=== fifo_rd_unpacker ===
## src/rtl/fifo_rd_unpacker.sv

```systemverilog
// Reads wide words from a FIFO (first-word-fall-through or standard read latency 1)
// and streams them out as narrow beats over a valid/ready interface.
module fifo_rd_unpacker #(
  parameter int    IN_WIDTH  = 128,
  parameter int    OUT_WIDTH = 16,
  parameter string MODE      = "FWFT",
  parameter string DIRECTION = "LSB"
) (
  input  logic                 clock,
  input  logic                 reset,
  input  logic                 fifo_empty,
  input  logic [IN_WIDTH-1:0]  fifo_dout,
  input  logic                 fifo_valid,
  output logic                 fifo_rd_en,
  output logic                 m_valid,
  input  logic                 m_ready,
  output logic [OUT_WIDTH-1:0] m_data,
  output logic                 m_last,
  output logic                 busy
);

  localparam int RATIO = IN_WIDTH / OUT_WIDTH;
  localparam int CNT_W = (RATIO > 1) ? $clog2(RATIO) : 1;
  localparam int NB    = 1 << CNT_W;
  localparam logic [CNT_W-1:0] LAST_CNT = CNT_W'(RATIO - 1);
  localparam bit IS_FWFT = (MODE == "FWFT");
  localparam bit IS_MSB  = (DIRECTION == "MSB");

  logic [IN_WIDTH-1:0] word_q, word_d;
  logic [CNT_W-1:0]    cnt_q, cnt_d;
  logic                held_q, held_d;
  logic                pending_q, pending_d;

  logic                xfer;
  logic                load;
  logic [OUT_WIDTH-1:0] beat_mux [NB];

  // Beat slices of the held word; entries beyond RATIO pad the mux to a power of two.
  for (genvar k = 0; k < NB; k++) begin : g_beat
    if (k >= RATIO) begin : g_pad
      assign beat_mux[k] = '0;
    end else if (IS_MSB) begin : g_msb
      assign beat_mux[k] = word_q[IN_WIDTH-1-k*OUT_WIDTH -: OUT_WIDTH];
    end else begin : g_lsb
      assign beat_mux[k] = word_q[k*OUT_WIDTH +: OUT_WIDTH];
    end
  end

  // Handshake: a beat moves on every cycle where m_valid && m_ready; while
  // m_valid is high and m_ready low, m_data and m_last are held unchanged.
  assign m_valid = held_q;
  assign m_last  = held_q && (cnt_q == LAST_CNT);
  assign m_data  = beat_mux[cnt_q];
  assign busy    = held_q || pending_q;
  assign xfer    = held_q && m_ready;

  always_comb begin
    fifo_rd_en = 1'b0;
    if (!reset && !fifo_empty) begin
      if (IS_FWFT) begin
        fifo_rd_en = !held_q || (m_last && m_ready);
      end else begin
        fifo_rd_en = !held_q && !pending_q;
      end
    end
  end

  // FWFT data is present with the strobe; STANDARD data returns with fifo_valid.
  assign load = IS_FWFT ? fifo_rd_en : (fifo_valid && pending_q);

  always_comb begin
    word_d    = word_q;
    cnt_d     = cnt_q;
    held_d    = held_q;
    pending_d = pending_q;
    if (xfer) begin
      if (m_last) begin
        cnt_d  = '0;
        held_d = 1'b0;
      end else begin
        cnt_d = cnt_q + CNT_W'(1);
      end
    end
    if (load) begin
      word_d = fifo_dout;
      cnt_d  = '0;
      held_d = 1'b1;
    end
    if (!IS_FWFT) begin
      if (fifo_rd_en) begin
        pending_d = 1'b1;
      end else if (fifo_valid && pending_q) begin
        pending_d = 1'b0;
      end
    end
  end

  always_ff @(posedge clock or posedge reset) begin
    if (reset) begin
      word_q    <= '0;
      cnt_q     <= '0;
      held_q    <= 1'b0;
      pending_q <= 1'b0;
    end else begin
      word_q    <= word_d;
      cnt_q     <= cnt_d;
      held_q    <= held_d;
      pending_q <= pending_d;
    end
  end

endmodule

```

## config.mk

```make
export PLATFORM = sky130hd
export DESIGN_NAME = fifo_rd_unpacker
export DESIGN_NICKNAME = d
export VERILOG_FILES = /design/src/rtl/fifo_rd_unpacker.sv
export SDC_FILE = /design/constraint.sdc
export NUM_CORES = 1
export LEC_CHECK = 0
export CAP_MARGIN = 20
export CELL_PAD_IN_SITES_DETAIL_PLACEMENT = 0
export CELL_PAD_IN_SITES_GLOBAL_PLACEMENT = 1
export CORE_ASPECT_RATIO = 0.75
export CORE_MARGIN = 1
export CORE_UTILIZATION = 25
export CTS_CLUSTER_DIAMETER = 30
export DETAILED_ROUTE_END_ITERATION = 7
export PLACE_DENSITY_LB_ADDON = 0.05
export SLEW_MARGIN = 10
export SYNTH_ARGS = -nofsm -noshare
export SYNTH_HDL_FRONTEND = slang
export SYNTH_SLANG_ARGS = --single-unit
```

## constraint.sdc

```tcl
create_clock -name clock -period 10.4 [get_ports clock]
set_input_delay 1.04 -clock clock [delete_from_list [all_inputs] [get_ports clock]]
set_output_delay 1.04 -clock clock [all_outputs]
set_load 0.02 [all_outputs]
```

Fig. 1: fifo_rd_unpacker, M2 wires
(3 px per um) Cells faint in the background.
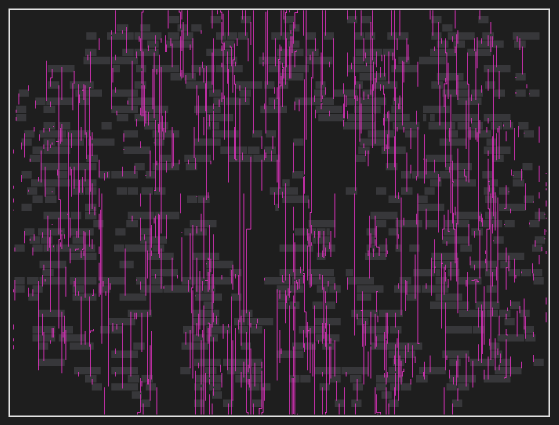
nets with wire on the layer = 562
longest straight run = 74.5 um
wire length on this layer = 6,810 um
Total Wirelength: 14,920 um
total vias in the final route: 3,468

Fig. 2: fifo_rd_unpacker, pin map
(3 px per um) Pins as bars across the die edge, other pins in gray.
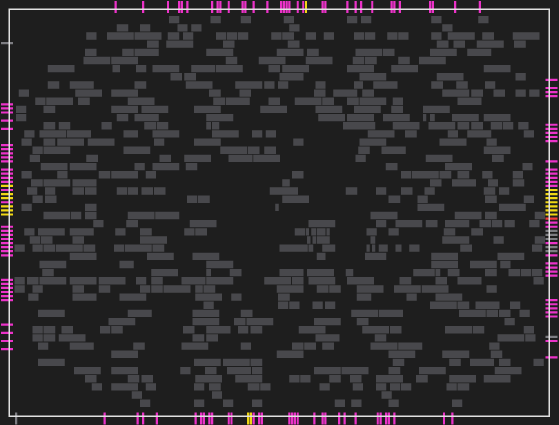
yellow -> m_data  # pins 16, direction output, edge 7 east, 6 west, 2 south, 1 north
red -> reset  # pins 1, direction input, edge east
magenta -> fifo_dout  # pins 128, direction input, edge 34 west, 33 north, 31 south, 30 east
all pins by edge = 44 east, 41 west, 34 north, 34 south
die boundary width: 179.5 um
vertical die dimension: 135.1 um
number of port buffers: 151

==> run summary <==
Purpose: to document the outcome of synthesis and place and route.

Global route
After global routing the overflow that remains totals 0. The largest net degree at the start of global routing is 132. The first global-routing pass estimated 23,520 um of wire. The initial antenna violation count came to 1. The number of global-route vias before repair was 3,989.

Floorplan
Row generation in the floorplan step produced 48 rows. According to the floorplan report, the total die area is 24,260 um2. The placeable core region is 23,120 um2. In this run the count of I/O pins placed on the die edge is 153.

Synth
The flip-flop cell with the highest count after synthesis is sky130_fd_sc_hd__dfrtp_1. The share of the synthesized area in the top cell type is 55.90%. The post-synthesis area per instance is 16.84 um2. The chip area line of the yosys report is 5909 um2. For this run, the number of Yosys warnings is 0. Yosys attributes the largest share of cell area to sky130_fd_sc_hd__dfrtp_1, sky130_fd_sc_hd__mux2_1, sky130_fd_sc_hd__mux2_2, sky130_fd_sc_hd__mux4_2, sky130_fd_sc_hd__buf_4. The number of storage elements in the synthesis netlist is 132. The number of distinct standard cells referenced by the synthesized netlist is 18.

Per the synthesis report, the XOR/XNOR share of the synthesized area is 0%. The leading area contributor after synthesis is sky130_fd_sc_hd__dfrtp_1. For reference, the top logic cell family by area is multiplexers. The cell area that synthesis handed to floorplanning was 5909 um2.

The synthesized-area fraction occupied by adder cells is 0.4235%. The synthesized-area fraction occupied by and/or/nand/nor cells is 0.8469%. The async set-reset flop share out of synthesis is 100.0%. The number of enable flip-flop cells is 0.

Outcome
The checks that failed: DRC. The run finished, with violations left.

STA
The worst hold margin is 477.7 ps. The pin closest to its max-slew limit shows a slew of 1027 ps. The total setup violations reported at the end of the flow is 0. In this build the clock could be raised as far as between 0.2 and 0.25 GHz. The final cycle utilization of the critical path is 41.37%.

The final total negative setup slack is 0 ps. The time the worst path needs with I/O delays and setup is 4302 ps.

Power
Power spread over the standard cell area amounts to 292.3 nW/um2. The combinational power is 0.918 mW. The sum of internal, switching and leakage power is 2.412 mW. The flow reports that combinational logic draws 38.1% of the design power.

The total internal power is 1.675 mW.

Detailed routing
The routed design shows a via density per instance of 4.276. The post-detailed-route wirelength per cell is 18.40 um. The DRC violation total left in the routed layout is recorded as 26. Detailed-route iteration 0 reported a violation count of 139.

Worst setup path
The worst-case register-to-register setup slack is around 7000 ps. Along the worst path, the maximum fanout reaches 26. The number of cells traversed by the worst register-to-register path is 7. At the worst endpoint, the arrival time is between 3000 and 4000 ps.

The nature of the critical path endpoint is an output pin. The endpoint of the worst setup timing path is fifo_rd_en. On the worst path, the slowest cell contributes a delay of 670 ps. Per STA, the library cell used most along the worst path is sky130_fd_sc_hd__ha_1.

Clock network
The number of levels the H-tree was split into is 4. TritonCTS created 17 clock buffers. Looking at the post-CTS report, the setup buffer insertion count equals 0. The TritonCTS clock tree is yes.

Run
The number of warnings reported in the stage logs is 30. The tool flagged a number of max-cap violations equal to 0.

Worst hold path
The launch point of the worst hold path is word_q[99]. The endpoint of the worst hold path is reported as word_q[99].

Placement
After its last routability iteration, the placer logged a weighted congestion of 0.7294. The placement stage leaves a total instance area of around 7700 um2.

Layout
The total number of nets in the final design is roughly 630. The layout cell share with drive strength beyond 1 is 26.67%. The most frequent logic cell in the layout is sky130_fd_sc_hd__clkdlybuf4s50_1.
layer usage:
layer | global-route usage (%) | vias up | routed length [um]
li1 | - | 1601 | -
met1 | 17.07 | 1757 | 6782
met2 | 20.18 | 96 | 6806
met3 | 5.699 | 14 | 1164
met4 | 4.310 | 0 | 168
met5 | 0 | - | 0
layout make-up:
class | count | area, um2 | share of cell area [%]
Sequential cell | 132 | 3306 | 40.05
Multi-Input combinational cell | 193 | 2462 | 29.84
Timing Repair Buffer | 154 | 1546 | 18.74
Clock buffer | 21 | 470.5 | 5.700
Tap cell | 300 | 375.4 | 4.548
Clock inverter | 9 | 81.33 | 0.9854
Inverter | 1 | 8.758 | 0.1061
Antenna cell | 1 | 2.502 | 0.03032
per-stage QoR:
stage / utilization [%] / cells
finish: 35.69 / 811
global route: 35.68 / 810
CTS: 35.68 / 810
detailed placement: 33.30 / 780
global placement: 33.30 / 780
floorplan: - / 351
flip-flops by register name, indices dropped and copies added (netlist names):
| signal | flops |
|---|---|
| cnt_q | 3 |
| word_q | 128 |
| m_valid | 1 |

=== sprite_anim_sequencer ===
$ cat src/rtl/sprite_anim_sequencer.sv
// Multi-channel sprite frame sequencer stepped by the per-video-frame tick.
// Ports: clk_pixel/sys_rst_n, tick_in, per-channel start/stop/mode/hold/last in, frame/active/done out.
module sprite_anim_sequencer #(
  parameter  int NUM_CHANNELS = 4,
  parameter  int NUM_FRAMES   = 5,
  parameter  int HOLD_W       = 4,
  localparam int FW = (NUM_FRAMES > 1) ? $clog2(NUM_FRAMES) : 1
) (
  input  logic                         clk_pixel,
  input  logic                         sys_rst_n,
  input  logic                         tick_in,
  input  logic [NUM_CHANNELS-1:0]      start_in,
  input  logic [NUM_CHANNELS-1:0]      stop_in,
  input  logic [2*NUM_CHANNELS-1:0]    mode_in,
  input  logic [HOLD_W*NUM_CHANNELS-1:0] hold_in,
  input  logic [FW*NUM_CHANNELS-1:0]   last_in,
  output logic [FW*NUM_CHANNELS-1:0]   frame_out,
  output logic [NUM_CHANNELS-1:0]      active_out,
  output logic [NUM_CHANNELS-1:0]      done_out
);

  typedef enum logic [1:0] {
    LOOP   = 2'b00,
    PING   = 2'b01,
    ONCE   = 2'b10,
    FREEZE = 2'b11
  } mode_t;

  localparam logic [FW-1:0]     MAXF = FW'(NUM_FRAMES - 1);
  localparam logic [FW-1:0]     F1   = FW'(1);
  localparam logic [HOLD_W-1:0] H1   = HOLD_W'(1);

  for (genvar c = 0; c < NUM_CHANNELS; c++) begin : g_ch
    mode_t             mode_q;
    logic [HOLD_W-1:0] hold_q;
    logic [HOLD_W-1:0] cnt_q;
    logic [FW-1:0]     last_q;
    logic [FW-1:0]     frame_q;
    logic              back_q;
    logic              active_q;
    logic              done_q;
    logic [FW-1:0]     last_c;

    // Sheets shorter than the field width can hold get clamped
    assign last_c = (last_in[c*FW +: FW] > MAXF) ? MAXF
                                                 : last_in[c*FW +: FW];

    always_ff @(posedge clk_pixel or negedge sys_rst_n) begin
      if (!sys_rst_n) begin
        mode_q   <= LOOP;
        hold_q   <= '0;
        last_q   <= '0;
        cnt_q    <= '0;
        frame_q  <= '0;
        back_q   <= 1'b0;
        active_q <= 1'b0;
        done_q   <= 1'b0;
      end else begin
        done_q <= 1'b0;
        if (start_in[c]) begin
          // Start overrides stop and swallows a same-cycle tick
          mode_q   <= mode_t'(mode_in[2*c +: 2]);
          hold_q   <= hold_in[c*HOLD_W +: HOLD_W];
          last_q   <= last_c;
          cnt_q    <= '0;
          frame_q  <= '0;
          back_q   <= 1'b0;
          active_q <= 1'b1;
        end else if (stop_in[c]) begin
          active_q <= 1'b0;
        end else if (tick_in && active_q && mode_q != FREEZE) begin
          if (cnt_q != hold_q) begin
            cnt_q <= cnt_q + H1;
          end else begin
            cnt_q <= '0;
            unique case (mode_q)
              LOOP: begin
                frame_q <= (frame_q == last_q) ? '0 : frame_q + F1;
              end
              PING: begin
                if (!back_q) begin
                  if (frame_q >= last_q) begin
                    back_q  <= 1'b1;
                    frame_q <= (last_q == '0) ? '0 : last_q - F1;
                  end else begin
                    frame_q <= frame_q + F1;
                  end
                end else if (frame_q == '0) begin
                  back_q  <= 1'b0;
                  frame_q <= (last_q == '0) ? '0 : F1;
                end else begin
                  frame_q <= frame_q - F1;
                end
              end
              ONCE: begin
                if (frame_q == last_q) begin
                  active_q <= 1'b0;
                  done_q   <= 1'b1;
                end else begin
                  frame_q <= frame_q + F1;
                end
              end
              FREEZE: begin
              end
            endcase
          end
        end
      end
    end

    assign frame_out[c*FW +: FW] = frame_q;
    assign active_out[c]         = active_q;
    assign done_out[c]           = done_q;
  end

endmodule
$ cat config.mk
export PLATFORM = sky130hd
export DESIGN_NAME = sprite_anim_sequencer
export DESIGN_NICKNAME = d
export VERILOG_FILES = /design/src/rtl/sprite_anim_sequencer.sv
export SDC_FILE = /design/constraint.sdc
export NUM_CORES = 1
export LEC_CHECK = 0
export ABC_CLOCK_PERIOD_IN_PS = 1800
export CORE_ASPECT_RATIO = 1.4
export CORE_MARGIN = 2
export CORE_UTILIZATION = 51
export DETAILED_ROUTE_END_ITERATION = 8
export HOLD_SLACK_MARGIN = 0.06
export PLACE_DENSITY = 0.78
export SLEW_MARGIN = 15
export SYNTH_ARGS = -nofsm -noshare
export SYNTH_HDL_FRONTEND = slang
export SYNTH_SLANG_ARGS = --single-unit
$ cat constraint.sdc
create_clock -name clk_pixel -period 1.8 [get_ports clk_pixel]
set_clock_uncertainty 0.05 [all_clocks]
set_input_delay 0.36 -clock clk_pixel [delete_from_list [all_inputs] [get_ports clk_pixel]]
set_output_delay 0.36 -clock clk_pixel [all_outputs]
set_load 0.005 [all_outputs]
Fig. 3: sprite_anim_sequencer, pin map
(4 px per um) Pins as bars across the die edge, other pins in gray.
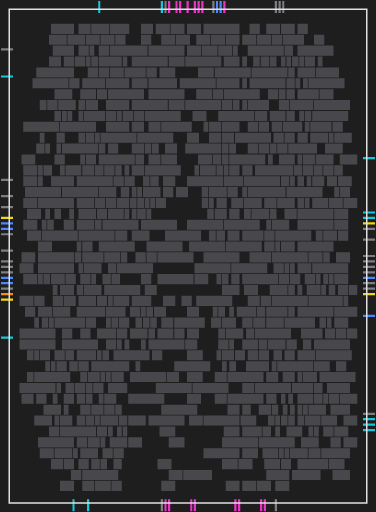
orange -> tick_in  # pins 1, direction input, edge west
yellow -> stop_in  # pins 4, direction input, edge 2 west, 2 east
magenta -> hold_in  # pins 16, direction input, edge 8 north, 8 south
blue -> mode_in  # pins 8, direction input, edge 4 west, 2 east, 2 north
cyan -> frame_out  # pins 12, direction output, edge 6 east, 2 north, 2 west, 2 south
number of port buffers: 66
die boundary width: 89.03 um
vertical die dimension: 123.0 um

==> run summary <==
Purpose: to document the outcome of synthesis and place and route.

Layout
After the flow finishes, the layout carries non-filler instances totaling 839. In the layout the commonest cells are sky130_fd_sc_hd__buf_4, sky130_fd_sc_hd__dfrtp_1, sky130_fd_sc_hd__clkdlybuf4s50_1, sky130_fd_sc_hd__nand2_1, sky130_fd_sc_hd__ha_1. The total number of nets in the final design is around 800. The largest cell class by area is logic gates.

The multi-input combinational cell count is 401. Summing all flip-flop and latch instances after layout gives 1906 um2.

Synth
The main area contributors are sky130_fd_sc_hd__dfrtp_1, sky130_fd_sc_hd__ha_1, sky130_fd_sc_hd__mux2_2, sky130_fd_sc_hd__o21ai_0, sky130_fd_sc_hd__nand2_1. The number of distinct standard cells referenced by the synthesized netlist is 65. The post-synthesis instance area is between 5000 and 6000 um2. The number of instances in the synthesized netlist is 545. For reference, the post-synthesis area per instance comes to 9.472 um2. The synthesized netlist devotes 12.60% of its cell area to adder and majority cells. The cell-mix breakdown from Yosys lists the simple-gate area share as around a fifth.

Sequential elements use between 30% and 40% of the synthesized area. The post-synthesis xor/xnor area fraction is 3.732%. Of the combinational cells, the family taking the most area is simple AND/OR/NAND/NOR gates.

Global route
The leftover overflow at the end of global routing is 0. The initial antenna violation count is 0. Entering global routing, the biggest net connects 77 pins.

STA
The total setup violations reported at the end of the flow is 16. The number of hold violations in the final report is 0. For the pin with the worst max-slew slack, the measured transition is 431.9 ps. The final worst setup slack is -124.4 ps.

Worst hold path
The class of the worst hold path is flop to flop.

Outcome
The checks that failed: setup timing. The flow ran to the end, but the final reports show violations.

Power
The power in the clock group is around 1.8 mW. The design draws 4.954 mW. The total net switching power is ~1.4 mW. The top contributor to total power is registers.

Power attributed to combinational cells is 1.32 mW. Registers are responsible for 38.0% of the overall power.

Clock network
The quantity of gates resized following cts is between 50 and 60. The post-CTS setup buffer count is 19. TritonCTS built the clock tree. In this run the number of H-tree levels came out at 3.

Floorplan
The core utilization at floorplan is 52.15%. After floorplanning, the core was divided into approximately 43 placement rows. According to the tapcell log, the count of inserted taps is 135.

Detailed routing
In the detailed route, the total length drawn on met2 is 7753 um. For this run, the detailed router's first-pass iteration total came to 4. After the first detailed-routing iteration, the DRC count stood at 262.

The final antenna-violating net count is 0. Summed over all layers, the routed wires come to ~14,000 um.

Placement
The HPWL after detailed placement is approximately 9000 um. The total placed cells including tap cells is 796.

Worst setup path
The nature of the critical path endpoint is a flop. Counting both buffers and inverters, the worst setup path holds a total of 0. The worst register-to-register path has a depth of 4. The standard cell with the maximum stage delay on the critical path is sky130_fd_sc_hd__or4b_4. The first element of the critical path is g_ch[3].frame_q[1].
Fig. 4: sprite_anim_sequencer, congestion heat map
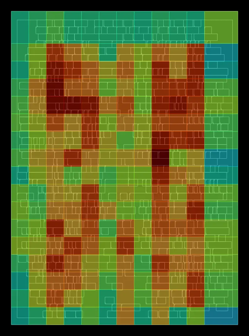
met3 routing resource usage after global routing: 3.939%
WL/cell: 17.16 um
met2 usage: 45.62%

-- cells in the mapped netlist, types with 7 or more instances --
cell and n:
sky130_fd_sc_hd__nand2_1 45, sky130_fd_sc_hd__nand3_1 10, sky130_fd_sc_hd__nand2b_1 8, sky130_fd_sc_hd__nor2b_1 12
sky130_fd_sc_hd__nand4_1 9, sky130_fd_sc_hd__nand3b_1 10, sky130_fd_sc_hd__nor2_1 30, sky130_fd_sc_hd__nor3b_1 7
sky130_fd_sc_hd__buf_4 8, sky130_fd_sc_hd__dfrtp_1 76, sky130_fd_sc_hd__a21oi_1 31, sky130_fd_sc_hd__xor2_1 14
sky130_fd_sc_hd__ha_1 52, sky130_fd_sc_hd__o21ai_0 34, sky130_fd_sc_hd__mux2_2 23, sky130_fd_sc_hd__xnor2_1 8
sky130_fd_sc_hd__inv_1 43, sky130_fd_sc_hd__clkbuf_1 13, sky130_fd_sc_hd__mux2i_1 8
-- registers in the layout, indices dropped and copies added, names as in the netlist --
name,count
g_ch.frame_q,12
g_ch.cnt_q,16
g_ch.done_q,4
g_ch.back_q,4
g_ch.hold_q,16
g_ch.mode_q,8
g_ch.active_q,4
g_ch.last_q,12

=== ddr_cmd_dispatch_arb ===
Fig. 5: ddr_cmd_dispatch_arb, congestion heat map
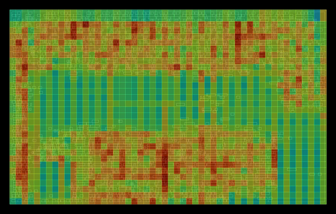
Fig. 6: ddr_cmd_dispatch_arb, pin map
(1.5 px per um) Pins as bars across the die edge, other pins in gray.
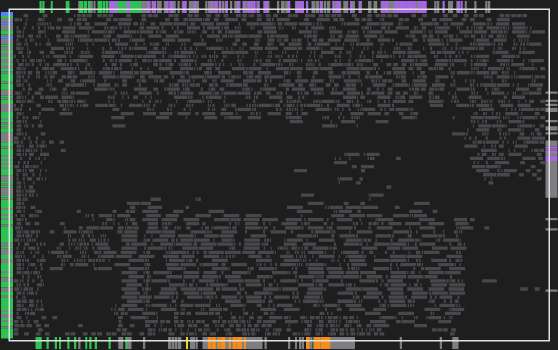
===== src/rtl/ddr_cmd_dispatch_arb.sv =====
// Drains write/read request FIFOs into the DDR2 controller app interface, splitting wide
// writes into beats and reassembling read returns tagged with their original address.
module ddr_cmd_dispatch_arb #(
  parameter int ADDR_W          = 27,
  parameter int APP_DATA_W      = 64,
  parameter int USER_DATA_W     = 128,
  parameter int ARB_MODE        = 2,
  parameter int BURST_MAX       = 4,
  parameter int MAX_OUTSTANDING = 8
) (
  input  logic                                clk,
  input  logic                                resetn,
  input  logic                                has_wr,
  input  logic [ADDR_W-1:0]                   wr_adx_in,
  input  logic [USER_DATA_W-1:0]              wr_data_in,
  output logic                                get_wr,
  input  logic                                has_rd_req,
  input  logic [ADDR_W-1:0]                   rd_adx_in,
  output logic                                get_rd_req,
  output logic [ADDR_W-1:0]                   app_addr,
  output logic [2:0]                          app_cmd,
  output logic                                app_en,
  input  logic                                app_rdy,
  output logic [APP_DATA_W-1:0]               app_wdf_data,
  output logic                                app_wdf_wren,
  output logic                                app_wdf_end,
  input  logic                                app_wdf_rdy,
  input  logic [APP_DATA_W-1:0]               app_rd_data,
  input  logic                                app_rd_data_valid,
  output logic [USER_DATA_W-1:0]              ret_data,
  output logic [ADDR_W-1:0]                   ret_adx,
  output logic                                ret_valid,
  output logic [$clog2(MAX_OUTSTANDING):0]    outstanding
);

  localparam int BEATS = USER_DATA_W / APP_DATA_W;
  localparam int OW    = $clog2(MAX_OUTSTANDING) + 1;
  localparam int PW    = $clog2(MAX_OUTSTANDING);
  localparam int BW    = $clog2(BURST_MAX + 1);
  localparam logic [2:0] LAST_BEAT = 3'(BEATS - 1);

  localparam logic [1:0] IDLE    = 2'd0;
  localparam logic [1:0] WR_DATA = 2'd1;
  localparam logic [1:0] WR_CMD  = 2'd2;
  localparam logic [1:0] RD_CMD  = 2'd3;

  logic [1:0]             state;
  logic [2:0]             wbeat;
  logic [2:0]             rbeat;
  logic [BW-1:0]          burst_cnt;
  logic                   last_wr;
  logic [ADDR_W-1:0]      tag_mem [MAX_OUTSTANDING];
  logic [PW-1:0]          tag_wp;
  logic [PW-1:0]          tag_rp;
  logic [USER_DATA_W-1:0] asm_q;
  logic [USER_DATA_W-1:0] asm_next;

  logic wr_elig, rd_elig, same_elig, other_elig;
  logic keep_same, pick_same, pick_other;
  logic grant_wr, grant_rd;
  logic rd_accept, beat_ok, ret_done;

  assign wr_elig    = has_wr;
  assign rd_elig    = has_rd_req && (outstanding < OW'(MAX_OUTSTANDING));
  assign same_elig  = last_wr ? wr_elig : rd_elig;
  assign other_elig = last_wr ? rd_elig : wr_elig;

  // Mode 2: a burst (burst_cnt != 0) may continue up to BURST_MAX, or longer if the other side is idle
  always_comb begin
    grant_wr   = 1'b0;
    grant_rd   = 1'b0;
    keep_same  = 1'b0;
    pick_same  = 1'b0;
    pick_other = 1'b0;
    if (state == IDLE) begin
      if (ARB_MODE == 0) begin
        grant_wr = wr_elig;
        grant_rd = !wr_elig && rd_elig;
      end else if (ARB_MODE == 1) begin
        grant_rd = rd_elig;
        grant_wr = !rd_elig && wr_elig;
      end else begin
        keep_same  = same_elig && (burst_cnt != '0) &&
                     ((burst_cnt < BW'(BURST_MAX)) || !other_elig);
        pick_other = !keep_same && other_elig;
        pick_same  = !pick_other && same_elig;
        grant_wr   = last_wr ? pick_same  : pick_other;
        grant_rd   = last_wr ? pick_other : pick_same;
      end
    end
  end

  assign rd_accept = (state == RD_CMD) && app_rdy;
  assign beat_ok   = app_rd_data_valid && (outstanding != '0);
  assign ret_done  = beat_ok && (rbeat == LAST_BEAT);

  assign get_wr       = (state == WR_CMD) && app_rdy;
  assign get_rd_req   = rd_accept;
  assign app_en       = (state == WR_CMD) || (state == RD_CMD);
  assign app_cmd      = (state == RD_CMD) ? 3'b001 : 3'b000;
  assign app_addr     = (state == WR_CMD) ? wr_adx_in :
                        (state == RD_CMD) ? rd_adx_in : '0;
  assign app_wdf_wren = (state == WR_DATA);
  assign app_wdf_end  = app_wdf_wren && (wbeat == LAST_BEAT);
  assign app_wdf_data = app_wdf_wren ? wr_data_in[wbeat*APP_DATA_W +: APP_DATA_W] : '0;

  always_ff @(posedge clk or negedge resetn) begin
    if (!resetn) begin
      state     <= IDLE;
      wbeat     <= '0;
      burst_cnt <= '0;
      last_wr   <= 1'b0;
    end else begin
      if (grant_wr || grant_rd) begin
        if (grant_wr == last_wr)
          burst_cnt <= (burst_cnt == BW'(BURST_MAX)) ? burst_cnt : burst_cnt + 1'b1;
        else
          burst_cnt <= BW'(1);
        last_wr <= grant_wr;
      end
      case (state)
        IDLE: begin
          wbeat <= '0;
          if (grant_wr)      state <= WR_DATA;
          else if (grant_rd) state <= RD_CMD;
        end
        WR_DATA: begin
          if (app_wdf_rdy) begin
            if (wbeat == LAST_BEAT) begin
              wbeat <= '0;
              state <= WR_CMD;
            end else begin
              wbeat <= wbeat + 3'd1;
            end
          end
        end
        WR_CMD:  if (app_rdy) state <= IDLE;
        default: if (app_rdy) state <= IDLE;
      endcase
    end
  end

  always_ff @(posedge clk) begin
    if (rd_accept) tag_mem[tag_wp] <= rd_adx_in;
  end

  always_comb begin
    asm_next = asm_q;
    asm_next[rbeat*APP_DATA_W +: APP_DATA_W] = app_rd_data;
  end

  // Beats with no read in flight are dropped so a stray return can never fabricate a word
  always_ff @(posedge clk or negedge resetn) begin
    if (!resetn) begin
      tag_wp      <= '0;
      tag_rp      <= '0;
      outstanding <= '0;
      rbeat       <= '0;
      asm_q       <= '0;
      ret_valid   <= 1'b0;
      ret_data    <= '0;
      ret_adx     <= '0;
    end else begin
      ret_valid <= 1'b0;
      if (rd_accept) tag_wp <= tag_wp + 1'b1;
      if (ret_done)  tag_rp <= tag_rp + 1'b1;
      case ({rd_accept, ret_done})
        2'b10:   outstanding <= outstanding + 1'b1;
        2'b01:   outstanding <= outstanding - 1'b1;
        default: outstanding <= outstanding;
      endcase
      if (beat_ok) begin
        asm_q <= asm_next;
        if (rbeat == LAST_BEAT) begin
          rbeat     <= '0;
          ret_valid <= 1'b1;
          ret_data  <= asm_next;
          ret_adx   <= tag_mem[tag_rp];
        end else begin
          rbeat <= rbeat + 3'd1;
        end
      end
    end
  end

endmodule


===== config.mk =====
export PLATFORM = sky130hd
export DESIGN_NAME = ddr_cmd_dispatch_arb
export DESIGN_NICKNAME = d
export VERILOG_FILES = /design/src/rtl/ddr_cmd_dispatch_arb.sv
export SDC_FILE = /design/constraint.sdc
export NUM_CORES = 1
export LEC_CHECK = 0
export ABC_AREA = 1
export CAP_MARGIN = 20
export CORE_AREA = 2 2 357 218
export DETAILED_ROUTE_END_ITERATION = 16
export DIE_AREA = 0 0 359 220
export GPL_TIMING_DRIVEN = 0
export SLEW_MARGIN = 25
export SYNTH_ARGS = -nofsm -noshare
export SYNTH_HDL_FRONTEND = slang
export SYNTH_SLANG_ARGS = --single-unit

===== constraint.sdc =====
create_clock -name clk -period 2.9 [get_ports clk]
set_input_delay 0.58 -clock clk [delete_from_list [all_inputs] [get_ports clk]]
set_output_delay 0.58 -clock clk [all_outputs]
set_load 0.02 [all_outputs]

==> run summary <==
Purpose: to document the outcome of synthesis and place and route.

Outcome
The run finished with clean final reports.

Clock network
Looking at the clock tree report, the root buffer type is sky130_fd_sc_hd__clkbuf_16. The number of levels the H-tree was split into is 2. After clock tree synthesis, the flow added hold-fix buffers numbering 1. The post-CTS setup buffer count is 3. The clock net sink count is 522.

Layout
The total number of sequential cells is 522. The fraction of area in non-clock buffers is 19.68%. Summing all non-filler instances in the final layout gives an area of 31,000 um2. The register with the most flip-flops in the layout has 216 of them.

The proportion of cell area occupied by registers is between 40% and 50%. Across the whole layout, storage elements account for 14,150 um2. The layout cell share with drive strength beyond 1 is 8.777%. The register with the most flip-flops is tag_mem.

Synth
The post-synth count of flops with an enable pin is ~220. The compound-gate portion of the synthesized area is 12.24%. In this run, distinct cell masters in the synthesized netlist total 34. Counting the warning lines in the Yosys log gives 0. Yosys shows that the main logic family after synthesis is simple AND/OR/NAND/NOR gates. For this run, asynchronously set or reset flops after synthesis account for 58.62%.

For reference, the mux area share after synthesis is 2.850%.

Worst setup path
The critical path data arrival time is around 2200 ps. The type of the worst setup path is flop to output pin. STA classifies the critical path startpoint as a flop.

Run
The total tool warning count is 31. The tool flagged a number of max-cap violations equal to 0.

Power
The power report attributes to the sequential group a share of approximately a third. The total net switching power is between 10 and 15 mW. Per report_power, the clock group accounts for 22.7% of the total.

The top contributor to total power is combinational logic. The maximum VDD drop is 0.4792 mV.

STA
Per the final timing report, the hold violations number 0. For the final routed database, the setup TNS stands at 0 ps. The worst path needs ~2800 ps of the cycle, external delays included.

Global route
The number of global-route vias before repair is 18.42k. The global-route met1 utilization is between 20 and 30%. The global-route wire length before repair is 117,200 um. The initial antenna violation count is 6. Entering global routing, the biggest net connects ~85 pins.

Detailed routing
Using the TritonRoute via totals, the vias-per-cell ratio works out to 4.816. The detailed route wirelength on metal3 is 5233 um.

Floorplan
The floorplan step defined a die boundary enclosing between 70,000 and 80,000 um2.
Notes on Fig. 5 above:
met3 routing resource usage after global routing: 4.071%
met2 usage: 29.22%
final core occ: 40.68%

Notes on Fig. 6 above:
yellow -> app_rdy  # pins 1, direction input, edge south
blue -> outstanding  # pins 4, direction output, edge west
purple -> app_rd_data  # pins 64, direction input, edge 60 north, 4 east
orange -> wr_adx_in  # pins 27, direction input, edge south
green -> wr_data_in  # pins 128, direction input, edge 85 west, 29 north, 14 south
die boundary width: 359 um
number of port buffers: 509
vertical die dimension: 220 um

==> layout by cell type, fill, tap and decap left out, types with 9 or more instances in the layout <==
cell type and count:
sky130_fd_sc_hd__nand2_1 667, sky130_fd_sc_hd__clkdlybuf4s50_1 423, sky130_fd_sc_hd__o21ai_0 324, sky130_fd_sc_hd__dfrtp_1 304
sky130_fd_sc_hd__edfxtp_1 216, sky130_fd_sc_hd__nand3_1 121, sky130_fd_sc_hd__nor2_1 120, sky130_fd_sc_hd__inv_1 95
sky130_fd_sc_hd__clkbuf_1 92, sky130_fd_sc_hd__a21oi_1 71, sky130_fd_sc_hd__mux2i_1 63, sky130_fd_sc_hd__buf_2 54
sky130_fd_sc_hd__clkbuf_16 53, sky130_fd_sc_hd__o221ai_1 50, sky130_fd_sc_hd__o21ai_1 49, sky130_fd_sc_hd__clkbuf_2 32
sky130_fd_sc_hd__buf_4 28, sky130_fd_sc_hd__dlygate4sd2_1 19, sky130_fd_sc_hd__clkbuf_8 11, sky130_fd_sc_hd__ha_1 11
sky130_fd_sc_hd__nor2_4 9, sky130_fd_sc_hd__clkinv_2 9, sky130_fd_sc_hd__buf_16 9, sky130_fd_sc_hd__clkdlybuf4s15_2 9

=== colour_patch_reporter ===
[config.mk]
export PLATFORM = sky130hd
export DESIGN_NAME = colour_patch_reporter
export DESIGN_NICKNAME = d
export VERILOG_FILES = /design/src/rtl/colour_patch_reporter_pkg.sv /design/src/rtl/colour_patch_reporter_bin2ascii_2d.sv /design/src/rtl/colour_patch_reporter.sv
export SDC_FILE = /design/constraint.sdc
export NUM_CORES = 1
export LEC_CHECK = 0
export CORE_AREA = 2 2 79 58
export DETAILED_ROUTE_END_ITERATION = 10
export DIE_AREA = 0 0 81 60
export PLACE_DENSITY = 0.77
export SETUP_SLACK_MARGIN = 0.2
export SLEW_MARGIN = 5
export SYNTH_ARGS = -nofsm -noshare
export SYNTH_HDL_FRONTEND = slang
export SYNTH_SLANG_ARGS = --single-unit
[constraint.sdc]
create_clock -name clk -period 6.4 [get_ports clk]
set_input_delay 1.28 -clock clk [delete_from_list [all_inputs] [get_ports clk]]
set_output_delay 1.28 -clock clk [all_outputs]
set_load 0.005 [all_outputs]
[src/rtl/colour_patch_reporter_pkg.sv]
// Shared types and constants for the colour patch reporter.
// Colour codes, ASCII bytes, letter mapping and FSM states.
package colour_patch_reporter_pkg;

  localparam logic [2:0] WHITE = 3'b000;
  localparam logic [2:0] RED   = 3'b001;
  localparam logic [2:0] GREEN = 3'b010;
  localparam logic [2:0] BLUE  = 3'b011;

  localparam logic [7:0] ASC_P  = 8'h50;
  localparam logic [7:0] ASC_R  = 8'h52;
  localparam logic [7:0] ASC_G  = 8'h47;
  localparam logic [7:0] ASC_B  = 8'h42;
  localparam logic [7:0] ASC_0  = 8'h30;
  localparam logic [7:0] ASC_LF = 8'h0A;

  typedef enum logic [1:0] {
    IDLE,
    WAIT_RES,
    EVAL,
    SEND
  } state_e;

  function automatic logic [7:0] colour_letter(
    input logic [2:0] c
  );
    logic [7:0] l;
    case (c)
      RED:     l = ASC_R;
      GREEN:   l = ASC_G;
      BLUE:    l = ASC_B;
      default: l = 8'h3F;
    endcase
    return l;
  endfunction

endpackage

[src/rtl/colour_patch_reporter_bin2ascii_2d.sv]
// Binary count to two ASCII decimal digits.
// Purely combinational; counts stay below 100.
module bin2ascii_2d
  import colour_patch_reporter_pkg::*;
(
  input  logic [6:0] bin,
  output logic [7:0] tens_asc,
  output logic [7:0] ones_asc
);

  logic [6:0] tens;
  logic [6:0] ones;

  // split into tens and ones, then offset to ASCII
  always_comb begin
    tens     = bin / 7'd10;
    ones     = bin - 7'(tens * 7'd10);
    tens_asc = ASC_0 + {1'b0, tens};
    ones_asc = ASC_0 + {1'b0, ones};
  end

endmodule

[src/rtl/colour_patch_reporter.sv]
// Debounces sensor colours and streams a 5-byte
// ASCII report for every newly reached patch.
module colour_patch_reporter
  import colour_patch_reporter_pkg::*;
#(
  parameter int CONFIRM   = 2,
  parameter int MAX_PATCH = 99
) (
  input  logic       clk,
  input  logic       reset,
  input  logic       run,
  input  logic [2:0] color,
  input  logic       valid,
  output logic       measure,
  output logic [7:0] tx_data,
  output logic       tx_valid,
  input  logic       tx_ready,
  output logic [6:0] patch_count,
  output logic [2:0] last_colour,
  output logic       busy
);

  localparam logic [2:0] CONF_L = 3'(CONFIRM);
  localparam logic [6:0] MAXP_L = 7'(MAX_PATCH);

  state_e     state_q, state_d;
  logic [2:0] samp_q, samp_d;
  logic [2:0] cand_q, cand_d;
  logic [2:0] run_cnt_q, run_cnt_d;
  logic [2:0] last_q, last_d;
  logic       gap_q, gap_d;
  logic       armed_q, armed_d;
  logic       meas_q, meas_d;
  logic [6:0] cnt_q, cnt_d;
  logic [2:0] idx_q, idx_d;

  logic       accept;
  logic       hs;
  logic [2:0] s_norm;
  logic [2:0] new_cand;
  logic [2:0] new_run;
  logic       confirm;
  logic       report;
  logic [7:0] tens_asc;
  logic [7:0] ones_asc;

  bin2ascii_2d u_digits (
    .bin      (cnt_q),
    .tens_asc (tens_asc),
    .ones_asc (ones_asc)
  );

  assign accept = (state_q == WAIT_RES) && run
               && valid && armed_q;
  assign hs     = (state_q == SEND) && tx_ready;

  // debounce update for the latched sample
  always_comb begin
    s_norm   = samp_q[2] ? WHITE : samp_q;
    new_cand = s_norm;
    new_run  = 3'd1;
    confirm  = (CONF_L == 3'd1);
    if (s_norm == cand_q) begin
      new_cand = cand_q;
      new_run  = (run_cnt_q < CONF_L)
               ? run_cnt_q + 3'd1 : CONF_L;
      confirm  = (run_cnt_q < CONF_L)
              && (run_cnt_q + 3'd1 == CONF_L);
    end
    report = confirm && (new_cand != WHITE)
          && (gap_q || (new_cand != last_q));
  end

  // next-state and bookkeeping
  always_comb begin
    state_d   = state_q;
    samp_d    = samp_q;
    cand_d    = cand_q;
    run_cnt_d = run_cnt_q;
    last_d    = last_q;
    gap_d     = gap_q;
    cnt_d     = cnt_q;
    idx_d     = idx_q;
    meas_d    = 1'b0;
    armed_d   = armed_q;

    if (accept || meas_q) begin
      armed_d = 1'b0;
    end else if (!valid) begin
      armed_d = 1'b1;
    end

    unique case (state_q)
      IDLE: begin
        if (run) state_d = WAIT_RES;
      end
      WAIT_RES: begin
        if (!run) begin
          state_d = IDLE;
        end else if (accept) begin
          samp_d  = color;
          meas_d  = 1'b1;
          state_d = EVAL;
        end
      end
      EVAL: begin
        cand_d    = new_cand;
        run_cnt_d = new_run;
        state_d   = WAIT_RES;
        if (confirm && new_cand == WHITE) begin
          gap_d = 1'b1;
        end
        if (report) begin
          last_d  = new_cand;
          gap_d   = 1'b0;
          cnt_d   = (cnt_q == MAXP_L)
                  ? 7'd0 : cnt_q + 7'd1;
          idx_d   = 3'd0;
          state_d = SEND;
        end
      end
      SEND: begin
        if (hs) begin
          if (idx_q == 3'd4) begin
            state_d = run ? WAIT_RES : IDLE;
          end else begin
            idx_d = idx_q + 3'd1;
          end
        end
      end
    endcase
  end

  // report byte for the current index
  always_comb begin
    tx_data = 8'h00;
    if (state_q == SEND) begin
      unique case (idx_q)
        3'd0:    tx_data = ASC_P;
        3'd1:    tx_data = tens_asc;
        3'd2:    tx_data = ones_asc;
        3'd3:    tx_data = colour_letter(last_q);
        default: tx_data = ASC_LF;
      endcase
    end
  end

  // state registers
  always_ff @(posedge clk or negedge reset) begin
    if (!reset) begin
      state_q   <= IDLE;
      samp_q    <= WHITE;
      cand_q    <= WHITE;
      run_cnt_q <= 3'd0;
      last_q    <= WHITE;
      gap_q     <= 1'b1;
      armed_q   <= 1'b1;
      meas_q    <= 1'b0;
      cnt_q     <= 7'd0;
      idx_q     <= 3'd0;
    end else begin
      state_q   <= state_d;
      samp_q    <= samp_d;
      cand_q    <= cand_d;
      run_cnt_q <= run_cnt_d;
      last_q    <= last_d;
      gap_q     <= gap_d;
      armed_q   <= armed_d;
      meas_q    <= meas_d;
      cnt_q     <= cnt_d;
      idx_q     <= idx_d;
    end
  end

  assign measure     = meas_q;
  assign tx_valid    = (state_q == SEND);
  assign busy        = (state_q == SEND);
  assign patch_count = cnt_q;
  assign last_colour = last_q;

endmodule
Fig. 7: colour_patch_reporter, congestion heat map
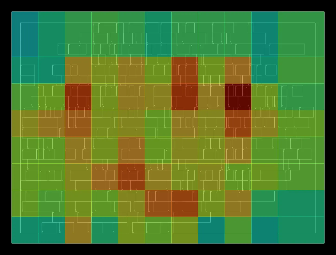
met2 usage: 31.40%
Overall Global Routing Usage: 20.61%
met3 routing resource usage after global routing: 3.776%
global-route met1 utilization: 31.33%

Fig. 8: colour_patch_reporter, pin map
(6 px per um) Pins as bars across the die edge, other pins in gray.
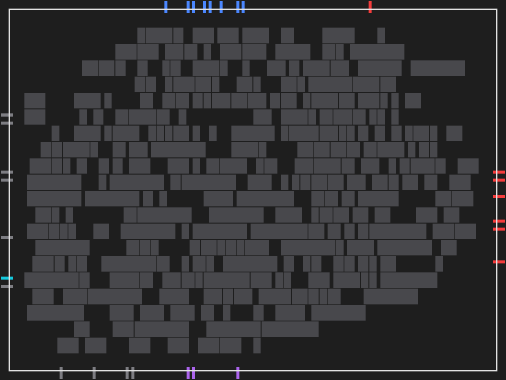
cyan -> valid  # pins 1, direction input, edge west
blue -> tx_data  # pins 8, direction output, edge north
red -> patch_count  # pins 7, direction output, edge 6 east, 1 north
purple -> last_colour  # pins 3, direction output, edge south
vertical die dimension: 60 um
die boundary width: 81 um

==> run summary <==
Purpose: to document the outcome of synthesis and place and route.

Outcome
The flow ran to the end, and the final reports show no timing, DRC or antenna violations.

Layout
The storage element area is slightly below 700 um2. The multi-input combinational cell count is about 200. The total inserted antenna cells is 0. The core utilization of the finished layout is approximately 65%. The final instance area is roughly 2700 um2. The layout summary lists the proportion of cells stronger than drive strength 1 as 18.28%. The flip-flop count of the largest register after layout is 7. The fraction of area in non-clock buffers is 14.74%. The finished layout holds roughly 350 standard cells, fillers aside. In the final layout, the multi-input gates occupy 1429 um2.

Run
The max capacitance violation total is 0. The number of warnings reported in the stage logs is 34.

Worst setup path
The timing report shows that the slowest cell on the worst path is sky130_fd_sc_hd__dfrtp_2. The type of origin of the critical path is a flop. The top cell family by delay on the critical path is adder cells. Across all register-to-register paths, the minimum setup slack is 4110 ps. Walking the worst path, the cells encountered are nand2b_1, nand3_1, o221a_2, inv_1, ha_4, nor3b_4, a21oi_2, a31oi_1, nor2_1, a211o_1, ha_1, ha_2, fa_1, inv_1, ha_4, or2_2, o22ai_4, mux2i_2, buf_4, mux2i_1, nand2_1, dlymetal6s2s_1. The highest cell delay on the worst timing path is 500 ps.

The required time of the worst setup path is 5120 ps. Per the timing report, the most critical flop-to-flop path finishes at patch_count[3]. The critical path maximum fanout is 13.

Power
The top contributor to total power is registers. The leakage power of the design is 1.210 nW. Per the summary, power density relative to cell area is 250.6 nW/um2. Looking at the power breakdown, the clock network takes 14.3% of the total.

The power in the clock group is 0.0961 mW. Internal power comes to between 0.3 and 0.4 mW. The flow reports that sequential cells draw 43.0% of the design power. Looking at the VDD voltage map, the peak drop is between 0.2 and 0.25 mV.

Floorplan
The area of the die is a little under 5000 um2. The placeable core region is 4154 um2. The core utilization at floorplan is 51.78%. The flow inserted 55 tap cells.

STA
The final max-slew violation count recorded for this run is 0. The worst hold margin is 403.0 ps. Dividing the final minimum period by the clock period gives 94.30%. The max-slew headroom at the worst pin is 38.11%.

Looking at the max-slew report, the worst-margin pin has a slew of 919.9 ps.

Detailed routing
The DRC violation total left in the routed layout is recorded as 0. After detailed routing, the average wire length per cell comes to 13.88 um.

Placement
Once detailed placement completed, the half-perimeter wirelength came to 3413 um. The number of buffers added on ports is 28. Per the placement report, the placed cell count is roughly 330. The final weighted congestion of routability-driven global placement is 1.052.

Clock network
The later pin in the worst-skew pair is clocked with a latency of 280 ps. The TritonCTS clock tree is yes.

Worst hold path
STA lists the startpoint of the worst hold path as measure.

Global route
The initial antenna violation count is 0. The leftover overflow at the end of global routing is 0. The number of global-route vias before repair is 1,671. The first global-routing pass estimated between 7000 and 8000 um of wire.

Synth
The flip-flop cell with the highest count after synthesis is sky130_fd_sc_hd__dfrtp_1. Per the synth log, the flip-flop and latch total comes to 27. Ranked by total cell area, the synthesized netlist is headed by sky130_fd_sc_hd__dfrtp_1, sky130_fd_sc_hd__ha_1, sky130_fd_sc_hd__nand2_1, sky130_fd_sc_hd__o21ai_0, sky130_fd_sc_hd__inv_1. The number of nets handed over by synthesis was 280.

Per the post-synthesis stats, the area per cell is 8.569 um2. The number of warnings issued by yosys is 0.
## cell families after synthesis
group / Yosys count / share of synthesized area [%]
AOI/OAI and AO/OA: 63 / 18.96
xor gates and xnor gates: 8 / 3.258
adders and majority gates: 21 / 12.91
buffers and inverters: 27 / 5.643
DFF: 27 / 31.53
muxes: 6 / 3.025
and+or+nand+nor: 99 / 24.66
## worst max path at each step
stage                              start         end
final                     patch_count[3]  tx_data[6]
after detailed placement  patch_count[6]  tx_data[5]
after global routing      patch_count[3]  tx_data[6]
after global placement    patch_count[6]  tx_data[5]
after CTS                 patch_count[5]  tx_data[7]
after floorplan           patch_count[4]  tx_data[5]
## stage by stage
step,power [mW],setup slack (ps)
finish,0.6741,364.9
global placement,0.5643,154.5
global route,0.7324,117.2
floorplan,0.4872,524.0
CTS,0.6726,221.8
detailed placement,0.5762,21.89
## repair_timing
item,CTS,global route
hold buffers,0,0
pin swaps,2,7
setup buffers,6,4
resized,10,16
endpoints found under the setup margin,3,3
## layer usage
layer	vias up	global-route usage (%)	wire, um
met5	-	0	0
met2	48	31.40	2138
met1	907	31.33	2416
met3	4	3.776	204
li1	950	-	-
met4	0	2.663	28

=== mem_stage_ctrl ===
File: src/rtl/cpu_types_pkg.sv
// Shared core types: data word, register index, and memory-stage FSM states.
package cpu_types_pkg;

  localparam int unsigned LINK_CMP_LSB = 2;

  typedef logic [31:0] word_t;
  typedef logic [4:0]  regbits_t;

  typedef enum logic [1:0] {
    RUN,
    HOLD,
    HALTED
  } memstate_t;

endpackage

File: src/rtl/link_reg.sv
// LL/SC link register: records the word reserved by LL and drops it on
// SC, a local store to that word, or a coherence invalidate of that word.
module link_reg #(
  parameter int unsigned WORD_W  = 32,
  parameter int unsigned CMP_LSB = 2
) (
  input  logic              clk,
  input  logic              rst_n,
  input  logic              ll_set,
  input  logic [WORD_W-1:0] ll_addr,
  input  logic              clr,
  input  logic              inv,
  input  logic [WORD_W-1:0] inv_addr,
  input  logic [WORD_W-1:0] chk_addr,
  output logic              valid,
  output logic              match
);

  logic [WORD_W-1:0] link_addr_q;
  logic              link_valid_q;
  logic              inv_hits_link;
  logic              inv_hits_ll;

  assign inv_hits_link = inv && (inv_addr[WORD_W-1:CMP_LSB] == link_addr_q[WORD_W-1:CMP_LSB]);
  assign inv_hits_ll   = inv && (inv_addr[WORD_W-1:CMP_LSB] == ll_addr[WORD_W-1:CMP_LSB]);

  assign valid = link_valid_q;
  assign match = link_valid_q &&
                 (chk_addr[WORD_W-1:CMP_LSB] == link_addr_q[WORD_W-1:CMP_LSB]);

  always_ff @(posedge clk or negedge rst_n) begin
    if (!rst_n) begin
      link_addr_q  <= '0;
      link_valid_q <= 1'b0;
    end else if (ll_set) begin
      // A snoop to the word being linked this very cycle kills the new reservation.
      link_addr_q  <= ll_addr;
      link_valid_q <= !inv_hits_ll;
    end else if (clr || inv_hits_link) begin
      link_valid_q <= 1'b0;
    end
  end

endmodule

File: src/rtl/mem_stage_ctrl.sv
// Memory-stage controller and MEM/WB register: dcache requests, stall until
// dhit, LL/SC via link_reg, and a HOLD state that parks a finished access.
module mem_stage_ctrl
  import cpu_types_pkg::*;
#(
  parameter int unsigned WORD_W       = 32,
  parameter int unsigned LINK_CMP_LSB = cpu_types_pkg::LINK_CMP_LSB
) (
  input  logic              CLK,
  input  logic              nRST,
  input  logic              memRd_MEM,
  input  logic              memWr_MEM,
  input  logic              datomic_MEM,
  input  logic              RegWr_MEM,
  input  logic              halt_MEM,
  input  logic [4:0]        wsel_MEM,
  input  logic [WORD_W-1:0] aluout_MEM,
  input  logic [WORD_W-1:0] busB_MEM,
  input  logic              wb_enable,
  input  logic              wb_flush,
  input  logic              dhit,
  input  logic [WORD_W-1:0] dload,
  input  logic              ccinv,
  input  logic [WORD_W-1:0] ccinv_addr,
  output logic              dREN,
  output logic              dWEN,
  output logic [WORD_W-1:0] daddr,
  output logic [WORD_W-1:0] dstore,
  output logic              mem_stall,
  output logic              RegWr_WB,
  output logic [4:0]        wsel_WB,
  output logic [WORD_W-1:0] wdat_WB,
  output logic              halt_WB,
  output logic              halted
);

  memstate_t         state_q, state_d;
  logic [WORD_W-1:0] hold_q;
  logic              link_valid;
  logic              link_match;
  logic              sc_op, ll_op, mem_op, sc_fail;
  logic              ren_c, wen_c, stall_c, in_run, commit, park;
  logic              ll_set, link_clr;
  logic [WORD_W-1:0] result, commit_data;

  assign sc_op   = memWr_MEM && datomic_MEM;
  assign ll_op   = memRd_MEM && datomic_MEM;
  assign mem_op  = memRd_MEM || memWr_MEM;
  assign sc_fail = sc_op && !link_match;
  assign in_run  = (state_q == RUN);

  assign result = memRd_MEM ? dload :
                  sc_op     ? {{(WORD_W-1){1'b0}}, !sc_fail} :
                              aluout_MEM;

  always_comb begin
    ren_c   = 1'b0;
    wen_c   = 1'b0;
    stall_c = 1'b0;
    state_d = state_q;
    unique case (state_q)
      RUN: begin
        ren_c   = memRd_MEM;
        wen_c   = memWr_MEM && !sc_fail;
        stall_c = (ren_c || wen_c) && !dhit;
      end
      HOLD:    stall_c = !wb_enable;
      HALTED:  ;
      default: ;
    endcase

    commit = wb_enable && ((in_run && !stall_c) || (state_q == HOLD));
    park   = in_run && !stall_c && !wb_enable && mem_op;

    if (park) begin
      state_d = HOLD;
    end else if (commit && !wb_flush && halt_MEM) begin
      state_d = HALTED;
    end else if (commit && (state_q == HOLD)) begin
      state_d = RUN;
    end
  end

  // Requests fall the instant reset asserts so a half-done store never lands.
  assign dREN      = nRST && ren_c;
  assign dWEN      = nRST && wen_c;
  assign mem_stall = nRST && stall_c;
  assign daddr     = aluout_MEM;
  assign dstore    = busB_MEM;
  assign halted    = (state_q == HALTED);

  assign ll_set   = in_run && ll_op && dhit;
  assign link_clr = in_run && ((sc_op && (dhit || sc_fail)) ||
                               (memWr_MEM && !datomic_MEM && dhit && link_match));

  link_reg #(
    .WORD_W  (WORD_W),
    .CMP_LSB (LINK_CMP_LSB)
  ) u_link_reg (
    .clk      (CLK),
    .rst_n    (nRST),
    .ll_set   (ll_set),
    .ll_addr  (aluout_MEM),
    .clr      (link_clr),
    .inv      (ccinv),
    .inv_addr (ccinv_addr),
    .chk_addr (aluout_MEM),
    .valid    (link_valid),
    .match    (link_match)
  );

  assign commit_data = (state_q == HOLD) ? hold_q : result;

  always_ff @(posedge CLK or negedge nRST) begin
    if (!nRST) begin
      state_q <= RUN;
      hold_q  <= '0;
    end else begin
      state_q <= state_d;
      if (park) hold_q <= result;
    end
  end

  always_ff @(posedge CLK or negedge nRST) begin
    if (!nRST) begin
      RegWr_WB <= 1'b0;
      wsel_WB  <= '0;
      wdat_WB  <= '0;
      halt_WB  <= 1'b0;
    end else if (wb_enable) begin
      if (wb_flush) begin
        RegWr_WB <= 1'b0;
        wsel_WB  <= '0;
        wdat_WB  <= '0;
        halt_WB  <= 1'b0;
      end else if (commit) begin
        RegWr_WB <= RegWr_MEM;
        wsel_WB  <= wsel_MEM;
        wdat_WB  <= commit_data;
        halt_WB  <= halt_MEM;
      end else if (in_run && stall_c) begin
        RegWr_WB <= 1'b0;
        halt_WB  <= 1'b0;
      end
    end
  end

endmodule

File: config.mk
export PLATFORM = sky130hd
export DESIGN_NAME = mem_stage_ctrl
export DESIGN_NICKNAME = d
export VERILOG_FILES = /design/src/rtl/cpu_types_pkg.sv /design/src/rtl/link_reg.sv /design/src/rtl/mem_stage_ctrl.sv
export SDC_FILE = /design/constraint.sdc
export NUM_CORES = 1
export LEC_CHECK = 0
export ABC_AREA = 1
export CAP_MARGIN = 15
export CORE_MARGIN = 4
export CORE_UTILIZATION = 49
export CTS_CLUSTER_DIAMETER = 40
export DETAILED_ROUTE_END_ITERATION = 10
export GPL_TIMING_DRIVEN = 0
export PLACE_DENSITY = 0.9
export SYNTH_ARGS = -nofsm -noshare
export SYNTH_HDL_FRONTEND = slang
export SYNTH_HIERARCHICAL = 1
export SYNTH_SLANG_ARGS = --single-unit
File: constraint.sdc
create_clock -name CLK -period 3.2 [get_ports CLK]
set_input_delay 0.64 -clock CLK [delete_from_list [all_inputs] [get_ports CLK]]
set_output_delay 0.64 -clock CLK [all_outputs]
set_load 0.05 [all_outputs]
Fig. 9: mem_stage_ctrl, wire density map
(3 px per um) The die is cut into 25 by 25 equal tiles; dark blue is low, red is high, scaled to the fullest tile. Values are wire area over tile area, all layers added.
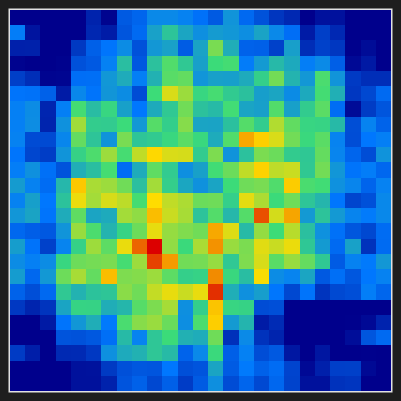
fullest tile = 0.75
densest ninth of the die = center
nearly empty tiles = 11%
total vias in the final route: 7,385
WL/cell: 16.68 um
Total Wirelength: 23,660 um
Overall Global Routing Usage: 28.57%

==> run summary <==
Purpose: to document the outcome of synthesis and place and route.

Outcome
The run finished with clean final reports.

STA
Setup repair after global routing could not meet its margin everywhere. Per the timing report, the achievable frequency comes out to 0.3205 GHz. Endpoints failing hold in the final report were tallied at 0. The pin slew with the least headroom to its limit is 636.1 ps. The number of slew-limit violations in the final report is 0.

The worst hold margin is 193.8 ps.

Synth
After synthesis, the largest family of logic cells by area is simple AND/OR/NAND/NOR gates. Per the synthesis report, the simple-gate share of the synthesized area is 27.89%. The number of distinct standard cells referenced by the synthesized netlist is 31. The chip area line of the yosys report is 6939 um2. The mux cell area share after synthesis is 0.4868%. In the synthesized netlist the dominant register cell turns out to be sky130_fd_sc_hd__dfrtp_1.

The post-synthesis area per instance is roughly 6.9 um2. The post-synthesis instance area is between 6000 and 7000 um2. After synthesis, the design contains 1,006 cells according to Yosys.

Worst setup path
The worst setup path is of the input port to output pin kind. Per the timing report, the most critical flop-to-flop path originates at u_link_reg/link_addr_q[19]. The standard cell with the maximum stage delay on the critical path is sky130_fd_sc_hd__clkdlybuf4s15_1. STA classifies the critical path endpoint as an output pin.

Listed in order, past its start point the critical path passes clkdlybuf4s15_1, o22ai_1, nor3b_2, nand3_1, nor2_4, inv_1, nand2_1, nand2_1, nand2_1, nand2_2, nor2_2, nor2_1, nor2_1, buf_6.

Power
Sequential cells account for 40.3% of the total power. The total net switching power is 1.092 mW. The design draws about 3.3 mW.

Clock network
Clock tree synthesis found a total of ~100 sinks. Clock-pin slew was measured on the worst setup and hold paths at about 80 ps. The cts-stage hold buffer count is 0.

Floorplan
The placeable core region is 13,880 um2. For reference, the placement row count at floorplan is 43. The vertical die size is 127 um.

The number of tap cells inserted is 180.

Layout
The layout has 1,181 filler cells. Cells fill 68.88% of the core in the end. Counting plain and timing-repair buffers in the layout gives between 300 and 400. The total number of nets in the final design is roughly 1.4k. The proportion of cell area occupied by multi-input gates is 33.20%. The total inserted antenna cells is 0. The layout cell share with drive strength beyond 1 is 15.83%.

Global route
The number of global-route vias before repair was 7,136. The largest net degree at the start of global routing is 65. The first global-routing pass estimated roughly 37,000 um of wire. The initial antenna violation count is 0.

Placement
The congestion estimate from routability-driven global placement came to between 0.9 and 1.

Detailed routing
The met1 wire length is approximately 9200 um.
Fig. 10: mem_stage_ctrl, met3 routing
(4 px per um) Cells faint in the background.
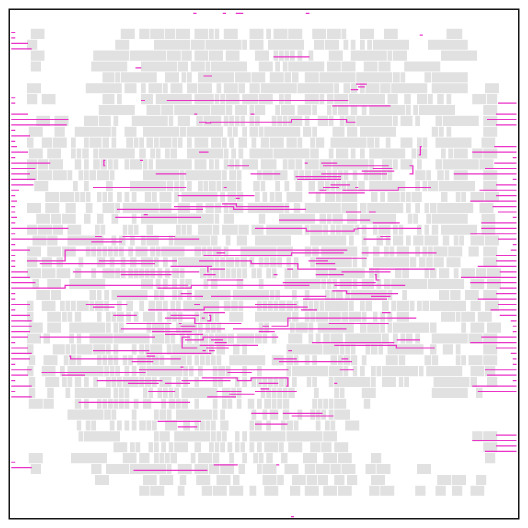
main direction = horizontal
share of all routed wire = 10%
met3 routing resource usage after global routing: 5.769%

==> through the flow <==
stage	TNS, ps	cell area, um2
2_1_floorplan	0	6939
3_3_place_gp	-279130	9316
3_5_place_dp	-7325	9341
4_1_cts	-61.35	9635
5_1_grt	-45.23	9560
6_report	0	9560
==> sequential cells by signal, summed over array words and instances, names as in the netlist <==
register / cells
hold_q: 32
state_q: 2
halt_WB: 1
wsel_WB: 5
RegWr_WB: 1
wdat_WB: 32
u_link_reg/valid: 1
u_link_reg/link_addr_q: 30
==> final timing paths <==
kind | to | slack [ps] | cells past startpoint
max in group asynchronous | u_link_reg/link_addr_q[19] | 2330 | 2
max | mem_stall | 80 | 14
min in group CLK | wsel_WB[4] | 480 | 2
min reg2reg | wsel_WB[4] | 480 | 2
max reg2reg | wdat_WB[1] | 730 | 19
min | wdat_WB[4] | 190 | 1
==> power groups by stage <==
| stage | clock network (mW) | registers (mW) | logic, mW |
|---|---|---|---|
| final | 1.13 | 1.34 | 0.855 |
| after global routing | 1.20 | 1.34 | 0.910 |
| after CTS | 1.13 | 1.34 | 0.855 |
| after detailed placement | 0 | 1.37 | 0.862 |
| after global placement | 0 | 1.37 | 0.850 |
| after floorplan | 0 | 1.43 | 0.404 |

=== conv_ctrl_slave ===
$ cat src/rtl/conv_ctrl_slave.sv
// rtl/conv_ctrl_slave.sv - Avalon-MM control/status slave for the convolution engine
//
// Purpose: lets the host program the convolution engine configuration, launch a
// job with a one-cycle request, track completion via the engine acknowledge, and
// report busy/done/error/timeout status, job count, per-job latency and a level irq.
//
// Ports:
//   clk, rst                 clock, asynchronous active-high reset
//   avs_address[2:0]         word address
//   avs_read, avs_write      access strobes
//   avs_writedata[31:0]      write data
//   avs_readdata[31:0]       read data, one cycle after avs_read, 0 otherwise
//   irq_o                    DONE & IRQ_EN
//   Share_o .. AccuEn_o      engine configuration, straight from the CFG registers
//   Req_o                    one-cycle job request
//   Ack_i                    one-cycle job completion from the engine
module conv_ctrl_slave #(
    parameter logic [31:0] TimeoutCycles = 32'd1_000_000
) (
    input  logic        clk,
    input  logic        rst,
    input  logic [2:0]  avs_address,
    input  logic        avs_read,
    input  logic        avs_write,
    input  logic [31:0] avs_writedata,
    output logic [31:0] avs_readdata,
    output logic        irq_o,
    output logic        Share_o,
    output logic [2:0]  ConvSize_o,
    output logic [3:0]  DataBp_o,
    output logic [3:0]  WeightBp_o,
    output logic [3:0]  ResultBp_o,
    output logic [8:0]  Height_o,
    output logic [3:0]  CoreEnable_o,
    output logic        AccuEn_o,
    output logic        Req_o,
    input  logic        Ack_i
);

    localparam logic [2:0] AddrCtrl   = 3'd0;
    localparam logic [2:0] AddrCfg0   = 3'd1;
    localparam logic [2:0] AddrCfg1   = 3'd2;
    localparam logic [2:0] AddrStatus = 3'd3;
    localparam logic [2:0] AddrJobCnt = 3'd4;
    localparam logic [2:0] AddrCycles = 3'd5;

    typedef enum logic {
        StIdle = 1'b0,
        StBusy = 1'b1
    } state_t;

    state_t      state;
    logic        irqEn;
    logic        done;
    logic        err;
    logic        timeout;
    logic [15:0] jobCnt;
    logic [31:0] cycleCnt;
    logic [31:0] lastCycles;

    logic        busy;
    logic        wrCtrl;
    logic        wrCfg0;
    logic        wrCfg1;
    logic        wrStatus;
    logic        startReq;
    logic        startOk;
    logic        startRej;
    logic        cfgRej;
    logic        ackHit;
    logic        timeoutHit;
    logic [31:0] cycleCntNext;
    logic [31:0] cfg0Word;
    logic [31:0] statusWord;
    logic [31:0] readMux;

    always_comb begin
        busy     = (state == StBusy);
        wrCtrl   = avs_write && (avs_address == AddrCtrl);
        wrCfg0   = avs_write && (avs_address == AddrCfg0);
        wrCfg1   = avs_write && (avs_address == AddrCfg1);
        wrStatus = avs_write && (avs_address == AddrStatus);
        startReq = wrCtrl && avs_writedata[0];
        // Without core 0 enabled the engine never acknowledges, so refuse to start.
        startOk  = startReq && !busy && CoreEnable_o[0];
        startRej = startReq && (busy || !CoreEnable_o[0]);
        cfgRej   = (wrCfg0 || wrCfg1) && busy;
        ackHit   = busy && Ack_i;

        // Counter reads 1 in the request cycle and saturates at all-ones.
        cycleCntNext = cycleCnt;
        if (startOk) begin
            cycleCntNext = 32'd1;
        end else if (busy && (cycleCnt != 32'hFFFF_FFFF)) begin
            cycleCntNext = cycleCnt + 32'd1;
        end
        // Flag in the same cycle the counter shows the threshold value.
        timeoutHit = (TimeoutCycles != 32'd0) && (startOk || busy)
                     && (cycleCntNext == TimeoutCycles);

        cfg0Word   = {8'd0, CoreEnable_o, 3'd0, AccuEn_o, ResultBp_o,
                      WeightBp_o, DataBp_o, ConvSize_o, Share_o};
        statusWord = {28'd0, timeout, err, done, busy};

        readMux = 32'd0;
        case (avs_address)
            AddrCtrl:   readMux = {30'd0, irqEn, 1'b0};
            AddrCfg0:   readMux = cfg0Word;
            AddrCfg1:   readMux = {23'd0, Height_o};
            AddrStatus: readMux = statusWord;
            AddrJobCnt: readMux = {16'd0, jobCnt};
            AddrCycles: readMux = lastCycles;
            default:    readMux = 32'd0;
        endcase
    end

    assign irq_o = done && irqEn;

    always_ff @(posedge clk or posedge rst) begin
        if (rst) begin
            state        <= StIdle;
            irqEn        <= 1'b0;
            done         <= 1'b0;
            err          <= 1'b0;
            timeout      <= 1'b0;
            jobCnt       <= 16'd0;
            cycleCnt     <= 32'd0;
            lastCycles   <= 32'd0;
            avs_readdata <= 32'd0;
            Share_o      <= 1'b0;
            ConvSize_o   <= 3'd0;
            DataBp_o     <= 4'd0;
            WeightBp_o   <= 4'd0;
            ResultBp_o   <= 4'd0;
            Height_o     <= 9'd0;
            CoreEnable_o <= 4'd0;
            AccuEn_o     <= 1'b0;
            Req_o        <= 1'b0;
        end else begin
            avs_readdata <= avs_read ? readMux : 32'd0;
            Req_o        <= startOk;
            cycleCnt     <= cycleCntNext;

            // A rejected CTRL write leaves IRQ_EN untouched as well.
            if (wrCtrl && !startRej) begin
                irqEn <= avs_writedata[1];
            end

            if (wrCfg0 && !busy) begin
                Share_o      <= avs_writedata[0];
                ConvSize_o   <= avs_writedata[3:1];
                DataBp_o     <= avs_writedata[7:4];
                WeightBp_o   <= avs_writedata[11:8];
                ResultBp_o   <= avs_writedata[15:12];
                AccuEn_o     <= avs_writedata[16];
                CoreEnable_o <= avs_writedata[23:20];
            end
            if (wrCfg1 && !busy) begin
                Height_o <= avs_writedata[8:0];
            end

            case (state)
                StIdle: begin
                    if (startOk) begin
                        state <= StBusy;
                    end
                end
                StBusy: begin
                    if (Ack_i) begin
                        state      <= StIdle;
                        jobCnt     <= jobCnt + 16'd1;
                        lastCycles <= cycleCnt;
                    end
                end
                default: state <= StIdle;
            endcase

            // Set beats W1C clear on every status bit.
            if (ackHit) begin
                done <= 1'b1;
            end else if (startOk || (wrStatus && avs_writedata[1])) begin
                done <= 1'b0;
            end

            if (startRej || cfgRej) begin
                err <= 1'b1;
            end else if (wrStatus && avs_writedata[2]) begin
                err <= 1'b0;
            end

            if (timeoutHit) begin
                timeout <= 1'b1;
            end else if (startOk || (wrStatus && avs_writedata[3])) begin
                timeout <= 1'b0;
            end
        end
    end

endmodule

$ cat config.mk
export PLATFORM = sky130hd
export DESIGN_NAME = conv_ctrl_slave
export DESIGN_NICKNAME = d
export VERILOG_FILES = /design/src/rtl/conv_ctrl_slave.sv
export SDC_FILE = /design/constraint.sdc
export NUM_CORES = 1
export LEC_CHECK = 0
export ABC_AREA = 1
export CELL_PAD_IN_SITES_DETAIL_PLACEMENT = 1
export CELL_PAD_IN_SITES_GLOBAL_PLACEMENT = 2
export CORE_ASPECT_RATIO = 1.25
export CORE_MARGIN = 2
export CORE_UTILIZATION = 29
export CTS_CLUSTER_SIZE = 24
export DETAILED_ROUTE_END_ITERATION = 10
export GPL_ROUTABILITY_DRIVEN = 0
export HOLD_SLACK_MARGIN = 0.08
export PLACE_DENSITY_LB_ADDON = 0.1
export SETUP_SLACK_MARGIN = 0.3
export SYNTH_ARGS = -nofsm -noshare
export SYNTH_HDL_FRONTEND = slang
export SYNTH_SLANG_ARGS = --single-unit
$ cat constraint.sdc
create_clock -name clk -period 5.1 [get_ports clk]
set_input_delay 1.02 -clock clk [delete_from_list [all_inputs] [get_ports clk]]
set_output_delay 1.02 -clock clk [all_outputs]
set_load 0.03 [all_outputs]
Fig. 11: conv_ctrl_slave, wire density map
(2 px per um) The die is cut into 29 by 36 equal tiles; dark blue is low, red is high, scaled to the fullest tile. Values are wire area over tile area, all layers added.
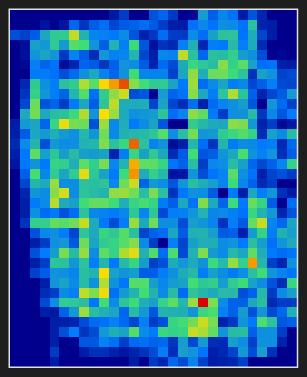
densest ninth of the die = center
nearly empty tiles = 11%
mean over tiles = 0.13
fullest tile = 0.44
emptiest ninth of the die = south-west
total vias in the final route: 5,821
WL/cell: 16.54 um
Overall Global Routing Usage: 17.61%
Total Wirelength: 21,290 um

Fig. 12: conv_ctrl_slave, congestion heat map
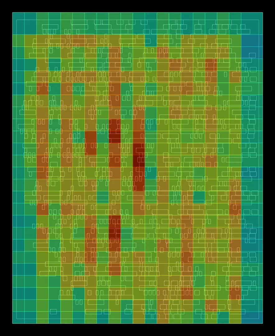
GRT Max-Usage Layer: met2
met3 routing resource usage after global routing: 3.141%
final core occ: 37.57%
global-route met1 utilization: 22.84%

==> run summary <==
Purpose: to document the outcome of synthesis and place and route.

Outcome
The run finished with clean final reports.

Floorplan
104 I/O pins were placed. The placeable core region is 23,810 um2. The report lists the number of standard-cell rows as 63. The number of tap cells inserted is 325.

The width of the die is 143.4 um.

Power
The final power report lists total power as approximately 3.3 mW. The net switching fraction of the power is 27.74%.

Synth
By count the netlist is led by sky130_fd_sc_hd__nand2_1, sky130_fd_sc_hd__dfrtp_1, sky130_fd_sc_hd__inv_1. The post-synthesis instance area is 7048 um2. The number of instances in the synthesized netlist is 863.

The chip area line of the yosys report is 7048 um2. The number of nets at floorplan is 905.

Placement
Port buffering added 92 buffers.

Layout
The library cells used most frequently in the layout, excluding fill and tap cells, are sky130_fd_sc_hd__nand2_1, sky130_fd_sc_hd__dfrtp_1, sky130_fd_sc_hd__inv_1, sky130_fd_sc_hd__nor2_1, sky130_fd_sc_hd__clkdlybuf4s50_1. The final instance area is about 9000 um2. The storage element area is 3704 um2. The relative area of clock buffers and inverters in the final design is 7.233%. The most frequent logic cell in the layout is sky130_fd_sc_hd__nand2_1.

The filler cells instantiated in the layout total 2,871. The largest cell class by area is flip-flops and latches.

STA
The time the worst path needs with I/O delays and setup is between 3000 and 4000 ps. At the pin with the least slew margin, the transition time is 828.8 ps. The number of hold violations in the final report is 0.

The final cycle utilization of the critical path is 64.37%.

Detailed routing
The detail route stage leaves a number of antenna-violating nets equal to 0. The routed via count divided by cell count is 4.523.

Worst setup path
The maximum fanout count along the critical path is 31. The type of the worst setup path is input port to flop. The top cell family by delay on the critical path is simple AND/OR/NAND/NOR gates.

Clock network
The clock H-tree reported by CTS has 4 levels. CTS reports a maximum clock tree buffer depth of 2.
Fig. 13: conv_ctrl_slave, M2 wires
(3 px per um) Cells faint in the background.
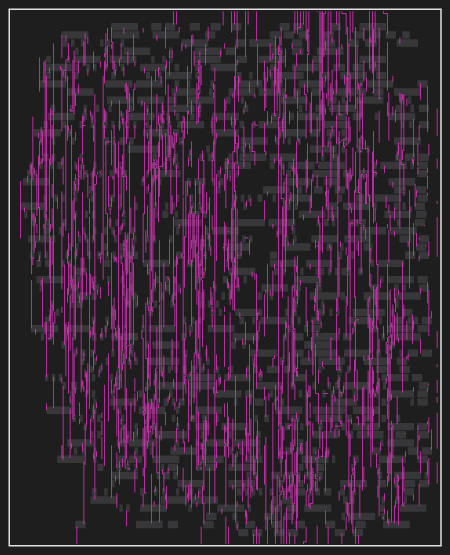
main direction = vertical
share of all routed wire = 52%
nets with wire on the layer = 800
wire length on this layer = 11,000 um
met2 usage: 30.63%

[routing by layer]
metal	vias to the layer above	part of all wire, %
li1	2906	-
met1	2830	45
met2	74	52
met3	11	2.3
met4	0	0.68
met5	-	0
[cell families (layout without fill, tap and decap cells)]
logic type | Yosys count | count (layout) | synth area share (%)
AND/OR/NAND/NOR | 434 | 434 | 27.06
buffers and inverters | 157 | 256 | 8.894
flip-flops | 148 | 148 | 52.55
AND-OR/OR-AND | 100 | 100 | 8.131
XOR/XNOR | 14 | 14 | 1.740
multiplexers | 8 | 8 | 1.278
adder cells (fa/ha/maj) | 2 | 2 | 0.3550
[flip-flops by register name, indices dropped and copies added (netlist names), 3 cells and up]
name,count
Height_o,9
lastCycles,32
ResultBp_o,4
ConvSize_o,3
jobCnt,16
CoreEnable_o,4
WeightBp_o,4
cycleCnt,32
DataBp_o,4
avs_readdata,32
[final timing paths]
path	endpoint	start	slack (ps)	cells past startpoint
max	timeout	avs_address[1]	1820	12
min	lastCycles[26]	lastCycles[26]	480	2
max reg2reg	timeout	busy	2230	11
min reg2reg	lastCycles[26]	lastCycles[26]	480	2
max in group asynchronous	cycleCnt[16]	rst	3320	3
min in group asynchronous	CoreEnable_o[1]	rst	1170	3

=== frame_loader ===
Fig. 14: frame_loader, M2 wires
(6 px per um) Cells faint in the background.
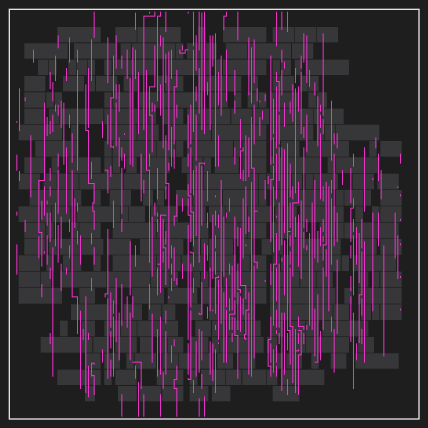
**src/rtl/frame_loader_pkg.sv**
```systemverilog
// frame_loader_pkg: FSM state type shared by the frame loader
package frame_loader_pkg;
  typedef enum logic [1:0] {IDLE, HI, LO, GO} state_t;
endpackage

```
**src/rtl/frame_loader.sv**
```systemverilog
// frame_loader: assembles an RGB565 byte stream into upper/lower panel bank writes
module frame_loader
  import frame_loader_pkg::*;
#(
  parameter int MATRIX_HEIGHT = 32,
  parameter int MATRIX_WIDTH = 64,
  localparam int BANK_SIZE = MATRIX_HEIGHT * MATRIX_WIDTH / 2,
  localparam int AW = $clog2(BANK_SIZE)
) (
  input  logic          clk,
  input  logic          rst,
  input  logic [7:0]    in_data,
  input  logic          in_valid,
  input  logic          in_sof,
  output logic          in_ready,
  output logic [15:0]   w_data,
  output logic [AW-1:0] w_addr,
  output logic          bank0_wen,
  output logic          bank1_wen,
  output logic          go,
  output logic          frame_err
);
  localparam int NPIX = MATRIX_HEIGHT * MATRIX_WIDTH;
  localparam int PW = $clog2(NPIX);
  localparam logic [PW-1:0] LAST = PW'(NPIX - 1);
  localparam logic [PW-1:0] BANK_PIX = PW'(BANK_SIZE);
  state_t state, state_nxt;
  logic [PW-1:0] pix;
  logic [7:0] hi;
  logic acc, restart, capture_hi, complete, bank1;
  assign in_ready = !rst && state != GO;
  assign go = state == GO;
  assign acc = in_valid && in_ready;
  // pixels past the first half-panel land in the lower bank at the same row-major offset
  assign bank1 = pix >= BANK_PIX;
  always_comb begin
    restart = acc && in_sof;
    capture_hi = acc && !in_sof && state == HI;
    complete = acc && !in_sof && state == LO;
    state_nxt = restart || capture_hi ? LO
              : complete ? (pix == LAST ? GO : HI)
              : state == GO ? IDLE
              : state;
  end
  always_ff @(posedge clk) begin
    if (rst) state <= IDLE;
    else state <= state_nxt;
  end
  always_ff @(posedge clk) begin
    if (rst) begin
      pix <= '0;
      hi <= '0;
      w_data <= '0;
      w_addr <= '0;
      bank0_wen <= 1'b0;
      bank1_wen <= 1'b0;
      frame_err <= 1'b0;
    end else begin
      frame_err <= restart && state != IDLE;
      bank0_wen <= complete && !bank1;
      bank1_wen <= complete && bank1;
      if (restart || capture_hi) hi <= in_data;
      if (restart) pix <= '0;
      else if (complete && pix != LAST) pix <= pix + PW'(1);
      if (complete) begin
        w_data <= {hi, in_data};
        w_addr <= AW'(bank1 ? pix - BANK_PIX : pix);
      end
    end
  end
endmodule

```
**config.mk**
```make
export PLATFORM = sky130hd
export DESIGN_NAME = frame_loader
export DESIGN_NICKNAME = d
export VERILOG_FILES = /design/src/rtl/frame_loader_pkg.sv /design/src/rtl/frame_loader.sv
export SDC_FILE = /design/constraint.sdc
export NUM_CORES = 1
export LEC_CHECK = 0
export CAP_MARGIN = 15
export CORE_MARGIN = 1
export CORE_UTILIZATION = 45
export DETAILED_ROUTE_END_ITERATION = 10
export MAX_ROUTING_LAYER = met4
export PLACE_DENSITY = 0.75
export SLEW_MARGIN = 0
export SYNTH_ARGS = -nofsm -noshare
export SYNTH_HDL_FRONTEND = slang
export SYNTH_SLANG_ARGS = --single-unit
```
**constraint.sdc**
```tcl
create_clock -name clk -period 1.6 [get_ports clk]
set_clock_uncertainty 0.15 [all_clocks]
set_input_delay 0.16 -clock clk [delete_from_list [all_inputs] [get_ports clk]]
set_output_delay 0.16 -clock clk [all_outputs]
set_load 0.005 [all_outputs]
```
==> run summary <==
Purpose: to document the outcome of synthesis and place and route.

Global route
The first global-routing pass estimated 7762 um of wire. met1 track demand over resource after global routing is 28.22%.

Placement
The worst setup timing slack at the placement stage is -367.6 ps. For this run the detailed placement stage logged an HPWL of approximately 3300 um.

Layout
Leaving out fill and tap cells, the most frequent cells in the layout are sky130_fd_sc_hd__nand2_1, sky130_fd_sc_hd__dfxtp_1, sky130_fd_sc_hd__clkdlybuf4s50_1, sky130_fd_sc_hd__buf_4, sky130_fd_sc_hd__a21oi_1. The fill cell total of the finished layout is 310. Among logic cells in the layout, the one with the most instances is sky130_fd_sc_hd__nand2_1.

Outcome
The checks that failed: setup timing. The flow ran to the end, but the final reports show violations.

Detailed routing
Signal nets in the final route climb as high as met4. The detailed route wirelength on metal3 is 278 um. The DRC marker count from the first detailed-route iteration is 140. In the routed design, unresolved DRC markers number 0.

STA
After layout, the worst setup slack is -19.25 ps. Looking at the max-slew report, the worst-margin pin has a slew of 418.2 ps. The final report lists the setup-violating endpoint count as 3. Counting pins that exceed their max-slew limit in the final report gives 0.

Synth
Per the synthesis report, the AND-OR/OR-AND share of the synthesized area is 14.80%. The dominant kind of combinational cell is simple AND/OR/NAND/NOR gates. The async set-reset flop share out of synthesis is 0%.

The synthesized-area fraction occupied by adder cells is between 1 and 1.5%. Per Yosys stat, the portion of area used by sequential elements is 51.02%. In the Yosys stats the netlist draws on 37 distinct library cells.

Power
The top contributor to total power is registers.

Worst hold path
The hold-critical path depth is 3.

Worst setup path
STA classifies the critical path endpoint as a flop. The required time of the worst setup path is 1700 ps. The first element of the critical path is pix[0]. The launch point of the worst register-to-register path is recorded as pix[0].

Run
The total tool warning count is 30.

Clock network
The later pin in the worst-skew pair is clocked with a latency of 300 ps. In this run, post-CTS hold repair placed 0 buffers.

Floorplan
For this design the top-level I/O count stands at 43. The chip occupies 4628 um2.
About Fig. 14:
longest straight run = 32.3 um
nets with wire on the layer = 281
main direction = vertical
wire length on this layer = 2,650 um
Total Wirelength: 5311 um
met2 usage: 37.38%
total vias in the final route: 1,941

registers in the layout, summed over array words and instances, names as in the netlist:
name       count
w_data        16
pix           11
w_addr        10
hi             8
state          2
bank0_wen      1
bank1_wen      1
frame_err      1
through the flow:
stage,hold WS [ps],utilization (%),area (um2),setup TNS (ps)
after floorplan,126.1,-,1962,0
after global placement,287.7,65.25,2666,-9535
after detailed placement,295.8,65.25,2666,-11580
after CTS,186.0,69.26,2830,-21.47
after global routing,195.7,73.42,3000,-414.2
final,183.7,73.42,3000,-39.72
critical path, stage by stage, from the launching register on:
cell                      delay [ps]
sky130_fd_sc_hd__dfxtp_4         370
sky130_fd_sc_hd__buf_6           100
sky130_fd_sc_hd__and4b_2         270
sky130_fd_sc_hd__nand2_2          60
sky130_fd_sc_hd__or4_4           480
sky130_fd_sc_hd__a21oi_2         130
final cells by class:
type                            instances  area [um2]  area share [%]
Multi-Input combinational cell        163        1001           33.36
Timing Repair Buffer                   82       797.0           26.56
Tap cell                               50       62.56           2.085
Clock buffer                            6       72.57           2.419
Sequential cell                        50        1011           33.69
Inverter                                5       18.77          0.6255
Clock inverter                          2       37.54           1.251

=== dbus_uart ===
File: config.mk
export PLATFORM = sky130hd
export DESIGN_NAME = dbus_uart
export DESIGN_NICKNAME = d
export VERILOG_FILES = /design/src/rtl/dbus_uart.sv
export SDC_FILE = /design/constraint.sdc
export NUM_CORES = 1
export LEC_CHECK = 0
export CAP_MARGIN = 20
export CORE_AREA = 3 3 133 109
export DETAILED_ROUTE_END_ITERATION = 8
export DIE_AREA = 0 0 136 112
export GPL_TIMING_DRIVEN = 0
export HOLD_SLACK_MARGIN = 0.08
export PLACE_DENSITY = 0.58
export SLEW_MARGIN = 40
export SYNTH_ARGS = -nofsm -noshare
export SYNTH_HDL_FRONTEND = slang
export SYNTH_SLANG_ARGS = --single-unit
File: constraint.sdc
create_clock -name clk -period 5.6 [get_ports clk]
set_input_delay 1.68 -clock clk [delete_from_list [all_inputs] [get_ports clk]]
set_output_delay 1.68 -clock clk [all_outputs]
set_load 0.05 [all_outputs]
File: src/rtl/dbus_uart.sv
// dbus_uart: dbus-attached UART transmitter. A small byte FIFO feeds an 8N1
// framer whose bit time is set by a programmable clock divisor.
module dbus_uart #(
  parameter int          DW         = 16,
  parameter logic [15:0] DIV_RST    = 16'd16,
  parameter int          FIFO_DEPTH = 4
) (
  input  logic          clk,
  input  logic          rst,
  input  logic          sel,
  input  logic          we,
  input  logic [1:0]    addr,
  input  logic [DW-1:0] din,
  output logic [DW-1:0] dout,
  output logic          txd,
  output logic          irq
);

  localparam int PW = (FIFO_DEPTH > 1) ? $clog2(FIFO_DEPTH) : 1;
  localparam int LW = $clog2(FIFO_DEPTH + 1);

  typedef enum logic [1:0] {S_IDLE, S_START, S_DATA, S_STOP} state_t;

  state_t        state_q, state_d;
  logic [7:0]    shift_q, shift_d;
  logic [15:0]   bit_div_q, bit_div_d;
  logic [15:0]   cnt_q, cnt_d;
  logic [2:0]    bit_cnt_q, bit_cnt_d;
  logic [15:0]   div_q, div_d;
  logic          ovf_q, ovf_d;
  logic [PW-1:0] wr_ptr_q, wr_ptr_d;
  logic [PW-1:0] rd_ptr_q, rd_ptr_d;
  logic [LW-1:0] level_q, level_d;
  logic [7:0]    mem_q [FIFO_DEPTH];
  logic [7:0]    mem_d [FIFO_DEPTH];

  logic        wr_acc, wr_data, full, empty, busy, push, pop;
  logic [15:0] status;

  // Bus access: sel qualifies everything; writes commit on the rising edge,
  // reads are purely combinational and have no side effects.
  always_comb begin
    wr_acc  = sel & we;
    wr_data = wr_acc && (addr == 2'd0);
    full    = (level_q == LW'(FIFO_DEPTH));
    empty   = (level_q == '0);
    busy    = (state_q != S_IDLE);
    pop     = (state_q == S_IDLE) && !empty;
    // A pop in the same cycle frees the slot, so a full FIFO still accepts.
    push    = wr_data && (!full || pop);
  end

  always_comb begin
    mem_d    = mem_q;
    wr_ptr_d = wr_ptr_q;
    rd_ptr_d = rd_ptr_q;
    level_d  = level_q;
    ovf_d    = ovf_q;
    div_d    = div_q;
    if (push) begin
      mem_d[wr_ptr_q] = din[7:0];
      wr_ptr_d        = wr_ptr_q + PW'(1);
    end
    if (pop) rd_ptr_d = rd_ptr_q + PW'(1);
    case ({push, pop})
      2'b10:   level_d = level_q + LW'(1);
      2'b01:   level_d = level_q - LW'(1);
      default: level_d = level_q;
    endcase
    if (wr_data && !push) ovf_d = 1'b1;
    if (wr_acc && (addr == 2'd1) && din[3]) ovf_d = 1'b0;
    if (wr_acc && (addr == 2'd2)) div_d = (din[15:0] == 16'd0) ? 16'd1 : din[15:0];
  end

  // Every phase (start, each data bit, stop) lasts bit_div clocks: the
  // down-counter is loaded with bit_div-1 and the phase ends when it hits 0.
  always_comb begin
    state_d   = state_q;
    shift_d   = shift_q;
    bit_div_d = bit_div_q;
    cnt_d     = cnt_q;
    bit_cnt_d = bit_cnt_q;
    case (state_q)
      S_IDLE: begin
        if (!empty) begin
          shift_d   = mem_q[rd_ptr_q];
          bit_div_d = div_q;
          cnt_d     = div_q - 16'd1;
          bit_cnt_d = 3'd0;
          state_d   = S_START;
        end
      end
      S_START: begin
        if (cnt_q == 16'd0) begin
          cnt_d   = bit_div_q - 16'd1;
          state_d = S_DATA;
        end else begin
          cnt_d = cnt_q - 16'd1;
        end
      end
      S_DATA: begin
        if (cnt_q == 16'd0) begin
          cnt_d   = bit_div_q - 16'd1;
          shift_d = {1'b0, shift_q[7:1]};
          if (bit_cnt_q == 3'd7) state_d = S_STOP;
          else bit_cnt_d = bit_cnt_q + 3'd1;
        end else begin
          cnt_d = cnt_q - 16'd1;
        end
      end
      S_STOP: begin
        if (cnt_q == 16'd0) state_d = S_IDLE;
        else cnt_d = cnt_q - 16'd1;
      end
      default: state_d = S_IDLE;
    endcase
  end

  always_ff @(posedge clk or posedge rst) begin
    if (rst) begin
      state_q   <= S_IDLE;
      shift_q   <= '0;
      bit_div_q <= '0;
      cnt_q     <= '0;
      bit_cnt_q <= '0;
      div_q     <= DIV_RST;
      ovf_q     <= 1'b0;
      wr_ptr_q  <= '0;
      rd_ptr_q  <= '0;
      level_q   <= '0;
      mem_q     <= '{default: '0};
    end else begin
      state_q   <= state_d;
      shift_q   <= shift_d;
      bit_div_q <= bit_div_d;
      cnt_q     <= cnt_d;
      bit_cnt_q <= bit_cnt_d;
      div_q     <= div_d;
      ovf_q     <= ovf_d;
      wr_ptr_q  <= wr_ptr_d;
      rd_ptr_q  <= rd_ptr_d;
      level_q   <= level_d;
      mem_q     <= mem_d;
    end
  end

  always_comb begin
    status = {9'd0, 3'(level_q), ovf_q, busy, empty, full};
    dout   = '0;
    if (sel && !we) begin
      case (addr)
        2'd1:    dout = DW'(status);
        2'd2:    dout = DW'(div_q);
        default: dout = '0;
      endcase
    end
    irq = empty && (state_q == S_IDLE);
    case (state_q)
      S_START: txd = 1'b0;
      S_DATA:  txd = shift_q[0];
      default: txd = 1'b1;
    endcase
  end

endmodule

Fig. 15: dbus_uart, congestion heat map
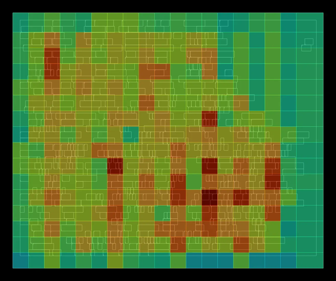
Overall Global Routing Usage: 19.95%
WL/cell: 17.97 um
final core occ: 50.45%
global-route met1 utilization: 30.38%
met3 routing resource usage after global routing: 5.239%

==> run summary <==
Purpose: to document the outcome of synthesis and place and route.

Detailed routing
The highest layer touched by signal routing is met4. The count of TritonRoute iterations in the first routing pass is 5. The final routed DRC violation total is 0. The routed via count divided by cell count is approximately 5.6. In the detailed route, the total length drawn on met3 is 841 um. The met1 wire length is between 7000 and 8000 um. The detail route stage leaves a number of antenna-violating nets equal to 0.

Power
Per the summary, power density relative to cell area is 550.5 nW/um2. The maximum VDD drop is 0.2241 mV. The combinational cell fraction of total power is between 40 and 50%. The power in the clock group is 0.642 mW. The clock network burns roughly 17% of the power.

The leakage power of the design is 2.942 nW. The total net switching power is 1.587 mW. The total internal power is 2.137 mW. Total power for the finished layout comes to approximately 3.7 mW. Summed over all combinational cells, the power is ~1.8 mW.

Floorplan
The area of the die is 15,230 um2. After floorplanning, the core was divided into 38 placement rows. The width of the die is 136 um. The total area inside the core boundary comes to between 10,000 and 15,000 um2. The initial utilization of the core area, before any placement, comes to 43.46%.

Layout
Per the cell usage report, the commonest logic cells after layout are sky130_fd_sc_hd__dfrtp_1, sky130_fd_sc_hd__nand2_1, sky130_fd_sc_hd__mux2_2, sky130_fd_sc_hd__nor2_1, sky130_fd_sc_hd__clkdlybuf4s50_1. The register with the most flip-flops is mem_q. The register with the most flip-flops in the layout has 32 of them.

The final instance area is 6764 um2. The layout cell share with drive strength beyond 1 is between 15 and 20%.

STA
For the pin with the worst max-slew slack, the measured transition is approximately 670 ps. The number of slew-limit violations in the final report is 0. The highest clock rate this design can be run at is about 0.18 GHz. The final worst setup slack is around 140 ps. On the final layout, the worst clock skew is 8.087 ps. Setup repair after global routing left no endpoint under its margin. The final report lists the setup-violating endpoint count as 0.

Synth
The flip-flop cell with the highest count after synthesis is sky130_fd_sc_hd__dfrtp_1. The number of nets at floorplan is 618. The post-synthesis area per instance is 10.12 um2. The chip area line of the yosys report is 5827 um2. The synthesized netlist devotes 10.16% of its cell area to compound gates.

In the synthesized netlist, the dominant kind of combinational cell is simple AND/OR/NAND/NOR gates. The synthesized-area fraction occupied by adder cells is 4.423%. The mux cell area share after synthesis is 14.77%. The post-synthesis xor/xnor area fraction is roughly 6%. The number of distinct standard cells referenced by the synthesized netlist is approximately 60.

Global route
The leftover overflow at the end of global routing is 0. The first global-routing pass estimated between 20,000 and 25,000 um of wire. The initial antenna violation count came to 0. The global routing stage identified its most utilized layer as met1. The met2 track demand over resource is 28.51%.

Placement
The count of buffers added on input and output ports is 39. In this run the cell area measured after placement is 6477 um2.

Worst setup path
The setup path with the least slack is of type input port to output pin. For reference, the critical path cell chain is clkdlybuf4s50_1, inv_1, ha_1, clkbuf_1, a22oi_1, nor2_1, clkdlybuf4s50_1. The worst-case reg-to-reg setup slack stands at approximately 2700 ps. STA classifies the critical path endpoint as an output pin. The maximum fanout count along the critical path is 9.

Clock network
The H-tree was split into 3 levels. The clock transition time at the flip-flop clock pins of the worst setup and hold paths is 70 ps. The clock net sink count is around 100. The post-CTS setup buffer count is 0. The cell chosen for the clock root is sky130_fd_sc_hd__clkbuf_16.

The clock passes through at most 2 buffers.

Outcome
The flow ran to the end, and the final reports show no timing, DRC or antenna violations.

Worst hold path
STA reports the tightest min-delay check as being of type flop to flop.

Run
The max capacitance violation total is 0.
Fig. 16: dbus_uart, wire density map
(3 px per um) The die is cut into 27 by 22 equal tiles; dark blue is low, red is high, scaled to the fullest tile. Values are wire area over tile area, all layers added.
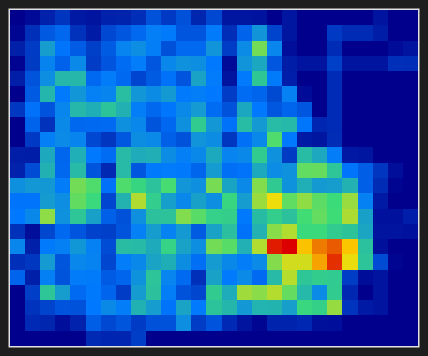
nearly empty tiles = 17%
fullest tile = 0.66
densest ninth of the die = center
tiles over half the peak = 8.1%
emptiest ninth of the die = north-east
mean over tiles = 0.15
total vias in the final route: 4,559
Total Wirelength: 14,590 um

-- final cells by class --
| type | count | area (um2) |
|---|---|---|
| plain buffers | 29 | 158.9 |
| repair buffers | 40 | 377.9 |
| clock inverters | 7 | 88.84 |
| clock buffers | 9 | 225.2 |
| well taps | 180 | 225.2 |
| fillers | 1243 | 6644 |
| multi-input cells | 423 | 3065 |
| inverters | 23 | 93.84 |
| flip-flops and latches | 101 | 2529 |
-- what timing repair did --
item	in CTS	in global routing
endpoints found under the setup margin	9	9
gates cloned	0	0
gates resized	9	17
-- critical path, delay by kind of cell --
| family | cells | cell delay, ps |
|---|---|---|
| buffers and inverters | 4 | 1650 |
| adders and majority gates | 1 | 140 |
| AOI/OAI and AO/OA | 1 | 140 |
| and+or+nand+nor | 1 | 160 |
-- path summary, 6_finish.rpt --
kind	from	to	cells past startpoint
max in group asynchronous	rst	div_q[4]	3
min in group asynchronous	rst	bit_cnt_q[1]	2
worst max register to register	state_q[0]	level_q[2]	12
worst max-delay path	addr[0]	dout[3]	7
worst min register to register	mem_q[24]	mem_q[24]	1
worst min-delay path	mem_q[24]	mem_q[24]	1

=== keypad_scanner ===
Fig. 17: keypad_scanner, pin map
(6 px per um) Pins as bars across the die edge, other pins in gray.
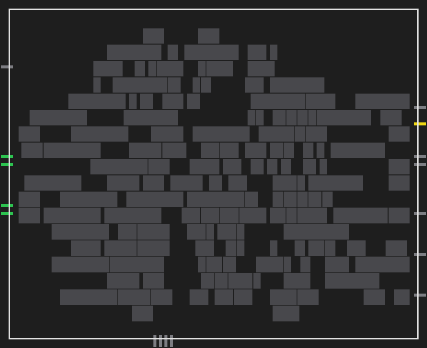
**config.mk**
```make
export PLATFORM = sky130hd
export DESIGN_NAME = keypad_scanner
export DESIGN_NICKNAME = d
export VERILOG_FILES = /design/src/rtl/keypad_pkg.sv /design/src/rtl/sync_2ff.sv /design/src/rtl/keypad_scanner.sv
export SDC_FILE = /design/constraint.sdc
export NUM_CORES = 1
export LEC_CHECK = 0
export CORE_ASPECT_RATIO = 0.8
export CORE_UTILIZATION = 45
export CTS_CLUSTER_DIAMETER = 40
export DETAILED_ROUTE_END_ITERATION = 6
export PLACE_DENSITY = 0.7
export SLEW_MARGIN = 15
export SYNTH_ARGS = -nofsm -noshare
export SYNTH_HDL_FRONTEND = slang
export SYNTH_SLANG_ARGS = --single-unit
```
**constraint.sdc**
```tcl
create_clock -name clk -period 5 [get_ports clk]
set_input_delay 0.5 -clock clk [delete_from_list [all_inputs] [get_ports clk]]
set_output_delay 0.5 -clock clk [all_outputs]
set_load 0.02 [all_outputs]
```
**src/rtl/keypad_pkg.sv**
```systemverilog
// Shared types and helpers for the 4x4 keypad scanner: FSM states, key code
// table and one-hot-zero decoding of row/column patterns.
package keypad_pkg;

  typedef enum logic [1:0] {
    SCAN     = 2'd0,
    DEBOUNCE = 2'd1,
    PRESSED  = 2'd2,
    RELEASE  = 2'd3
  } state_t;

  localparam logic [3:0] COL_RESET = 4'b1110;

  // Keypad legend, row-major: 1 2 3 A / 4 5 6 B / 7 8 9 C / * 0 # D
  function automatic logic [3:0] key_code(input logic [1:0] row_idx, input logic [1:0] col_idx);
    logic [3:0] code;
    code = 4'h0;
    case ({row_idx, col_idx})
      4'h0: code = 4'h1;
      4'h1: code = 4'h2;
      4'h2: code = 4'h3;
      4'h3: code = 4'hA;
      4'h4: code = 4'h4;
      4'h5: code = 4'h5;
      4'h6: code = 4'h6;
      4'h7: code = 4'hB;
      4'h8: code = 4'h7;
      4'h9: code = 4'h8;
      4'hA: code = 4'h9;
      4'hB: code = 4'hC;
      4'hC: code = 4'hE;
      4'hD: code = 4'h0;
      4'hE: code = 4'hF;
      4'hF: code = 4'hD;
      default: code = 4'h0;
    endcase
    return code;
  endfunction

  function automatic logic single_low(input logic [3:0] v);
    return (v == 4'b1110) || (v == 4'b1101) || (v == 4'b1011) || (v == 4'b0111);
  endfunction

  // Position of the single zero bit; only meaningful when single_low() holds.
  function automatic logic [1:0] low_index(input logic [3:0] v);
    logic [1:0] idx;
    idx = 2'd0;
    case (v)
      4'b1101: idx = 2'd1;
      4'b1011: idx = 2'd2;
      4'b0111: idx = 2'd3;
      default: idx = 2'd0;
    endcase
    return idx;
  endfunction

endpackage

```
**src/rtl/sync_2ff.sv**
```systemverilog
// Two-flop synchroniser for asynchronous inputs; resets to all ones so that
// idle pulled-up keypad rows read as "no key" straight out of reset.
module sync_2ff #(
  parameter int W = 4
) (
  input  logic         clk,
  input  logic         rst,
  input  logic [W-1:0] d,
  output logic [W-1:0] q
);

  logic [W-1:0] meta_reg;
  logic [W-1:0] sync_reg;

  always_ff @(posedge clk or negedge rst) begin
    if (!rst) begin
      meta_reg <= '1;
      sync_reg <= '1;
    end else begin
      meta_reg <= d;
      sync_reg <= meta_reg;
    end
  end

  assign q = sync_reg;

endmodule

```
**src/rtl/keypad_scanner.sv**
```systemverilog
// 4x4 matrix keypad scanner: rotates the column drive, debounces press and
// release, and emits one key code with a single-cycle push per press.
module keypad_scanner
  import keypad_pkg::*;
#(
  parameter int SCAN_DIV        = 4,
  parameter int DEBOUNCE_CYCLES = 8
) (
  input  logic       clk,
  input  logic       rst,
  input  logic [3:0] fila,
  output logic [3:0] columna,
  output logic [3:0] entrada,
  output logic       push,
  output logic       tecla
);

  localparam int DW = $clog2(SCAN_DIV);
  localparam int BW = $clog2(DEBOUNCE_CYCLES);
  localparam logic [DW-1:0] DIV_LAST = DW'(SCAN_DIV - 1);
  localparam logic [BW-1:0] DEB_LAST = BW'(DEBOUNCE_CYCLES - 1);

  logic [3:0]    fila_s;
  state_t        state_reg;
  logic [DW-1:0] div_reg;
  logic [BW-1:0] deb_reg;
  logic [3:0]    col_reg;
  logic [3:0]    pattern_reg;
  logic [3:0]    entrada_reg;
  logic          push_reg;
  logic          tecla_reg;

  sync_2ff #(.W(4)) u_sync (
    .clk (clk),
    .rst (rst),
    .d   (fila),
    .q   (fila_s)
  );

  always_ff @(posedge clk or negedge rst) begin
    if (!rst) begin
      state_reg   <= SCAN;
      div_reg     <= '0;
      deb_reg     <= '0;
      col_reg     <= COL_RESET;
      pattern_reg <= 4'hF;
      entrada_reg <= 4'h0;
      push_reg    <= 1'b0;
      tecla_reg   <= 1'b0;
    end else begin
      push_reg <= 1'b0;
      case (state_reg)
        SCAN: begin
          // Sampling late in the slot lets the new column settle through the synchroniser.
          if (div_reg == DIV_LAST) begin
            div_reg <= '0;
            if (single_low(fila_s)) begin
              pattern_reg <= fila_s;
              deb_reg     <= '0;
              state_reg   <= DEBOUNCE;
            end else begin
              col_reg <= {col_reg[2:0], col_reg[3]};
            end
          end else begin
            div_reg <= div_reg + DW'(1);
          end
        end
        DEBOUNCE: begin
          if (fila_s == pattern_reg) begin
            if (deb_reg == DEB_LAST) begin
              push_reg    <= 1'b1;
              entrada_reg <= key_code(low_index(pattern_reg), low_index(col_reg));
              tecla_reg   <= 1'b1;
              state_reg   <= PRESSED;
            end else begin
              deb_reg <= deb_reg + BW'(1);
            end
          end else begin
            div_reg   <= '0;
            state_reg <= SCAN;
          end
        end
        PRESSED: begin
          if (fila_s == 4'hF) begin
            deb_reg   <= '0;
            state_reg <= RELEASE;
          end
        end
        RELEASE: begin
          // Any bounce back to a low row restarts the release wait without a new push.
          if (fila_s != 4'hF) begin
            state_reg <= PRESSED;
          end else if (deb_reg == DEB_LAST) begin
            tecla_reg <= 1'b0;
            div_reg   <= '0;
            state_reg <= SCAN;
          end else begin
            deb_reg <= deb_reg + BW'(1);
          end
        end
        default: state_reg <= SCAN;
      endcase
    end
  end

  assign columna = col_reg;
  assign entrada = entrada_reg;
  assign push    = push_reg;
  assign tecla   = tecla_reg;

endmodule

```
==> run summary <==
Purpose: to document the outcome of synthesis and place and route.

STA
The flow reports an fmax of approximately 0.46 GHz. The number of hold violations in the final report is 0. In the final report, the number of endpoints failing setup comes to 0.

Floorplan
The area of the die is ~3700 um2. The core region is 3198 um2.

Clock network
Buffers inserted to repair hold after CTS numbered 0. The clock net sink count is 29. The cell chosen for the clock root is sky130_fd_sc_hd__clkbuf_8. The quantity of gates resized following cts is 0.

Synth
After synthesis the cells add up to 1560 um2. The synthesized-area fraction occupied by and/or/nand/nor cells is 11.55%. After synthesis, the cell types taking the most area are sky130_fd_sc_hd__dfstp_2, sky130_fd_sc_hd__dfrtp_1, sky130_fd_sc_hd__mux2_4, sky130_fd_sc_hd__ha_1, sky130_fd_sc_hd__xor2_1. Of the total synthesized cell area, the portion taken by full adders, half adders and majority gates is 6.415%.

Layout
The finished design was reported to have a net count of 164. The layout cell share with drive strength beyond 1 is about a quarter. Compared with the post-synthesis result, the final layout area differs by 17.80%. The final instance area is 1838 um2. The number of antenna diodes in the final layout is 0.

Power
The total internal power is 0.5264 mW. The combinational cell fraction of total power is 27.6%.

Worst setup path
The nature of the critical path endpoint is a flop. The startpoint of the worst register-to-register path is columna[1]. The worst register-to-register path has a depth of 7. The critical path in this run is classified as flop to flop.

The critical path maximum fanout is 5.

Outcome
The flow ran to the end, and the final reports show no timing, DRC or antenna violations.

Detailed routing
The routed via count divided by cell count is 5.398. In this run the remaining antenna-violating nets after routing total 0. The first routing iteration left 60 violations.

Placement
Summing all placed instances gives a cell area of 1730 um2.
About Fig. 17:
yellow -> push  # pins 1, direction output, edge east
green -> fila  # pins 4, direction input, edge west
die boundary width: 67.84 um
number of port buffers: 15
vertical die dimension: 54.67 um

-- area by class of cell --
type,count,area (um2)
fillers,280,1360
multi-input cells,93,759.5
flip-flops and latches,29,744.5
repair buffers,16,157.7
clock buffers,6,72.57
well taps,40,50.05
clock inverters,2,35.03
inverters,5,18.77
-- routing by layer --
metal	global-route usage (%)	vias up	share of wire (%)
met5	0	-	0
met4	9.375	0	1.9
met3	6.250	8	3.6
met2	25.74	17	42
met1	25.10	487	52
li1	-	519	-
-- Yosys cell counts, types with 3 or more instances --
cell type,n
sky130_fd_sc_hd__a31oi_1,4
sky130_fd_sc_hd__and2_1,3
sky130_fd_sc_hd__buf_2,3
sky130_fd_sc_hd__dfrtp_1,14
sky130_fd_sc_hd__dfstp_2,15
sky130_fd_sc_hd__ha_1,8
sky130_fd_sc_hd__inv_1,4
sky130_fd_sc_hd__mux2_4,8
sky130_fd_sc_hd__mux2i_1,3
sky130_fd_sc_hd__nand2_1,9
sky130_fd_sc_hd__nand3_1,5
sky130_fd_sc_hd__nor2_1,4
sky130_fd_sc_hd__o21ai_0,10
sky130_fd_sc_hd__xnor2_1,5
sky130_fd_sc_hd__xor2_1,6

=== sram_burst_ctrl ===
Fig. 18: sram_burst_ctrl, congestion heat map
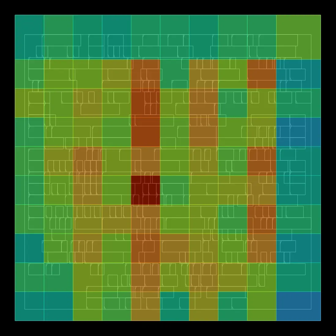
Fig. 19: sram_burst_ctrl, met3 routing
(6 px per um) Cells faint in the background.
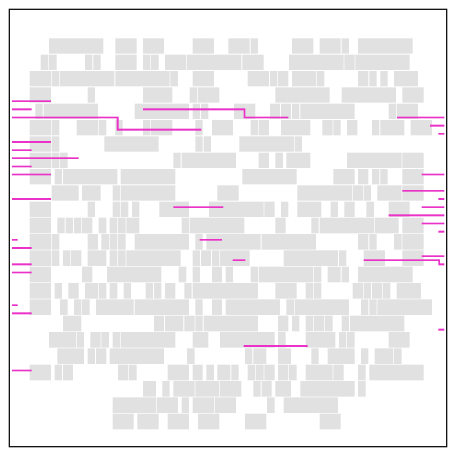
## src/rtl/sram_burst_ctrl.sv

```systemverilog
// Burst initiator for a single-port synchronous SRAM: write bursts stream straight into the
// macro, read bursts are prefetched into a 2-entry FIFO and drained with valid/ready backpressure.
module sram_burst_ctrl #(
  parameter int AW     = 4,
  parameter int DW     = 8,
  parameter int RD_LAT = 0
) (
  input  logic          i_clk,
  input  logic          i_rst,
  input  logic          i_cmd_valid,
  output logic          o_cmd_ready,
  input  logic          i_cmd_write,
  input  logic [AW-1:0] i_cmd_addr,
  input  logic [AW-1:0] i_cmd_len,
  input  logic          i_wr_valid,
  output logic          o_wr_ready,
  input  logic [DW-1:0] i_wr_data,
  output logic          o_rd_valid,
  input  logic          i_rd_ready,
  output logic [DW-1:0] o_rd_data,
  output logic          o_busy,
  output logic          o_sram_write_en,
  output logic [AW-1:0] o_sram_address,
  output logic [DW-1:0] o_sram_data_in,
  input  logic [DW-1:0] i_sram_data_out,
  output logic [1:0]    o_dbg_state
);

  // Handshakes: a transfer happens on a rising edge where valid and ready are both high;
  // valid never waits on ready, and ready is a function of state and FIFO occupancy only.

  typedef enum logic [1:0] {S_IDLE, S_WRITE, S_READ, S_DRAIN} state_t;

  localparam bit LAT1 = (RD_LAT != 0);

  state_t        r_state;
  state_t        w_next;
  logic [AW-1:0] r_addr;
  logic [AW-1:0] r_cnt;
  logic          r_sram_we;
  logic [AW-1:0] r_sram_addr;
  logic [DW-1:0] r_sram_din;
  logic [DW-1:0] r_mem [0:1];
  logic          r_wp;
  logic          r_rp;
  logic [1:0]    r_occ;
  logic          r_v0;
  logic          r_v1;

  logic          w_cmd_fire;
  logic          w_wr_fire;
  logic          w_last;
  logic          w_pop;
  logic          w_push;
  logic [1:0]    w_inflight;
  logic [1:0]    w_total;
  logic          w_issue;
  logic [1:0]    w_occ_nxt;

  assign w_cmd_fire = i_cmd_valid && (r_state == S_IDLE);
  assign w_wr_fire  = i_wr_valid && (r_state == S_WRITE);
  assign w_last     = (r_cnt == '0);
  assign w_pop      = (r_occ != 2'd0) && i_rd_ready;
  // r_v0 marks the cycle the address is on the bus, r_v1 the cycle after it.
  assign w_push     = LAT1 ? r_v1 : r_v0;
  assign w_inflight = {1'b0, r_v0} + {1'b0, LAT1 && r_v1};
  assign w_total    = r_occ + w_inflight;
  assign w_issue    = (r_state == S_READ) && ((w_total - {1'b0, w_pop}) < 2'd2);
  assign w_occ_nxt  = r_occ + {1'b0, w_push} - {1'b0, w_pop};

  always_ff @(posedge i_clk or posedge i_rst) begin
    if (i_rst) r_state <= S_IDLE;
    else       r_state <= w_next;
  end

  always_comb begin
    w_next = r_state;
    case (r_state)
      S_IDLE:  if (w_cmd_fire) w_next = i_cmd_write ? S_WRITE : S_READ;
      S_WRITE: if (w_wr_fire && w_last) w_next = S_IDLE;
      S_READ:  if (w_issue && w_last) w_next = S_DRAIN;
      S_DRAIN: if ((r_occ == 2'd0) && (w_inflight == 2'd0)) w_next = S_IDLE;
      default: w_next = S_IDLE;
    endcase
  end

  always_ff @(posedge i_clk or posedge i_rst) begin
    if (i_rst) begin
      r_addr      <= '0;
      r_cnt       <= '0;
      r_sram_we   <= 1'b0;
      r_sram_addr <= '0;
      r_sram_din  <= '0;
      r_v0        <= 1'b0;
      r_v1        <= 1'b0;
    end else begin
      r_sram_we <= w_wr_fire;
      r_v0      <= w_issue;
      r_v1      <= r_v0;
      if (w_cmd_fire) begin
        r_addr <= i_cmd_addr;
        r_cnt  <= i_cmd_len;
      end else if (w_wr_fire || w_issue) begin
        r_addr      <= r_addr + 1'b1;
        r_cnt       <= r_cnt - 1'b1;
        r_sram_addr <= r_addr;
      end
      if (w_wr_fire) r_sram_din <= i_wr_data;
    end
  end

  always_ff @(posedge i_clk or posedge i_rst) begin
    if (i_rst) begin
      r_mem[0] <= '0;
      r_mem[1] <= '0;
      r_wp     <= 1'b0;
      r_rp     <= 1'b0;
      r_occ    <= 2'd0;
    end else begin
      if (w_push) begin
        r_mem[r_wp] <= i_sram_data_out;
        r_wp        <= ~r_wp;
      end
      if (w_pop) r_rp <= ~r_rp;
      r_occ <= w_occ_nxt;
    end
  end

  assign o_cmd_ready     = (r_state == S_IDLE);
  assign o_wr_ready      = (r_state == S_WRITE);
  assign o_busy          = (r_state != S_IDLE);
  assign o_rd_valid      = (r_occ != 2'd0);
  assign o_rd_data       = r_mem[r_rp];
  assign o_sram_write_en = r_sram_we;
  assign o_sram_address  = r_sram_addr;
  assign o_sram_data_in  = r_sram_din;
  assign o_dbg_state     = r_state;

endmodule
```

## config.mk

```make
export PLATFORM = sky130hd
export DESIGN_NAME = sram_burst_ctrl
export DESIGN_NICKNAME = d
export VERILOG_FILES = /design/src/rtl/sram_burst_ctrl.sv
export SDC_FILE = /design/constraint.sdc
export NUM_CORES = 1
export LEC_CHECK = 0
export ABC_AREA = 1
export CORE_MARGIN = 2
export CORE_UTILIZATION = 45
export CTS_CLUSTER_SIZE = 28
export DETAILED_ROUTE_END_ITERATION = 10
export PLACE_DENSITY = 0.71
export RECOVER_POWER = 50
export REMOVE_ABC_BUFFERS = 1
export SLEW_MARGIN = 10
export SYNTH_ARGS = -nofsm -noshare
export SYNTH_HDL_FRONTEND = slang
export SYNTH_SLANG_ARGS = --single-unit
```

## constraint.sdc

```tcl
create_clock -name i_clk -period 5.4 [get_ports i_clk]
set_clock_uncertainty 0.05 [all_clocks]
set_input_delay 0.54 -clock i_clk [delete_from_list [all_inputs] [get_ports i_clk]]
set_output_delay 0.54 -clock i_clk [all_outputs]
set_load 0.05 [all_outputs]
```

==> run summary <==
Purpose: to document the outcome of synthesis and place and route.

Floorplan
The area of the die is 5278 um2. The initial utilization of the core area, before any placement, comes to 47.72%. The top-level port count is 57.

According to the floorplan report, the die height is 72.65 um. According to the tapcell log, the count of inserted taps is roughly 52. The floorplan step set the die width to 72.65 um.

Power
The part of the power in registers is 30.7%. The design draws 1.988 mW. The power report lists cell-internal power as a little over 1 mW.

The leakage power of the design is 1.423 nW. The clock network accounts for around 12% of the total power. The highest supply drop recorded on VDD is 0.2764 mV.

Per report_power, the combinational group accounts for 57.0% of the total. Total power normalized to cell area comes to between 700 and 800 nW/um2.

STA
The final timing summary puts the cycle share of the worst path at 47.75%. The number of slew-limit violations in the final report is 45. Endpoints with negative setup slack in the final report add up to 0.

The final total negative setup slack is 0 ps. The max-slew headroom at the worst pin is -6.727%.

Layout
The multi-input combinational cell count is 162. At the end of the flow the core is filled with cells to 63.09%. In the final design, more cell area goes to flip-flops and latches than to any other class. The area of combinational cells with multiple inputs is 845.8 um2. The layout overhead on the synthesized area is 32.21%. Leaving out the clock tree, the finished layout contains an inverter count of 31. The layout cell share with drive strength beyond 1 is 8.638%. Leaving out fill and tap cells, the most frequent cell in the layout is sky130_fd_sc_hd__nand2_1. The fill cell total of the finished layout is a little under 400.

The number of clock buffers in the layout is 6.

Synth
The post-synthesis xor/xnor area fraction is ~2.1%. The share of the Yosys chip area taken by registers is about half. Before any placement, the netlist area is recorded as 2121 um2. In the Yosys report the total cell count is 242. The synthesized design devotes to its leading area cell type 51.92% of total area. The number of storage elements in the synthesis netlist is 44. The dominant kind of combinational cell is simple AND/OR/NAND/NOR gates. The cell type that accounts for the most area after synthesis is sky130_fd_sc_hd__dfrtp_1. The number of warnings issued by yosys is 0.

The mux cell area share after synthesis is 4.248%. In the synthesized netlist, the number of instances is roughly 240. The chip area line of the yosys report is between 2000 and 2500 um2.

Worst setup path
The type of origin of the critical path is a flop. The top cell family by delay on the critical path is buffers and inverters. The critical path in this run is classified as flop to output pin.

The worst path buffer plus inverter count is 1. The maximum fanout count along the critical path is 9. For this run, the slowest stage of the critical path takes 710 ps. The required time of the worst setup path is a little under 5000 ps.

Detailed routing
The count of TritonRoute iterations in the first routing pass is 4. In the routed design, unresolved DRC markers number 0. The routed design shows a wire length per standard cell of around 11 um.

Outcome
The flow ran to the end, but the final reports show violations. The checks that failed: capacitance limit, slew limit.

Clock network
The number of levels the H-tree was split into is 2. Buffers inserted to repair hold after CTS numbered 0. The number of CTS-inserted buffers is 5.

The clock net sink count is 44. The TritonCTS clock tree is yes.

Run
The total tool warning count is 26. The max capacitance violation total is 1.

Placement
Once placement completed, the tool counted placed cells totaling roughly 350.
Notes on Fig. 18 above:
global-route met1 utilization: 22.74%
met3 routing resource usage after global routing: 5.249%

Notes on Fig. 19 above:
longest straight run = 17.5 um
share of all routed wire = 5.1%
nets with wire on the layer = 30
wire length on this layer = 199 um
total vias in the final route: 1,619
Total Wirelength: 3888 um

## registers in the layout (all words and copies together) (netlist names)
register / cells
r_wp: 1
r_rp: 1
r_v0: 1
r_addr: 4
r_cnt: 4
o_sram_data_in: 8
o_sram_write_en: 1
o_sram_address: 4
o_dbg_state: 2
r_occ: 2
r_mem: 16
## path summary, 6_finish.rpt
path / endpoint / from / slack [ps] / cells after the start
min in group asynchronous: o_sram_write_en / i_rst / 1110 / 2
worst min register to register: o_sram_data_in[0] / o_sram_data_in[0] / 430 / 2
max in group asynchronous: r_mem[6] / i_rst / 3250 / 2
worst max-delay path: o_rd_data[7] / r_rp / 2820 / 2
worst max register to register: r_cnt[3] / r_occ[1] / 3370 / 12
worst min-delay path: o_sram_data_in[0] / o_sram_data_in[0] / 430 / 2
## power groups by stage
stage               logic (mW)  clock network [mW]  registers (mW)
floorplan                0.673                   0           0.752
global placement          1.14                   0           0.612
detailed placement        1.15                   0           0.614
CTS                       1.15               0.253           0.609
global route              1.24               0.267           0.632
finish                    1.13               0.246           0.610
## metal layers
layer	up-vias	GRT usage [%]	routed length (um)
li1	873	-	-
met2	34	25.45	1725
met4	0	5.556	59
met3	7	5.249	198
met5	-	0	0
met1	705	22.74	1904

=== gray_ptr_receiver ===
Fig. 20: gray_ptr_receiver, pin map
(8 px per um) Pins as bars across the die edge, other pins in gray.
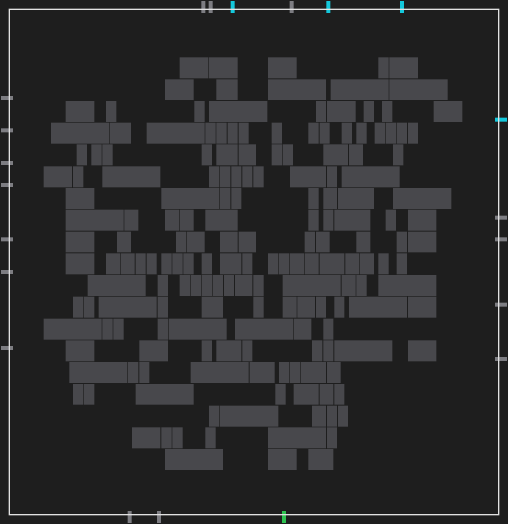
`src/rtl/gray_ptr_receiver.sv`:
```
// Receives a gray-coded pointer from a remote clock domain: two-flop synchronizer,
// single-bit-step checking, gray-to-binary decode and per-update advance reporting.
module gray_ptr_receiver #(
  parameter int counter_width = 4
) (
  input  logic                     clk,
  input  logic                     clr_in,
  input  logic [counter_width-1:0] gray_in,
  input  logic                     en_in,
  output logic [counter_width-1:0] gray_sync_out,
  output logic [counter_width-1:0] bin_out,
  output logic [counter_width-1:0] step_out,
  output logic                     step_valid_out,
  output logic                     err_out
);

  localparam int W = counter_width;
  localparam logic [W-1:0] ONE = {{(W-1){1'b0}}, 1'b1};

  // s1/s2 form the synchronizer; s3 is only the previous s2 sample for the step check.
  logic [W-1:0] s1_q, s2_q, s3_q;
  logic [W-1:0] gray_sync_q, gray_sync_d;
  logic [W-1:0] bin_q, bin_d;
  logic [W-1:0] step_q, step_d;
  logic         step_valid_q, step_valid_d;
  logic         err_q, err_d;

  logic [W-1:0] bin_dec;
  logic [W-1:0] sample_diff;
  logic         multi_bit;
  logic         changed;

  // Binary bit i is the XOR of gray bits i..W-1.
  always_comb begin
    bin_dec = '0;
    for (int i = 0; i < W; i++) begin
      bin_dec[i] = ^(s2_q >> i);
    end
  end

  // More than one set bit <=> clearing the lowest set bit leaves something behind.
  always_comb begin
    sample_diff = s2_q ^ s3_q;
    multi_bit   = (sample_diff & (sample_diff - ONE)) != '0;
    changed     = s2_q != gray_sync_q;
  end

  // step_valid_out is a one-cycle pulse with no back-pressure: the local consumer
  // must take step_out in the cycle it is high. step_out only reloads on a real
  // pointer change, so a stalled pointer keeps the last advance visible.
  always_comb begin
    gray_sync_d  = gray_sync_q;
    bin_d        = bin_q;
    step_d       = step_q;
    step_valid_d = 1'b0;
    err_d        = err_q | multi_bit;
    if (en_in) begin
      gray_sync_d  = s2_q;
      bin_d        = bin_dec;
      step_valid_d = changed;
      if (changed) begin
        step_d = bin_dec - bin_q;
      end
    end
  end

  always_ff @(posedge clk) begin
    if (clr_in) begin
      s1_q         <= '0;
      s2_q         <= '0;
      s3_q         <= '0;
      gray_sync_q  <= '0;
      bin_q        <= '0;
      step_q       <= '0;
      step_valid_q <= 1'b0;
      err_q        <= 1'b0;
    end else begin
      s1_q         <= gray_in;
      s2_q         <= s1_q;
      s3_q         <= s2_q;
      gray_sync_q  <= gray_sync_d;
      bin_q        <= bin_d;
      step_q       <= step_d;
      step_valid_q <= step_valid_d;
      err_q        <= err_d;
    end
  end

  assign gray_sync_out  = gray_sync_q;
  assign bin_out        = bin_q;
  assign step_out       = step_q;
  assign step_valid_out = step_valid_q;
  assign err_out        = err_q;

endmodule

```
`config.mk`:
```
export PLATFORM = sky130hd
export DESIGN_NAME = gray_ptr_receiver
export DESIGN_NICKNAME = d
export VERILOG_FILES = /design/src/rtl/gray_ptr_receiver.sv
export SDC_FILE = /design/constraint.sdc
export NUM_CORES = 1
export LEC_CHECK = 0
export ABC_AREA = 1
export CORE_AREA = 4 4 57 59
export CTS_BUF_LIST = sky130_fd_sc_hd__clkbuf_4 sky130_fd_sc_hd__clkbuf_8 sky130_fd_sc_hd__clkbuf_16
export DETAILED_ROUTE_END_ITERATION = 7
export DIE_AREA = 0 0 61 63
export PLACE_DENSITY_LB_ADDON = 0.12
export REMOVE_ABC_BUFFERS = 1
export SLEW_MARGIN = 20
export SYNTH_ARGS = -nofsm -noshare
export SYNTH_HDL_FRONTEND = slang
export SYNTH_SLANG_ARGS = --single-unit
```
`constraint.sdc`:
```
create_clock -name clk -period 2.45 [get_ports clk]
set_input_delay 0.6125 -clock clk [delete_from_list [all_inputs] [get_ports clk]]
set_output_delay 0.6125 -clock clk [all_outputs]
set_load 0.05 [all_outputs]
```
==> run summary <==
Purpose: to document the outcome of synthesis and place and route.

Outcome
The flow ran to the end, and the final reports show no timing, DRC or antenna violations.

Worst setup path
The total number of cells along the worst setup path is 1. The type of origin of the critical path is a flop. The number of buffers and inverters on the critical path is 1.

Clock network
The post-CTS setup buffer count is 0.

Layout
The relative area of clock buffers and inverters in the final design is 2.170%. The area growth from synthesis to layout is 21.94%.

Detailed routing
Wire segments on met3 add up to 108 um in the final route. The routed design shows a wire length per standard cell of about 9.7 um. The amount of wire on met2 after detailed routing is between 900 and 1000 um.

Worst hold path
In the hold timing report, the worst path depth is 2.

Synth
For reference, compound AND-OR and OR-AND cells occupy 7.056% of the area reported after synthesis. The async set-reset flop share out of synthesis is 0%. Per the post-synthesis stats, the area per cell is roughly 7 um2. The leading area contributor after synthesis is sky130_fd_sc_hd__dfxtp_1. The post-synthesis instance area is 1135 um2.

STA
Max-slew check failures listed in the final report amount to 0. The final cycle utilization of the critical path is 89.19%. After layout, the setup clock skew is reported as between 9 and 10 ps.

Power
The script computed the net switching share of total power as 33.41%. The combinational power is 0.233 mW.

Placement
The post-place instance area is between 1000 and 1500 um2.
Notes on Fig. 20 above:
cyan -> step_out  # pins 4, direction output, edge 3 north, 1 east
green -> err_out  # pins 1, direction output, edge south
die boundary width: 61 um
number of port buffers: 20
vertical die dimension: 63 um

-- layout by cell type, fill, tap and decap left out --
| cell type | instances |
|---|---|
| sky130_fd_sc_hd__a21oi_1 | 8 |
| sky130_fd_sc_hd__buf_4 | 1 |
| sky130_fd_sc_hd__clkbuf_4 | 3 |
| sky130_fd_sc_hd__clkdlybuf4s50_1 | 20 |
| sky130_fd_sc_hd__clkinvlp_4 | 1 |
| sky130_fd_sc_hd__dfxtp_1 | 25 |
| sky130_fd_sc_hd__fa_1 | 1 |
| sky130_fd_sc_hd__ha_1 | 3 |
| sky130_fd_sc_hd__inv_1 | 29 |
| sky130_fd_sc_hd__inv_2 | 4 |
| sky130_fd_sc_hd__nand2_1 | 34 |
| sky130_fd_sc_hd__nand2_2 | 3 |
| sky130_fd_sc_hd__nand2_4 | 1 |
| sky130_fd_sc_hd__nand3_1 | 3 |
| sky130_fd_sc_hd__nand4_1 | 2 |
| sky130_fd_sc_hd__nor2_1 | 23 |
| sky130_fd_sc_hd__nor2_2 | 2 |
| sky130_fd_sc_hd__o21ai_0 | 6 |
| sky130_fd_sc_hd__o21ai_1 | 2 |
| sky130_fd_sc_hd__xnor2_1 | 3 |
| sky130_fd_sc_hd__xor2_1 | 4 |

=== speed_sample_ctrl_flat ===
Fig. 21: speed_sample_ctrl_flat, wire density map
(2 px per um) The die is cut into 33 by 33 equal tiles; dark blue is low, red is high, scaled to the fullest tile. Values are wire area over tile area, all layers added.
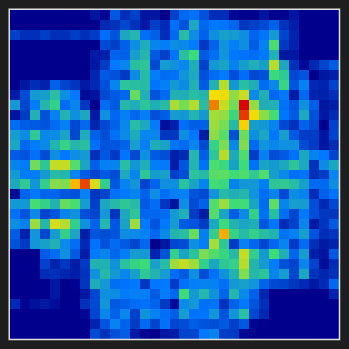
Fig. 22: speed_sample_ctrl_flat, pin map
(3 px per um) Pins as bars across the die edge, other pins in gray.
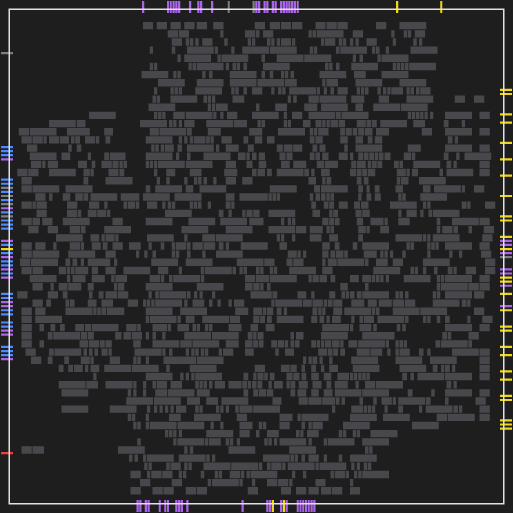
### config.mk
export PLATFORM = sky130hd
export DESIGN_NAME = speed_sample_ctrl_flat
export DESIGN_NICKNAME = d
export VERILOG_FILES = /design/src/rtl/speed_pkg.sv /design/src/rtl/speed_sample_ctrl_if.sv /design/src/rtl/speed_period_timer.sv /design/src/rtl/speed_sample_ctrl.sv /design/src/flat_wrapper.sv
export SDC_FILE = /design/constraint.sdc
export NUM_CORES = 1
export LEC_CHECK = 0
export CORE_MARGIN = 2
export CORE_UTILIZATION = 40
export CTS_CLUSTER_DIAMETER = 50
export DETAILED_ROUTE_END_ITERATION = 6
export HOLD_SLACK_MARGIN = 0.1
export SLEW_MARGIN = 20
export SYNTH_ARGS = -nofsm -noshare
export SYNTH_HDL_FRONTEND = slang
export SYNTH_SLANG_ARGS = --single-unit
### constraint.sdc
create_clock -name clk -period 17.25 [get_ports clk]
set_input_delay 4.3125 -clock clk [delete_from_list [all_inputs] [get_ports clk]]
set_output_delay 4.3125 -clock clk [all_outputs]
set_load 0.005 [all_outputs]
### src/rtl/speed_pkg.sv
// Shared types and defaults for the wheel-speed sampling path.
package speed_pkg;
    localparam int DEFAULT_ANGLE_W = 32;
    localparam int DEFAULT_N_CH    = 2;

    typedef enum logic [1:0] {WAIT, CALC, HOLD} state_t;

    typedef logic signed [DEFAULT_ANGLE_W-1:0] omega_t;
endpackage

### src/rtl/speed_sample_ctrl_if.sv
// Omega result channel: per-channel angle delta with valid/ready handshake.
interface speed_sample_ctrl_if
    import speed_pkg::*;
#(
    parameter int ANGLE_W = DEFAULT_ANGLE_W,
    parameter int CH_W    = 1
) ();
    logic [ANGLE_W-1:0] omega_data;
    logic [CH_W-1:0]    omega_ch;
    logic               omega_valid;
    logic               omega_ready;

    modport master (output omega_data, omega_ch, omega_valid, input omega_ready);
    modport slave  (input omega_data, omega_ch, omega_valid, output omega_ready);
endinterface

### src/rtl/speed_period_timer.sv
// Sampling tick generator: down-counter that ticks on zero and reloads with period.
module speed_period_timer #(
    parameter int PERIOD_W = 25
) (
    input  logic                clk,
    input  logic                reset,
    input  logic                enable,
    input  logic [PERIOD_W-1:0] period,
    output logic                tick
);
    logic [PERIOD_W-1:0] count;

    // Holding the counter at zero while disabled makes the first enabled cycle tick.
    assign tick = enable && (count == '0);

    always_ff @(posedge clk or posedge reset) begin
        if (reset) begin
            count <= '0;
        end else if (!enable) begin
            count <= '0;
        end else if (tick) begin
            count <= period;
        end else begin
            count <= count - 1'b1;
        end
    end
endmodule

### src/rtl/speed_sample_ctrl.sv
// Wheel-speed sampling scheduler: snapshots all angle counters on a tick and
// streams per-channel deltas through one shared subtractor.
//
//   state | meaning
//   WAIT  | idle, waiting for a sampling tick
//   CALC  | register cur[ch]-prev[ch] and ch into the output
//   HOLD  | omega_valid high until the consumer accepts
module speed_sample_ctrl
    import speed_pkg::*;
#(
    parameter int N_CH     = DEFAULT_N_CH,
    parameter int ANGLE_W  = DEFAULT_ANGLE_W,
    parameter int PERIOD_W = 25,
    parameter int CH_W     = (N_CH > 1) ? $clog2(N_CH) : 1
) (
    input  logic                           clk,
    input  logic                           reset,
    input  logic                           enable,
    input  logic [PERIOD_W-1:0]            period,
    input  logic [N_CH-1:0][ANGLE_W-1:0]   angle,
    speed_sample_ctrl_if.master            omega_if,
    output logic                           overrun,
    input  logic                           overrun_clr,
    output logic                           busy
);
    logic               tick;
    state_t             state, state_nxt;
    logic [CH_W-1:0]    ch, ch_nxt;
    logic               primed;
    logic               snap, calc, last_ch, late_tick;
    logic [ANGLE_W-1:0] cur  [N_CH];
    logic [ANGLE_W-1:0] prev [N_CH];
    logic [ANGLE_W-1:0] omega_data_q;
    logic [CH_W-1:0]    omega_ch_q;

    speed_period_timer #(.PERIOD_W(PERIOD_W)) u_timer (
        .clk    (clk),
        .reset  (reset),
        .enable (enable),
        .period (period),
        .tick   (tick)
    );

    assign last_ch   = (ch == CH_W'(N_CH - 1));
    assign late_tick = tick && (state != WAIT);

    always_comb begin
        state_nxt = state;
        ch_nxt    = ch;
        snap      = 1'b0;
        calc      = 1'b0;
        unique case (state)
            WAIT: begin
                if (tick) begin
                    snap = 1'b1;
                    if (primed) begin
                        state_nxt = CALC;
                        ch_nxt    = '0;
                    end
                end
            end
            CALC: begin
                calc      = 1'b1;
                state_nxt = HOLD;
            end
            HOLD: begin
                if (omega_if.omega_ready) begin
                    if (last_ch) begin
                        state_nxt = WAIT;
                    end else begin
                        ch_nxt    = ch + CH_W'(1);
                        state_nxt = CALC;
                    end
                end
            end
            default: state_nxt = WAIT;
        endcase
    end

    always_ff @(posedge clk or posedge reset) begin
        if (reset) begin
            state <= WAIT;
            ch    <= '0;
        end else begin
            state <= state_nxt;
            ch    <= ch_nxt;
        end
    end

    // A late tick drops its snapshot and unprimes, so every delta spans one window.
    always_ff @(posedge clk or posedge reset) begin
        if (reset) begin
            primed       <= 1'b0;
            overrun      <= 1'b0;
            omega_data_q <= '0;
            omega_ch_q   <= '0;
            for (int i = 0; i < N_CH; i++) begin
                cur[i]  <= '0;
                prev[i] <= '0;
            end
        end else begin
            if (!enable || late_tick) begin
                primed <= 1'b0;
            end else if (snap) begin
                primed <= 1'b1;
            end

            if (late_tick) begin
                overrun <= 1'b1;
            end else if (overrun_clr) begin
                overrun <= 1'b0;
            end

            if (snap) begin
                for (int i = 0; i < N_CH; i++) begin
                    prev[i] <= cur[i];
                    cur[i]  <= angle[i];
                end
            end

            if (calc) begin
                omega_data_q <= cur[ch] - prev[ch];
                omega_ch_q   <= ch;
            end
        end
    end

    assign omega_if.omega_data  = omega_data_q;
    assign omega_if.omega_ch    = omega_ch_q;
    assign omega_if.omega_valid = (state == HOLD);
    assign busy                 = (state != WAIT);
endmodule
### src/flat_wrapper.sv
// flat-port wrapper written by rule: the top's interface ports become plain ports
module speed_sample_ctrl_flat import speed_pkg::*;
#(
    parameter int N_CH     = DEFAULT_N_CH,
    parameter int ANGLE_W  = DEFAULT_ANGLE_W,
    parameter int PERIOD_W = 25,
    parameter int CH_W     = (N_CH > 1) ? $clog2(N_CH) : 1
)
  (clk, reset, enable, period, angle, overrun, overrun_clr, busy, omega_if_omega_data, omega_if_omega_ch, omega_if_omega_valid, omega_if_omega_ready);
  speed_sample_ctrl_if #(.ANGLE_W(ANGLE_W), .CH_W(CH_W)) omega_if_i ();
  input  logic clk;
  input  logic reset;
  input  logic enable;
  input  logic [PERIOD_W-1:0] period;
  input  logic [N_CH-1:0][ANGLE_W-1:0] angle;
  output logic overrun;
  input  logic overrun_clr;
  output logic busy;
  output wire logic [$bits(omega_if_i.omega_data)-1:0] omega_if_omega_data;
  output wire logic [$bits(omega_if_i.omega_ch)-1:0] omega_if_omega_ch;
  output wire logic [$bits(omega_if_i.omega_valid)-1:0] omega_if_omega_valid;
  input wire logic [$bits(omega_if_i.omega_ready)-1:0] omega_if_omega_ready;
  assign omega_if_omega_data = omega_if_i.omega_data;
  assign omega_if_omega_ch = omega_if_i.omega_ch;
  assign omega_if_omega_valid = omega_if_i.omega_valid;
  assign omega_if_i.omega_ready = omega_if_omega_ready;
  speed_sample_ctrl #(.N_CH(N_CH), .ANGLE_W(ANGLE_W), .PERIOD_W(PERIOD_W), .CH_W(CH_W)) u_core (.clk(clk), .reset(reset), .enable(enable), .period(period), .angle(angle), .omega_if(omega_if_i), .overrun(overrun), .overrun_clr(overrun_clr), .busy(busy));
endmodule
==> run summary <==
Purpose: to document the outcome of synthesis and place and route.

Outcome
The run finished with clean final reports.

Synth
Yosys attributes the largest share of cell area to sky130_fd_sc_hd__dfrtp_1, sky130_fd_sc_hd__nand2_1, sky130_fd_sc_hd__ha_1, sky130_fd_sc_hd__mux2i_1, sky130_fd_sc_hd__mux2_2. The share of the synthesized area in the top cell type is 46.48%. The post-synthesis xor/xnor area fraction is 3.565%.

In this run, synthesis inferred 0 flip-flops with an integrated enable. For this run, the chip area from Yosys synthesis comes to 10,280 um2.

Layout
Non-clock buffers in the final layout number 135. The total inserted antenna cells is 0. The relative area of clock buffers and inverters in the final design is under 10%. The multi-input combinational cell count is approximately 910.

Clock network
The number of buffers on the longest clock path is 2. The clock net sink count is about 190. The clock transition time at the flip-flop clock pins of the worst setup and hold paths is about 60 ps.

Detailed routing
The count of TritonRoute iterations in the first routing pass is 5.

Power
The power consumed by sequential cells is 0.720 mW. The total net switching power is 1.116 mW.

Worst setup path
The largest single stage delay on the critical path is a little under 700 ps.

Global route
Recorded from the global router log, the overflow total was 0.

STA
The number of hold violations in the final report is 0. Measured against its own limit, the worst slew margin works out to about 24%.

Placement
The wire-length estimate of the detail-placed layout is 16,650 um.

Floorplan
In this run the full chip footprint comes out at 27,010 um2. The core utilization at floorplan is 40.84%.
Notes on Fig. 21 above:
emptiest ninth of the die = north-west
fullest tile = 0.60
mean over tiles = 0.14
tiles over half the peak = 6.9%
WL/cell: 14.68 um
total vias in the final route: 8,045
Total Wirelength: 23,590 um

Notes on Fig. 22 above:
blue -> period  # pins 25, direction input, edge west
yellow -> omega_if_omega_data  # pins 32, direction output, edge 27 east, 2 south, 2 north, 1 west
purple -> angle  # pins 64, direction input, edge 23 south, 23 north, 11 west, 7 east
red -> reset  # pins 1, direction input, edge west
all pins by edge = 43 west, 35 east, 27 north, 25 south
die boundary width: 164.3 um
vertical die dimension: 164.3 um
number of port buffers: 129

-- placed cells by master (no fill, tap or decap), drive strengths merged, types with 5 or more instances in the layout --
cell / synthesis / layout
o21ai: 55 / 55
nand2: 476 / 476
clkbuf: 26 / 19
a31oi: 5 / 5
buf: 36 / 6
nand3: 12 / 12
xnor2: 20 / 20
ha: 33 / 33
a21o: 7 / 7
a21oi: 47 / 47
and3: 8 / 8
inv: 14 / 17
nor4: 6 / 6
o211ai: 7 / 7
nand4: 14 / 14
mux2i: 37 / 37
nor2b: 6 / 6
nand2b: 9 / 9
o21bai: 5 / 5
nor3: 12 / 12
mux2: 30 / 30
dfrtp: 191 / 191
nor2: 33 / 33
xor2: 21 / 21
a211oi: 5 / 5
clkdlybuf4s50: 0 / 129
o211a: 16 / 16
-- layer usage --
metal  vias to the layer above  GRT usage (%)  part of all wire [%]
li1                       4095              -                     -
met1                      3763          26.54                    50
met2                       169          27.39                    44
met3                        16          3.788                   5.6
met4                         2          4.067                  0.83
met5                         -              0                 0.055
-- worst min-delay path, stage by stage (launching register included) --
cell	delay, ps
sky130_fd_sc_hd__dfrtp_1	340
sky130_fd_sc_hd__nand2_1	50
sky130_fd_sc_hd__nand2_1	50

=== res_mod3 ===
Fig. 23: res_mod3, cells by drive strength
(8 px per um)
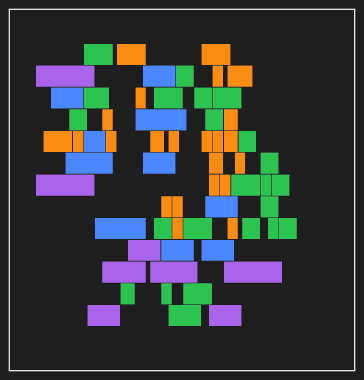
<file path="src/rtl/addr_pipe_pkg.sv">
// addr_pipe_pkg
//   Shared constants and helpers for the pipelined residue-checked adder.
//   - DEF_WIDTH / DEF_SEG / DEF_CNTW : default operand width, slice width
//                                      and error-counter width
//   - stages_f()   : number of pipeline stages for a width/slice pair
//   - mod3_f()     : mod-3 residue of an unsigned value up to RES_MAXW bits
//   - add_mod3_f() : (x + y) mod 3 for two residues
package addr_pipe_pkg;

  localparam int DEF_WIDTH  = 8;
  localparam int DEF_SEG    = 4;
  localparam int DEF_CNTW   = 4;
  localparam int DEF_STAGES = DEF_WIDTH / DEF_SEG;

  // Widest value ever reduced: a 64-bit sum plus its carry-out.
  localparam int RES_MAXW = 65;

  function automatic int stages_f(input int width, input int seg);
    return width / seg;
  endfunction

  // MSB-first Horner reduction: r <- (2*r + bit) mod 3. Leading zeros
  // leave the residue at 0, so narrower values can be zero-extended.
  function automatic logic [1:0] mod3_f(input logic [RES_MAXW-1:0] v);
    logic [1:0] r;
    r = 2'd0;
    for (int i = RES_MAXW - 1; i >= 0; i--) begin
      case ({r, v[i]})
        3'b000:  r = 2'd0;
        3'b001:  r = 2'd1;
        3'b010:  r = 2'd2;
        3'b011:  r = 2'd0;
        3'b100:  r = 2'd1;
        3'b101:  r = 2'd2;
        default: r = 2'd0;
      endcase
    end
    return r;
  endfunction

  function automatic logic [1:0] add_mod3_f(input logic [1:0] x, input logic [1:0] y);
    logic [2:0] s;
    s = {1'b0, x} + {1'b0, y};
    if (s >= 3'd3) begin
      s = s - 3'd3;
    end
    return s[1:0];
  endfunction

endpackage

</file>
<file path="src/rtl/res_mod3.sv">
// res_mod3
//   Combinational mod-3 residue of a W-bit unsigned value.
//   Ports:
//     val : input  [W-1:0]  value to reduce
//     res : output [1:0]    val mod 3
module res_mod3
  import addr_pipe_pkg::*;
#(
  parameter int W = 8
) (
  input  logic [W-1:0] val,
  output logic [1:0]   res
);

  logic [RES_MAXW-1:0] val_ext;

  always_comb begin
    val_ext = '0;
    val_ext[W-1:0] = val;
    res = mod3_f(val_ext);
  end

endmodule

</file>
<file path="config.mk">
export PLATFORM = sky130hd
export DESIGN_NAME = res_mod3
export DESIGN_NICKNAME = d
export VERILOG_FILES = /design/src/rtl/addr_pipe_pkg.sv /design/src/rtl/res_mod3.sv
export SDC_FILE = /design/constraint.sdc
export NUM_CORES = 1
export LEC_CHECK = 0
export ABC_AREA = 1
export CORE_AREA = 3 3 40 42
export DETAILED_ROUTE_END_ITERATION = 8
export DIE_AREA = 0 0 43 45
export PLACE_DENSITY = 0.44
export SETUP_SLACK_MARGIN = 0.5
export SLEW_MARGIN = 20
export SYNTH_ARGS = -nofsm -noshare
export SYNTH_HDL_FRONTEND = slang
export SYNTH_SLANG_ARGS = --single-unit
</file>
<file path="constraint.sdc">
create_clock -name vclk -period 1.25
set_input_delay 0.25 -clock vclk [all_inputs]
set_output_delay 0.25 -clock vclk [all_outputs]
set_load 0.05 [all_outputs]
</file>
==> run summary <==
Purpose: to document the outcome of synthesis and place and route.

Synth
The most frequent cell after synthesis is sky130_fd_sc_hd__nand2_1. Before any placement, the netlist area is recorded as roughly 240 um2. The commonest cells after synthesis are sky130_fd_sc_hd__nand2_1, sky130_fd_sc_hd__inv_1, sky130_fd_sc_hd__nand3_1.

The leading area contributor after synthesis is sky130_fd_sc_hd__nand2_1. The synthesized-area fraction occupied by and/or/nand/nor cells is 77.08%. Per the synthesis report, the XOR/XNOR share of the synthesized area is 0%.

Power
The design draws 0.2943 mW. The total internal power is 0.1325 mW. The leakage power of the design is 0.2915 nW. The switching portion of total power comes to 54.97%.

Worst hold path
The class of the worst hold path is input port to output pin.

Global route
The number of global-route vias before repair is 308. The first global-routing pass estimated 1110 um of wire.

Detailed routing
The detailed router reported a total wirelength of 618 um. The script logs the ratio of routed vias to standard cells as 4.063.

Worst setup path
For reference, the critical path is launched at val[6]. The worst setup path is captured at an output pin.

Layout
The total number of sequential cells is 0. The fill cell total of the finished layout is 139. Summing all flip-flop and latch instances after layout gives 0 um2.

Outcome
The flow ran to the end, but the final reports show violations. The final reports fail on setup timing.

STA
The total setup violations reported at the end of the flow is 2. Derived from the worst setup path, the maximum achievable clock frequency is 0.5393 GHz. The final worst setup slack is -604.2 ps.

Floorplan
The number of rows created at floorplan is 13. The floorplan step records an initial core utilization of 18.70%.

Clock network
After clock tree synthesis, the flow added hold-fix buffers numbering 0.
Notes on Fig. 23 above:
purple -> x6 and larger  # cells 8, share 13%
blue -> x3 and x4  # cells 10, share 16%
green -> x2  # cells 23, share 36%
orange -> x1 and smaller  # cells 23, share 36%
final cell area excluding filler cells: 550.5 um2
buffers outside the clock class: 13
layout-stage area growth over the synthesis result: 129.2%
crit path setup slack, layout: -604.2 ps

## cell type report
class	instances	area [um2]	area share, %
multi-input cells	40	310.3	56.36
well taps	15	18.77	3.409
repair buffers	13	160.2	29.09
inverters	11	61.31	11.14
## routing by layer
layer	track usage, %	wire length (um)	part of all wire [%]	vias to the layer above
met5	0	0	0	-
met4	0	0	0	0
met3	0.3984	15	2.4	0
met2	12.57	334	54	3
met1	9.048	268	43	135
li1	-	-	-	183
## kinds of logic (layout without fill, tap and decap cells)
logic type      count (synthesis)  after routing
simple gates                   38             38
buf+inv                        11             24
compound gates                  2              2
## through the flow
step	setup WS (ps)	setup TNS (ps)	hold WS [ps]
after global routing	-702.4	-1379	1318
after global placement	-1012	-2011	1306
after CTS	-648.3	-1245	1297
final	-604.2	-1166	1284
after floorplan	-296.8	-554.1	608.9
after detailed placement	-1019	-2013	1296
## power by group through the flow
stage	Combinational [mW]	Sequential (mW)	Clock, mW
after global placement	0.258	0	0
after CTS	0.293	0	0
after detailed placement	0.257	0	0
after global routing	0.316	0	0
after floorplan	0.144	0	0
final	0.294	0	0
## what timing repair did
action                     4_1_cts  5_1_grt
gates resized                   36        5
pin swaps                       16       10
setup endpoints to repair        2        2
buffers inserted                 0        0

=== mem_port_arbiter ===
### src/rtl/mem_port_arbiter.sv
// Arbitrates one single-port synchronous-read memory between the fetch (IF) and
// data (DM) requesters and steers each read response back to its owner.
module mem_port_arbiter #(
   parameter int XLEN       = 32,
   parameter int ADDR_WIDTH = 9,
   parameter int MAX_WAIT   = 3
) (
   input  logic                  clk,
   input  logic                  rst_n,
   input  logic                  if_req_i,
   input  logic [ADDR_WIDTH-1:0] if_addr_i,
   output logic                  if_gnt_o,
   output logic                  if_rvalid_o,
   output logic [XLEN-1:0]       if_rdata_o,
   input  logic                  dm_req_i,
   input  logic                  dm_we_i,
   input  logic [ADDR_WIDTH-1:0] dm_addr_i,
   input  logic [XLEN-1:0]       dm_wdata_i,
   output logic                  dm_gnt_o,
   output logic                  dm_rvalid_o,
   output logic [XLEN-1:0]       dm_rdata_o,
   output logic                  mem_en_o,
   output logic                  mem_we_o,
   output logic [ADDR_WIDTH-1:0] mem_addr_o,
   output logic [XLEN-1:0]       mem_wdata_o,
   input  logic [XLEN-1:0]       mem_rdata_i
);

   typedef enum logic [1:0] {
      OwnerNone = 2'b00,
      OwnerIf   = 2'b01,
      OwnerDm   = 2'b10
   } owner_t;

   localparam logic [3:0] MaxWaitCnt = 4'(MAX_WAIT);

   owner_t     owner;
   owner_t     ownerNext;
   logic [3:0] waitCnt;
   logic [3:0] waitCntNext;
   logic       ifWin;
   logic       dmWin;

   // DM has priority unless IF has been starved for MAX_WAIT cycles; nothing is granted in reset.
   always_comb begin
      ifWin = 1'b0;
      dmWin = 1'b0;
      if (rst_n) begin
         if (if_req_i && (!dm_req_i || waitCnt == MaxWaitCnt)) begin
            ifWin = 1'b1;
         end else if (dm_req_i) begin
            dmWin = 1'b1;
         end
      end
   end

   assign if_gnt_o = ifWin;
   assign dm_gnt_o = dmWin;

   always_comb begin
      mem_en_o    = ifWin | dmWin;
      mem_we_o    = dmWin & dm_we_i;
      mem_addr_o  = '0;
      mem_wdata_o = '0;
      if (ifWin) begin
         mem_addr_o = if_addr_i;
      end else if (dmWin) begin
         mem_addr_o  = dm_addr_i;
         mem_wdata_o = dm_wdata_i;
      end
   end

   // Only reads create an owner; writes complete at grant and never return data.
   always_comb begin
      ownerNext = OwnerNone;
      if (ifWin) begin
         ownerNext = OwnerIf;
      end else if (dmWin && !dm_we_i) begin
         ownerNext = OwnerDm;
      end
   end

   always_comb begin
      waitCntNext = waitCnt;
      if (!if_req_i || ifWin) begin
         waitCntNext = '0;
      end else if (waitCnt < MaxWaitCnt) begin
         waitCntNext = waitCnt + 4'd1;
      end
   end

   always_ff @(posedge clk or negedge rst_n) begin
      if (!rst_n) begin
         owner   <= OwnerNone;
         waitCnt <= '0;
      end else begin
         owner   <= ownerNext;
         waitCnt <= waitCntNext;
      end
   end

   assign if_rvalid_o = (owner == OwnerIf);
   assign dm_rvalid_o = (owner == OwnerDm);
   assign if_rdata_o  = (owner == OwnerIf) ? mem_rdata_i : '0;
   assign dm_rdata_o  = (owner == OwnerDm) ? mem_rdata_i : '0;

endmodule

### config.mk
export PLATFORM = sky130hd
export DESIGN_NAME = mem_port_arbiter
export DESIGN_NICKNAME = d
export VERILOG_FILES = /design/src/rtl/mem_port_arbiter.sv
export SDC_FILE = /design/constraint.sdc
export NUM_CORES = 1
export LEC_CHECK = 0
export ABC_CLOCK_PERIOD_IN_PS = 1750
export CORE_ASPECT_RATIO = 1.2
export CORE_UTILIZATION = 18
export CTS_BUF_LIST = sky130_fd_sc_hd__clkbuf_2 sky130_fd_sc_hd__clkbuf_4 sky130_fd_sc_hd__clkbuf_8
export DETAILED_ROUTE_END_ITERATION = 10
export PLACE_DENSITY = 0.73
export SLEW_MARGIN = 20
export SYNTH_ARGS = -nofsm -noshare
export SYNTH_HDL_FRONTEND = slang
export SYNTH_SLANG_ARGS = --single-unit
### constraint.sdc
create_clock -name clk -period 1.75 [get_ports clk]
set_input_delay 0.35 -clock clk [delete_from_list [all_inputs] [get_ports clk]]
set_output_delay 0.35 -clock clk [all_outputs]
set_load 0.005 [all_outputs]
Fig. 24: mem_port_arbiter, congestion heat map
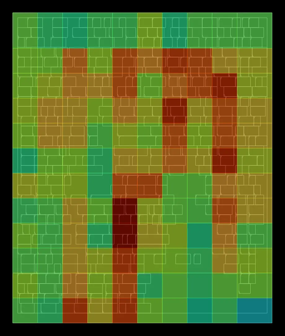
WL/cell: 15.37 um
met2 usage: 41.85%
GRT Max-Usage Layer: met2
global-route met1 utilization: 17.97%

Fig. 25: mem_port_arbiter, M2 wires
(6 px per um) Cells faint in the background.
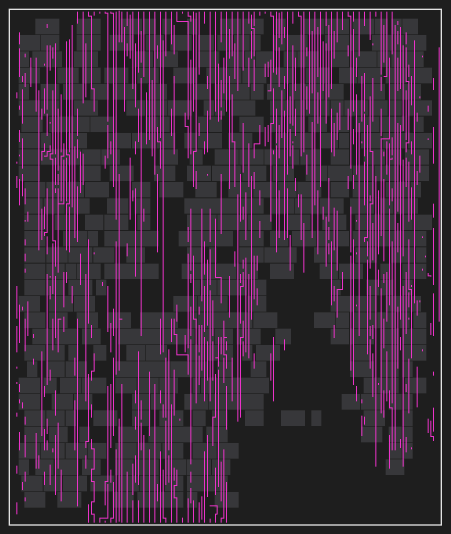
share of all routed wire = 58%
wire length on this layer = 4,110 um
nets with wire on the layer = 444
main direction = vertical
longest straight run = 70.7 um
Total Wirelength: 7115 um
total vias in the final route: 2,049

[routing by layer]
layer / track usage [%] / vias up / wire length [um]
met2: 41.85 / 126 / 4113
met3: 5.053 / 10 / 645
met4: 6.061 / 0 / 95
li1: - / 974 / -
met5: 0 / - / 0
met1: 17.97 / 939 / 2260
[path summary, 6_finish.rpt]
kind                             from             to  slack [ps]  cells after the start
setup / recovery           waitCnt[0]  mem_addr_o[0]        -550                      8
hold / removal             waitCnt[1]     waitCnt[1]         550                      2
setup reg to reg           waitCnt[0]       owner[1]         110                      5
hold reg to reg            waitCnt[1]     waitCnt[1]         550                      2
max in group asynchronous       rst_n       owner[0]        1040                      2
min in group asynchronous       rst_n     waitCnt[3]         590                      2
[cell type report]
cell class | instances | area [um2] | share of cell area [%]
clock buffers | 3 | 41.29 | 1.069
inverters | 1 | 3.754 | 0.09718
multi-input cells | 126 | 1022 | 26.47
flip-flops and latches | 6 | 150.1 | 3.887
well taps | 64 | 80.08 | 2.073
repair buffers | 263 | 2565 | 66.41
[where the power goes]
| part | internal, mW | switching (mW) | total [mW] |
|---|---|---|---|
| sequential | 0.146 | 0.00520 | 0.151 |
| combinational | 0.507 | 0.215 | 0.721 |
| clock | 0.147 | 0.0532 | 0.200 |
==> run summary <==
Purpose: to document the outcome of synthesis and place and route.

Synth
The compound-gate portion of the synthesized area is just under 10%. Yosys reports that the leading cell type by area covers 57.74% of the netlist area. Synthesis inferred 6 register bits.

After Yosys synthesis, and, or, nand and nor cells account for 64.64% of the synthesized area. Of the post-synthesis cell area, the part taken by muxes is less than 1%. At floorplan, the net count of the design was reported as 232. Of the combinational cells, the family taking the most area is simple AND/OR/NAND/NOR gates.

Clock network
Per the CTS log, the buffer count on the longest clock path is 2. TritonCTS built the clock tree. Buffers inserted to repair hold after CTS numbered 0. The clock transition time at the flip-flop clock pins of the worst setup and hold paths is 40 ps.

Layout
The most frequent logic cell in the layout is sky130_fd_sc_hd__buf_6. In the final design database the tool counted 489 nets. Counting the fill cells in the layout gives 458.

The largest registers in the layout are waitCnt: 4 flops, owner: 2 flops.

Worst setup path
The worst path buffer plus inverter count is 4. The required time of the worst setup path is 1400 ps. Listed in order, past its start point the critical path passes ha_2, or3b_4, buf_6, a21oi_2, buf_4, buf_6, a22o_1, buf_2.

Global route
The first global-routing pass estimated between 9000 and 10,000 um of wire. Entering global routing, the biggest net connects 19 pins.

Detailed routing
The pre-antenna-repair detailed-routing pass consisted of 4 iterations. The final routed DRC violation total is 0.

Outcome
The checks that failed: setup timing. The run finished, with violations left.

Floorplan
From bottom edge to top edge, the die measures 85.71 um. For reference, the placement row count at floorplan is 30.

Power
The script extracted a total leakage power of around 2.0 nW. Across the VDD grid, the largest voltage drop is between 0.2 and 0.25 mV.

STA
The max-slew headroom at the worst pin is 74.12%. Setup repair after global routing could not meet its margin everywhere. The time the worst path needs with I/O delays and setup is ~2300 ps. In the final report, the number of endpoints failing setup comes to 64. In the post-route analysis, the smallest setup slack over all paths is -548.7 ps.

=== fib_step_ctrl ===
**src/rtl/fib_step_ctrl.sv**
```systemverilog
// fib_step_ctrl: sequencing controller for a chain of Fibonacci adder tiles.
//
// Issues single-cycle clock-enable pulses (chain_step) to every tile, either on
// manual command (IDLE) or at a fixed rate from a prescaler (RUN). It also
// re-initialises the chain (CLEAR), enforces an optional step limit and halts
// on adder overflow (HALT). All outputs are registered.
//
// Parameters:
//   RUN_PERIOD  clk cycles between auto-steps in RUN (2 .. 2^26-1)
//   CLR_CYCLES  chain_reset length in CLEAR (1 .. 15)
//
// Ports:
//   clk          clock, rising edge
//   reset        synchronous active-high reset
//   cmd_run      pulse: start free-running stepping
//   cmd_stop     pulse: leave RUN
//   cmd_step     pulse: one manual step (IDLE only)
//   cmd_clear    pulse: re-initialise the chain
//   ovf          level: carry out of the top tile
//   max_steps    step limit, 0 = unlimited
//   chain_reset  reset to every tile
//   chain_step   one-cycle step enable to every tile
//   step_cnt     steps issued since the last CLEAR
//   busy         high in RUN
//   halted       high in HALT
//   state        IDLE=0, CLEAR=1, RUN=2, HALT=3
//
// Build option:
//   FIB_STEP_CTRL_AUTOWRAP_EN  overflow in RUN clears the chain and resumes RUN
//                              instead of halting.

module fib_step_ctrl #(
  parameter int unsigned RUN_PERIOD = 25000000,
  parameter int unsigned CLR_CYCLES = 2
) (
  input  logic       clk,
  input  logic       reset,
  input  logic       cmd_run,
  input  logic       cmd_stop,
  input  logic       cmd_step,
  input  logic       cmd_clear,
  input  logic       ovf,
  input  logic [7:0] max_steps,
  output logic       chain_reset,
  output logic       chain_step,
  output logic [7:0] step_cnt,
  output logic       busy,
  output logic       halted,
  output logic [1:0] state
);

  localparam logic [25:0] PrescLast = 26'(RUN_PERIOD - 1);
  localparam logic [3:0]  ClrLast   = 4'(CLR_CYCLES - 1);

  typedef enum logic [1:0] {
    StIdle  = 2'd0,
    StClear = 2'd1,
    StRun   = 2'd2,
    StHalt  = 2'd3
  } state_e;

  state_e      state_q, state_d;
  logic [25:0] presc_q, presc_d;
  logic [3:0]  clr_q, clr_d;
  logic [7:0]  cnt_q, cnt_d;
  logic        restart_q, restart_d;
  logic        step_d;
  logic        chain_reset_d, busy_d, halted_d;
  logic        limit_hit;

  assign limit_hit = (max_steps != 8'd0) && (cnt_q == max_steps);

  // State and registered outputs.
  always_ff @(posedge clk) begin
    if (reset) begin
      state_q     <= StClear;
      presc_q     <= '0;
      clr_q       <= '0;
      cnt_q       <= '0;
      restart_q   <= 1'b0;
      chain_reset <= 1'b1;
      chain_step  <= 1'b0;
      busy        <= 1'b0;
      halted      <= 1'b0;
    end else begin
      state_q     <= state_d;
      presc_q     <= presc_d;
      clr_q       <= clr_d;
      cnt_q       <= cnt_d;
      restart_q   <= restart_d;
      chain_reset <= chain_reset_d;
      chain_step  <= step_d;
      busy        <= busy_d;
      halted      <= halted_d;
    end
  end

  // Next state. Command priority: clear > stop > run > step.
  always_comb begin
    state_d   = state_q;
    presc_d   = presc_q;
    clr_d     = clr_q;
    cnt_d     = cnt_q;
    restart_d = restart_q;
    step_d    = 1'b0;

    unique case (state_q)
      StClear: begin
        if (clr_q == ClrLast) begin
          clr_d = '0;
          if (restart_q) begin
            state_d   = StRun;
            restart_d = 1'b0;
          end else begin
            state_d = StIdle;
          end
        end else begin
          clr_d = clr_q + 4'd1;
        end
      end
      StIdle: begin
        if (cmd_clear) begin
          state_d = StClear;
        end else if (ovf || limit_hit) begin
          state_d = StHalt;
        end else if (cmd_stop) begin
          // Stop has no effect in IDLE but still masks run/step.
          state_d = StIdle;
        end else if (cmd_run) begin
          state_d = StRun;
          presc_d = '0;
        end else if (cmd_step) begin
          step_d = 1'b1;
          cnt_d  = cnt_q + 8'd1;
        end
      end
      StRun: begin
        if (cmd_clear) begin
          state_d = StClear;
        end else if (ovf) begin
`ifdef FIB_STEP_CTRL_AUTOWRAP_EN
          state_d   = StClear;
          restart_d = 1'b1;
`else
          state_d = StHalt;
`endif
        end else if (limit_hit) begin
          state_d = StHalt;
        end else if (cmd_stop) begin
          state_d = StIdle;
        end else if (presc_q == PrescLast) begin
          presc_d = '0;
          step_d  = 1'b1;
          cnt_d   = cnt_q + 8'd1;
        end else begin
          presc_d = presc_q + 26'd1;
        end
      end
      StHalt: begin
        if (cmd_clear) begin
          state_d = StClear;
        end
      end
      default: state_d = StClear;
    endcase

    // Any entry into CLEAR restarts its timer and zeroes the counters.
    if (state_d == StClear) begin
      cnt_d   = '0;
      presc_d = '0;
      if (state_q != StClear) begin
        clr_d = '0;
      end
    end
  end

  // Output decode of the next state, captured into the output registers.
  always_comb begin
    chain_reset_d = (state_d == StClear);
    busy_d        = (state_d == StRun);
    halted_d      = (state_d == StHalt);
  end

  assign step_cnt = cnt_q;
  assign state    = state_q;

endmodule

```
**config.mk**
```make
export PLATFORM = sky130hd
export DESIGN_NAME = fib_step_ctrl
export DESIGN_NICKNAME = d
export VERILOG_FILES = /design/src/rtl/fib_step_ctrl.sv
export SDC_FILE = /design/constraint.sdc
export NUM_CORES = 1
export LEC_CHECK = 0
export CAP_MARGIN = 20
export CORE_UTILIZATION = 25
export CTS_CLUSTER_DIAMETER = 200
export CTS_CLUSTER_SIZE = 10
export DETAILED_ROUTE_END_ITERATION = 7
export SLEW_MARGIN = 20
export SYNTH_ARGS = -nofsm -noshare
export SYNTH_HDL_FRONTEND = slang
export SYNTH_SLANG_ARGS = --single-unit
export TNS_END_PERCENT = 100
```
**constraint.sdc**
```tcl
create_clock -name clk -period 2.2 [get_ports clk]
set_clock_uncertainty 0.05 [all_clocks]
set_input_delay 0.22 -clock clk [delete_from_list [all_inputs] [get_ports clk]]
set_output_delay 0.22 -clock clk [all_outputs]
set_load 0.005 [all_outputs]
```
Fig. 26: fib_step_ctrl, congestion heat map
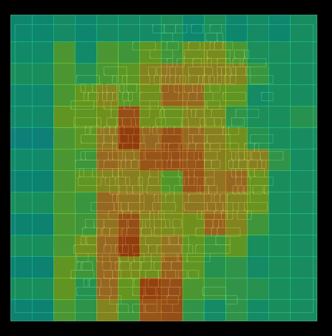
Overall Global Routing Usage: 12.46%
met2 usage: 20.91%
WL/cell: 12.58 um
met3 routing resource usage after global routing: 2.935%
GRT Max-Usage Layer: met2

Fig. 27: fib_step_ctrl, pin map
(4 px per um) Pins as bars across the die edge, other pins in gray.
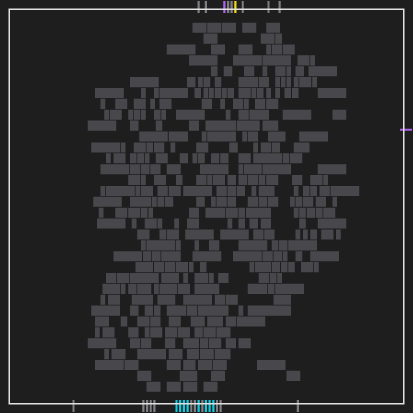
yellow -> cmd_stop  # pins 1, direction input, edge north
cyan -> max_steps  # pins 8, direction input, edge south
purple -> state  # pins 2, direction output, edge 1 north, 1 east
vertical die dimension: 98.28 um
number of port buffers: 28

==> run summary <==
Purpose: to document the outcome of synthesis and place and route.

Synth
The share of the synthesized area in the top cell type is 38.01%. The number of cell instances after yosys synthesis is between 200 and 300. The flip-flop cell with the highest count after synthesis is sky130_fd_sc_hd__dfxtp_1. The main area contributors are sky130_fd_sc_hd__dfxtp_1, sky130_fd_sc_hd__xnor2_1, sky130_fd_sc_hd__nor2_1, sky130_fd_sc_hd__nand3_1, sky130_fd_sc_hd__nand2_1. In the post-synthesis netlist, the cell with the most instances is sky130_fd_sc_hd__nor2_1. Yosys printed 0 warnings. The number of nets at floorplan is 291.

Placement
The final weighted congestion of routability-driven global placement is 0.7782. The half-perimeter wire length after detailed placement is approximately 4300 um.

Layout
Counting only logic cells after layout, the most numerous master is sky130_fd_sc_hd__nor2_1.

Clock network
The timing report gives the clock slew at the launch and capture registers of the worst setup and hold paths as 90 ps. The H-tree was split into 2 levels. The clock latency on the worst-skew pair is 310 ps. CTS reports a maximum clock tree buffer depth of 2.

Detailed routing
The DRC marker count from the first detailed-route iteration is ~94. The met1 wire length is 2626 um. The number of vias in the routed layout is 2,159. The routed via count divided by cell count is 4.777. Nets still carrying antenna violations after routing amount to 0.

Power
The sum of internal, switching and leakage power is 1.794 mW.

STA
The final cycle utilization of the critical path is 97.65%. The maximum clock frequency is 0.4655 GHz. Setup repair after global routing left no endpoint under its margin.

Looking at the max-slew report, the worst-margin pin has a slew of 490.0 ps.

Worst setup path
In this run the worst setup path terminates at presc_q[4]. STA lists the maximum fanout along the critical path as 6. The critical path is of the input port to flop type.

The startpoint of the worst register-to-register path is presc_q[6]. The timing report notes that buffer and inverter cells on the critical path total 1. In this run the critical path is formed by clkdlybuf4s50_1, or4_4, nor2_4, o31a_4, nand2_4, or4_4, a21oi_2.

Outcome
The flow ran to the end, and the final reports show no timing, DRC or antenna violations.

Floorplan
The report lists the number of standard-cell rows as 34. The width of the die is 98.28 um.

Global route
The first global-routing pass estimated 9611 um of wire. The global route stage reports its total congestion overflow as 0.

Worst hold path
The class of the worst hold path is flop to flop. The launch point of the worst hold path is presc_q[1]. The report gives the cell count of the worst hold path as 2.

Run
The total tool warning count is 26.
[power breakdown]
part | internal [mW] | switching [mW]
logic | 0.126 | 0.156
clock network | 0.401 | 0.284
registers | 0.813 | 0.0140
total | 1.34 | 0.454
[timing repair]
item | CTS | global route
hold endpoints to repair | 0 | 0
setup endpoints to repair | 0 | 29
resized | 0 | 15
setup buffers | 0 | 2
[final cells by class]
type	count	area, um2
fill	924	5642
tap	108	135.1
inverter	5	18.77
clock buffer	7	96.34
multi-input combinational	218	1443
timing repair buffer	69	603.1
clock inverter	1	30.03
sequential	44	880.8
[state kept, by name, indices dropped and copies added (netlist names)]
| name | cells |
|---|---|
| presc_q | 26 |
| step_cnt | 8 |
| clr_q | 4 |
| state | 2 |
| busy | 1 |
| chain_reset | 1 |
| chain_step | 1 |
| halted | 1 |
[logic make-up (layout without fill, tap and decap cells)]
family          after synthesis  after routing  synth area share [%]
fa+ha+maj                     2              2                 1.080
compound gates               27             27                 7.722
xor+xnor                     38             38                 14.36
simple gates                149            149                 34.56
buf+inv                      12             82                 3.348
mux                           2              2                0.9179
flops                        44             44                 38.01

=== sram_phase_sequencer ===
### src/rtl/project_pkg.sv
// Shared types and constants for the top-level phase sequencer and its SRAM owner mux.
package project_pkg;

  localparam int ADDR_W        = 18;
  localparam int DATA_W        = 16;
  localparam int UART_TIMER_W  = 26;
  localparam int PHASE_TIMER_W = 32;

  localparam logic [UART_TIMER_W-1:0]  UART_TIMEOUT_DEFAULT  = 26'd49999999;
  localparam logic [PHASE_TIMER_W-1:0] PHASE_TIMEOUT_DEFAULT = 32'd50000000;
  localparam logic [UART_TIMER_W-1:0]  SKIP_UART_DELAY       = 26'd10;

  typedef enum logic [3:0] {
    S_IDLE     = 4'd0,
    S_UART_ARM = 4'd1,
    S_UART_RX  = 4'd2,
    S_M2_START = 4'd3,
    S_M2_RUN   = 4'd4,
    S_M1_START = 4'd5,
    S_M1_RUN   = 4'd6,
    S_ERROR    = 4'd7
  } seq_state_type;

  typedef enum logic [1:0] {
    OWN_VGA  = 2'd0,
    OWN_UART = 2'd1,
    OWN_M2   = 2'd2,
    OWN_M1   = 2'd3
  } sram_owner_type;

  function automatic sram_owner_type owner_for_state(input seq_state_type state);
    case (state)
      S_UART_ARM, S_UART_RX: return OWN_UART;
      S_M2_START, S_M2_RUN:  return OWN_M2;
      S_M1_START, S_M1_RUN:  return OWN_M1;
      default:               return OWN_VGA;
    endcase
  endfunction

endpackage

### src/rtl/sram_owner_mux.sv
// Routes exactly one client's address/data/strobe onto the single SRAM port.
module sram_owner_mux
  import project_pkg::*;
(
  input  sram_owner_type    owner,
  input  logic [ADDR_W-1:0] VGA_SRAM_address,
  input  logic [ADDR_W-1:0] UART_SRAM_address,
  input  logic [DATA_W-1:0] UART_SRAM_write_data,
  input  logic              UART_SRAM_we_n,
  input  logic [ADDR_W-1:0] M2_SRAM_address,
  input  logic [DATA_W-1:0] M2_SRAM_write_data,
  input  logic              M2_SRAM_we_n,
  input  logic [ADDR_W-1:0] M1_SRAM_address,
  input  logic [DATA_W-1:0] M1_SRAM_write_data,
  input  logic              M1_SRAM_we_n,
  output logic [ADDR_W-1:0] SRAM_address,
  output logic [DATA_W-1:0] SRAM_write_data,
  output logic              SRAM_we_n
);

  // VGA only reads, so its slot keeps the strobe high and parks UART data on the bus.
  always_comb begin
    SRAM_address    = VGA_SRAM_address;
    SRAM_write_data = UART_SRAM_write_data;
    SRAM_we_n       = 1'b1;
    case (owner)
      OWN_UART: begin
        SRAM_address    = UART_SRAM_address;
        SRAM_write_data = UART_SRAM_write_data;
        SRAM_we_n       = UART_SRAM_we_n;
      end
      OWN_M2: begin
        SRAM_address    = M2_SRAM_address;
        SRAM_write_data = M2_SRAM_write_data;
        SRAM_we_n       = M2_SRAM_we_n;
      end
      OWN_M1: begin
        SRAM_address    = M1_SRAM_address;
        SRAM_write_data = M1_SRAM_write_data;
        SRAM_we_n       = M1_SRAM_we_n;
      end
      default: ;
    endcase
  end

endmodule

### src/rtl/sram_phase_sequencer.sv
// Phase controller: UART load -> M2 decode -> M1 colour convert -> VGA display,
// with a per-phase watchdog and a sticky error state.
module sram_phase_sequencer
  import project_pkg::*;
#(
  parameter logic [UART_TIMER_W-1:0]  UART_TIMEOUT  = UART_TIMEOUT_DEFAULT,
  parameter logic [PHASE_TIMER_W-1:0] PHASE_TIMEOUT = PHASE_TIMEOUT_DEFAULT,
  parameter logic                     SKIP_UART     = 1'b0
) (
  input  logic              Clock,
  input  logic              Reset,
  input  logic              UART_RX_I,
  input  logic              start_pb,
  input  logic [ADDR_W-1:0] UART_SRAM_address,
  input  logic [DATA_W-1:0] UART_SRAM_write_data,
  input  logic              UART_SRAM_we_n,
  output logic              UART_rx_initialize,
  output logic              UART_rx_enable,
  output logic              M2_start,
  output logic              M1_start,
  input  logic              M2_done,
  input  logic              M1_done,
  input  logic [ADDR_W-1:0] M2_SRAM_address,
  input  logic [DATA_W-1:0] M2_SRAM_write_data,
  input  logic              M2_SRAM_we_n,
  input  logic [ADDR_W-1:0] M1_SRAM_address,
  input  logic [DATA_W-1:0] M1_SRAM_write_data,
  input  logic              M1_SRAM_we_n,
  input  logic [ADDR_W-1:0] VGA_SRAM_address,
  output logic              VGA_enable,
  output logic [ADDR_W-1:0] SRAM_address,
  output logic [DATA_W-1:0] SRAM_write_data,
  output logic              SRAM_we_n,
  output logic [3:0]        seq_state,
  output logic              phase_error
);

  seq_state_type            state, state_next;
  sram_owner_type           owner;
  logic [UART_TIMER_W-1:0]  uart_timer;
  logic [PHASE_TIMER_W-1:0] phase_timer;
  logic m2_start_next, m1_start_next, rx_init_next, rx_enable_next;
  logic vga_enable_next, phase_error_next, phase_expired;

  assign seq_state     = state;
  assign phase_expired = (phase_timer == PHASE_TIMEOUT);

  always_comb begin
    state_next       = state;
    m2_start_next    = 1'b0;
    m1_start_next    = 1'b0;
    rx_init_next     = 1'b0;
    rx_enable_next   = 1'b0;
    vga_enable_next  = VGA_enable;
    phase_error_next = phase_error;
    case (state)
      S_IDLE: begin
        if (!UART_RX_I || start_pb) begin
          state_next      = S_UART_ARM;
          rx_init_next    = 1'b1;
          vga_enable_next = 1'b0;
        end else if (SKIP_UART && uart_timer == SKIP_UART_DELAY) begin
          state_next      = S_M2_START;
          m2_start_next   = 1'b1;
          vga_enable_next = 1'b0;
        end
      end
      S_UART_ARM: begin
        state_next     = S_UART_RX;
        rx_enable_next = 1'b1;
      end
      S_UART_RX: begin
        // An empty image (writer never advanced) does not count as a finished load.
        if (uart_timer == UART_TIMEOUT && UART_SRAM_address != '0) begin
          state_next    = S_M2_START;
          m2_start_next = 1'b1;
          rx_init_next  = 1'b1;
        end
      end
      S_M2_START, S_M2_RUN: begin
        if (M2_done) begin
          state_next    = S_M1_START;
          m1_start_next = 1'b1;
        end else if (phase_expired) begin
          state_next       = S_ERROR;
          vga_enable_next  = 1'b1;
          phase_error_next = 1'b1;
        end else begin
          state_next = S_M2_RUN;
        end
      end
      S_M1_START, S_M1_RUN: begin
        if (M1_done) begin
          state_next      = S_IDLE;
          vga_enable_next = 1'b1;
        end else if (phase_expired) begin
          state_next       = S_ERROR;
          vga_enable_next  = 1'b1;
          phase_error_next = 1'b1;
        end else begin
          state_next = S_M1_RUN;
        end
      end
      S_ERROR: begin
        vga_enable_next  = 1'b1;
        phase_error_next = 1'b1;
      end
      default: state_next = S_IDLE;
    endcase
  end

  always_ff @(posedge Clock) begin
    if (Reset) begin
      state              <= S_IDLE;
      owner              <= OWN_VGA;
      M2_start           <= 1'b0;
      M1_start           <= 1'b0;
      UART_rx_initialize <= 1'b0;
      UART_rx_enable     <= 1'b0;
      VGA_enable         <= 1'b1;
      phase_error        <= 1'b0;
      uart_timer         <= '0;
      phase_timer        <= '0;
    end else begin
      state              <= state_next;
      owner              <= owner_for_state(state_next);
      M2_start           <= m2_start_next;
      M1_start           <= m1_start_next;
      UART_rx_initialize <= rx_init_next;
      UART_rx_enable     <= rx_enable_next;
      VGA_enable         <= vga_enable_next;
      phase_error        <= phase_error_next;
      if (UART_rx_initialize || !UART_SRAM_we_n)
        uart_timer <= '0;
      else if (uart_timer != '1)
        uart_timer <= uart_timer + 1'b1;
      if (state_next == S_M2_START || state_next == S_M1_START)
        phase_timer <= '0;
      else if (state == S_M2_RUN || state == S_M1_RUN)
        phase_timer <= phase_timer + 1'b1;
    end
  end

  sram_owner_mux u_owner_mux (
    .owner               (owner),
    .VGA_SRAM_address    (VGA_SRAM_address),
    .UART_SRAM_address   (UART_SRAM_address),
    .UART_SRAM_write_data(UART_SRAM_write_data),
    .UART_SRAM_we_n      (UART_SRAM_we_n),
    .M2_SRAM_address     (M2_SRAM_address),
    .M2_SRAM_write_data  (M2_SRAM_write_data),
    .M2_SRAM_we_n        (M2_SRAM_we_n),
    .M1_SRAM_address     (M1_SRAM_address),
    .M1_SRAM_write_data  (M1_SRAM_write_data),
    .M1_SRAM_we_n        (M1_SRAM_we_n),
    .SRAM_address        (SRAM_address),
    .SRAM_write_data     (SRAM_write_data),
    .SRAM_we_n           (SRAM_we_n)
  );

endmodule

### config.mk
export PLATFORM = sky130hd
export DESIGN_NAME = sram_phase_sequencer
export DESIGN_NICKNAME = d
export VERILOG_FILES = /design/src/rtl/project_pkg.sv /design/src/rtl/sram_owner_mux.sv /design/src/rtl/sram_phase_sequencer.sv
export SDC_FILE = /design/constraint.sdc
export NUM_CORES = 1
export LEC_CHECK = 0
export CAP_MARGIN = 0
export CORE_MARGIN = 4
export CORE_UTILIZATION = 43
export CTS_CLUSTER_DIAMETER = 100
export DETAILED_ROUTE_END_ITERATION = 10
export PLACE_DENSITY_LB_ADDON = 0.15
export SYNTH_ARGS = -nofsm -noshare
export SYNTH_HDL_FRONTEND = slang
export SYNTH_SLANG_ARGS = --single-unit
### constraint.sdc
create_clock -name Clock -period 2.45 [get_ports Clock]
set_input_delay 0.245 -clock Clock [delete_from_list [all_inputs] [get_ports Clock]]
set_output_delay 0.245 -clock Clock [all_outputs]
set_load 0.05 [all_outputs]
Fig. 28: sram_phase_sequencer, met3 routing
(4 px per um) Cells faint in the background.
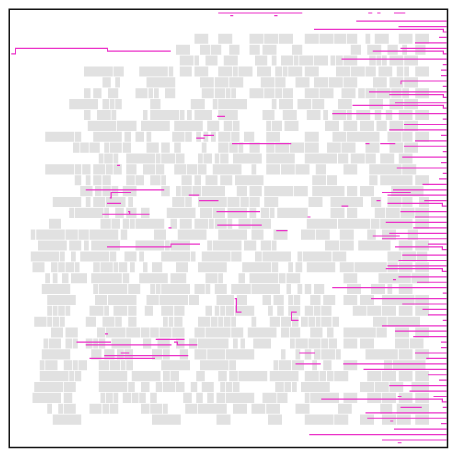
main direction = horizontal
longest straight run = 34.0 um
wire length on this layer = 1,180 um
nets with wire on the layer = 108
met3 routing resource usage after global routing: 5.329%
total vias in the final route: 4,671
Total Wirelength: 15,600 um

Fig. 29: sram_phase_sequencer, wire density map
(3 px per um) The die is cut into 22 by 22 equal tiles; dark blue is low, red is high, scaled to the fullest tile. Values are wire area over tile area, all layers added.
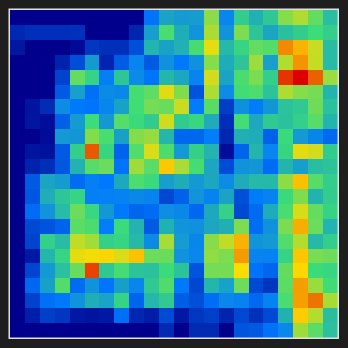
nearly empty tiles = 11%
fullest tile = 0.61
mean over tiles = 0.21
densest ninth of the die = north-east
Overall Global Routing Usage: 24.98%
WL/cell: 18.75 um

==> run summary <==
Purpose: to document the outcome of synthesis and place and route.

Outcome
The run finished with clean final reports.

Layout
The finished layout holds around 830 standard cells, fillers aside.

Synth
The post-synth count of flops with an enable pin is 0. In this run, the synthesized area fraction spent on AND-OR/OR-AND gates is recorded as 12.36%. The share of synthesized area occupied by flip-flops and latches is 31.82%.

Worst setup path
In this run the critical path is formed by mux4_2, clkdlybuf4s50_1.

Floorplan
During I/O placement, the number of pins put on the boundary was ~170.

Global route
The number of global-route vias before repair came to 4,470.

STA
Setup repair after global routing left no endpoint under its margin. The total setup violations reported at the end of the flow is 0. The maximum clock frequency is 0.4204 GHz. The worst path meets setup with 71.17 ps of slack.

Detailed routing
According to the report, the first pass of detailed routing completed in 5 iterations.

Power
For this design the ratio of total power to cell area is 406.4 nW/um2.

Placement
Summing all placed instances gives a cell area of 6322 um2. The total placed cells including tap cells is 813.
## repair_timing
| action | CTS | global route |
|---|---|---|
| setup endpoints to repair | 1 | 2 |
| buffers inserted | 0 | 0 |
| hold endpoints to repair | 0 | 0 |
| resized | 1 | 2 |
| cloned | 0 | 0 |
| pin swaps | 0 | 0 |
## layout make-up
type                    instances  area [um2]  share of cell area [%]
inverters                      14       52.55                  0.8083
diodes                          3       7.507                  0.1155
multi-input cells             401        2858                   43.96
flip-flops and latches         70        1404                   21.59
well taps                     133       166.4                   2.560
clock buffers                  12       145.1                   2.232
clock inverters                 4       22.52                  0.3464
repair buffers                195        1846                   28.39
## worst reg2reg max path: cells and delay by family (launching register included)
family / cells / cell delay, ps
compound gates: 1 / 160
flops: 1 / 460
simple gates: 4 / 1530
## power groups by stage
stage	sequential [mW]	combinational (mW)	clock (mW)
finish	1.16	0.669	0.815
global route	1.16	0.700	0.880
CTS	1.16	0.671	0.831
detailed placement	1.18	0.670	0
global placement	1.18	0.665	0
floorplan	1.19	0.326	0
## metal layers
metal	up-vias	wire (um)
met3	30	1177
li1	2279	-
met2	150	7730
met4	0	471
met5	-	0
met1	2212	6224

=== sysa_sequencer ===
$ cat config.mk
export PLATFORM = sky130hd
export DESIGN_NAME = sysa_sequencer
export DESIGN_NICKNAME = d
export VERILOG_FILES = /design/src/rtl/sysa_sequencer.sv
export SDC_FILE = /design/constraint.sdc
export NUM_CORES = 1
export LEC_CHECK = 0
export CAP_MARGIN = 20
export CORE_MARGIN = 5
export CORE_UTILIZATION = 58
export CTS_BUF_LIST = sky130_fd_sc_hd__clkbuf_2
export CTS_CLUSTER_SIZE = 20
export DETAILED_ROUTE_END_ITERATION = 6
export PLACE_DENSITY = 0.82
export SETUP_SLACK_MARGIN = 0.4
export SYNTH_ARGS = -nofsm -noshare
export SYNTH_HDL_FRONTEND = slang
export SYNTH_SLANG_ARGS = --single-unit
$ cat constraint.sdc
create_clock -name clk -period 3.8 [get_ports clk]
set_input_delay 0.95 -clock clk [delete_from_list [all_inputs] [get_ports clk]]
set_output_delay 0.95 -clock clk [all_outputs]
set_load 0.01 [all_outputs]
$ cat src/rtl/sysa_sequencer.sv
// Purpose: sequences one 3x3 systolic-array job (weight load, skewed feed, drain, result capture).
// Latency: start in cycle 0 -> done in cycle 12+PIPE_LAT when in_valid is held high.
// Backpressure: each missing in_valid in LOAD_W/LOAD_I stalls the job one cycle; in_ready is state-decoded only.
//
// Ports:
//   clk, rst_n            clock, synchronous active-low reset
//   start, busy, done     job control / status (done is a one-cycle pulse)
//   in_valid/ready/data   32-bit operand stream, bytes [23:0] used
//   sa_w, sa_en, sa_in    array weight-load strobe, compute enable, lane data
//   sa_out1..3            array column results
//   res_idx, res_data     registered read of the 9-entry result buffer
module sysa_sequencer #(
   parameter int PIPE_LAT = 3,
   parameter int OW       = 16
) (
   input  logic          clk,
   input  logic          rst_n,
   input  logic          start,
   output logic          busy,
   output logic          done,
   input  logic          in_valid,
   output logic          in_ready,
   input  logic [31:0]   in_data,
   output logic          sa_w,
   output logic          sa_en,
   output logic [23:0]   sa_in,
   input  logic [OW-1:0] sa_out1,
   input  logic [OW-1:0] sa_out2,
   input  logic [OW-1:0] sa_out3,
   input  logic [3:0]    res_idx,
   output logic [OW-1:0] res_data
);

   // k counts cycles from the first FEED cycle; the last capture happens at k = 4+PIPE_LAT.
   localparam int KMAX = 4 + PIPE_LAT;
   localparam int KW   = $clog2(KMAX + 2);

   typedef enum logic [2:0] {
      S_IDLE,
      S_LOAD_W,
      S_LOAD_I,
      S_FEED,
      S_DRAIN,
      S_DONE
   } state_t;

   state_t          state_q, state_d;
   logic [1:0]      wcnt_q, wcnt_d;
   logic [KW-1:0]   k_q, k_d;
   logic [3:0]      cap_q, cap_d;
   logic [23:0]     x_q [3];
   logic [23:0]     w_q;
   logic            w_vld_q;
   logic [OW-1:0]   res_q [9];
   logic [OW-1:0]   sa_col [3];
   logic            accept;
   logic            cap_en;
   logic [2:0]      cap_hit;
   logic [3:0]      ncap;
   logic [23:0]     feed_lanes;
   int              k_int;

   assign sa_col[0] = sa_out1;
   assign sa_col[1] = sa_out2;
   assign sa_col[2] = sa_out3;

   assign k_int    = int'(k_q);
   assign in_ready = (state_q == S_LOAD_W) || (state_q == S_LOAD_I);
   assign accept   = in_ready && in_valid;
   assign busy     = (state_q != S_IDLE);
   assign done     = (state_q == S_DONE);
   assign sa_en    = (state_q == S_FEED) || (state_q == S_DRAIN);
   assign cap_en   = sa_en;
   assign sa_w     = w_vld_q;
   // Weight words are replayed one cycle after acceptance; otherwise the skewed feed (zero outside FEED).
   assign sa_in    = w_vld_q ? w_q : feed_lanes;

   // Diagonal skew: lane j carries row (k-j) of the input matrix during FEED.
   always_comb begin
      feed_lanes = '0;
      for (int j = 0; j < 3; j++) begin
         for (int r = 0; r < 3; r++) begin
            if (state_q == S_FEED && k_int == r + j) begin
               feed_lanes[8*j +: 8] = x_q[r][8*j +: 8];
            end
         end
      end
   end

   // Lane j holds a valid result for row r at k = r + j + PIPE_LAT; up to three lanes capture per cycle.
   always_comb begin
      cap_hit = '0;
      for (int j = 0; j < 3; j++) begin
         for (int r = 0; r < 3; r++) begin
            if (cap_en && k_int == r + j + PIPE_LAT) begin
               cap_hit[j] = 1'b1;
            end
         end
      end
      ncap = 4'(cap_hit[0]) + 4'(cap_hit[1]) + 4'(cap_hit[2]);
   end

   always_comb begin
      state_d = state_q;
      wcnt_d  = wcnt_q;
      k_d     = k_q;
      cap_d   = cap_q;
      case (state_q)
         S_IDLE: begin
            if (start) begin
               state_d = S_LOAD_W;
               wcnt_d  = '0;
               k_d     = '0;
               cap_d   = '0;
            end
         end
         S_LOAD_W: begin
            if (accept) begin
               if (wcnt_q == 2'd2) begin
                  wcnt_d  = '0;
                  state_d = S_LOAD_I;
               end else begin
                  wcnt_d = wcnt_q + 2'd1;
               end
            end
         end
         S_LOAD_I: begin
            if (accept) begin
               if (wcnt_q == 2'd2) begin
                  wcnt_d  = '0;
                  k_d     = '0;
                  state_d = S_FEED;
               end else begin
                  wcnt_d = wcnt_q + 2'd1;
               end
            end
         end
         S_FEED: begin
            k_d   = k_q + KW'(1);
            cap_d = cap_q + ncap;
            if (k_q == KW'(4)) begin
               state_d = S_DRAIN;
            end
         end
         S_DRAIN: begin
            k_d   = k_q + KW'(1);
            cap_d = cap_q + ncap;
            if (cap_q + ncap == 4'd9) begin
               state_d = S_DONE;
            end
         end
         S_DONE: begin
            state_d = S_IDLE;
         end
         default: begin
            state_d = S_IDLE;
         end
      endcase
   end

   always_ff @(posedge clk) begin
      if (!rst_n) begin
         state_q  <= S_IDLE;
         wcnt_q   <= '0;
         k_q      <= '0;
         cap_q    <= '0;
         w_q      <= '0;
         w_vld_q  <= 1'b0;
         res_data <= '0;
         for (int r = 0; r < 3; r++) begin
            x_q[r] <= '0;
         end
         for (int n = 0; n < 9; n++) begin
            res_q[n] <= '0;
         end
      end else begin
         state_q <= state_d;
         wcnt_q  <= wcnt_d;
         k_q     <= k_d;
         cap_q   <= cap_d;
         w_vld_q <= (state_q == S_LOAD_W) && accept;
         if ((state_q == S_LOAD_W) && accept) begin
            w_q <= in_data[23:0];
         end
         if ((state_q == S_LOAD_I) && accept) begin
            x_q[wcnt_q] <= in_data[23:0];
         end
         if ((state_q == S_IDLE) && start) begin
            for (int n = 0; n < 9; n++) begin
               res_q[n] <= '0;
            end
         end else begin
            for (int j = 0; j < 3; j++) begin
               for (int r = 0; r < 3; r++) begin
                  if (cap_hit[j] && k_int == r + j + PIPE_LAT) begin
                     res_q[3*r + j] <= sa_col[j];
                  end
               end
            end
         end
         res_data <= (res_idx <= 4'd8) ? res_q[res_idx] : '0;
      end
   end

endmodule

Fig. 30: sysa_sequencer, pin map
(3 px per um) Pins as bars across the die edge, other pins in gray.
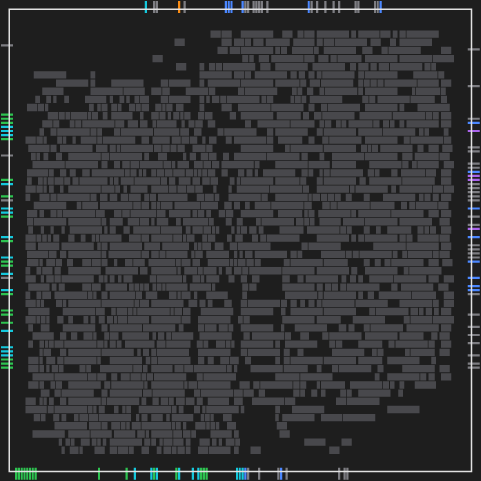
blue -> sa_out1  # pins 16, direction input, edge 8 east, 6 north, 2 south
purple -> res_idx  # pins 4, direction input, edge east
green -> in_data  # pins 32, direction input, edge 17 west, 15 south
cyan -> sa_in  # pins 24, direction output, edge 14 west, 9 south, 1 north
orange -> start  # pins 1, direction input, edge north
all pins by edge = 38 east, 35 west, 33 south, 27 north
vertical die dimension: 153.6 um
number of port buffers: 124
die boundary width: 153.6 um

==> run summary <==
Purpose: to document the outcome of synthesis and place and route.

Outcome
The run finished with clean final reports.

Synth
Summing the areas of all and, or, nand and nor instances in the mapped netlist gives 18.88% of the synthesized area. The async set-reset flop share out of synthesis is 0%. Synthesis produced a netlist whose cell count is 918. The number of storage elements in the synthesis netlist is 270.

Summing every instance area after synthesis gives 11,950 um2. For this run, the register share of the synthesized area comes to 63.31%. The leading area contributor after synthesis is sky130_fd_sc_hd__edfxtp_1.

The cell-mix breakdown from Yosys lists the compound-gate area share as under 10%.

Layout
Per the layout area report, the register area comes to 7595 um2. The total number of nets in the final design is 1,230. Clock buffers in the final layout number 98. Between the synthesized netlist and the finished layout, the area growth was recorded as 24.33%. The layout cell share with drive strength beyond 1 is 25.89%. Looking at the area split, the leading class of cells is flip-flops and latches. There are 270 flip-flops and latches. At the end of the flow the core is filled with cells to between 70% and 80%. The relative area of clock buffers and inverters in the final design is 4.420%. After routing the design area is 14,860 um2.

Leaving out the clock tree, the finished layout contains an inverter count of 9. The filler cells instantiated in the layout total 1,300.

STA
The clock skew is 84.98 ps. The worst path needs 3492 ps of the cycle, external delays included. The total setup violations reported at the end of the flow is 0. The final total negative setup slack is 0 ps.

Setup repair after global routing could not meet its margin everywhere.

Detailed routing
The detailed route wirelength on metal3 is 2769 um. In the routed layout, each cell is associated on average with a via count of approximately 6. The iteration count recorded for the first detailed-route pass is 5. The amount of wire on met2 after detailed routing is 16,630 um.

Global route
The busiest metal layer after global routing is met2. Across every metal layer, demand over resource in global routing totals about a quarter. The largest net degree at the start of global routing is ~49. The number of global-route vias before repair came to about 8.8k. For this run, global-route usage on met1 was measured as 30.73%.

Power
The leakage power of the design is between 5 and 6 nW. The power in the clock group is 2.04 mW.

Clock network
In this run the number of H-tree levels came out at 3. The number of buffers on the longest clock path is 3. The tree is rooted in a sky130_fd_sc_hd__clkbuf_2.

Worst hold path
The class of the worst hold path is flop to flop.

Run
The total tool warning count is 39.

Worst setup path
Per STA, the highest per-stage delay on the worst path measures around 390 ps. On the critical path the data arrives at approximately 2500 ps. The maximum fanout count along the critical path is 6.

Placement
The final weighted congestion of routability-driven global placement is 0.8570.

Floorplan
In this run the full chip footprint comes out at 23,580 um2. Before placement the cells fill 59.07% of the core.
[critical path: cells and delay by family (launching register included)]
kind / cells / cell delay [ps]
fa+ha+maj: 1 / 220
compound gates: 3 / 430
simple gates: 1 / 170
flops: 1 / 390
buf+inv: 4 / 460
[registers in the layout (all words and copies together) (netlist names)]
signal    count
cap_q         4
k_q           4
res_data     16
res_q       144
sa_w          1
state_q       3
w_q          24
wcnt_q        2
x_q          72
[repair_timing]
action | in CTS | in global routing
hold buffers | 0 | 0
resized | 160 | 29
endpoints found under the setup margin | 28 | 27
gates cloned | 4 | 1
hold endpoints to repair | 0 | 0
pin swaps | 25 | 19
setup buffers | 28 | 9
[path summary, 6_finish.rpt]
path | cells past startpoint | slack [ps] | startpoint | end
worst max-delay path | 9 | 310 | k_q[1] | sa_in[4]
worst min-delay path | 2 | 460 | w_q[23] | w_q[23]
worst max register to register | 11 | 470 | state_q[1] | state_q[0]
worst min register to register | 2 | 460 | w_q[23] | w_q[23]
[stage by stage]
stage	setup slack (ps)	std cells
detailed placement	430.6	1291
finish	307.8	1458
CTS	290.6	1446
global route	109.8	1458
floorplan	520.6	918
global placement	484.1	1290

=== add_sub_param ===
===== src/rtl/add_sub_param.sv =====
// -----------------------------------------------------------------------------
// add_sub_param
//
// Sign-magnitude adder/subtractor. It works through the operands CHUNK bits
// per clock, starting with the least significant chunk. Each operand arrives as
// an unsigned magnitude. The sign of each operand comes from the op code. The
// block applies the signs, does a chunked magnitude add or subtract, and then
// normalises the raw sum back to sign-magnitude form.
//
// Sequence of states:
//   IDLE -> ADD (N = WIDTH/CHUNK cycles) -> NORM (1 cycle) -> DONE (1 cycle)
//   IDLE -> DONE directly when the op code is invalid.
//
// Ports
//   clk_i        rising-edge clock for all state
//   rst_ni       asynchronous active-low reset
//   start_i      operation request, sampled only in IDLE
//   control_i    op code: 1000 +A+B, 1001 +A-B, 1010 -A+B, 1011 -A-B
//   a_i, b_i     unsigned operand magnitudes, WIDTH bits
//   busy_o       high whenever the FSM is not in IDLE
//   finish_o     one-cycle completion pulse (the DONE state)
//   c_o          result magnitude
//   sign_o       result sign (1 = negative); a zero result is never negative
//   overflow_o   result magnitude did not fit in WIDTH bits
//   error_o      last request carried an invalid op code
//
// WIDTH must be an integer multiple of CHUNK.
// -----------------------------------------------------------------------------
module add_sub_param #(
  parameter int WIDTH = 32,
  parameter int CHUNK = 8
) (
  input  logic             clk_i,
  input  logic             rst_ni,
  input  logic             start_i,
  input  logic [3:0]       control_i,
  input  logic [WIDTH-1:0] a_i,
  input  logic [WIDTH-1:0] b_i,
  output logic             busy_o,
  output logic             finish_o,
  output logic [WIDTH-1:0] c_o,
  output logic             sign_o,
  output logic             overflow_o,
  output logic             error_o
);

  localparam int N     = WIDTH / CHUNK;
  localparam int CNT_W = (N > 1) ? $clog2(N) : 1;

  typedef enum logic [1:0] {
    S_IDLE = 2'd0,
    S_ADD  = 2'd1,
    S_NORM = 2'd2,
    S_DONE = 2'd3
  } state_e;

  // ---------------------------------------------------------------------------
  // Arithmetic helpers
  // ---------------------------------------------------------------------------

  // Adds one chunk. A subtract is done as a + ~b + cin, so the caller supplies
  // cin = 1 on the first chunk of a subtract.
  // Returns {carry_out, chunk_sum}.
  function automatic logic [CHUNK:0] chunk_add(
    input logic [CHUNK-1:0] a,
    input logic [CHUNK-1:0] b,
    input logic             sub,
    input logic             cin
  );
    logic [CHUNK-1:0] b_eff;
    b_eff = sub ? ~b : b;
    return {1'b0, a} + {1'b0, b_eff} + {{CHUNK{1'b0}}, cin};
  endfunction

  // Converts the raw chunked result into sign-magnitude form.
  // Returns {magnitude, sign, overflow}.
  // For a subtract, a final carry of 0 means |B| > |A|. In that case the sum
  // holds the two's complement of the true magnitude, and the sign flips.
  function automatic logic [WIDTH+1:0] normalize(
    input logic [WIDTH-1:0] sum,
    input logic             carry,
    input logic             sub,
    input logic             sign_a
  );
    logic [WIDTH-1:0] mag;
    logic             sgn;
    logic             ovf;
    mag = sum;
    sgn = sign_a;
    ovf = 1'b0;
    if (!sub) begin
      ovf = carry;
    end else if (!carry) begin
      mag = ~sum + WIDTH'(1);
      sgn = ~sign_a;
    end
    // A true zero is always reported as positive. An overflowed add that
    // wraps to zero keeps its sign, because its real magnitude is not zero.
    if ((mag == '0) && !ovf) begin
      sgn = 1'b0;
    end
    return {mag, sgn, ovf};
  endfunction

  // ---------------------------------------------------------------------------
  // State
  // ---------------------------------------------------------------------------
  state_e            state_q, state_d;
  logic [WIDTH-1:0]  a_q, a_d;       // operand A, shifted right one chunk per ADD cycle
  logic [WIDTH-1:0]  b_q, b_d;       // operand B, shifted right one chunk per ADD cycle
  logic [WIDTH-1:0]  sum_q, sum_d;   // chunk sums, shifted in from the top
  logic              carry_q, carry_d;
  logic [CNT_W-1:0]  cnt_q, cnt_d;
  logic              sa_q, sa_d;     // sign of A
  logic              sb_q, sb_d;     // sign of B
  logic [WIDTH-1:0]  c_q, c_d;
  logic              sign_q, sign_d;
  logic              ovf_q, ovf_d;
  logic              err_q, err_d;

  logic              valid_op;
  logic              sub_op;
  logic              cin;
  logic [CHUNK:0]    chunk_res;
  logic [WIDTH+1:0]  norm_res;

  assign valid_op = (control_i[3:2] == 2'b10);

  // Different operand signs turn the magnitude add into a subtract.
  assign sub_op   = sa_q ^ sb_q;

  // The carry register is cleared at launch. On the first chunk the carry-in
  // is the subtract flag instead, which supplies the +1 of A + ~B + 1.
  assign cin       = (cnt_q == '0) ? sub_op : carry_q;
  assign chunk_res = chunk_add(a_q[CHUNK-1:0], b_q[CHUNK-1:0], sub_op, cin);
  assign norm_res  = normalize(sum_q, carry_q, sub_op, sa_q);

  // ---------------------------------------------------------------------------
  // Next-state logic
  // ---------------------------------------------------------------------------
  always_comb begin
    state_d = state_q;
    a_d     = a_q;
    b_d     = b_q;
    sum_d   = sum_q;
    carry_d = carry_q;
    cnt_d   = cnt_q;
    sa_d    = sa_q;
    sb_d    = sb_q;
    c_d     = c_q;
    sign_d  = sign_q;
    ovf_d   = ovf_q;
    err_d   = err_q;

    unique case (state_q)
      S_IDLE: begin
        if (start_i) begin
          if (valid_op) begin
            a_d     = a_i;
            b_d     = b_i;
            sa_d    = control_i[1];
            sb_d    = control_i[0];
            sum_d   = '0;
            carry_d = 1'b0;
            cnt_d   = '0;
            state_d = S_ADD;
          end else begin
            // An invalid op code completes at once with a cleared result.
            c_d     = '0;
            sign_d  = 1'b0;
            ovf_d   = 1'b0;
            err_d   = 1'b1;
            state_d = S_DONE;
          end
        end
      end

      S_ADD: begin
        carry_d = chunk_res[CHUNK];
        // The new chunk enters at the top. After N shifts the LSB chunk
        // has reached bit 0.
        sum_d   = (sum_q >> CHUNK) | (WIDTH'(chunk_res[CHUNK-1:0]) << (WIDTH - CHUNK));
        a_d     = a_q >> CHUNK;
        b_d     = b_q >> CHUNK;
        cnt_d   = cnt_q + CNT_W'(1);
        if (cnt_q == CNT_W'(N - 1)) begin
          state_d = S_NORM;
        end
      end

      S_NORM: begin
        c_d     = norm_res[WIDTH+1:2];
        sign_d  = norm_res[1];
        ovf_d   = norm_res[0];
        err_d   = 1'b0;
        state_d = S_DONE;
      end

      S_DONE: begin
        state_d = S_IDLE;
      end

      default: begin
        state_d = S_IDLE;
      end
    endcase
  end

  // ---------------------------------------------------------------------------
  // Registers
  // ---------------------------------------------------------------------------
  always_ff @(posedge clk_i or negedge rst_ni) begin
    if (!rst_ni) begin
      state_q <= S_IDLE;
      a_q     <= '0;
      b_q     <= '0;
      sum_q   <= '0;
      carry_q <= 1'b0;
      cnt_q   <= '0;
      sa_q    <= 1'b0;
      sb_q    <= 1'b0;
      c_q     <= '0;
      sign_q  <= 1'b0;
      ovf_q   <= 1'b0;
      err_q   <= 1'b0;
    end else begin
      state_q <= state_d;
      a_q     <= a_d;
      b_q     <= b_d;
      sum_q   <= sum_d;
      carry_q <= carry_d;
      cnt_q   <= cnt_d;
      sa_q    <= sa_d;
      sb_q    <= sb_d;
      c_q     <= c_d;
      sign_q  <= sign_d;
      ovf_q   <= ovf_d;
      err_q   <= err_d;
    end
  end

  // ---------------------------------------------------------------------------
  // Outputs
  // ---------------------------------------------------------------------------
  assign busy_o     = (state_q != S_IDLE);
  assign finish_o   = (state_q == S_DONE);
  assign c_o        = c_q;
  assign sign_o     = sign_q;
  assign overflow_o = ovf_q;
  assign error_o    = err_q;

endmodule


===== config.mk =====
export PLATFORM = sky130hd
export DESIGN_NAME = add_sub_param
export DESIGN_NICKNAME = d
export VERILOG_FILES = /design/src/rtl/add_sub_param.sv
export SDC_FILE = /design/constraint.sdc
export NUM_CORES = 1
export LEC_CHECK = 0
export ABC_CLOCK_PERIOD_IN_PS = 3000
export CAP_MARGIN = 10
export CORE_MARGIN = 8
export CORE_UTILIZATION = 35
export DETAILED_ROUTE_END_ITERATION = 12
export PLACE_DENSITY = 0.61
export SLEW_MARGIN = 0
export SYNTH_ARGS = -nofsm -noshare
export SYNTH_HDL_FRONTEND = slang
export SYNTH_SLANG_ARGS = --single-unit

===== constraint.sdc =====
create_clock -name clk_i -period 3 [get_ports clk_i]
set_input_delay 0.9 -clock clk_i [delete_from_list [all_inputs] [get_ports clk_i]]
set_output_delay 0.9 -clock clk_i [all_outputs]
set_load 0.005 [all_outputs]

Fig. 31: add_sub_param, wire density map
(2 px per um) The die is cut into 32 by 32 equal tiles; dark blue is low, red is high, scaled to the fullest tile. Values are wire area over tile area, all layers added.
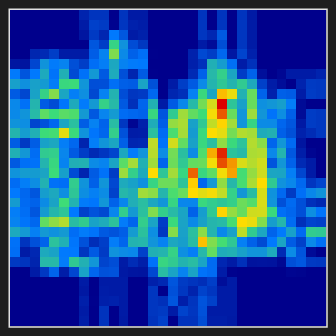
mean over tiles = 0.11
densest ninth of the die = center
nearly empty tiles = 23%
tiles over half the peak = 11%
fullest tile = 0.50
WL/cell: 15.71 um
total vias in the final route: 5,633
Total Wirelength: 17,930 um

==> run summary <==
Purpose: to document the outcome of synthesis and place and route.

Layout
The most frequent logic cell in the layout is sky130_fd_sc_hd__nand2_1. The layout report lists the non-clock buffer share of cell area as 15.84%. Multi-input gates account for 36.29% of the area. The number of clock buffers in the layout is 18.

Power
The clock network burns 21.8% of the power. Summing internal, switching and leakage power gives 10.31 mW. The leakage power of the design is 4.159 nW. The part of the power in registers is ~28%.

In this run, power in flip-flops and latches comes to roughly 2.9 mW. The power in the clock group is 2.24 mW. The maximum VDD drop is 0.5199 mV. Cell internal power was estimated by the tool at ~6.3 mW. The switching portion of total power comes to 39.18%.

Global route
The largest net degree at the start of global routing is about 90. Per the GRT congestion report, total overflow comes to 0. The fraction of met3 tracks used by global routing is 5.187%. The initial antenna violation count came to 0. For met1 alone, demand over resource in global routing was about 18%.

Worst setup path
The worst setup path is launched from a flop. The largest single stage delay on the critical path is 570 ps. Across all register-to-register paths, the minimum setup slack is 80 ps. The required time of the worst setup path is around 3300 ps.

Outcome
The run finished with clean final reports.

STA
After routing, the total negative slack on setup checks comes to 0 ps. The maximum clock frequency is ~0.34 GHz.

Synth
The post-synthesis area per instance is 9.424 um2. The number of nets handed over by synthesis was around 840. Ranked by total cell area, the synthesized netlist is headed by sky130_fd_sc_hd__dfrtp_1, sky130_fd_sc_hd__nand2_1, sky130_fd_sc_hd__o21ai_0, sky130_fd_sc_hd__mux2i_1, sky130_fd_sc_hd__xor2_1. Of all flip-flops after synthesis, the portion carrying an async set or reset was 100.0%. The leading area contributor after synthesis is sky130_fd_sc_hd__dfrtp_1. For reference, the top cells by count after synthesis are sky130_fd_sc_hd__nand2_1, sky130_fd_sc_hd__dfrtp_1, sky130_fd_sc_hd__o21ai_0. Measured against the total synthesized area, the mux share comes to 8.055%.

Clock network
The clock net in this run drives a total of 138 sinks. The registers of the reported paths see a clock transition of 60 ps. The cell chosen for the clock root is sky130_fd_sc_hd__clkbuf_16.

Run
The max capacitance violation total is 0. The total tool warning count is 30.

Floorplan
The number of rows created at floorplan is 52. In this run the standard cell core region covers roughly 20,000 um2.

Detailed routing
The DRC violation total left in the routed layout is recorded as 0.
## per-stage QoR
| stage | worst slack, ps | utilization (%) | instance area [um2] |
|---|---|---|---|
| after floorplan | 27.68 | - | 7069 |
| after detailed placement | 47.16 | 43.33 | 8683 |
| after global routing | -6.120 | 46.63 | 9344 |
| after CTS | 56.30 | 46.49 | 9316 |
| after global placement | 152.1 | 43.33 | 8683 |
| final | 77.54 | 46.63 | 9344 |
## worst max path at each step
stage | to | start | depth (start not counted) | slack, ps
2_1_floorplan | carry_q | sb_q | 12 | 30
3_3_place_gp | sign_o | sum_q[16] | 7 | 150
3_5_place_dp | sign_o | start_i | 8 | 50
4_1_cts | busy_o | state_q[0] | 4 | 60
5_1_grt | sign_o | sum_q[16] | 7 | -6
6_report | sign_o | sum_q[16] | 7 | 80
## worst reg2reg max path, cell delays in order, from the launching register on
cell	delay (ps)
sky130_fd_sc_hd__dfrtp_1	380
sky130_fd_sc_hd__or4_4	570
sky130_fd_sc_hd__or4_4	500
sky130_fd_sc_hd__or4_4	560
sky130_fd_sc_hd__mux2_4	320
sky130_fd_sc_hd__a32oi_2	230
sky130_fd_sc_hd__a2111oi_2	60
sky130_fd_sc_hd__a41oi_1	220

=== seq_alu ===
**src/rtl/seq_alu.sv**
```systemverilog
// Multicycle ALU: single-cycle shift/arith/logic/compare, shift-add MULTU, restoring DIVU.
// Define ALU_DIVIDE_EN to build the divider; otherwise opcode 11 is treated as illegal.
module seq_alu #(
  parameter int WIDTH = 32
) (
  input  logic             CLK,
  input  logic             nRST,
  input  logic             start,
  input  logic [3:0]       aluop,
  input  logic [WIDTH-1:0] a,
  input  logic [WIDTH-1:0] b,
  output logic             busy,
  output logic             done,
  output logic [WIDTH-1:0] out,
  output logic [WIDTH-1:0] hi,
  output logic             Z,
  output logic             N,
  output logic             V,
  output logic             dz,
  output logic             illegal
);

  localparam int SHW = $clog2(WIDTH);
  localparam logic [SHW:0] LAST = (SHW+1)'(WIDTH - 1);

  typedef enum logic [1:0] {IDLE, ITER, DONE} state_t;

  state_t           state, state_next;
  logic [SHW:0]     cnt;
  logic [WIDTH-1:0] work_hi, work_lo, opnd_b;
  logic [WIDTH-1:0] sum, diff;
  logic [WIDTH-1:0] sc_out, sc_hi;
  logic             sc_v, sc_dz, sc_ill, go_iter;
  logic [WIDTH:0]   mul_sum;
  logic [WIDTH-1:0] step_hi, step_lo;
`ifdef ALU_DIVIDE_EN
  logic             iter_div;
  logic [WIDTH:0]   div_shift, div_diff;
`endif

  assign sum  = a + b;
  assign diff = a - b;
  assign busy = (state != IDLE);
  assign done = (state == DONE);

  always_comb begin
    sc_out  = '0;
    sc_hi   = '0;
    sc_v    = 1'b0;
    sc_dz   = 1'b0;
    sc_ill  = 1'b0;
    go_iter = 1'b0;
    case (aluop)
      4'd0: sc_out = a << b[SHW-1:0];
      4'd1: sc_out = a >> b[SHW-1:0];
      4'd2: begin
        sc_out = sum;
        sc_v   = (a[WIDTH-1] == b[WIDTH-1]) && (sum[WIDTH-1] != a[WIDTH-1]);
      end
      4'd3: begin
        sc_out = diff;
        sc_v   = (a[WIDTH-1] != b[WIDTH-1]) && (diff[WIDTH-1] != a[WIDTH-1]);
      end
      4'd4: sc_out = a & b;
      4'd5: sc_out = a | b;
      4'd6: sc_out = a ^ b;
      4'd7: sc_out = ~(a | b);
      4'd8: sc_out = {{(WIDTH-1){1'b0}}, ($signed(a) < $signed(b))};
      4'd9: sc_out = {{(WIDTH-1){1'b0}}, (a < b)};
      4'd10: go_iter = 1'b1;
`ifdef ALU_DIVIDE_EN
      4'd11: begin
        if (b == '0) begin
          sc_out = '1;
          sc_hi  = a;
          sc_dz  = 1'b1;
        end else begin
          go_iter = 1'b1;
        end
      end
`endif
      default: sc_ill = 1'b1;
    endcase
  end

  // One iteration step; work_hi/work_lo hold {product} for MULTU, {remainder, quotient} for DIVU
  always_comb begin
    mul_sum = {1'b0, work_hi} + {1'b0, opnd_b};
    step_hi = work_lo[0] ? mul_sum[WIDTH:1] : {1'b0, work_hi[WIDTH-1:1]};
    step_lo = {(work_lo[0] ? mul_sum[0] : work_hi[0]), work_lo[WIDTH-1:1]};
`ifdef ALU_DIVIDE_EN
    div_shift = {work_hi, work_lo[WIDTH-1]};
    div_diff  = div_shift - {1'b0, opnd_b};
    if (iter_div) begin
      step_hi = div_diff[WIDTH] ? div_shift[WIDTH-1:0] : div_diff[WIDTH-1:0];
      step_lo = {work_lo[WIDTH-2:0], ~div_diff[WIDTH]};
    end
`endif
  end

  always_ff @(posedge CLK or negedge nRST) begin
    if (!nRST) state <= IDLE;
    else       state <= state_next;
  end

  always_comb begin
    state_next = state;
    case (state)
      IDLE:    if (start) state_next = go_iter ? ITER : DONE;
      ITER:    if (cnt == LAST) state_next = DONE;
      DONE:    state_next = IDLE;
      default: state_next = IDLE;
    endcase
  end

  // Visible results change only on the edge that enters DONE
  always_ff @(posedge CLK or negedge nRST) begin
    if (!nRST) begin
      cnt     <= '0;
      work_hi <= '0;
      work_lo <= '0;
      opnd_b  <= '0;
      out     <= '0;
      hi      <= '0;
      Z       <= 1'b0;
      N       <= 1'b0;
      V       <= 1'b0;
      dz      <= 1'b0;
      illegal <= 1'b0;
`ifdef ALU_DIVIDE_EN
      iter_div <= 1'b0;
`endif
    end else begin
      case (state)
        IDLE: begin
          if (start) begin
            cnt     <= '0;
            work_hi <= '0;
            work_lo <= a;
            opnd_b  <= b;
`ifdef ALU_DIVIDE_EN
            iter_div <= (aluop == 4'd11);
`endif
            if (!go_iter) begin
              out     <= sc_out;
              hi      <= sc_hi;
              Z       <= (sc_out == '0) && !sc_ill;
              N       <= sc_out[WIDTH-1];
              V       <= sc_v;
              dz      <= sc_dz;
              illegal <= sc_ill;
            end
          end
        end
        ITER: begin
          cnt     <= cnt + (SHW+1)'(1);
          work_hi <= step_hi;
          work_lo <= step_lo;
          if (cnt == LAST) begin
            out     <= step_lo;
            hi      <= step_hi;
            Z       <= (step_lo == '0);
            N       <= step_lo[WIDTH-1];
            V       <= 1'b0;
            dz      <= 1'b0;
            illegal <= 1'b0;
          end
        end
        default: cnt <= '0;
      endcase
    end
  end

endmodule
```
**config.mk**
```make
export PLATFORM = sky130hd
export DESIGN_NAME = seq_alu
export DESIGN_NICKNAME = d
export VERILOG_FILES = /design/src/rtl/seq_alu.sv
export SDC_FILE = /design/constraint.sdc
export NUM_CORES = 1
export LEC_CHECK = 0
export CORE_MARGIN = 10
export CORE_UTILIZATION = 40
export DETAILED_ROUTE_END_ITERATION = 8
export PLACE_DENSITY = 0.65
export SYNTH_ARGS = -nofsm -noshare
export SYNTH_HDL_FRONTEND = slang
export SYNTH_SLANG_ARGS = --single-unit
```
**constraint.sdc**
```tcl
create_clock -name CLK -period 5.5 [get_ports CLK]
set_input_delay 0.825 -clock CLK [delete_from_list [all_inputs] [get_ports CLK]]
set_output_delay 0.825 -clock CLK [all_outputs]
set_load 0.05 [all_outputs]
```
==> run summary <==
Purpose: to document the outcome of synthesis and place and route.

Floorplan
around 140 I/O pins were placed. The floorplan step defined a die boundary enclosing about 55,000 um2. For this configuration, the core starts out at a cell density of 40.68%. The placeable core region is roughly 46,000 um2.

Layout
The area growth from synthesis to layout is 18.41%. The count of inverters other than clock inverters in the layout is roughly 110. The total number of sequential cells is roughly 170. The total inserted antenna cells is 0.

The total number of nets in the final design is 2,716. The proportion of cell area occupied by registers is 19.45%. Per the final report, the share of cell area in non-clock buffers is 12.73%. In the layout the commonest cells are sky130_fd_sc_hd__nand2_1, sky130_fd_sc_hd__nor2_1, sky130_fd_sc_hd__buf_4, sky130_fd_sc_hd__dfrtp_1, sky130_fd_sc_hd__a21oi_1.

Worst setup path
The number of cells traversed by the worst register-to-register path is 16. The total number of cells along the worst setup path is 16. At the worst endpoint, the required time is ~6000 ps. The highest cell delay on the worst timing path is 580 ps. On the critical path the data arrives at 5640 ps. The type of the worst setup path is input port to flop. The capture point of the worst register-to-register path is recorded as Z.

Synth
The synthesized-area fraction occupied by adder cells is 10.22%. When the netlist entered floorplanning its net count stood at approximately 2.5k. For this run, the chip area from Yosys synthesis comes to 18,580 um2. The number of distinct standard cells referenced by the synthesized netlist is 94. Per the post-synthesis stats, the area per cell is roughly 8 um2. After technology mapping, the gate count stands at between 2k and 2.5k.

The flip-flop cell with the highest count after synthesis is sky130_fd_sc_hd__dfrtp_1. The post-synthesis instance area is about 19,000 um2. Of the post-synthesis cell area, the dominant cell type holds 23.03%.

The compound-gate portion of the synthesized area is 25.80%. The portion of synthesized area spent on multiplexers is 14.05%. After synthesis, the design contains 2,325 cells according to Yosys.

Warnings reported by Yosys during synthesis add up to 0.

Global route
The fraction of met3 tracks used by global routing is under 10%. The global route stage reports its total congestion overflow as 0. The number of global-route vias before repair is just under 20k. The initial antenna violation count is 1.

Power
The total net switching power is about 2.4 mW. The leakage power of the design is between 9 and 10 nW. The script computed a power per unit cell area of 246.1 nW/um2. The total internal power is 3.023 mW.

The flow reports that combinational logic draws around 47% of the design power.

Clock network
Looking at the clock tree report, the H-tree level count equals 4. The cts-stage hold buffer count is 0. The TritonCTS clock tree is yes.

The clock latency on the worst-skew pair is 490 ps. The quantity of gates resized following cts is 0. For this design, the sink count on the clock tree is 171.

Worst hold path
The class of the worst hold path is flop to flop. The launch point of the worst hold path is hi[20].

Outcome
The flow ran to the end, and the final reports show no timing, DRC or antenna violations.

Detailed routing
In this run, the number of DRC markers left after iteration 0 of detailed routing was ~2.1k. The final routed DRC violation total is 0.

STA
The clock skew is between 10 and 15 ps. Hold timing on the final database bottoms out at a slack of 463.8 ps.
==> metal layers <==
metal	vias up	wire (um)
met3	217	5845
met4	0	5356
li1	8866	-
met1	9700	36830
met2	958	39070
met5	-	0
==> stage by stage <==
stage               utilization, %  setup WS [ps]  instance area, um2  power [mW]  cells
floorplan                        -           1085               18580       3.122   2325
global placement             46.83         -189.8               21390       4.094   3076
detailed placement           46.83         -384.4               21390       4.118   3076
CTS                          48.17          162.9               22000       5.405   3108
global route                 48.17          106.9               22000       5.666   3108
finish                       48.17          257.5               22000       5.414   3108
==> state kept, by name (all words and copies together), names as in the netlist <==
register / flops
state: 2
work_hi: 32
cnt: 6
work_lo: 32
opnd_b: 32
hi: 32
illegal: 1
out: 32
Z: 1
V: 1
==> power groups by stage <==
stage / logic, mW / registers, mW / clock network, mW
after floorplan: 1.29 / 1.83 / 0
after global placement: 2.46 / 1.63 / 0
after detailed placement: 2.48 / 1.64 / 0
after CTS: 2.49 / 1.61 / 1.30
after global routing: 2.68 / 1.64 / 1.34
final: 2.53 / 1.62 / 1.27
Fig. 32: seq_alu, congestion heat map
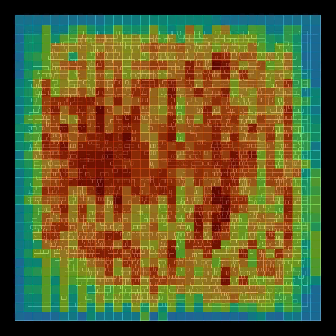
WL/cell: 28.03 um
GRT Max-Usage Layer: met2
global-route met1 utilization: 39.03%

Fig. 33: seq_alu, pin map
(2 px per um) Pins as bars across the die edge, other pins in gray.
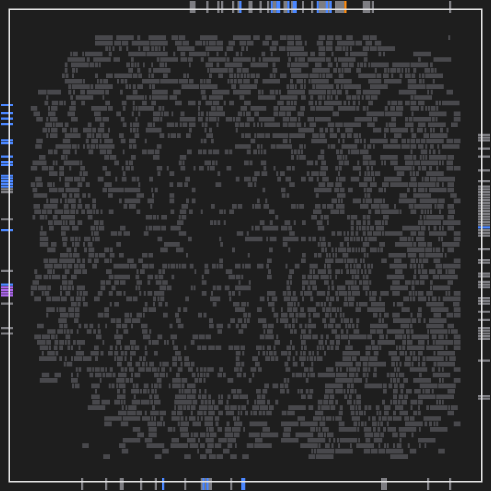
purple -> aluop  # pins 4, direction input, edge west
orange -> start  # pins 1, direction input, edge north
blue -> a  # pins 32, direction input, edge 16 west, 10 north, 5 south, 1 east
vertical die dimension: 235.5 um
number of port buffers: 140
die boundary width: 235.5 um

Fig. 34: seq_alu, wire density map
(1.5 px per um) The die is cut into 24 by 24 equal tiles; dark blue is low, red is high, scaled to the fullest tile. Values are wire area over tile area, all layers added.
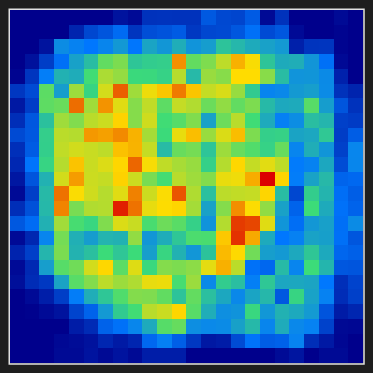
mean over tiles = 0.26
tiles over half the peak = 35%
nearly empty tiles = 9.4%
fullest tile = 0.69
Total Wirelength: 87,110 um
Overall Global Routing Usage: 30.33%
total vias in the final route: 19.74k


=== int_div_seq_ctrl ===
Fig. 35: int_div_seq_ctrl, M2 wires
(3 px per um) Cells faint in the background.
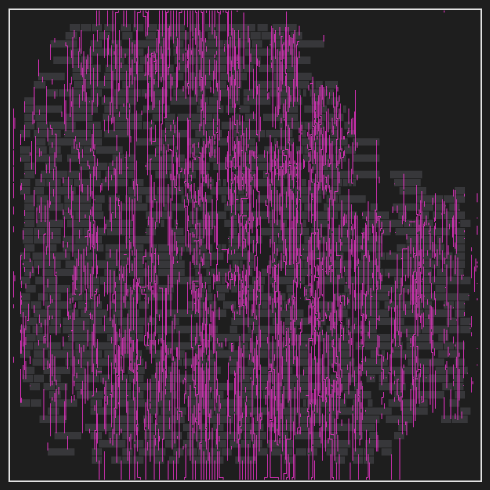
Fig. 36: int_div_seq_ctrl, wire density map
(2 px per um) The die is cut into 31 by 31 equal tiles; dark blue is low, red is high, scaled to the fullest tile. Values are wire area over tile area, all layers added.
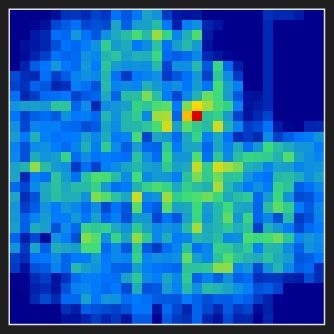
--- src/rtl/int_div_pkg.sv ---
// Shared types and width helpers for the sequential vector divider.
package int_div_pkg;

  typedef enum logic [1:0] {
    IDLE,
    CALC,
    OUT
  } state_e;

  // Remainder needs one guard bit above the wider operand so the shifted value never overflows.
  function automatic int unsigned rem_width(input int unsigned dvd_w, input int unsigned dvs_w);
    return ((dvd_w > dvs_w) ? dvd_w : dvs_w) + 1;
  endfunction

  function automatic int unsigned cnt_width(input int unsigned n);
    return (n <= 2) ? 1 : $clog2(n);
  endfunction

endpackage

--- src/rtl/int_div_restoring_step.sv ---
// One radix-2 restoring division step: shift in a dividend bit, subtract the divisor if it fits.
module int_div_restoring_step #(
  parameter int unsigned DIVISOR_WIDTH = 8,
  parameter int unsigned REM_W         = 9
) (
  input  logic [REM_W-1:0]         rem_i,
  input  logic                     dvd_bit_i,
  input  logic [DIVISOR_WIDTH-1:0] divisor_i,
  output logic [REM_W-1:0]         rem_o,
  output logic                     q_bit_o
);

  always_comb begin
    q_bit_o = ({rem_i, dvd_bit_i} >= (REM_W + 1)'(divisor_i));
    rem_o   = q_bit_o ? REM_W'({rem_i, dvd_bit_i} - (REM_W + 1)'(divisor_i))
                      : REM_W'({rem_i, dvd_bit_i});
  end

endmodule

--- src/rtl/int_div_seq_ctrl.sv ---
// Sequential vector unsigned divider: PAR_LANES restoring lanes iterate over IN_NUM elements,
// one quotient bit per lane per cycle, with join handshake in and valid/ready out.
module int_div_seq_ctrl
  import int_div_pkg::*;
#(
  parameter int unsigned IN_NUM         = 8,
  parameter int unsigned DIVIDEND_WIDTH = 8,
  parameter int unsigned DIVISOR_WIDTH  = 8,
  parameter int unsigned QUOTIENT_WIDTH = 8,
  parameter int unsigned PAR_LANES      = 2
) (
  input  logic                                          clk,
  input  logic                                          rst,
  input  logic [IN_NUM-1:0][DIVIDEND_WIDTH-1:0]         dividend_data,
  input  logic                                          dividend_data_valid,
  output logic                                          dividend_data_ready,
  input  logic [IN_NUM-1:0][DIVISOR_WIDTH-1:0]          divisor_data,
  input  logic                                          divisor_data_valid,
  output logic                                          divisor_data_ready,
  output logic [IN_NUM-1:0][QUOTIENT_WIDTH-1:0]         quotient_data,
  output logic                                          quotient_data_valid,
  input  logic                                          quotient_data_ready,
  output logic                                          busy
);

  localparam int unsigned NUM_GROUPS = IN_NUM / PAR_LANES;
  localparam int unsigned REM_W      = rem_width(DIVIDEND_WIDTH, DIVISOR_WIDTH);
  localparam int unsigned GW         = cnt_width(NUM_GROUPS);
  localparam int unsigned BW         = cnt_width(DIVIDEND_WIDTH);
  localparam int unsigned IW         = cnt_width(IN_NUM);
  localparam logic [GW-1:0] G_LAST   = GW'(NUM_GROUPS - 1);
  localparam logic [BW-1:0] B_FIRST  = BW'(DIVIDEND_WIDTH - 1);

  if (IN_NUM % PAR_LANES != 0) begin : g_lane_check
    $error("int_div_seq_ctrl: IN_NUM must be a multiple of PAR_LANES");
  end

  state_e                                     state_q;
  logic [GW-1:0]                              g_q;
  logic [BW-1:0]                              b_q;
  logic [IN_NUM-1:0][DIVIDEND_WIDTH-1:0]      dvd_q;
  logic [IN_NUM-1:0][DIVISOR_WIDTH-1:0]       dvs_q;
  logic [PAR_LANES-1:0][REM_W-1:0]            rem_q;
  logic [PAR_LANES-1:0][DIVIDEND_WIDTH-1:0]   qacc_q;
  logic [IN_NUM-1:0][QUOTIENT_WIDTH-1:0]      quot_q;
  logic                                       valid_q;
  logic                                       busy_q;

  logic [PAR_LANES-1:0][IW-1:0]               lane_idx;
  logic [PAR_LANES-1:0]                       lane_dvd_bit;
  logic [PAR_LANES-1:0]                       lane_q;
  logic [PAR_LANES-1:0][DIVISOR_WIDTH-1:0]    lane_dvs;
  logic [PAR_LANES-1:0][REM_W-1:0]            lane_rem;
  logic [PAR_LANES-1:0][DIVIDEND_WIDTH-1:0]   lane_qfull;
  logic [PAR_LANES-1:0][QUOTIENT_WIDTH-1:0]   lane_res;

  // Each side's ready mirrors the other side's valid so neither vector is consumed alone.
  assign dividend_data_ready = rst && (state_q == IDLE) && divisor_data_valid;
  assign divisor_data_ready  = rst && (state_q == IDLE) && dividend_data_valid;
  assign quotient_data       = quot_q;
  assign quotient_data_valid = valid_q;
  assign busy                = busy_q;

  always_comb begin
    lane_idx     = '0;
    lane_dvd_bit = '0;
    lane_dvs     = '0;
    lane_qfull   = '0;
    lane_res     = '0;
    for (int unsigned j = 0; j < PAR_LANES; j++) begin
      lane_idx[j]     = IW'(g_q * PAR_LANES + j);
      lane_dvd_bit[j] = dvd_q[lane_idx[j]][b_q];
      lane_dvs[j]     = dvs_q[lane_idx[j]];
      lane_qfull[j]   = qacc_q[j] | DIVIDEND_WIDTH'(lane_q[j]);
      // A zero divisor is forced to all ones so the result is independent of the output width.
      lane_res[j]     = (lane_dvs[j] == '0) ? '1 : QUOTIENT_WIDTH'(lane_qfull[j]);
    end
  end

  for (genvar j = 0; j < PAR_LANES; j++) begin : g_lane
    int_div_restoring_step #(
      .DIVISOR_WIDTH(DIVISOR_WIDTH),
      .REM_W        (REM_W)
    ) u_step (
      .rem_i    (rem_q[j]),
      .dvd_bit_i(lane_dvd_bit[j]),
      .divisor_i(lane_dvs[j]),
      .rem_o    (lane_rem[j]),
      .q_bit_o  (lane_q[j])
    );
  end

  always_ff @(posedge clk or negedge rst) begin
    if (!rst) begin
      state_q <= IDLE;
      g_q     <= '0;
      b_q     <= '0;
      dvd_q   <= '0;
      dvs_q   <= '0;
      rem_q   <= '0;
      qacc_q  <= '0;
      quot_q  <= '0;
      valid_q <= 1'b0;
      busy_q  <= 1'b0;
    end else begin
      case (state_q)
        IDLE: begin
          if (dividend_data_valid && divisor_data_valid) begin
            dvd_q   <= dividend_data;
            dvs_q   <= divisor_data;
            g_q     <= '0;
            b_q     <= B_FIRST;
            rem_q   <= '0;
            qacc_q  <= '0;
            busy_q  <= 1'b1;
            state_q <= CALC;
          end
        end
        CALC: begin
          for (int unsigned j = 0; j < PAR_LANES; j++) begin
            rem_q[j]       <= lane_rem[j];
            qacc_q[j][b_q] <= lane_q[j];
          end
          if (b_q == '0) begin
            for (int unsigned j = 0; j < PAR_LANES; j++) begin
              quot_q[lane_idx[j]] <= lane_res[j];
              rem_q[j]            <= '0;
              qacc_q[j]           <= '0;
            end
            b_q <= B_FIRST;
            if (g_q == G_LAST) begin
              valid_q <= 1'b1;
              state_q <= OUT;
            end else begin
              g_q <= g_q + 1'b1;
            end
          end else begin
            b_q <= b_q - 1'b1;
          end
        end
        OUT: begin
          if (quotient_data_ready) begin
            valid_q <= 1'b0;
            busy_q  <= 1'b0;
            state_q <= IDLE;
          end
        end
        default: state_q <= IDLE;
      endcase
    end
  end

endmodule

--- config.mk ---
export PLATFORM = sky130hd
export DESIGN_NAME = int_div_seq_ctrl
export DESIGN_NICKNAME = d
export VERILOG_FILES = /design/src/rtl/int_div_pkg.sv /design/src/rtl/int_div_restoring_step.sv /design/src/rtl/int_div_seq_ctrl.sv
export SDC_FILE = /design/constraint.sdc
export NUM_CORES = 1
export LEC_CHECK = 0
export ABC_CLOCK_PERIOD_IN_PS = 3500
export CAP_MARGIN = 5
export CORE_MARGIN = 3
export CORE_UTILIZATION = 48
export DETAILED_ROUTE_END_ITERATION = 6
export PLACE_DENSITY = 0.78
export RECOVER_POWER = 50
export SLEW_MARGIN = 20
export SYNTH_ARGS = -nofsm -noshare
export SYNTH_HDL_FRONTEND = slang
export SYNTH_SLANG_ARGS = --single-unit
--- constraint.sdc ---
create_clock -name clk -period 3.5 [get_ports clk]
set_clock_uncertainty 0.2 [all_clocks]
set_input_delay 0.35 -clock clk [delete_from_list [all_inputs] [get_ports clk]]
set_output_delay 0.35 -clock clk [all_outputs]
set_load 0.02 [all_outputs]
==> run summary <==
Purpose: to document the outcome of synthesis and place and route.

Clock network
The number of levels the H-tree was split into is 1. The clock transition time at the flip-flop clock pins of the worst setup and hold paths is 60 ps. The post-CTS setup buffer count is 4. The longest clock path from root to sink contains 3 buffers.

Synth
Counting the warning lines in the Yosys log gives 0. The number of nets at floorplan is 989. The post-synthesis xor/xnor area fraction is 0.4813%. The flip-flop cell with the highest count after synthesis is sky130_fd_sc_hd__dfrtp_1.

After technology mapping, the gate count stands at 832. By count the netlist is led by sky130_fd_sc_hd__dfrtp_1, sky130_fd_sc_hd__mux2_2, sky130_fd_sc_hd__o22a_1. Per the synthesis report, the AND-OR/OR-AND share of the synthesized area is 11.91%. The share of synthesized area occupied by flip-flops and latches is between 50 and 60%. Yosys stat counts 832 cells in the synthesized netlist. The largest total area in the synthesized netlist belongs to sky130_fd_sc_hd__dfrtp_1. The dominant kind of combinational cell is multiplexers. The most frequent cell after synthesis is sky130_fd_sc_hd__dfrtp_1. In the synthesized netlist, mux cells make up 20.73% of the area. For reference, full adder, half adder and majority cells occupy 2.888% of the area reported after synthesis.

The post-synthesis area per instance is 13.12 um2.

Worst setup path
The type of the worst setup path is flop to flop. The standard cell with the maximum stage delay on the critical path is sky130_fd_sc_hd__dfrtp_2. The setup check on the worst reg-to-reg path leaves a slack of ~5.9 ps. The required time of the worst setup path is 3710 ps. STA classifies the critical path endpoint as a flop. The critical path data arrival time is 3700 ps. On the critical path the largest part of the delay comes from AND-OR/OR-AND gates. The type of origin of the critical path is a flop.

Per STA, the worst path is made up of buf_6, buf_6, mux2i_2, o22ai_1, nor4_1, mux2_4, ha_4, inv_2, fa_2, a21o_1, a211oi_2, o211ai_2, buf_6, and4_1, o31ai_1. Of all nets on the critical path, the largest fanout is 7. The worst path buffer plus inverter count is 4. The total number of cells along the worst setup path is 15. The number of cells traversed by the worst register-to-register path is 15. The highest cell delay on the worst timing path is 480 ps.

STA
Setup repair after global routing could not meet its margin everywhere. The worst hold margin is 152.4 ps. Derived from the worst setup path, the maximum achievable clock frequency is between 0.2 and 0.3 GHz. After layout, the worst setup slack is a little under 6 ps.

The final total negative setup slack is 0 ps. Per the final report, max-transition violations number 216. The number of hold violations in the final report is 0.

Placement
After its last routability iteration, the placer logged a weighted congestion of 0.8099. The half-perimeter wire length after detailed placement is between 15,000 and 20,000 um. Detailed placement reports a standard cell area of ~13,000 um2. Including well taps, the total number of placed cells is between 1k and 1.5k.

Floorplan
The core region is 22,090 um2. The horizontal die dimension reported for this design is 156.8 um. Per the OpenROAD floorplan log, the height of the die is about 160 um. The area of the die is around 25,000 um2.

Detailed routing
The DRC marker count from the first detailed-route iteration is between 300 and 400. The final antenna-violating net count is 0. The routed design uses between 10,000 and 15,000 um of met2 wire. The count of TritonRoute iterations in the first routing pass is 5.

Per the detail_route log, met3 wirelength is 1693 um. Per the detail_route report, vias per standard cell equal between 5 and 6.

Outcome
The flow ran to the end, but the final reports show violations. The final reports fail on capacitance limit, slew limit.

Power
The switching portion of total power comes to a little under two fifths. The total power density per cell area is 1103 nW/um2. Combinational cells account for 51.3% of the total power. The part of the power in registers is 31.7%.

Layout
The fraction of area in non-clock buffers is 16.86%. According to the finish report, the design has a final net count of 1,213. The layout has between 1.5k and 2k filler cells. The total inserted antenna cells is 0. The proportion of cell area occupied by registers is 40.86%.

Per the final report, the share of cell area in clock cells is 5.893%.

Global route
The busiest metal layer after global routing is met2. In the global route stage, met1 resource usage came out at 30.99%.

Run
Summing over the stages, the warning tally comes to 33. The max capacitance violation total is 2.
## Picture notes: Fig. 35
main direction = vertical
longest straight run = 54.1 um
nets with wire on the layer = 1,104
Total Wirelength: 26,900 um
met2 usage: 35.51%
total vias in the final route: 7,838

## Picture notes: Fig. 36
densest ninth of the die = center
tiles over half the peak = 6.1%
emptiest ninth of the die = north-east
nearly empty tiles = 14%
mean over tiles = 0.17
fullest tile = 0.70
Overall Global Routing Usage: 21.87%
WL/cell: 19.88 um

[placed cells by master (no fill, tap or decap), types with 7 or more instances in the layout]
cell type and count:
sky130_fd_sc_hd__dlygate4sd3_1 15, sky130_fd_sc_hd__mux2i_1 35, sky130_fd_sc_hd__mux2_2 129, sky130_fd_sc_hd__nand2_1 45, sky130_fd_sc_hd__ha_1 21, sky130_fd_sc_hd__mux4_1 10
sky130_fd_sc_hd__a21o_1 14, sky130_fd_sc_hd__nor2_1 14, sky130_fd_sc_hd__inv_1 23, sky130_fd_sc_hd__clkbuf_16 25, sky130_fd_sc_hd__o21ai_0 27, sky130_fd_sc_hd__clkdlybuf4s50_1 185
sky130_fd_sc_hd__and3_1 8, sky130_fd_sc_hd__nor2b_1 8, sky130_fd_sc_hd__o22a_1 56, sky130_fd_sc_hd__buf_4 28, sky130_fd_sc_hd__buf_6 7, sky130_fd_sc_hd__o32a_1 8
sky130_fd_sc_hd__o22ai_1 16, sky130_fd_sc_hd__a21oi_1 14, sky130_fd_sc_hd__dfrtp_1 234

=== hex_scan ===
Fig. 37: hex_scan, congestion heat map
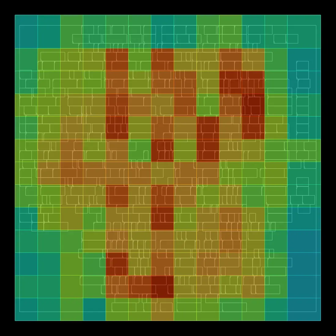
Fig. 38: hex_scan, met3 routing
(4 px per um) Cells faint in the background.
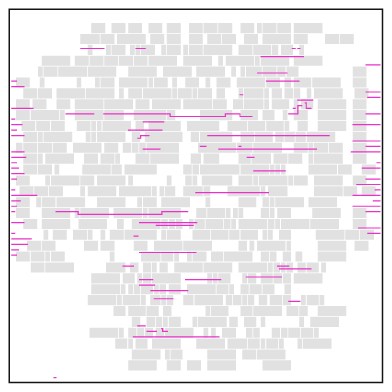
Fig. 39: hex_scan, wire density map
(4 px per um) The die is cut into 19 by 19 equal tiles; dark blue is low, red is high, scaled to the fullest tile. Values are wire area over tile area, all layers added.
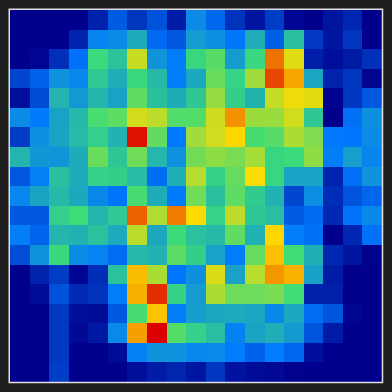
### src/rtl/hex_scan.sv
// Multiplexed driver for a bank of common-anode 7-segment digits sharing one active-low segment bus.
// Latches a packed hex value on a load strobe and scans it with per-digit blink, leading-zero blanking and a ghosting guard.
module hex_scan #(
  parameter int DIGITS    = 8,
  parameter int DIV       = 50000,
  parameter int GUARD     = 4,
  parameter int BLINK_DIV = 250
) (
  input  logic                                          iClk,
  input  logic                                          iRst,
  input  logic                                          iLoad,
  input  logic [4*DIGITS-1:0]                           iNum,
  input  logic [DIGITS-1:0]                             iDot,
  input  logic [DIGITS-1:0]                             iBlink,
  input  logic                                          iLzb,
  output logic [7:0]                                    oHex,
  output logic [DIGITS-1:0]                             oSel,
  output logic [$clog2(DIGITS > 1 ? DIGITS : 2)-1:0]    oDigit
);

  localparam int IW = $clog2(DIGITS > 1 ? DIGITS : 2);
  localparam int PW = $clog2(DIV > 1 ? DIV : 2);
  localparam int RW = $clog2(BLINK_DIV > 1 ? BLINK_DIV : 2);

  logic [4*DIGITS-1:0] r_num;
  logic [DIGITS-1:0]   r_dot;
  logic [DIGITS-1:0]   r_blink;
  logic                r_lzb;

  logic [PW-1:0]       r_pcnt;
  logic [IW-1:0]       r_idx;
  logic [RW-1:0]       r_rcnt;
  logic                r_ph;

  logic [7:0]          r_hex;
  logic [DIGITS-1:0]   r_sel;
  logic [IW-1:0]       r_digit;

  logic                w_lastPcnt;
  logic                w_lastIdx;
  logic                w_lastRound;
  logic                w_guard;
  logic [3:0]          w_nib;
  logic [DIGITS-1:0]   w_zeroFrom;
  logic                w_blank;
  logic                w_blinkOff;
  logic [6:0]          w_seg;
  logic [7:0]          w_hexNext;
  logic [DIGITS-1:0]   w_selNext;

  function automatic logic [6:0] seg7(input logic [3:0] nib);
    logic [6:0] s;
    case (nib)
      4'h0: s = 7'b1000000;
      4'h1: s = 7'b1111001;
      4'h2: s = 7'b0100100;
      4'h3: s = 7'b0110000;
      4'h4: s = 7'b0011001;
      4'h5: s = 7'b0010010;
      4'h6: s = 7'b0000010;
      4'h7: s = 7'b1111000;
      4'h8: s = 7'b0000000;
      4'h9: s = 7'b0010000;
      4'hA: s = 7'b0001000;
      4'hB: s = 7'b0000011;
      4'hC: s = 7'b0100111;
      4'hD: s = 7'b0100001;
      4'hE: s = 7'b0000110;
      default: s = 7'b0001110;
    endcase
    return s;
  endfunction

  assign w_lastPcnt  = (r_pcnt == PW'(DIV - 1));
  assign w_lastIdx   = (r_idx == IW'(DIGITS - 1));
  assign w_lastRound = (r_rcnt == RW'(BLINK_DIV - 1));

  generate
    if (GUARD == 0) begin : g_noGuard
      assign w_guard = 1'b0;
    end else begin : g_guard
      assign w_guard = (r_pcnt < PW'(GUARD));
    end
  endgenerate

  // w_zeroFrom[k] is set when nibble k and every more significant nibble are zero
  always_comb begin
    logic acc;
    acc        = 1'b1;
    w_zeroFrom = '0;
    for (int k = DIGITS - 1; k >= 0; k--) begin
      acc           = acc & (r_num[4*k +: 4] == 4'h0);
      w_zeroFrom[k] = acc;
    end
  end

  assign w_nib      = r_num[{r_idx, 2'b00} +: 4];
  assign w_blank    = r_lzb && (r_idx != '0) && w_zeroFrom[r_idx];
  assign w_blinkOff = r_ph && r_blink[r_idx];
  assign w_seg      = w_blank ? 7'h7F : seg7(w_nib);

  always_comb begin
    w_hexNext = {~r_dot[r_idx], w_seg};
    w_selNext = ~(DIGITS'(1) << r_idx);
    if (w_guard) begin
      w_hexNext = 8'hFF;
      w_selNext = '1;
    end else if (w_blinkOff) begin
      w_hexNext = 8'hFF;
    end
  end

  always_ff @(posedge iClk) begin
    if (iRst) begin
      r_num   <= '0;
      r_dot   <= '0;
      r_blink <= '0;
      r_lzb   <= 1'b0;
    end else if (iLoad) begin
      r_num   <= iNum;
      r_dot   <= iDot;
      r_blink <= iBlink;
      r_lzb   <= iLzb;
    end
  end

  // Blink phase only changes when the last slot of a round ends, so it never flips mid-slot
  always_ff @(posedge iClk) begin
    if (iRst) begin
      r_pcnt <= '0;
      r_idx  <= '0;
      r_rcnt <= '0;
      r_ph   <= 1'b0;
    end else begin
      r_pcnt <= w_lastPcnt ? '0 : r_pcnt + 1'b1;
      if (w_lastPcnt) begin
        r_idx <= w_lastIdx ? '0 : r_idx + 1'b1;
        if (w_lastIdx) begin
          if (w_lastRound) begin
            r_rcnt <= '0;
            r_ph   <= ~r_ph;
          end else begin
            r_rcnt <= r_rcnt + 1'b1;
          end
        end
      end
    end
  end

  always_ff @(posedge iClk) begin
    if (iRst) begin
      r_hex   <= 8'hFF;
      r_sel   <= '1;
      r_digit <= '0;
    end else begin
      r_hex   <= w_hexNext;
      r_sel   <= w_selNext;
      r_digit <= r_idx;
    end
  end

  assign oHex   = r_hex;
  assign oSel   = r_sel;
  assign oDigit = r_digit;

endmodule

### config.mk
export PLATFORM = sky130hd
export DESIGN_NAME = hex_scan
export DESIGN_NICKNAME = d
export VERILOG_FILES = /design/src/rtl/hex_scan.sv
export SDC_FILE = /design/constraint.sdc
export NUM_CORES = 1
export LEC_CHECK = 0
export CAP_MARGIN = 5
export CORE_UTILIZATION = 52
export DETAILED_ROUTE_END_ITERATION = 7
export GPL_ROUTABILITY_DRIVEN = 0
export PLACE_DENSITY = 0.84
export SLEW_MARGIN = 10
export SYNTH_ARGS = -nofsm -noshare
export SYNTH_HDL_FRONTEND = slang
export SYNTH_SLANG_ARGS = --single-unit
### constraint.sdc
create_clock -name iClk -period 3.5 [get_ports iClk]
set_input_delay 0.875 -clock iClk [delete_from_list [all_inputs] [get_ports iClk]]
set_output_delay 0.875 -clock iClk [all_outputs]
set_load 0.01 [all_outputs]
==> run summary <==
Purpose: to document the outcome of synthesis and place and route.

Clock network
The timing report gives the clock slew at the launch and capture registers of the worst setup and hold paths as around 90 ps. The cts-stage hold buffer count is 0. The CTS log lists the clock sinks for this run as between 90 and 100. Per the CTS log, the root buffer master is sky130_fd_sc_hd__clkbuf_8.

The number of levels the H-tree was split into is 3. The TritonCTS clock tree is yes. The number of CTS-inserted buffers is 9.

Layout
The count of inverters other than clock inverters in the layout is 7. Counting the fill cells in the layout gives 613. In the final layout, the share of cells above drive strength 1 is around 7.6%.

In the final layout, multi-input gates take up 42.65% of the cell area. The proportion of cell area occupied by registers is between 30% and 40%. The count of cells in the finished layout, fillers not included, comes to ~590. Summing all multi-input logic gate instances after layout gives 2213 um2. The most frequent logic cell in the layout is sky130_fd_sc_hd__dfxtp_1. The clock buffers instantiated in the layout total 12. The sequential cells in the finished layout cover a total of a little under 2000 um2.

Floorplan
The width of the die is 92.93 um. The core utilization at floorplan is 54.78%. The die is 92.93 um tall. The placeable core region is ~7800 um2.

Power
In this run, power in flip-flops and latches comes to 1.16 mW. The top contributor to total power is registers. The combinational power is 0.225 mW.

The leakage power of the design is 2.088 nW. The maximum VDD drop is roughly 0.22 mV. The total net switching power is between 0.5 and 0.6 mW. The net switching fraction of the power is 24.76%.

Synth
The number of enable flip-flop cells is 0. By count the netlist is led by sky130_fd_sc_hd__dfxtp_1, sky130_fd_sc_hd__nor2_1, sky130_fd_sc_hd__mux2i_1. The warning tally printed by Yosys for this design is 0. The average instance in the mapped netlist occupies 10.16 um2. Sequential elements use 44.70% of the synthesized area. Per the post-synthesis report, the number of cells in the design is 423. The synthesis report gives the async set-or-reset register share as 0%. Summed over all instances, the cell type with the most area after synthesis is sky130_fd_sc_hd__dfxtp_1.

The flip-flop cell with the highest count after synthesis is sky130_fd_sc_hd__dfxtp_1. The synthesis report lists the most area-consuming cells as sky130_fd_sc_hd__dfxtp_1, sky130_fd_sc_hd__mux2i_1, sky130_fd_sc_hd__nor2_1, sky130_fd_sc_hd__mux4_2, sky130_fd_sc_hd__ha_1. The post-synthesis instance area is 4299 um2. Counting every net in the synthesized netlist gives 490. The compound-gate portion of the synthesized area is 5.617%. Of the total synthesized cell area, the portion taken by full adders, half adders and majority gates is 4.366%. For reference, the mux area share after synthesis is 20.17%. The synthesized-area fraction occupied by and/or/nand/nor cells is 17.26%.

STA
Subtracting the final worst setup slack from the clock period gives between 2000 and 3000 ps. The max-slew headroom at the worst pin is 52.52%. The maximum clock frequency is roughly 0.36 GHz. The final total negative setup slack is 0 ps.

The pin slew with the least headroom to its limit is between 700 and 800 ps. The number of slew-limit violations in the final report is 0. In the post-route analysis, the smallest setup slack over all paths is 756.6 ps. OpenROAD reports that the post-layout worst path occupies 78.38% of the period.

Detailed routing
The violation tally recorded at the end of detailed-routing iteration 0 is 189. Per the post-route antenna check, the number of violating nets is 0.

Worst setup path
The signal on the critical path passes through mux4_2, mux2i_1, inv_1, ha_1, o211ai_1, o211ai_2. In this design, the largest share of critical-path delay is due to multiplexers. The slowest stage of the critical path is the sky130_fd_sc_hd__dfxtp_1 cell. The highest cell delay on the worst timing path is 790 ps. The worst path buffer plus inverter count is 1.

By startpoint and endpoint, the worst setup path is classified as flop to flop. The critical path maximum fanout is 18.

Run
Across the run, the number of max-cap violations was 0. The total tool warning count is 36.

Global route
The leftover overflow at the end of global routing is 0. The initial antenna violation count came to 0.

Outcome
The run finished with clean final reports.

Placement
Once placement completed, the tool counted placed cells totaling about 570. The number of buffers added on ports is 70.
## Picture notes: Fig. 37
GRT Max-Usage Layer: met2
met3 routing resource usage after global routing: 4.598%
met2 usage: 34.62%
WL/cell: 15.35 um

## Picture notes: Fig. 38
main direction = horizontal
share of all routed wire = 5.4%
wire length on this layer = 488 um
longest straight run = 30.4 um
Total Wirelength: 9011 um
total vias in the final route: 3,261

## Picture notes: Fig. 39
mean over tiles = 0.17
emptiest ninth of the die = south-west
tiles over half the peak = 21%
fullest tile = 0.53
densest ninth of the die = center
Overall Global Routing Usage: 22.80%

## worst paths after layout
| path | from | end | cells past startpoint |
|---|---|---|---|
| setup / recovery | r_idx[1] | oHex[0] | 6 |
| setup reg to reg | r_idx[1] | oHex[0] | 6 |
| hold / removal | r_pcnt[0] | r_pcnt[0] | 1 |
| hold reg to reg | r_pcnt[0] | r_pcnt[0] | 1 |
## sequential cells by signal, summed over array words and instances, names as in the netlist
register	cells
r_pcnt	16
r_rcnt	8
r_idx	3
oSel	8
r_lzb	1
oDigit	3
r_dot	8
r_num	32
r_ph	1
oHex	8
r_blink	8
## per-layer routing
metal	up-vias	share of wire (%)	track usage, %
li1	1593	-	-
met4	0	1.6	7.436
met3	17	5.4	4.598
met2	125	45	34.62
met1	1526	48	32.38
met5	-	0	0
## per-stage QoR
| step | cell area [um2] | hold WS (ps) | total power, mW | utilization [%] |
|---|---|---|---|---|
| after floorplan | 4299 | 413.2 | 1.311 | - |
| after global placement | 5015 | 423.1 | 1.401 | 63.90 |
| after detailed placement | 5015 | 435.9 | 1.410 | 63.90 |
| after CTS | 5190 | 449.1 | 2.055 | 66.14 |
| after global routing | 5190 | 490.4 | 2.132 | 66.14 |
| final | 5190 | 447.0 | 2.041 | 66.14 |

=== sync_time_rx ===
Fig. 40: sync_time_rx, met3 routing
(4 px per um) Cells faint in the background.
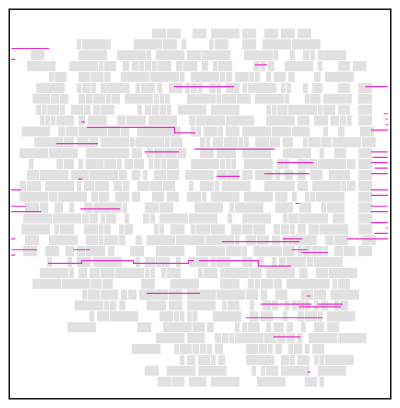
Fig. 41: sync_time_rx, wire density map
(4 px per um) The die is cut into 19 by 19 equal tiles; dark blue is low, red is high, scaled to the fullest tile. Values are wire area over tile area, all layers added.
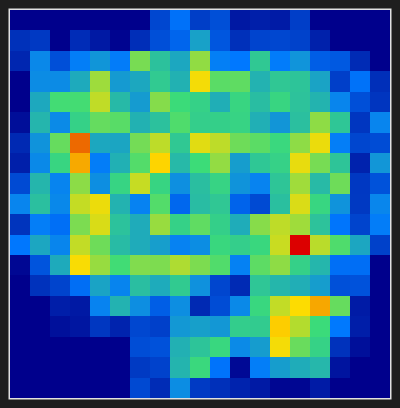
Fig. 42: sync_time_rx, congestion heat map
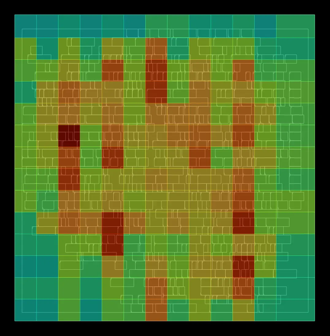
`src/rtl/sync_time_rx.sv`:
```
// rtl/sync_time_rx.sv - oversampled serial sync-time receiver with loadable seconds counter
//
// Receives UART-style characters on rx_in, assembles a header-framed
// time word and loads it into a free-running seconds counter.
//
// Ports:
//   clk_10M      sole clock
//   rst          synchronous active-high reset
//   rx_in        asynchronous serial line, idle high
//   rx_busy      high while a character is in progress
//   byte_valid   one-cycle pulse per good character
//   byte_data    last good character
//   syn_set      one-cycle pulse when a complete frame is accepted
//   syn_time     last accepted time word
//   time_second  running seconds count
//   sec_tick     one-cycle pulse on each seconds increment
//   frame_err    one-cycle pulse on parity, stop or timeout error
module sync_time_rx #(
  parameter int                CLKS_PER_BIT  = 16,
  parameter int                DATA_W        = 8,
  parameter int                FRAME_BYTES   = 2,
  parameter logic [DATA_W-1:0] HEADER        = 8'hA5,
  parameter bit                PARITY_EN     = 1'b0,
  parameter int                TIMEOUT_BITS  = 20,
  parameter int                TICKS_PER_SEC = 10_000_000,
  localparam int               TIME_W        = DATA_W * FRAME_BYTES
) (
  input  logic              clk_10M,
  input  logic              rst,
  input  logic              rx_in,
  output logic              rx_busy,
  output logic              byte_valid,
  output logic [DATA_W-1:0] byte_data,
  output logic              syn_set,
  output logic [TIME_W-1:0] syn_time,
  output logic [TIME_W-1:0] time_second,
  output logic              sec_tick,
  output logic              frame_err
);

  localparam int CNT_W   = $clog2(CLKS_PER_BIT);
  localparam int BIT_W   = $clog2(DATA_W + 1);
  localparam int IDX_W   = (FRAME_BYTES > 1) ? $clog2(FRAME_BYTES) : 1;
  localparam int GAP_LIM = TIMEOUT_BITS * CLKS_PER_BIT;
  localparam int GAP_W   = $clog2(GAP_LIM + 1);
  localparam int SUB_W   = (TICKS_PER_SEC > 1) ? $clog2(TICKS_PER_SEC) : 1;

  typedef enum logic [2:0] {S_IDLE, S_START, S_DATA, S_PARITY, S_STOP} char_state_t;
  typedef enum logic {F_HUNT, F_COLLECT} frame_state_t;

  char_state_t       state, state_n;
  frame_state_t      fstate, fstate_n;
  logic              rx_m, rx_s, rx_prev;
  logic [CNT_W-1:0]  cnt;
  logic [BIT_W-1:0]  bit_cnt;
  logic [DATA_W-1:0] shreg;
  logic              par_err;
  logic [IDX_W-1:0]  idx;
  logic [TIME_W-1:0] asm_q, asm_next;
  logic [GAP_W-1:0]  gap;
  logic [SUB_W-1:0]  sub_q;

  logic fall, cnt_zero, char_ok, char_err, timeout, frame_done, wrap;

  assign fall     = rx_prev & ~rx_s;
  assign cnt_zero = (cnt == '0);
  assign rx_busy  = (state != S_IDLE);
  assign timeout  = (fstate == F_COLLECT) && !rx_busy && (gap == GAP_W'(GAP_LIM));
  assign wrap     = (sub_q == SUB_W'(TICKS_PER_SEC - 1));

  // Character FSM: next state and the stop-sample verdict.
  always_comb begin
    state_n  = state;
    char_ok  = 1'b0;
    char_err = 1'b0;
    case (state)
      S_IDLE:   if (fall) state_n = S_START;
      S_START:  if (cnt_zero) state_n = rx_s ? S_IDLE : S_DATA;
      S_DATA:   if (cnt_zero && bit_cnt == BIT_W'(DATA_W - 1))
                  state_n = PARITY_EN ? S_PARITY : S_STOP;
      S_PARITY: if (cnt_zero) state_n = S_STOP;
      S_STOP: begin
        if (cnt_zero) begin
          state_n = S_IDLE;
          if (rx_s && !par_err) char_ok  = 1'b1;
          else                  char_err = 1'b1;
        end
      end
      default:  state_n = S_IDLE;
    endcase
  end

  // Frame FSM. The final byte is merged combinationally so the load
  // lands on the same edge as its byte_valid.
  always_comb begin
    fstate_n   = fstate;
    frame_done = 1'b0;
    asm_next   = asm_q;
    asm_next[idx*DATA_W +: DATA_W] = shreg;
    case (fstate)
      F_HUNT: if (char_ok && shreg == HEADER) fstate_n = F_COLLECT;
      F_COLLECT: begin
        if (char_err || timeout) begin
          fstate_n = F_HUNT;
        end else if (char_ok && idx == IDX_W'(FRAME_BYTES - 1)) begin
          fstate_n   = F_HUNT;
          frame_done = 1'b1;
        end
      end
      default: fstate_n = F_HUNT;
    endcase
  end

  always_ff @(posedge clk_10M) begin
    if (rst) begin
      rx_m        <= 1'b1;
      rx_s        <= 1'b1;
      rx_prev     <= 1'b1;
      state       <= S_IDLE;
      fstate      <= F_HUNT;
      cnt         <= '0;
      bit_cnt     <= '0;
      shreg       <= '0;
      par_err     <= 1'b0;
      idx         <= '0;
      asm_q       <= '0;
      gap         <= '0;
      sub_q       <= '0;
      byte_valid  <= 1'b0;
      byte_data   <= '0;
      syn_set     <= 1'b0;
      syn_time    <= '0;
      time_second <= '0;
      sec_tick    <= 1'b0;
      frame_err   <= 1'b0;
    end else begin
      rx_m    <= rx_in;
      rx_s    <= rx_m;
      rx_prev <= rx_s;
      state   <= state_n;
      fstate  <= fstate_n;

      // Half-bit delay to the start sample, then full bit periods.
      if (state == S_IDLE)
        cnt <= CNT_W'(CLKS_PER_BIT / 2 - 1);
      else
        cnt <= cnt_zero ? CNT_W'(CLKS_PER_BIT - 1) : cnt - 1'b1;

      case (state)
        S_START: begin
          bit_cnt <= '0;
          par_err <= 1'b0;
        end
        S_DATA: if (cnt_zero) begin
          shreg   <= {rx_s, shreg[DATA_W-1:1]};
          bit_cnt <= bit_cnt + 1'b1;
        end
        S_PARITY: if (cnt_zero) par_err <= ^{shreg, rx_s};
        default: ;
      endcase

      if (fstate == F_HUNT) begin
        idx   <= '0;
        asm_q <= '0;
      end else if (char_ok) begin
        idx   <= idx + 1'b1;
        asm_q <= asm_next;
      end

      // Idle gap inside a frame; any character activity restarts it.
      if (fstate != F_COLLECT || rx_busy) gap <= '0;
      else                                gap <= gap + 1'b1;

      byte_valid <= char_ok;
      if (char_ok) byte_data <= shreg;
      frame_err  <= char_err | timeout;
      syn_set    <= frame_done;
      if (frame_done) syn_time <= asm_next;

      // A frame load takes priority over a coincident wrap.
      if (frame_done) begin
        time_second <= asm_next;
        sub_q       <= '0;
        sec_tick    <= 1'b0;
      end else if (wrap) begin
        time_second <= time_second + 1'b1;
        sub_q       <= '0;
        sec_tick    <= 1'b1;
      end else begin
        sub_q       <= sub_q + 1'b1;
        sec_tick    <= 1'b0;
      end
    end
  end

endmodule

```
`config.mk`:
```
export PLATFORM = sky130hd
export DESIGN_NAME = sync_time_rx
export DESIGN_NICKNAME = d
export VERILOG_FILES = /design/src/rtl/sync_time_rx.sv
export SDC_FILE = /design/constraint.sdc
export NUM_CORES = 1
export LEC_CHECK = 0
export CORE_AREA = 2 2 93 95
export CTS_CLUSTER_SIZE = 10
export DETAILED_ROUTE_END_ITERATION = 16
export DIE_AREA = 0 0 95 97
export GPL_ROUTABILITY_DRIVEN = 0
export HOLD_SLACK_MARGIN = 0.08
export PLACE_DENSITY = 0.81
export SYNTH_ARGS = -nofsm -noshare
export SYNTH_HDL_FRONTEND = slang
export SYNTH_SLANG_ARGS = --single-unit
```
`constraint.sdc`:
```
create_clock -name clk_10M -period 6.1 [get_ports clk_10M]
set_input_delay 1.22 -clock clk_10M [delete_from_list [all_inputs] [get_ports clk_10M]]
set_output_delay 1.22 -clock clk_10M [all_outputs]
set_load 0.005 [all_outputs]
```
==> run summary <==
Purpose: to document the outcome of synthesis and place and route.

Synth
The synthesis run shows the most used standard cells to be sky130_fd_sc_hd__dfxtp_1, sky130_fd_sc_hd__nor2_1, sky130_fd_sc_hd__nand2_1. The synthesis report lists the Yosys warning total as 0. Counting flops with a built-in enable in the synthesized netlist gives 0.

Clock network
Counting the buffers created by CTS gives 9. The H-tree was split into 3 levels. The clock net sink count is 110. Per the skew report, the later register of the worst-skew pair sees a clock latency of 370 ps. The longest clock path from root to sink contains 2 buffers.

Power
The clock network is responsible for 40.8% of the overall power. The maximum VDD drop is about 0.16 mV.

Global route
The number of global-route vias before repair came to ~3.5k.

STA
Checking max transition, the worst relative margin is 24.49%. From the final report, the count of setup violators was given as 0. Hold-check failures listed in the final report amount to 0.

Outcome
The run finished with clean final reports.

Worst setup path
The most critical setup path has its endpoint at rx_busy. The critical path data arrival time is 1870 ps.

Layout
The top cell types in the final layout, fill and taps aside, are sky130_fd_sc_hd__dfxtp_1, sky130_fd_sc_hd__nor2_1, sky130_fd_sc_hd__nand2_1, sky130_fd_sc_hd__clkdlybuf4s50_1, sky130_fd_sc_hd__xnor2_1. The layout cell share with drive strength beyond 1 is 6.702%.

Worst hold path
The hold-critical path depth is 1.
## Picture notes: Fig. 40
main direction = horizontal
share of all routed wire = 3.9%
wire length on this layer = 380 um
total vias in the final route: 3,702
met3 routing resource usage after global routing: 5.218%
Total Wirelength: 9874 um

## Picture notes: Fig. 41
nearly empty tiles = 16%
fullest tile = 0.55
densest ninth of the die = center
WL/cell: 14.69 um
Overall Global Routing Usage: 22.41%

## Picture notes: Fig. 42
met2 usage: 36.06%
GRT Max-Usage Layer: met2
global-route met1 utilization: 29.92%

==> power by group through the flow <==
| stage | combinational [mW] | sequential (mW) | clock, mW |
|---|---|---|---|
| floorplan | 0.0243 | 0.742 | 0 |
| global placement | 0.0283 | 0.743 | 0 |
| detailed placement | 0.0293 | 0.744 | 0 |
| CTS | 0.0295 | 0.727 | 0.528 |
| global route | 0.0334 | 0.728 | 0.559 |
| finish | 0.0295 | 0.727 | 0.521 |
==> logic make-up after synthesis <==
group | share of synthesized area (%)
adder cells (fa/ha/maj) | 1.576
multiplexers | 5.462
flip-flops | 46.22
AND/OR/NAND/NOR | 24.92
AND-OR/OR-AND | 7.590
buffers and inverters | 4.307
XOR/XNOR | 9.926
==> metal layers <==
layer	routed length, um	track usage, %	vias to the layer above
met5	0	0	-
li1	-	-	1872
met2	4767	36.06	80
met4	163	6.466	0
met3	379	5.218	13
met1	4564	29.92	1737
==> final cells by class <==
cell class / count / area, um2
clock buffers: 9 / 123.9
clock inverters: 7 / 121.4
fillers: 657 / 2665
inverters: 14 / 52.55
multi-input cells: 378 / 2357
flip-flops and latches: 110 / 2202
well taps: 105 / 131.4
repair buffers: 49 / 480.5

=== freq_gen_square ===
Fig. 43: freq_gen_square, congestion heat map
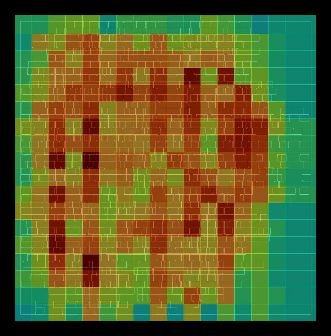
Fig. 44: freq_gen_square, M2 wires
(4 px per um) Cells faint in the background.
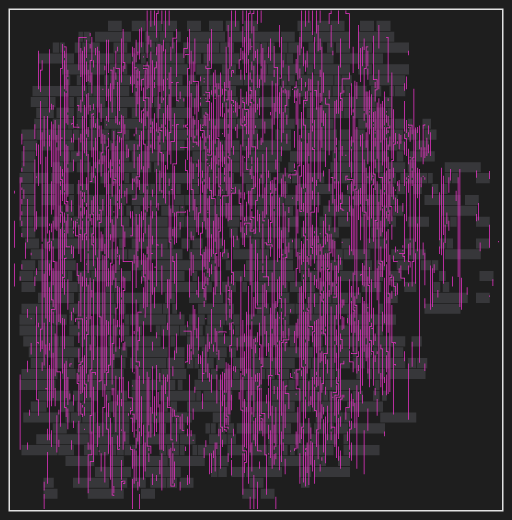
<file path="config.mk">
export PLATFORM = sky130hd
export DESIGN_NAME = freq_gen_square
export DESIGN_NICKNAME = d
export VERILOG_FILES = /design/src/rtl/freq_gen_pkg.sv /design/src/rtl/freq_gen_cfg_buf.sv /design/src/rtl/freq_gen_square.sv
export SDC_FILE = /design/constraint.sdc
export NUM_CORES = 1
export LEC_CHECK = 0
export CAP_MARGIN = 10
export CORE_AREA = 2 2 121 123
export DETAILED_ROUTE_END_ITERATION = 12
export DIE_AREA = 0 0 123 125
export HOLD_SLACK_MARGIN = 0.08
export MAX_ROUTING_LAYER = met4
export PLACE_DENSITY = 0.77
export SYNTH_ARGS = -nofsm -noshare
export SYNTH_HDL_FRONTEND = slang
export SYNTH_SLANG_ARGS = --single-unit
</file>
<file path="constraint.sdc">
create_clock -name clk -period 3.5 [get_ports clk]
set_clock_uncertainty 0.15 [all_clocks]
set_input_delay 0.35 -clock clk [delete_from_list [all_inputs] [get_ports clk]]
set_output_delay 0.35 -clock clk [all_outputs]
set_load 0.03 [all_outputs]
</file>
<file path="src/rtl/freq_gen_pkg.sv">
// rtl/freq_gen_pkg.sv - shared state type and defaults for the square-wave generator
package freq_gen_pkg;

    // Width of period / high-time fields (262,143 clocks max at 18 bits).
    localparam int COUNTER_WIDTH_DEF = 18;
    // Smallest legal period in clocks.
    localparam int MIN_PERIOD_DEF    = 2;

    typedef enum logic [1:0] {
        IDLE = 2'd0,
        RUN  = 2'd1,
        STOP = 2'd2
    } fg_state_e;

endpackage

</file>
<file path="src/rtl/freq_gen_cfg_buf.sv">
// rtl/freq_gen_cfg_buf.sv - config handshake, legality check and one-deep pending slot
//
// Ports:
//   clk, rst_n                 clock, asynchronous active-low reset
//   cfg_valid / cfg_ready      config handshake; ready is low exactly while the slot is full
//   cfg_period / cfg_high      offered period P and high time H
//   cfg_err                    one-cycle pulse the cycle after an illegal config is accepted
//   bypass                     accepted legal config goes straight to the active set, not the slot
//   take                       period boundary: the slot drains into the active set
//   acc_legal                  a legal config is accepted on this edge
//   pend_valid/period/high     pending slot contents
module freq_gen_cfg_buf
    import freq_gen_pkg::*;
#(
    parameter int COUNTER_WIDTH = COUNTER_WIDTH_DEF,
    parameter int MIN_PERIOD    = MIN_PERIOD_DEF
) (
    input  logic                     clk,
    input  logic                     rst_n,
    input  logic                     cfg_valid,
    output logic                     cfg_ready,
    input  logic [COUNTER_WIDTH-1:0] cfg_period,
    input  logic [COUNTER_WIDTH-1:0] cfg_high,
    output logic                     cfg_err,
    input  logic                     bypass,
    input  logic                     take,
    output logic                     acc_legal,
    output logic                     pend_valid,
    output logic [COUNTER_WIDTH-1:0] pend_period,
    output logic [COUNTER_WIDTH-1:0] pend_high
);

    logic                     legal;
    logic                     pend_valid_q, pend_valid_d;
    logic [COUNTER_WIDTH-1:0] pend_period_q, pend_period_d;
    logic [COUNTER_WIDTH-1:0] pend_high_q, pend_high_d;
    logic                     cfg_err_q, cfg_err_d;

    assign legal     = (cfg_period >= COUNTER_WIDTH'(MIN_PERIOD)) &&
                       (cfg_high != '0) && (cfg_high < cfg_period);
    assign cfg_ready = ~pend_valid_q;
    assign acc_legal = cfg_valid && cfg_ready && legal;

    always_comb begin
        pend_valid_d  = pend_valid_q;
        pend_period_d = pend_period_q;
        pend_high_d   = pend_high_q;
        cfg_err_d     = cfg_valid && cfg_ready && !legal;
        if (take) begin
            pend_valid_d = 1'b0;
        end
        // A config accepted on a boundary lands after the drain, so it waits a full period.
        if (acc_legal && !bypass) begin
            pend_valid_d  = 1'b1;
            pend_period_d = cfg_period;
            pend_high_d   = cfg_high;
        end
    end

    always_ff @(posedge clk or negedge rst_n) begin
        if (!rst_n) begin
            pend_valid_q  <= 1'b0;
            pend_period_q <= '0;
            pend_high_q   <= '0;
            cfg_err_q     <= 1'b0;
        end else begin
            pend_valid_q  <= pend_valid_d;
            pend_period_q <= pend_period_d;
            pend_high_q   <= pend_high_d;
            cfg_err_q     <= cfg_err_d;
        end
    end

    assign cfg_err     = cfg_err_q;
    assign pend_valid  = pend_valid_q;
    assign pend_period = pend_period_q;
    assign pend_high   = pend_high_q;

endmodule

</file>
<file path="src/rtl/freq_gen_square.sv">
// rtl/freq_gen_square.sv - programmable square-wave generator with glitch-free config updates
//
// Ports:
//   clk, rst_n                 clock, asynchronous active-low reset
//   en                         run request
//   cfg_valid / cfg_ready      config handshake (ready low while a config is pending)
//   cfg_period / cfg_high      period P and high time H in clocks
//   cfg_err                    one-cycle pulse after an illegal config is dropped
//   sq_out                     registered square wave: H clocks high, P-H clocks low
//   cycle_start                high during the first high clock of each period
//   running                    high while a waveform is being produced (RUN or draining in STOP)
//   period_active              P of the period currently being generated
module freq_gen_square
    import freq_gen_pkg::*;
#(
    parameter int COUNTER_WIDTH = COUNTER_WIDTH_DEF,
    parameter int MIN_PERIOD    = MIN_PERIOD_DEF
) (
    input  logic                     clk,
    input  logic                     rst_n,
    input  logic                     en,
    input  logic                     cfg_valid,
    output logic                     cfg_ready,
    input  logic [COUNTER_WIDTH-1:0] cfg_period,
    input  logic [COUNTER_WIDTH-1:0] cfg_high,
    output logic                     cfg_err,
    output logic                     sq_out,
    output logic                     cycle_start,
    output logic                     running,
    output logic [COUNTER_WIDTH-1:0] period_active
);

    fg_state_e                state_q, state_d;
    logic [COUNTER_WIDTH-1:0] cnt_q, cnt_d;
    logic [COUNTER_WIDTH-1:0] act_period_q, act_period_d;
    logic [COUNTER_WIDTH-1:0] act_high_q, act_high_d;
    logic                     act_valid_q, act_valid_d;
    logic                     sq_out_q, sq_out_d;
    logic                     cycle_start_q, cycle_start_d;
    logic                     running_q, running_d;
    logic [COUNTER_WIDTH-1:0] period_active_q, period_active_d;

    logic                     start;
    logic                     boundary;
    logic                     bypass;
    logic                     take;
    logic                     acc_legal;
    logic                     pend_valid;
    logic [COUNTER_WIDTH-1:0] pend_period;
    logic [COUNTER_WIDTH-1:0] pend_high;
    logic [COUNTER_WIDTH-1:0] next_period;
    logic [COUNTER_WIDTH-1:0] cnt_inc;

    assign start       = (state_q == IDLE) && en && act_valid_q;
    assign boundary    = (cnt_q == act_period_q - 1'b1);
    assign take        = (state_q != IDLE) && boundary;
    // On the start edge the active set is already in use, so a new config must queue.
    assign bypass      = (state_q == IDLE) && !start;
    assign next_period = pend_valid ? pend_period : act_period_q;
    assign cnt_inc     = cnt_q + 1'b1;

    freq_gen_cfg_buf #(
        .COUNTER_WIDTH (COUNTER_WIDTH),
        .MIN_PERIOD    (MIN_PERIOD)
    ) u_cfg_buf (
        .clk         (clk),
        .rst_n       (rst_n),
        .cfg_valid   (cfg_valid),
        .cfg_ready   (cfg_ready),
        .cfg_period  (cfg_period),
        .cfg_high    (cfg_high),
        .cfg_err     (cfg_err),
        .bypass      (bypass),
        .take        (take),
        .acc_legal   (acc_legal),
        .pend_valid  (pend_valid),
        .pend_period (pend_period),
        .pend_high   (pend_high)
    );

    always_comb begin
        state_d         = state_q;
        cnt_d           = cnt_q;
        act_period_d    = act_period_q;
        act_high_d      = act_high_q;
        act_valid_d     = act_valid_q;
        sq_out_d        = sq_out_q;
        cycle_start_d   = cycle_start_q;
        running_d       = running_q;
        period_active_d = period_active_q;

        case (state_q)
            IDLE: begin
                sq_out_d      = 1'b0;
                cycle_start_d = 1'b0;
                running_d     = 1'b0;
                if (start) begin
                    state_d         = RUN;
                    cnt_d           = '0;
                    sq_out_d        = 1'b1;
                    cycle_start_d   = 1'b1;
                    running_d       = 1'b1;
                    period_active_d = act_period_q;
                end else if (acc_legal) begin
                    act_period_d = cfg_period;
                    act_high_d   = cfg_high;
                    act_valid_d  = 1'b1;
                end
            end
            RUN, STOP: begin
                if (boundary) begin
                    if (pend_valid) begin
                        act_period_d = pend_period;
                        act_high_d   = pend_high;
                    end
                    cnt_d = '0;
                    if (en) begin
                        // H >= 1 is guaranteed, so every period opens high.
                        state_d         = RUN;
                        sq_out_d        = 1'b1;
                        cycle_start_d   = 1'b1;
                        running_d       = 1'b1;
                        period_active_d = next_period;
                    end else begin
                        state_d         = IDLE;
                        sq_out_d        = 1'b0;
                        cycle_start_d   = 1'b0;
                        running_d       = 1'b0;
                        period_active_d = '0;
                    end
                end else begin
                    cnt_d         = cnt_inc;
                    sq_out_d      = (cnt_inc < act_high_q);
                    cycle_start_d = 1'b0;
                    running_d     = 1'b1;
                    state_d       = en ? RUN : STOP;
                end
            end
            default: begin
                state_d = IDLE;
            end
        endcase
    end

    always_ff @(posedge clk or negedge rst_n) begin
        if (!rst_n) begin
            state_q         <= IDLE;
            cnt_q           <= '0;
            act_period_q    <= '0;
            act_high_q      <= '0;
            act_valid_q     <= 1'b0;
            sq_out_q        <= 1'b0;
            cycle_start_q   <= 1'b0;
            running_q       <= 1'b0;
            period_active_q <= '0;
        end else begin
            state_q         <= state_d;
            cnt_q           <= cnt_d;
            act_period_q    <= act_period_d;
            act_high_q      <= act_high_d;
            act_valid_q     <= act_valid_d;
            sq_out_q        <= sq_out_d;
            cycle_start_q   <= cycle_start_d;
            running_q       <= running_d;
            period_active_q <= period_active_d;
        end
    end

    assign sq_out        = sq_out_q;
    assign cycle_start   = cycle_start_q;
    assign running       = running_q;
    assign period_active = period_active_q;

endmodule

</file>
==> run summary <==
Purpose: to document the outcome of synthesis and place and route.

Outcome
The flow ran to the end, and the final reports show no timing, DRC or antenna violations.

Floorplan
The chip occupies 15,380 um2. The vertical die size is 125 um.

Synth
Once synthesis finished, the tally of register bits stood at ~120. The synthesized design devotes to its leading area cell type 39.52% of total area. During synthesis, Yosys emitted a total of 0 warnings.

Global route
Global routing used 30.03% of the available tracks. The global-route wire length before repair is about 34,000 um.

Layout
Sequential cells placed in the final layout were counted as roughly 120. Counting the inverters off the clock network in the layout gives roughly 53. In the layout the commonest cells are sky130_fd_sc_hd__dfrtp_1, sky130_fd_sc_hd__nand2_1, sky130_fd_sc_hd__o21ai_0, sky130_fd_sc_hd__clkdlybuf4s50_1, sky130_fd_sc_hd__a21oi_1.

The core utilization of the finished layout is 63.59%.

Worst setup path
Looking at the critical path, the highest net fanout was 8. STA classifies the critical path endpoint as a flop. The timing report shows the most common cell along the critical path to be sky130_fd_sc_hd__mux2i_1. The standard cell with the maximum stage delay on the critical path is sky130_fd_sc_hd__or3b_2.

Placement
Summing all placed instances gives a cell area of ~8300 um2.

STA
At the pin with the least slew margin, the transition time is about 790 ps. The worst-case max-slew headroom was logged as 47.64%.

Clock network
TritonCTS built the clock tree.

Detailed routing
The DRC marker count from the first detailed-route iteration is 710.
About Fig. 43:
global-route met1 utilization: 40.55%
met3 routing resource usage after global routing: 6.341%
GRT Max-Usage Layer: met2

About Fig. 44:
longest straight run = 49.3 um
wire length on this layer = 10,300 um
nets with wire on the layer = 789
main direction = vertical
share of all routed wire = 47%
total vias in the final route: 6,649
Total Wirelength: 21,780 um

## per-stage QoR
step	std cells	setup TNS, ps	worst slack, ps	hold slack [ps]
4_1_cts	1063	0	32.47	335.5
6_report	1067	0	203.8	317.5
5_1_grt	1067	-24.09	-24.09	369.1
3_5_place_dp	1030	0	109.7	238.0
3_3_place_gp	1030	0	211.2	230.8
2_1_floorplan	794	0	54.09	-95.59
## final timing paths
| path | start | endpoint | slack [ps] | cells after the start |
|---|---|---|---|---|
| setup reg to reg | act_period_q[1] | act_period_q[3] | 200 | 10 |
| max in group asynchronous | rst_n | period_active[4] | 2060 | 3 |
| min in group clk | u_cfg_buf.pend_high[10] | u_cfg_buf.pend_high[10] | 350 | 1 |
| hold reg to reg | u_cfg_buf.pend_high[10] | u_cfg_buf.pend_high[10] | 350 | 1 |
| setup / recovery | act_period_q[1] | act_period_q[3] | 200 | 10 |
| hold / removal | rst_n | u_cfg_buf.pend_high[13] | 320 | 2 |
## power breakdown
| group | total (mW) | switching, mW | internal, mW |
|---|---|---|---|
| Combinational | 2.75 | 1.69 | 1.06 |
| Sequential | 1.91 | 0.254 | 1.66 |
| Clock | 1.85 | 0.642 | 1.21 |


==> screenshots <==
Met3 routing.
image #1
(4 px per um) Cells faint in the background.
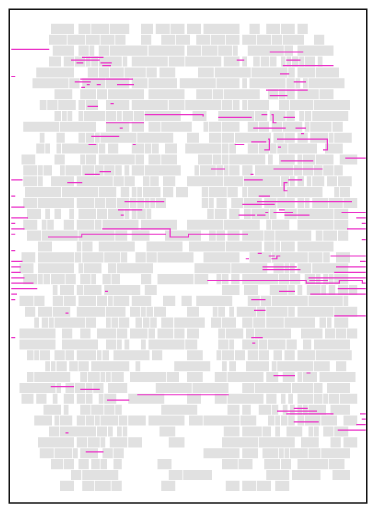
image #2
(3 px per um) Cells faint in the background.
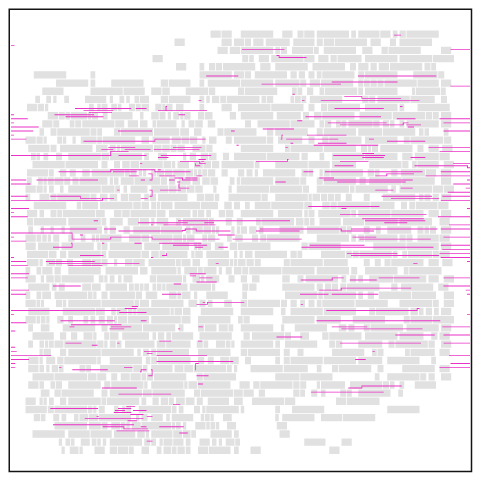
image #3
(4 px per um) Cells faint in the background.
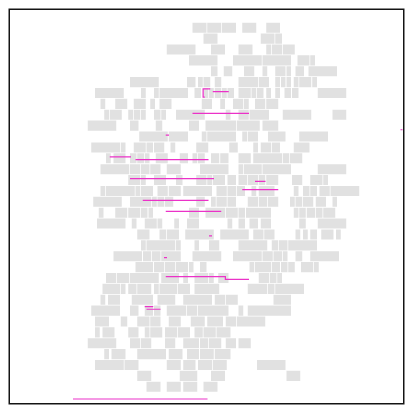
image #4
(3 px per um) Cells faint in the background.
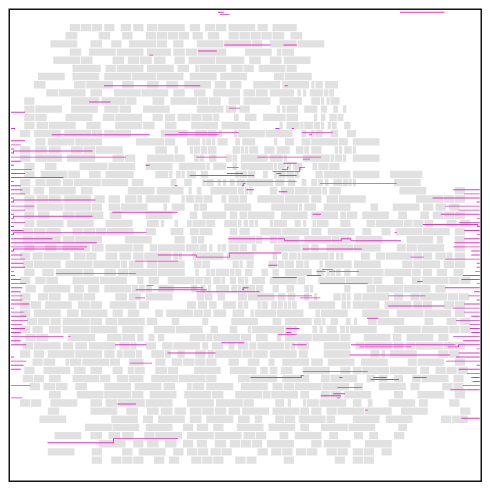
image #5
(3 px per um) Cells faint in the background.
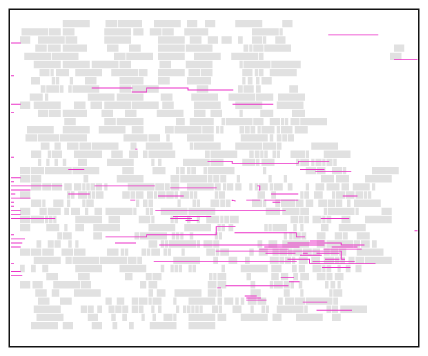
image #6
(1.5 px per um) Cells faint in the background.
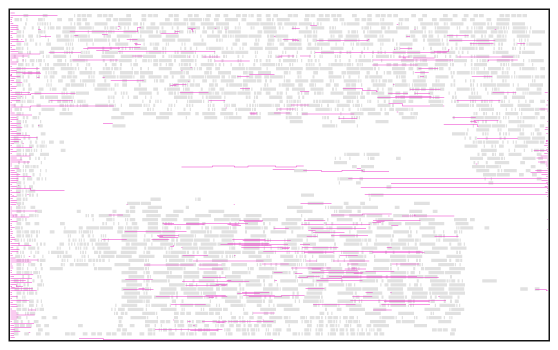
image #4 -> int_div_seq_ctrl
image #3 -> fib_step_ctrl
image #6 -> ddr_cmd_dispatch_arb
image #5 -> dbus_uart
image #2 -> sysa_sequencer
image #1 -> sprite_anim_sequencer
- largest die: image #6

Key to image #4:
share of all routed wire = 6.3%
nets with wire on the layer = 166
wire length on this layer = 1,690 um
main direction = horizontal
longest straight run = 44.2 um


## Gallery

M2 wires.
(a)
(1.5 px per um) Cells faint in the background.
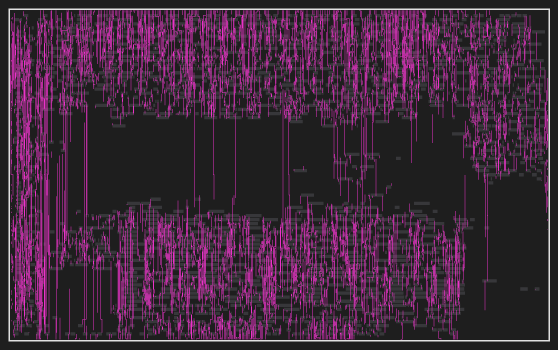
(b)
(4 px per um) Cells faint in the background.
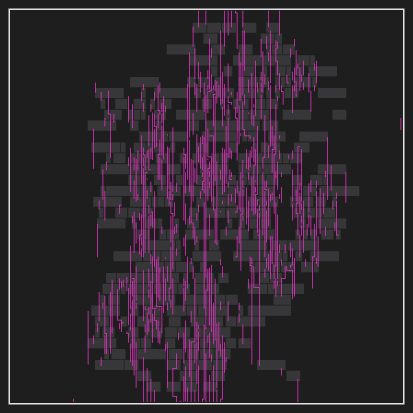
(c)
(3 px per um) Cells faint in the background.
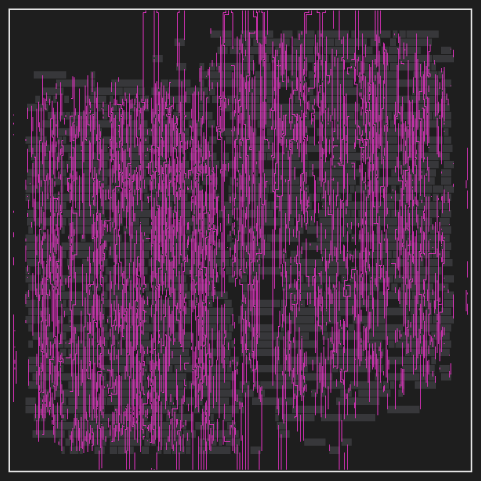
(d)
(4 px per um) Cells faint in the background.
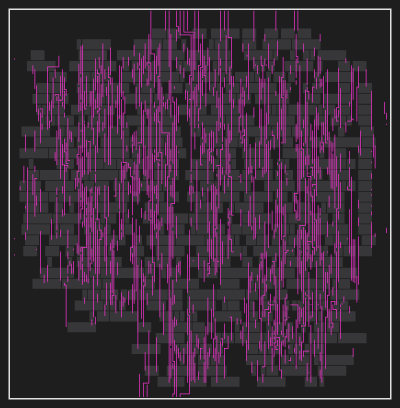
(e)
(3 px per um) Cells faint in the background.
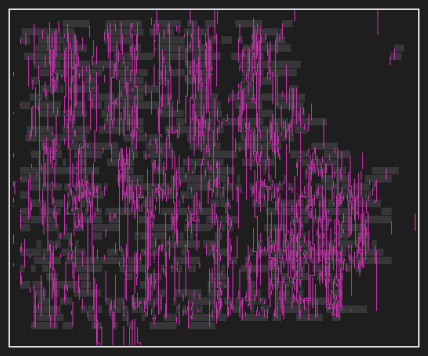
(f)
(6 px per um) Cells faint in the background.
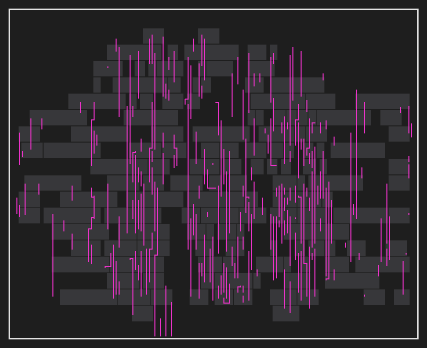
ddr_cmd_dispatch_arb -> (a)
sync_time_rx -> (d)
dbus_uart -> (e)
keypad_scanner -> (f)
sysa_sequencer -> (c)
fib_step_ctrl -> (b)

Key to (d):
nets with wire on the layer = 481
share of all routed wire = 48%
wire length on this layer = 4,770 um
main direction = vertical
longest straight run = 43.9 um

Power and IR drop assume default switching activity.
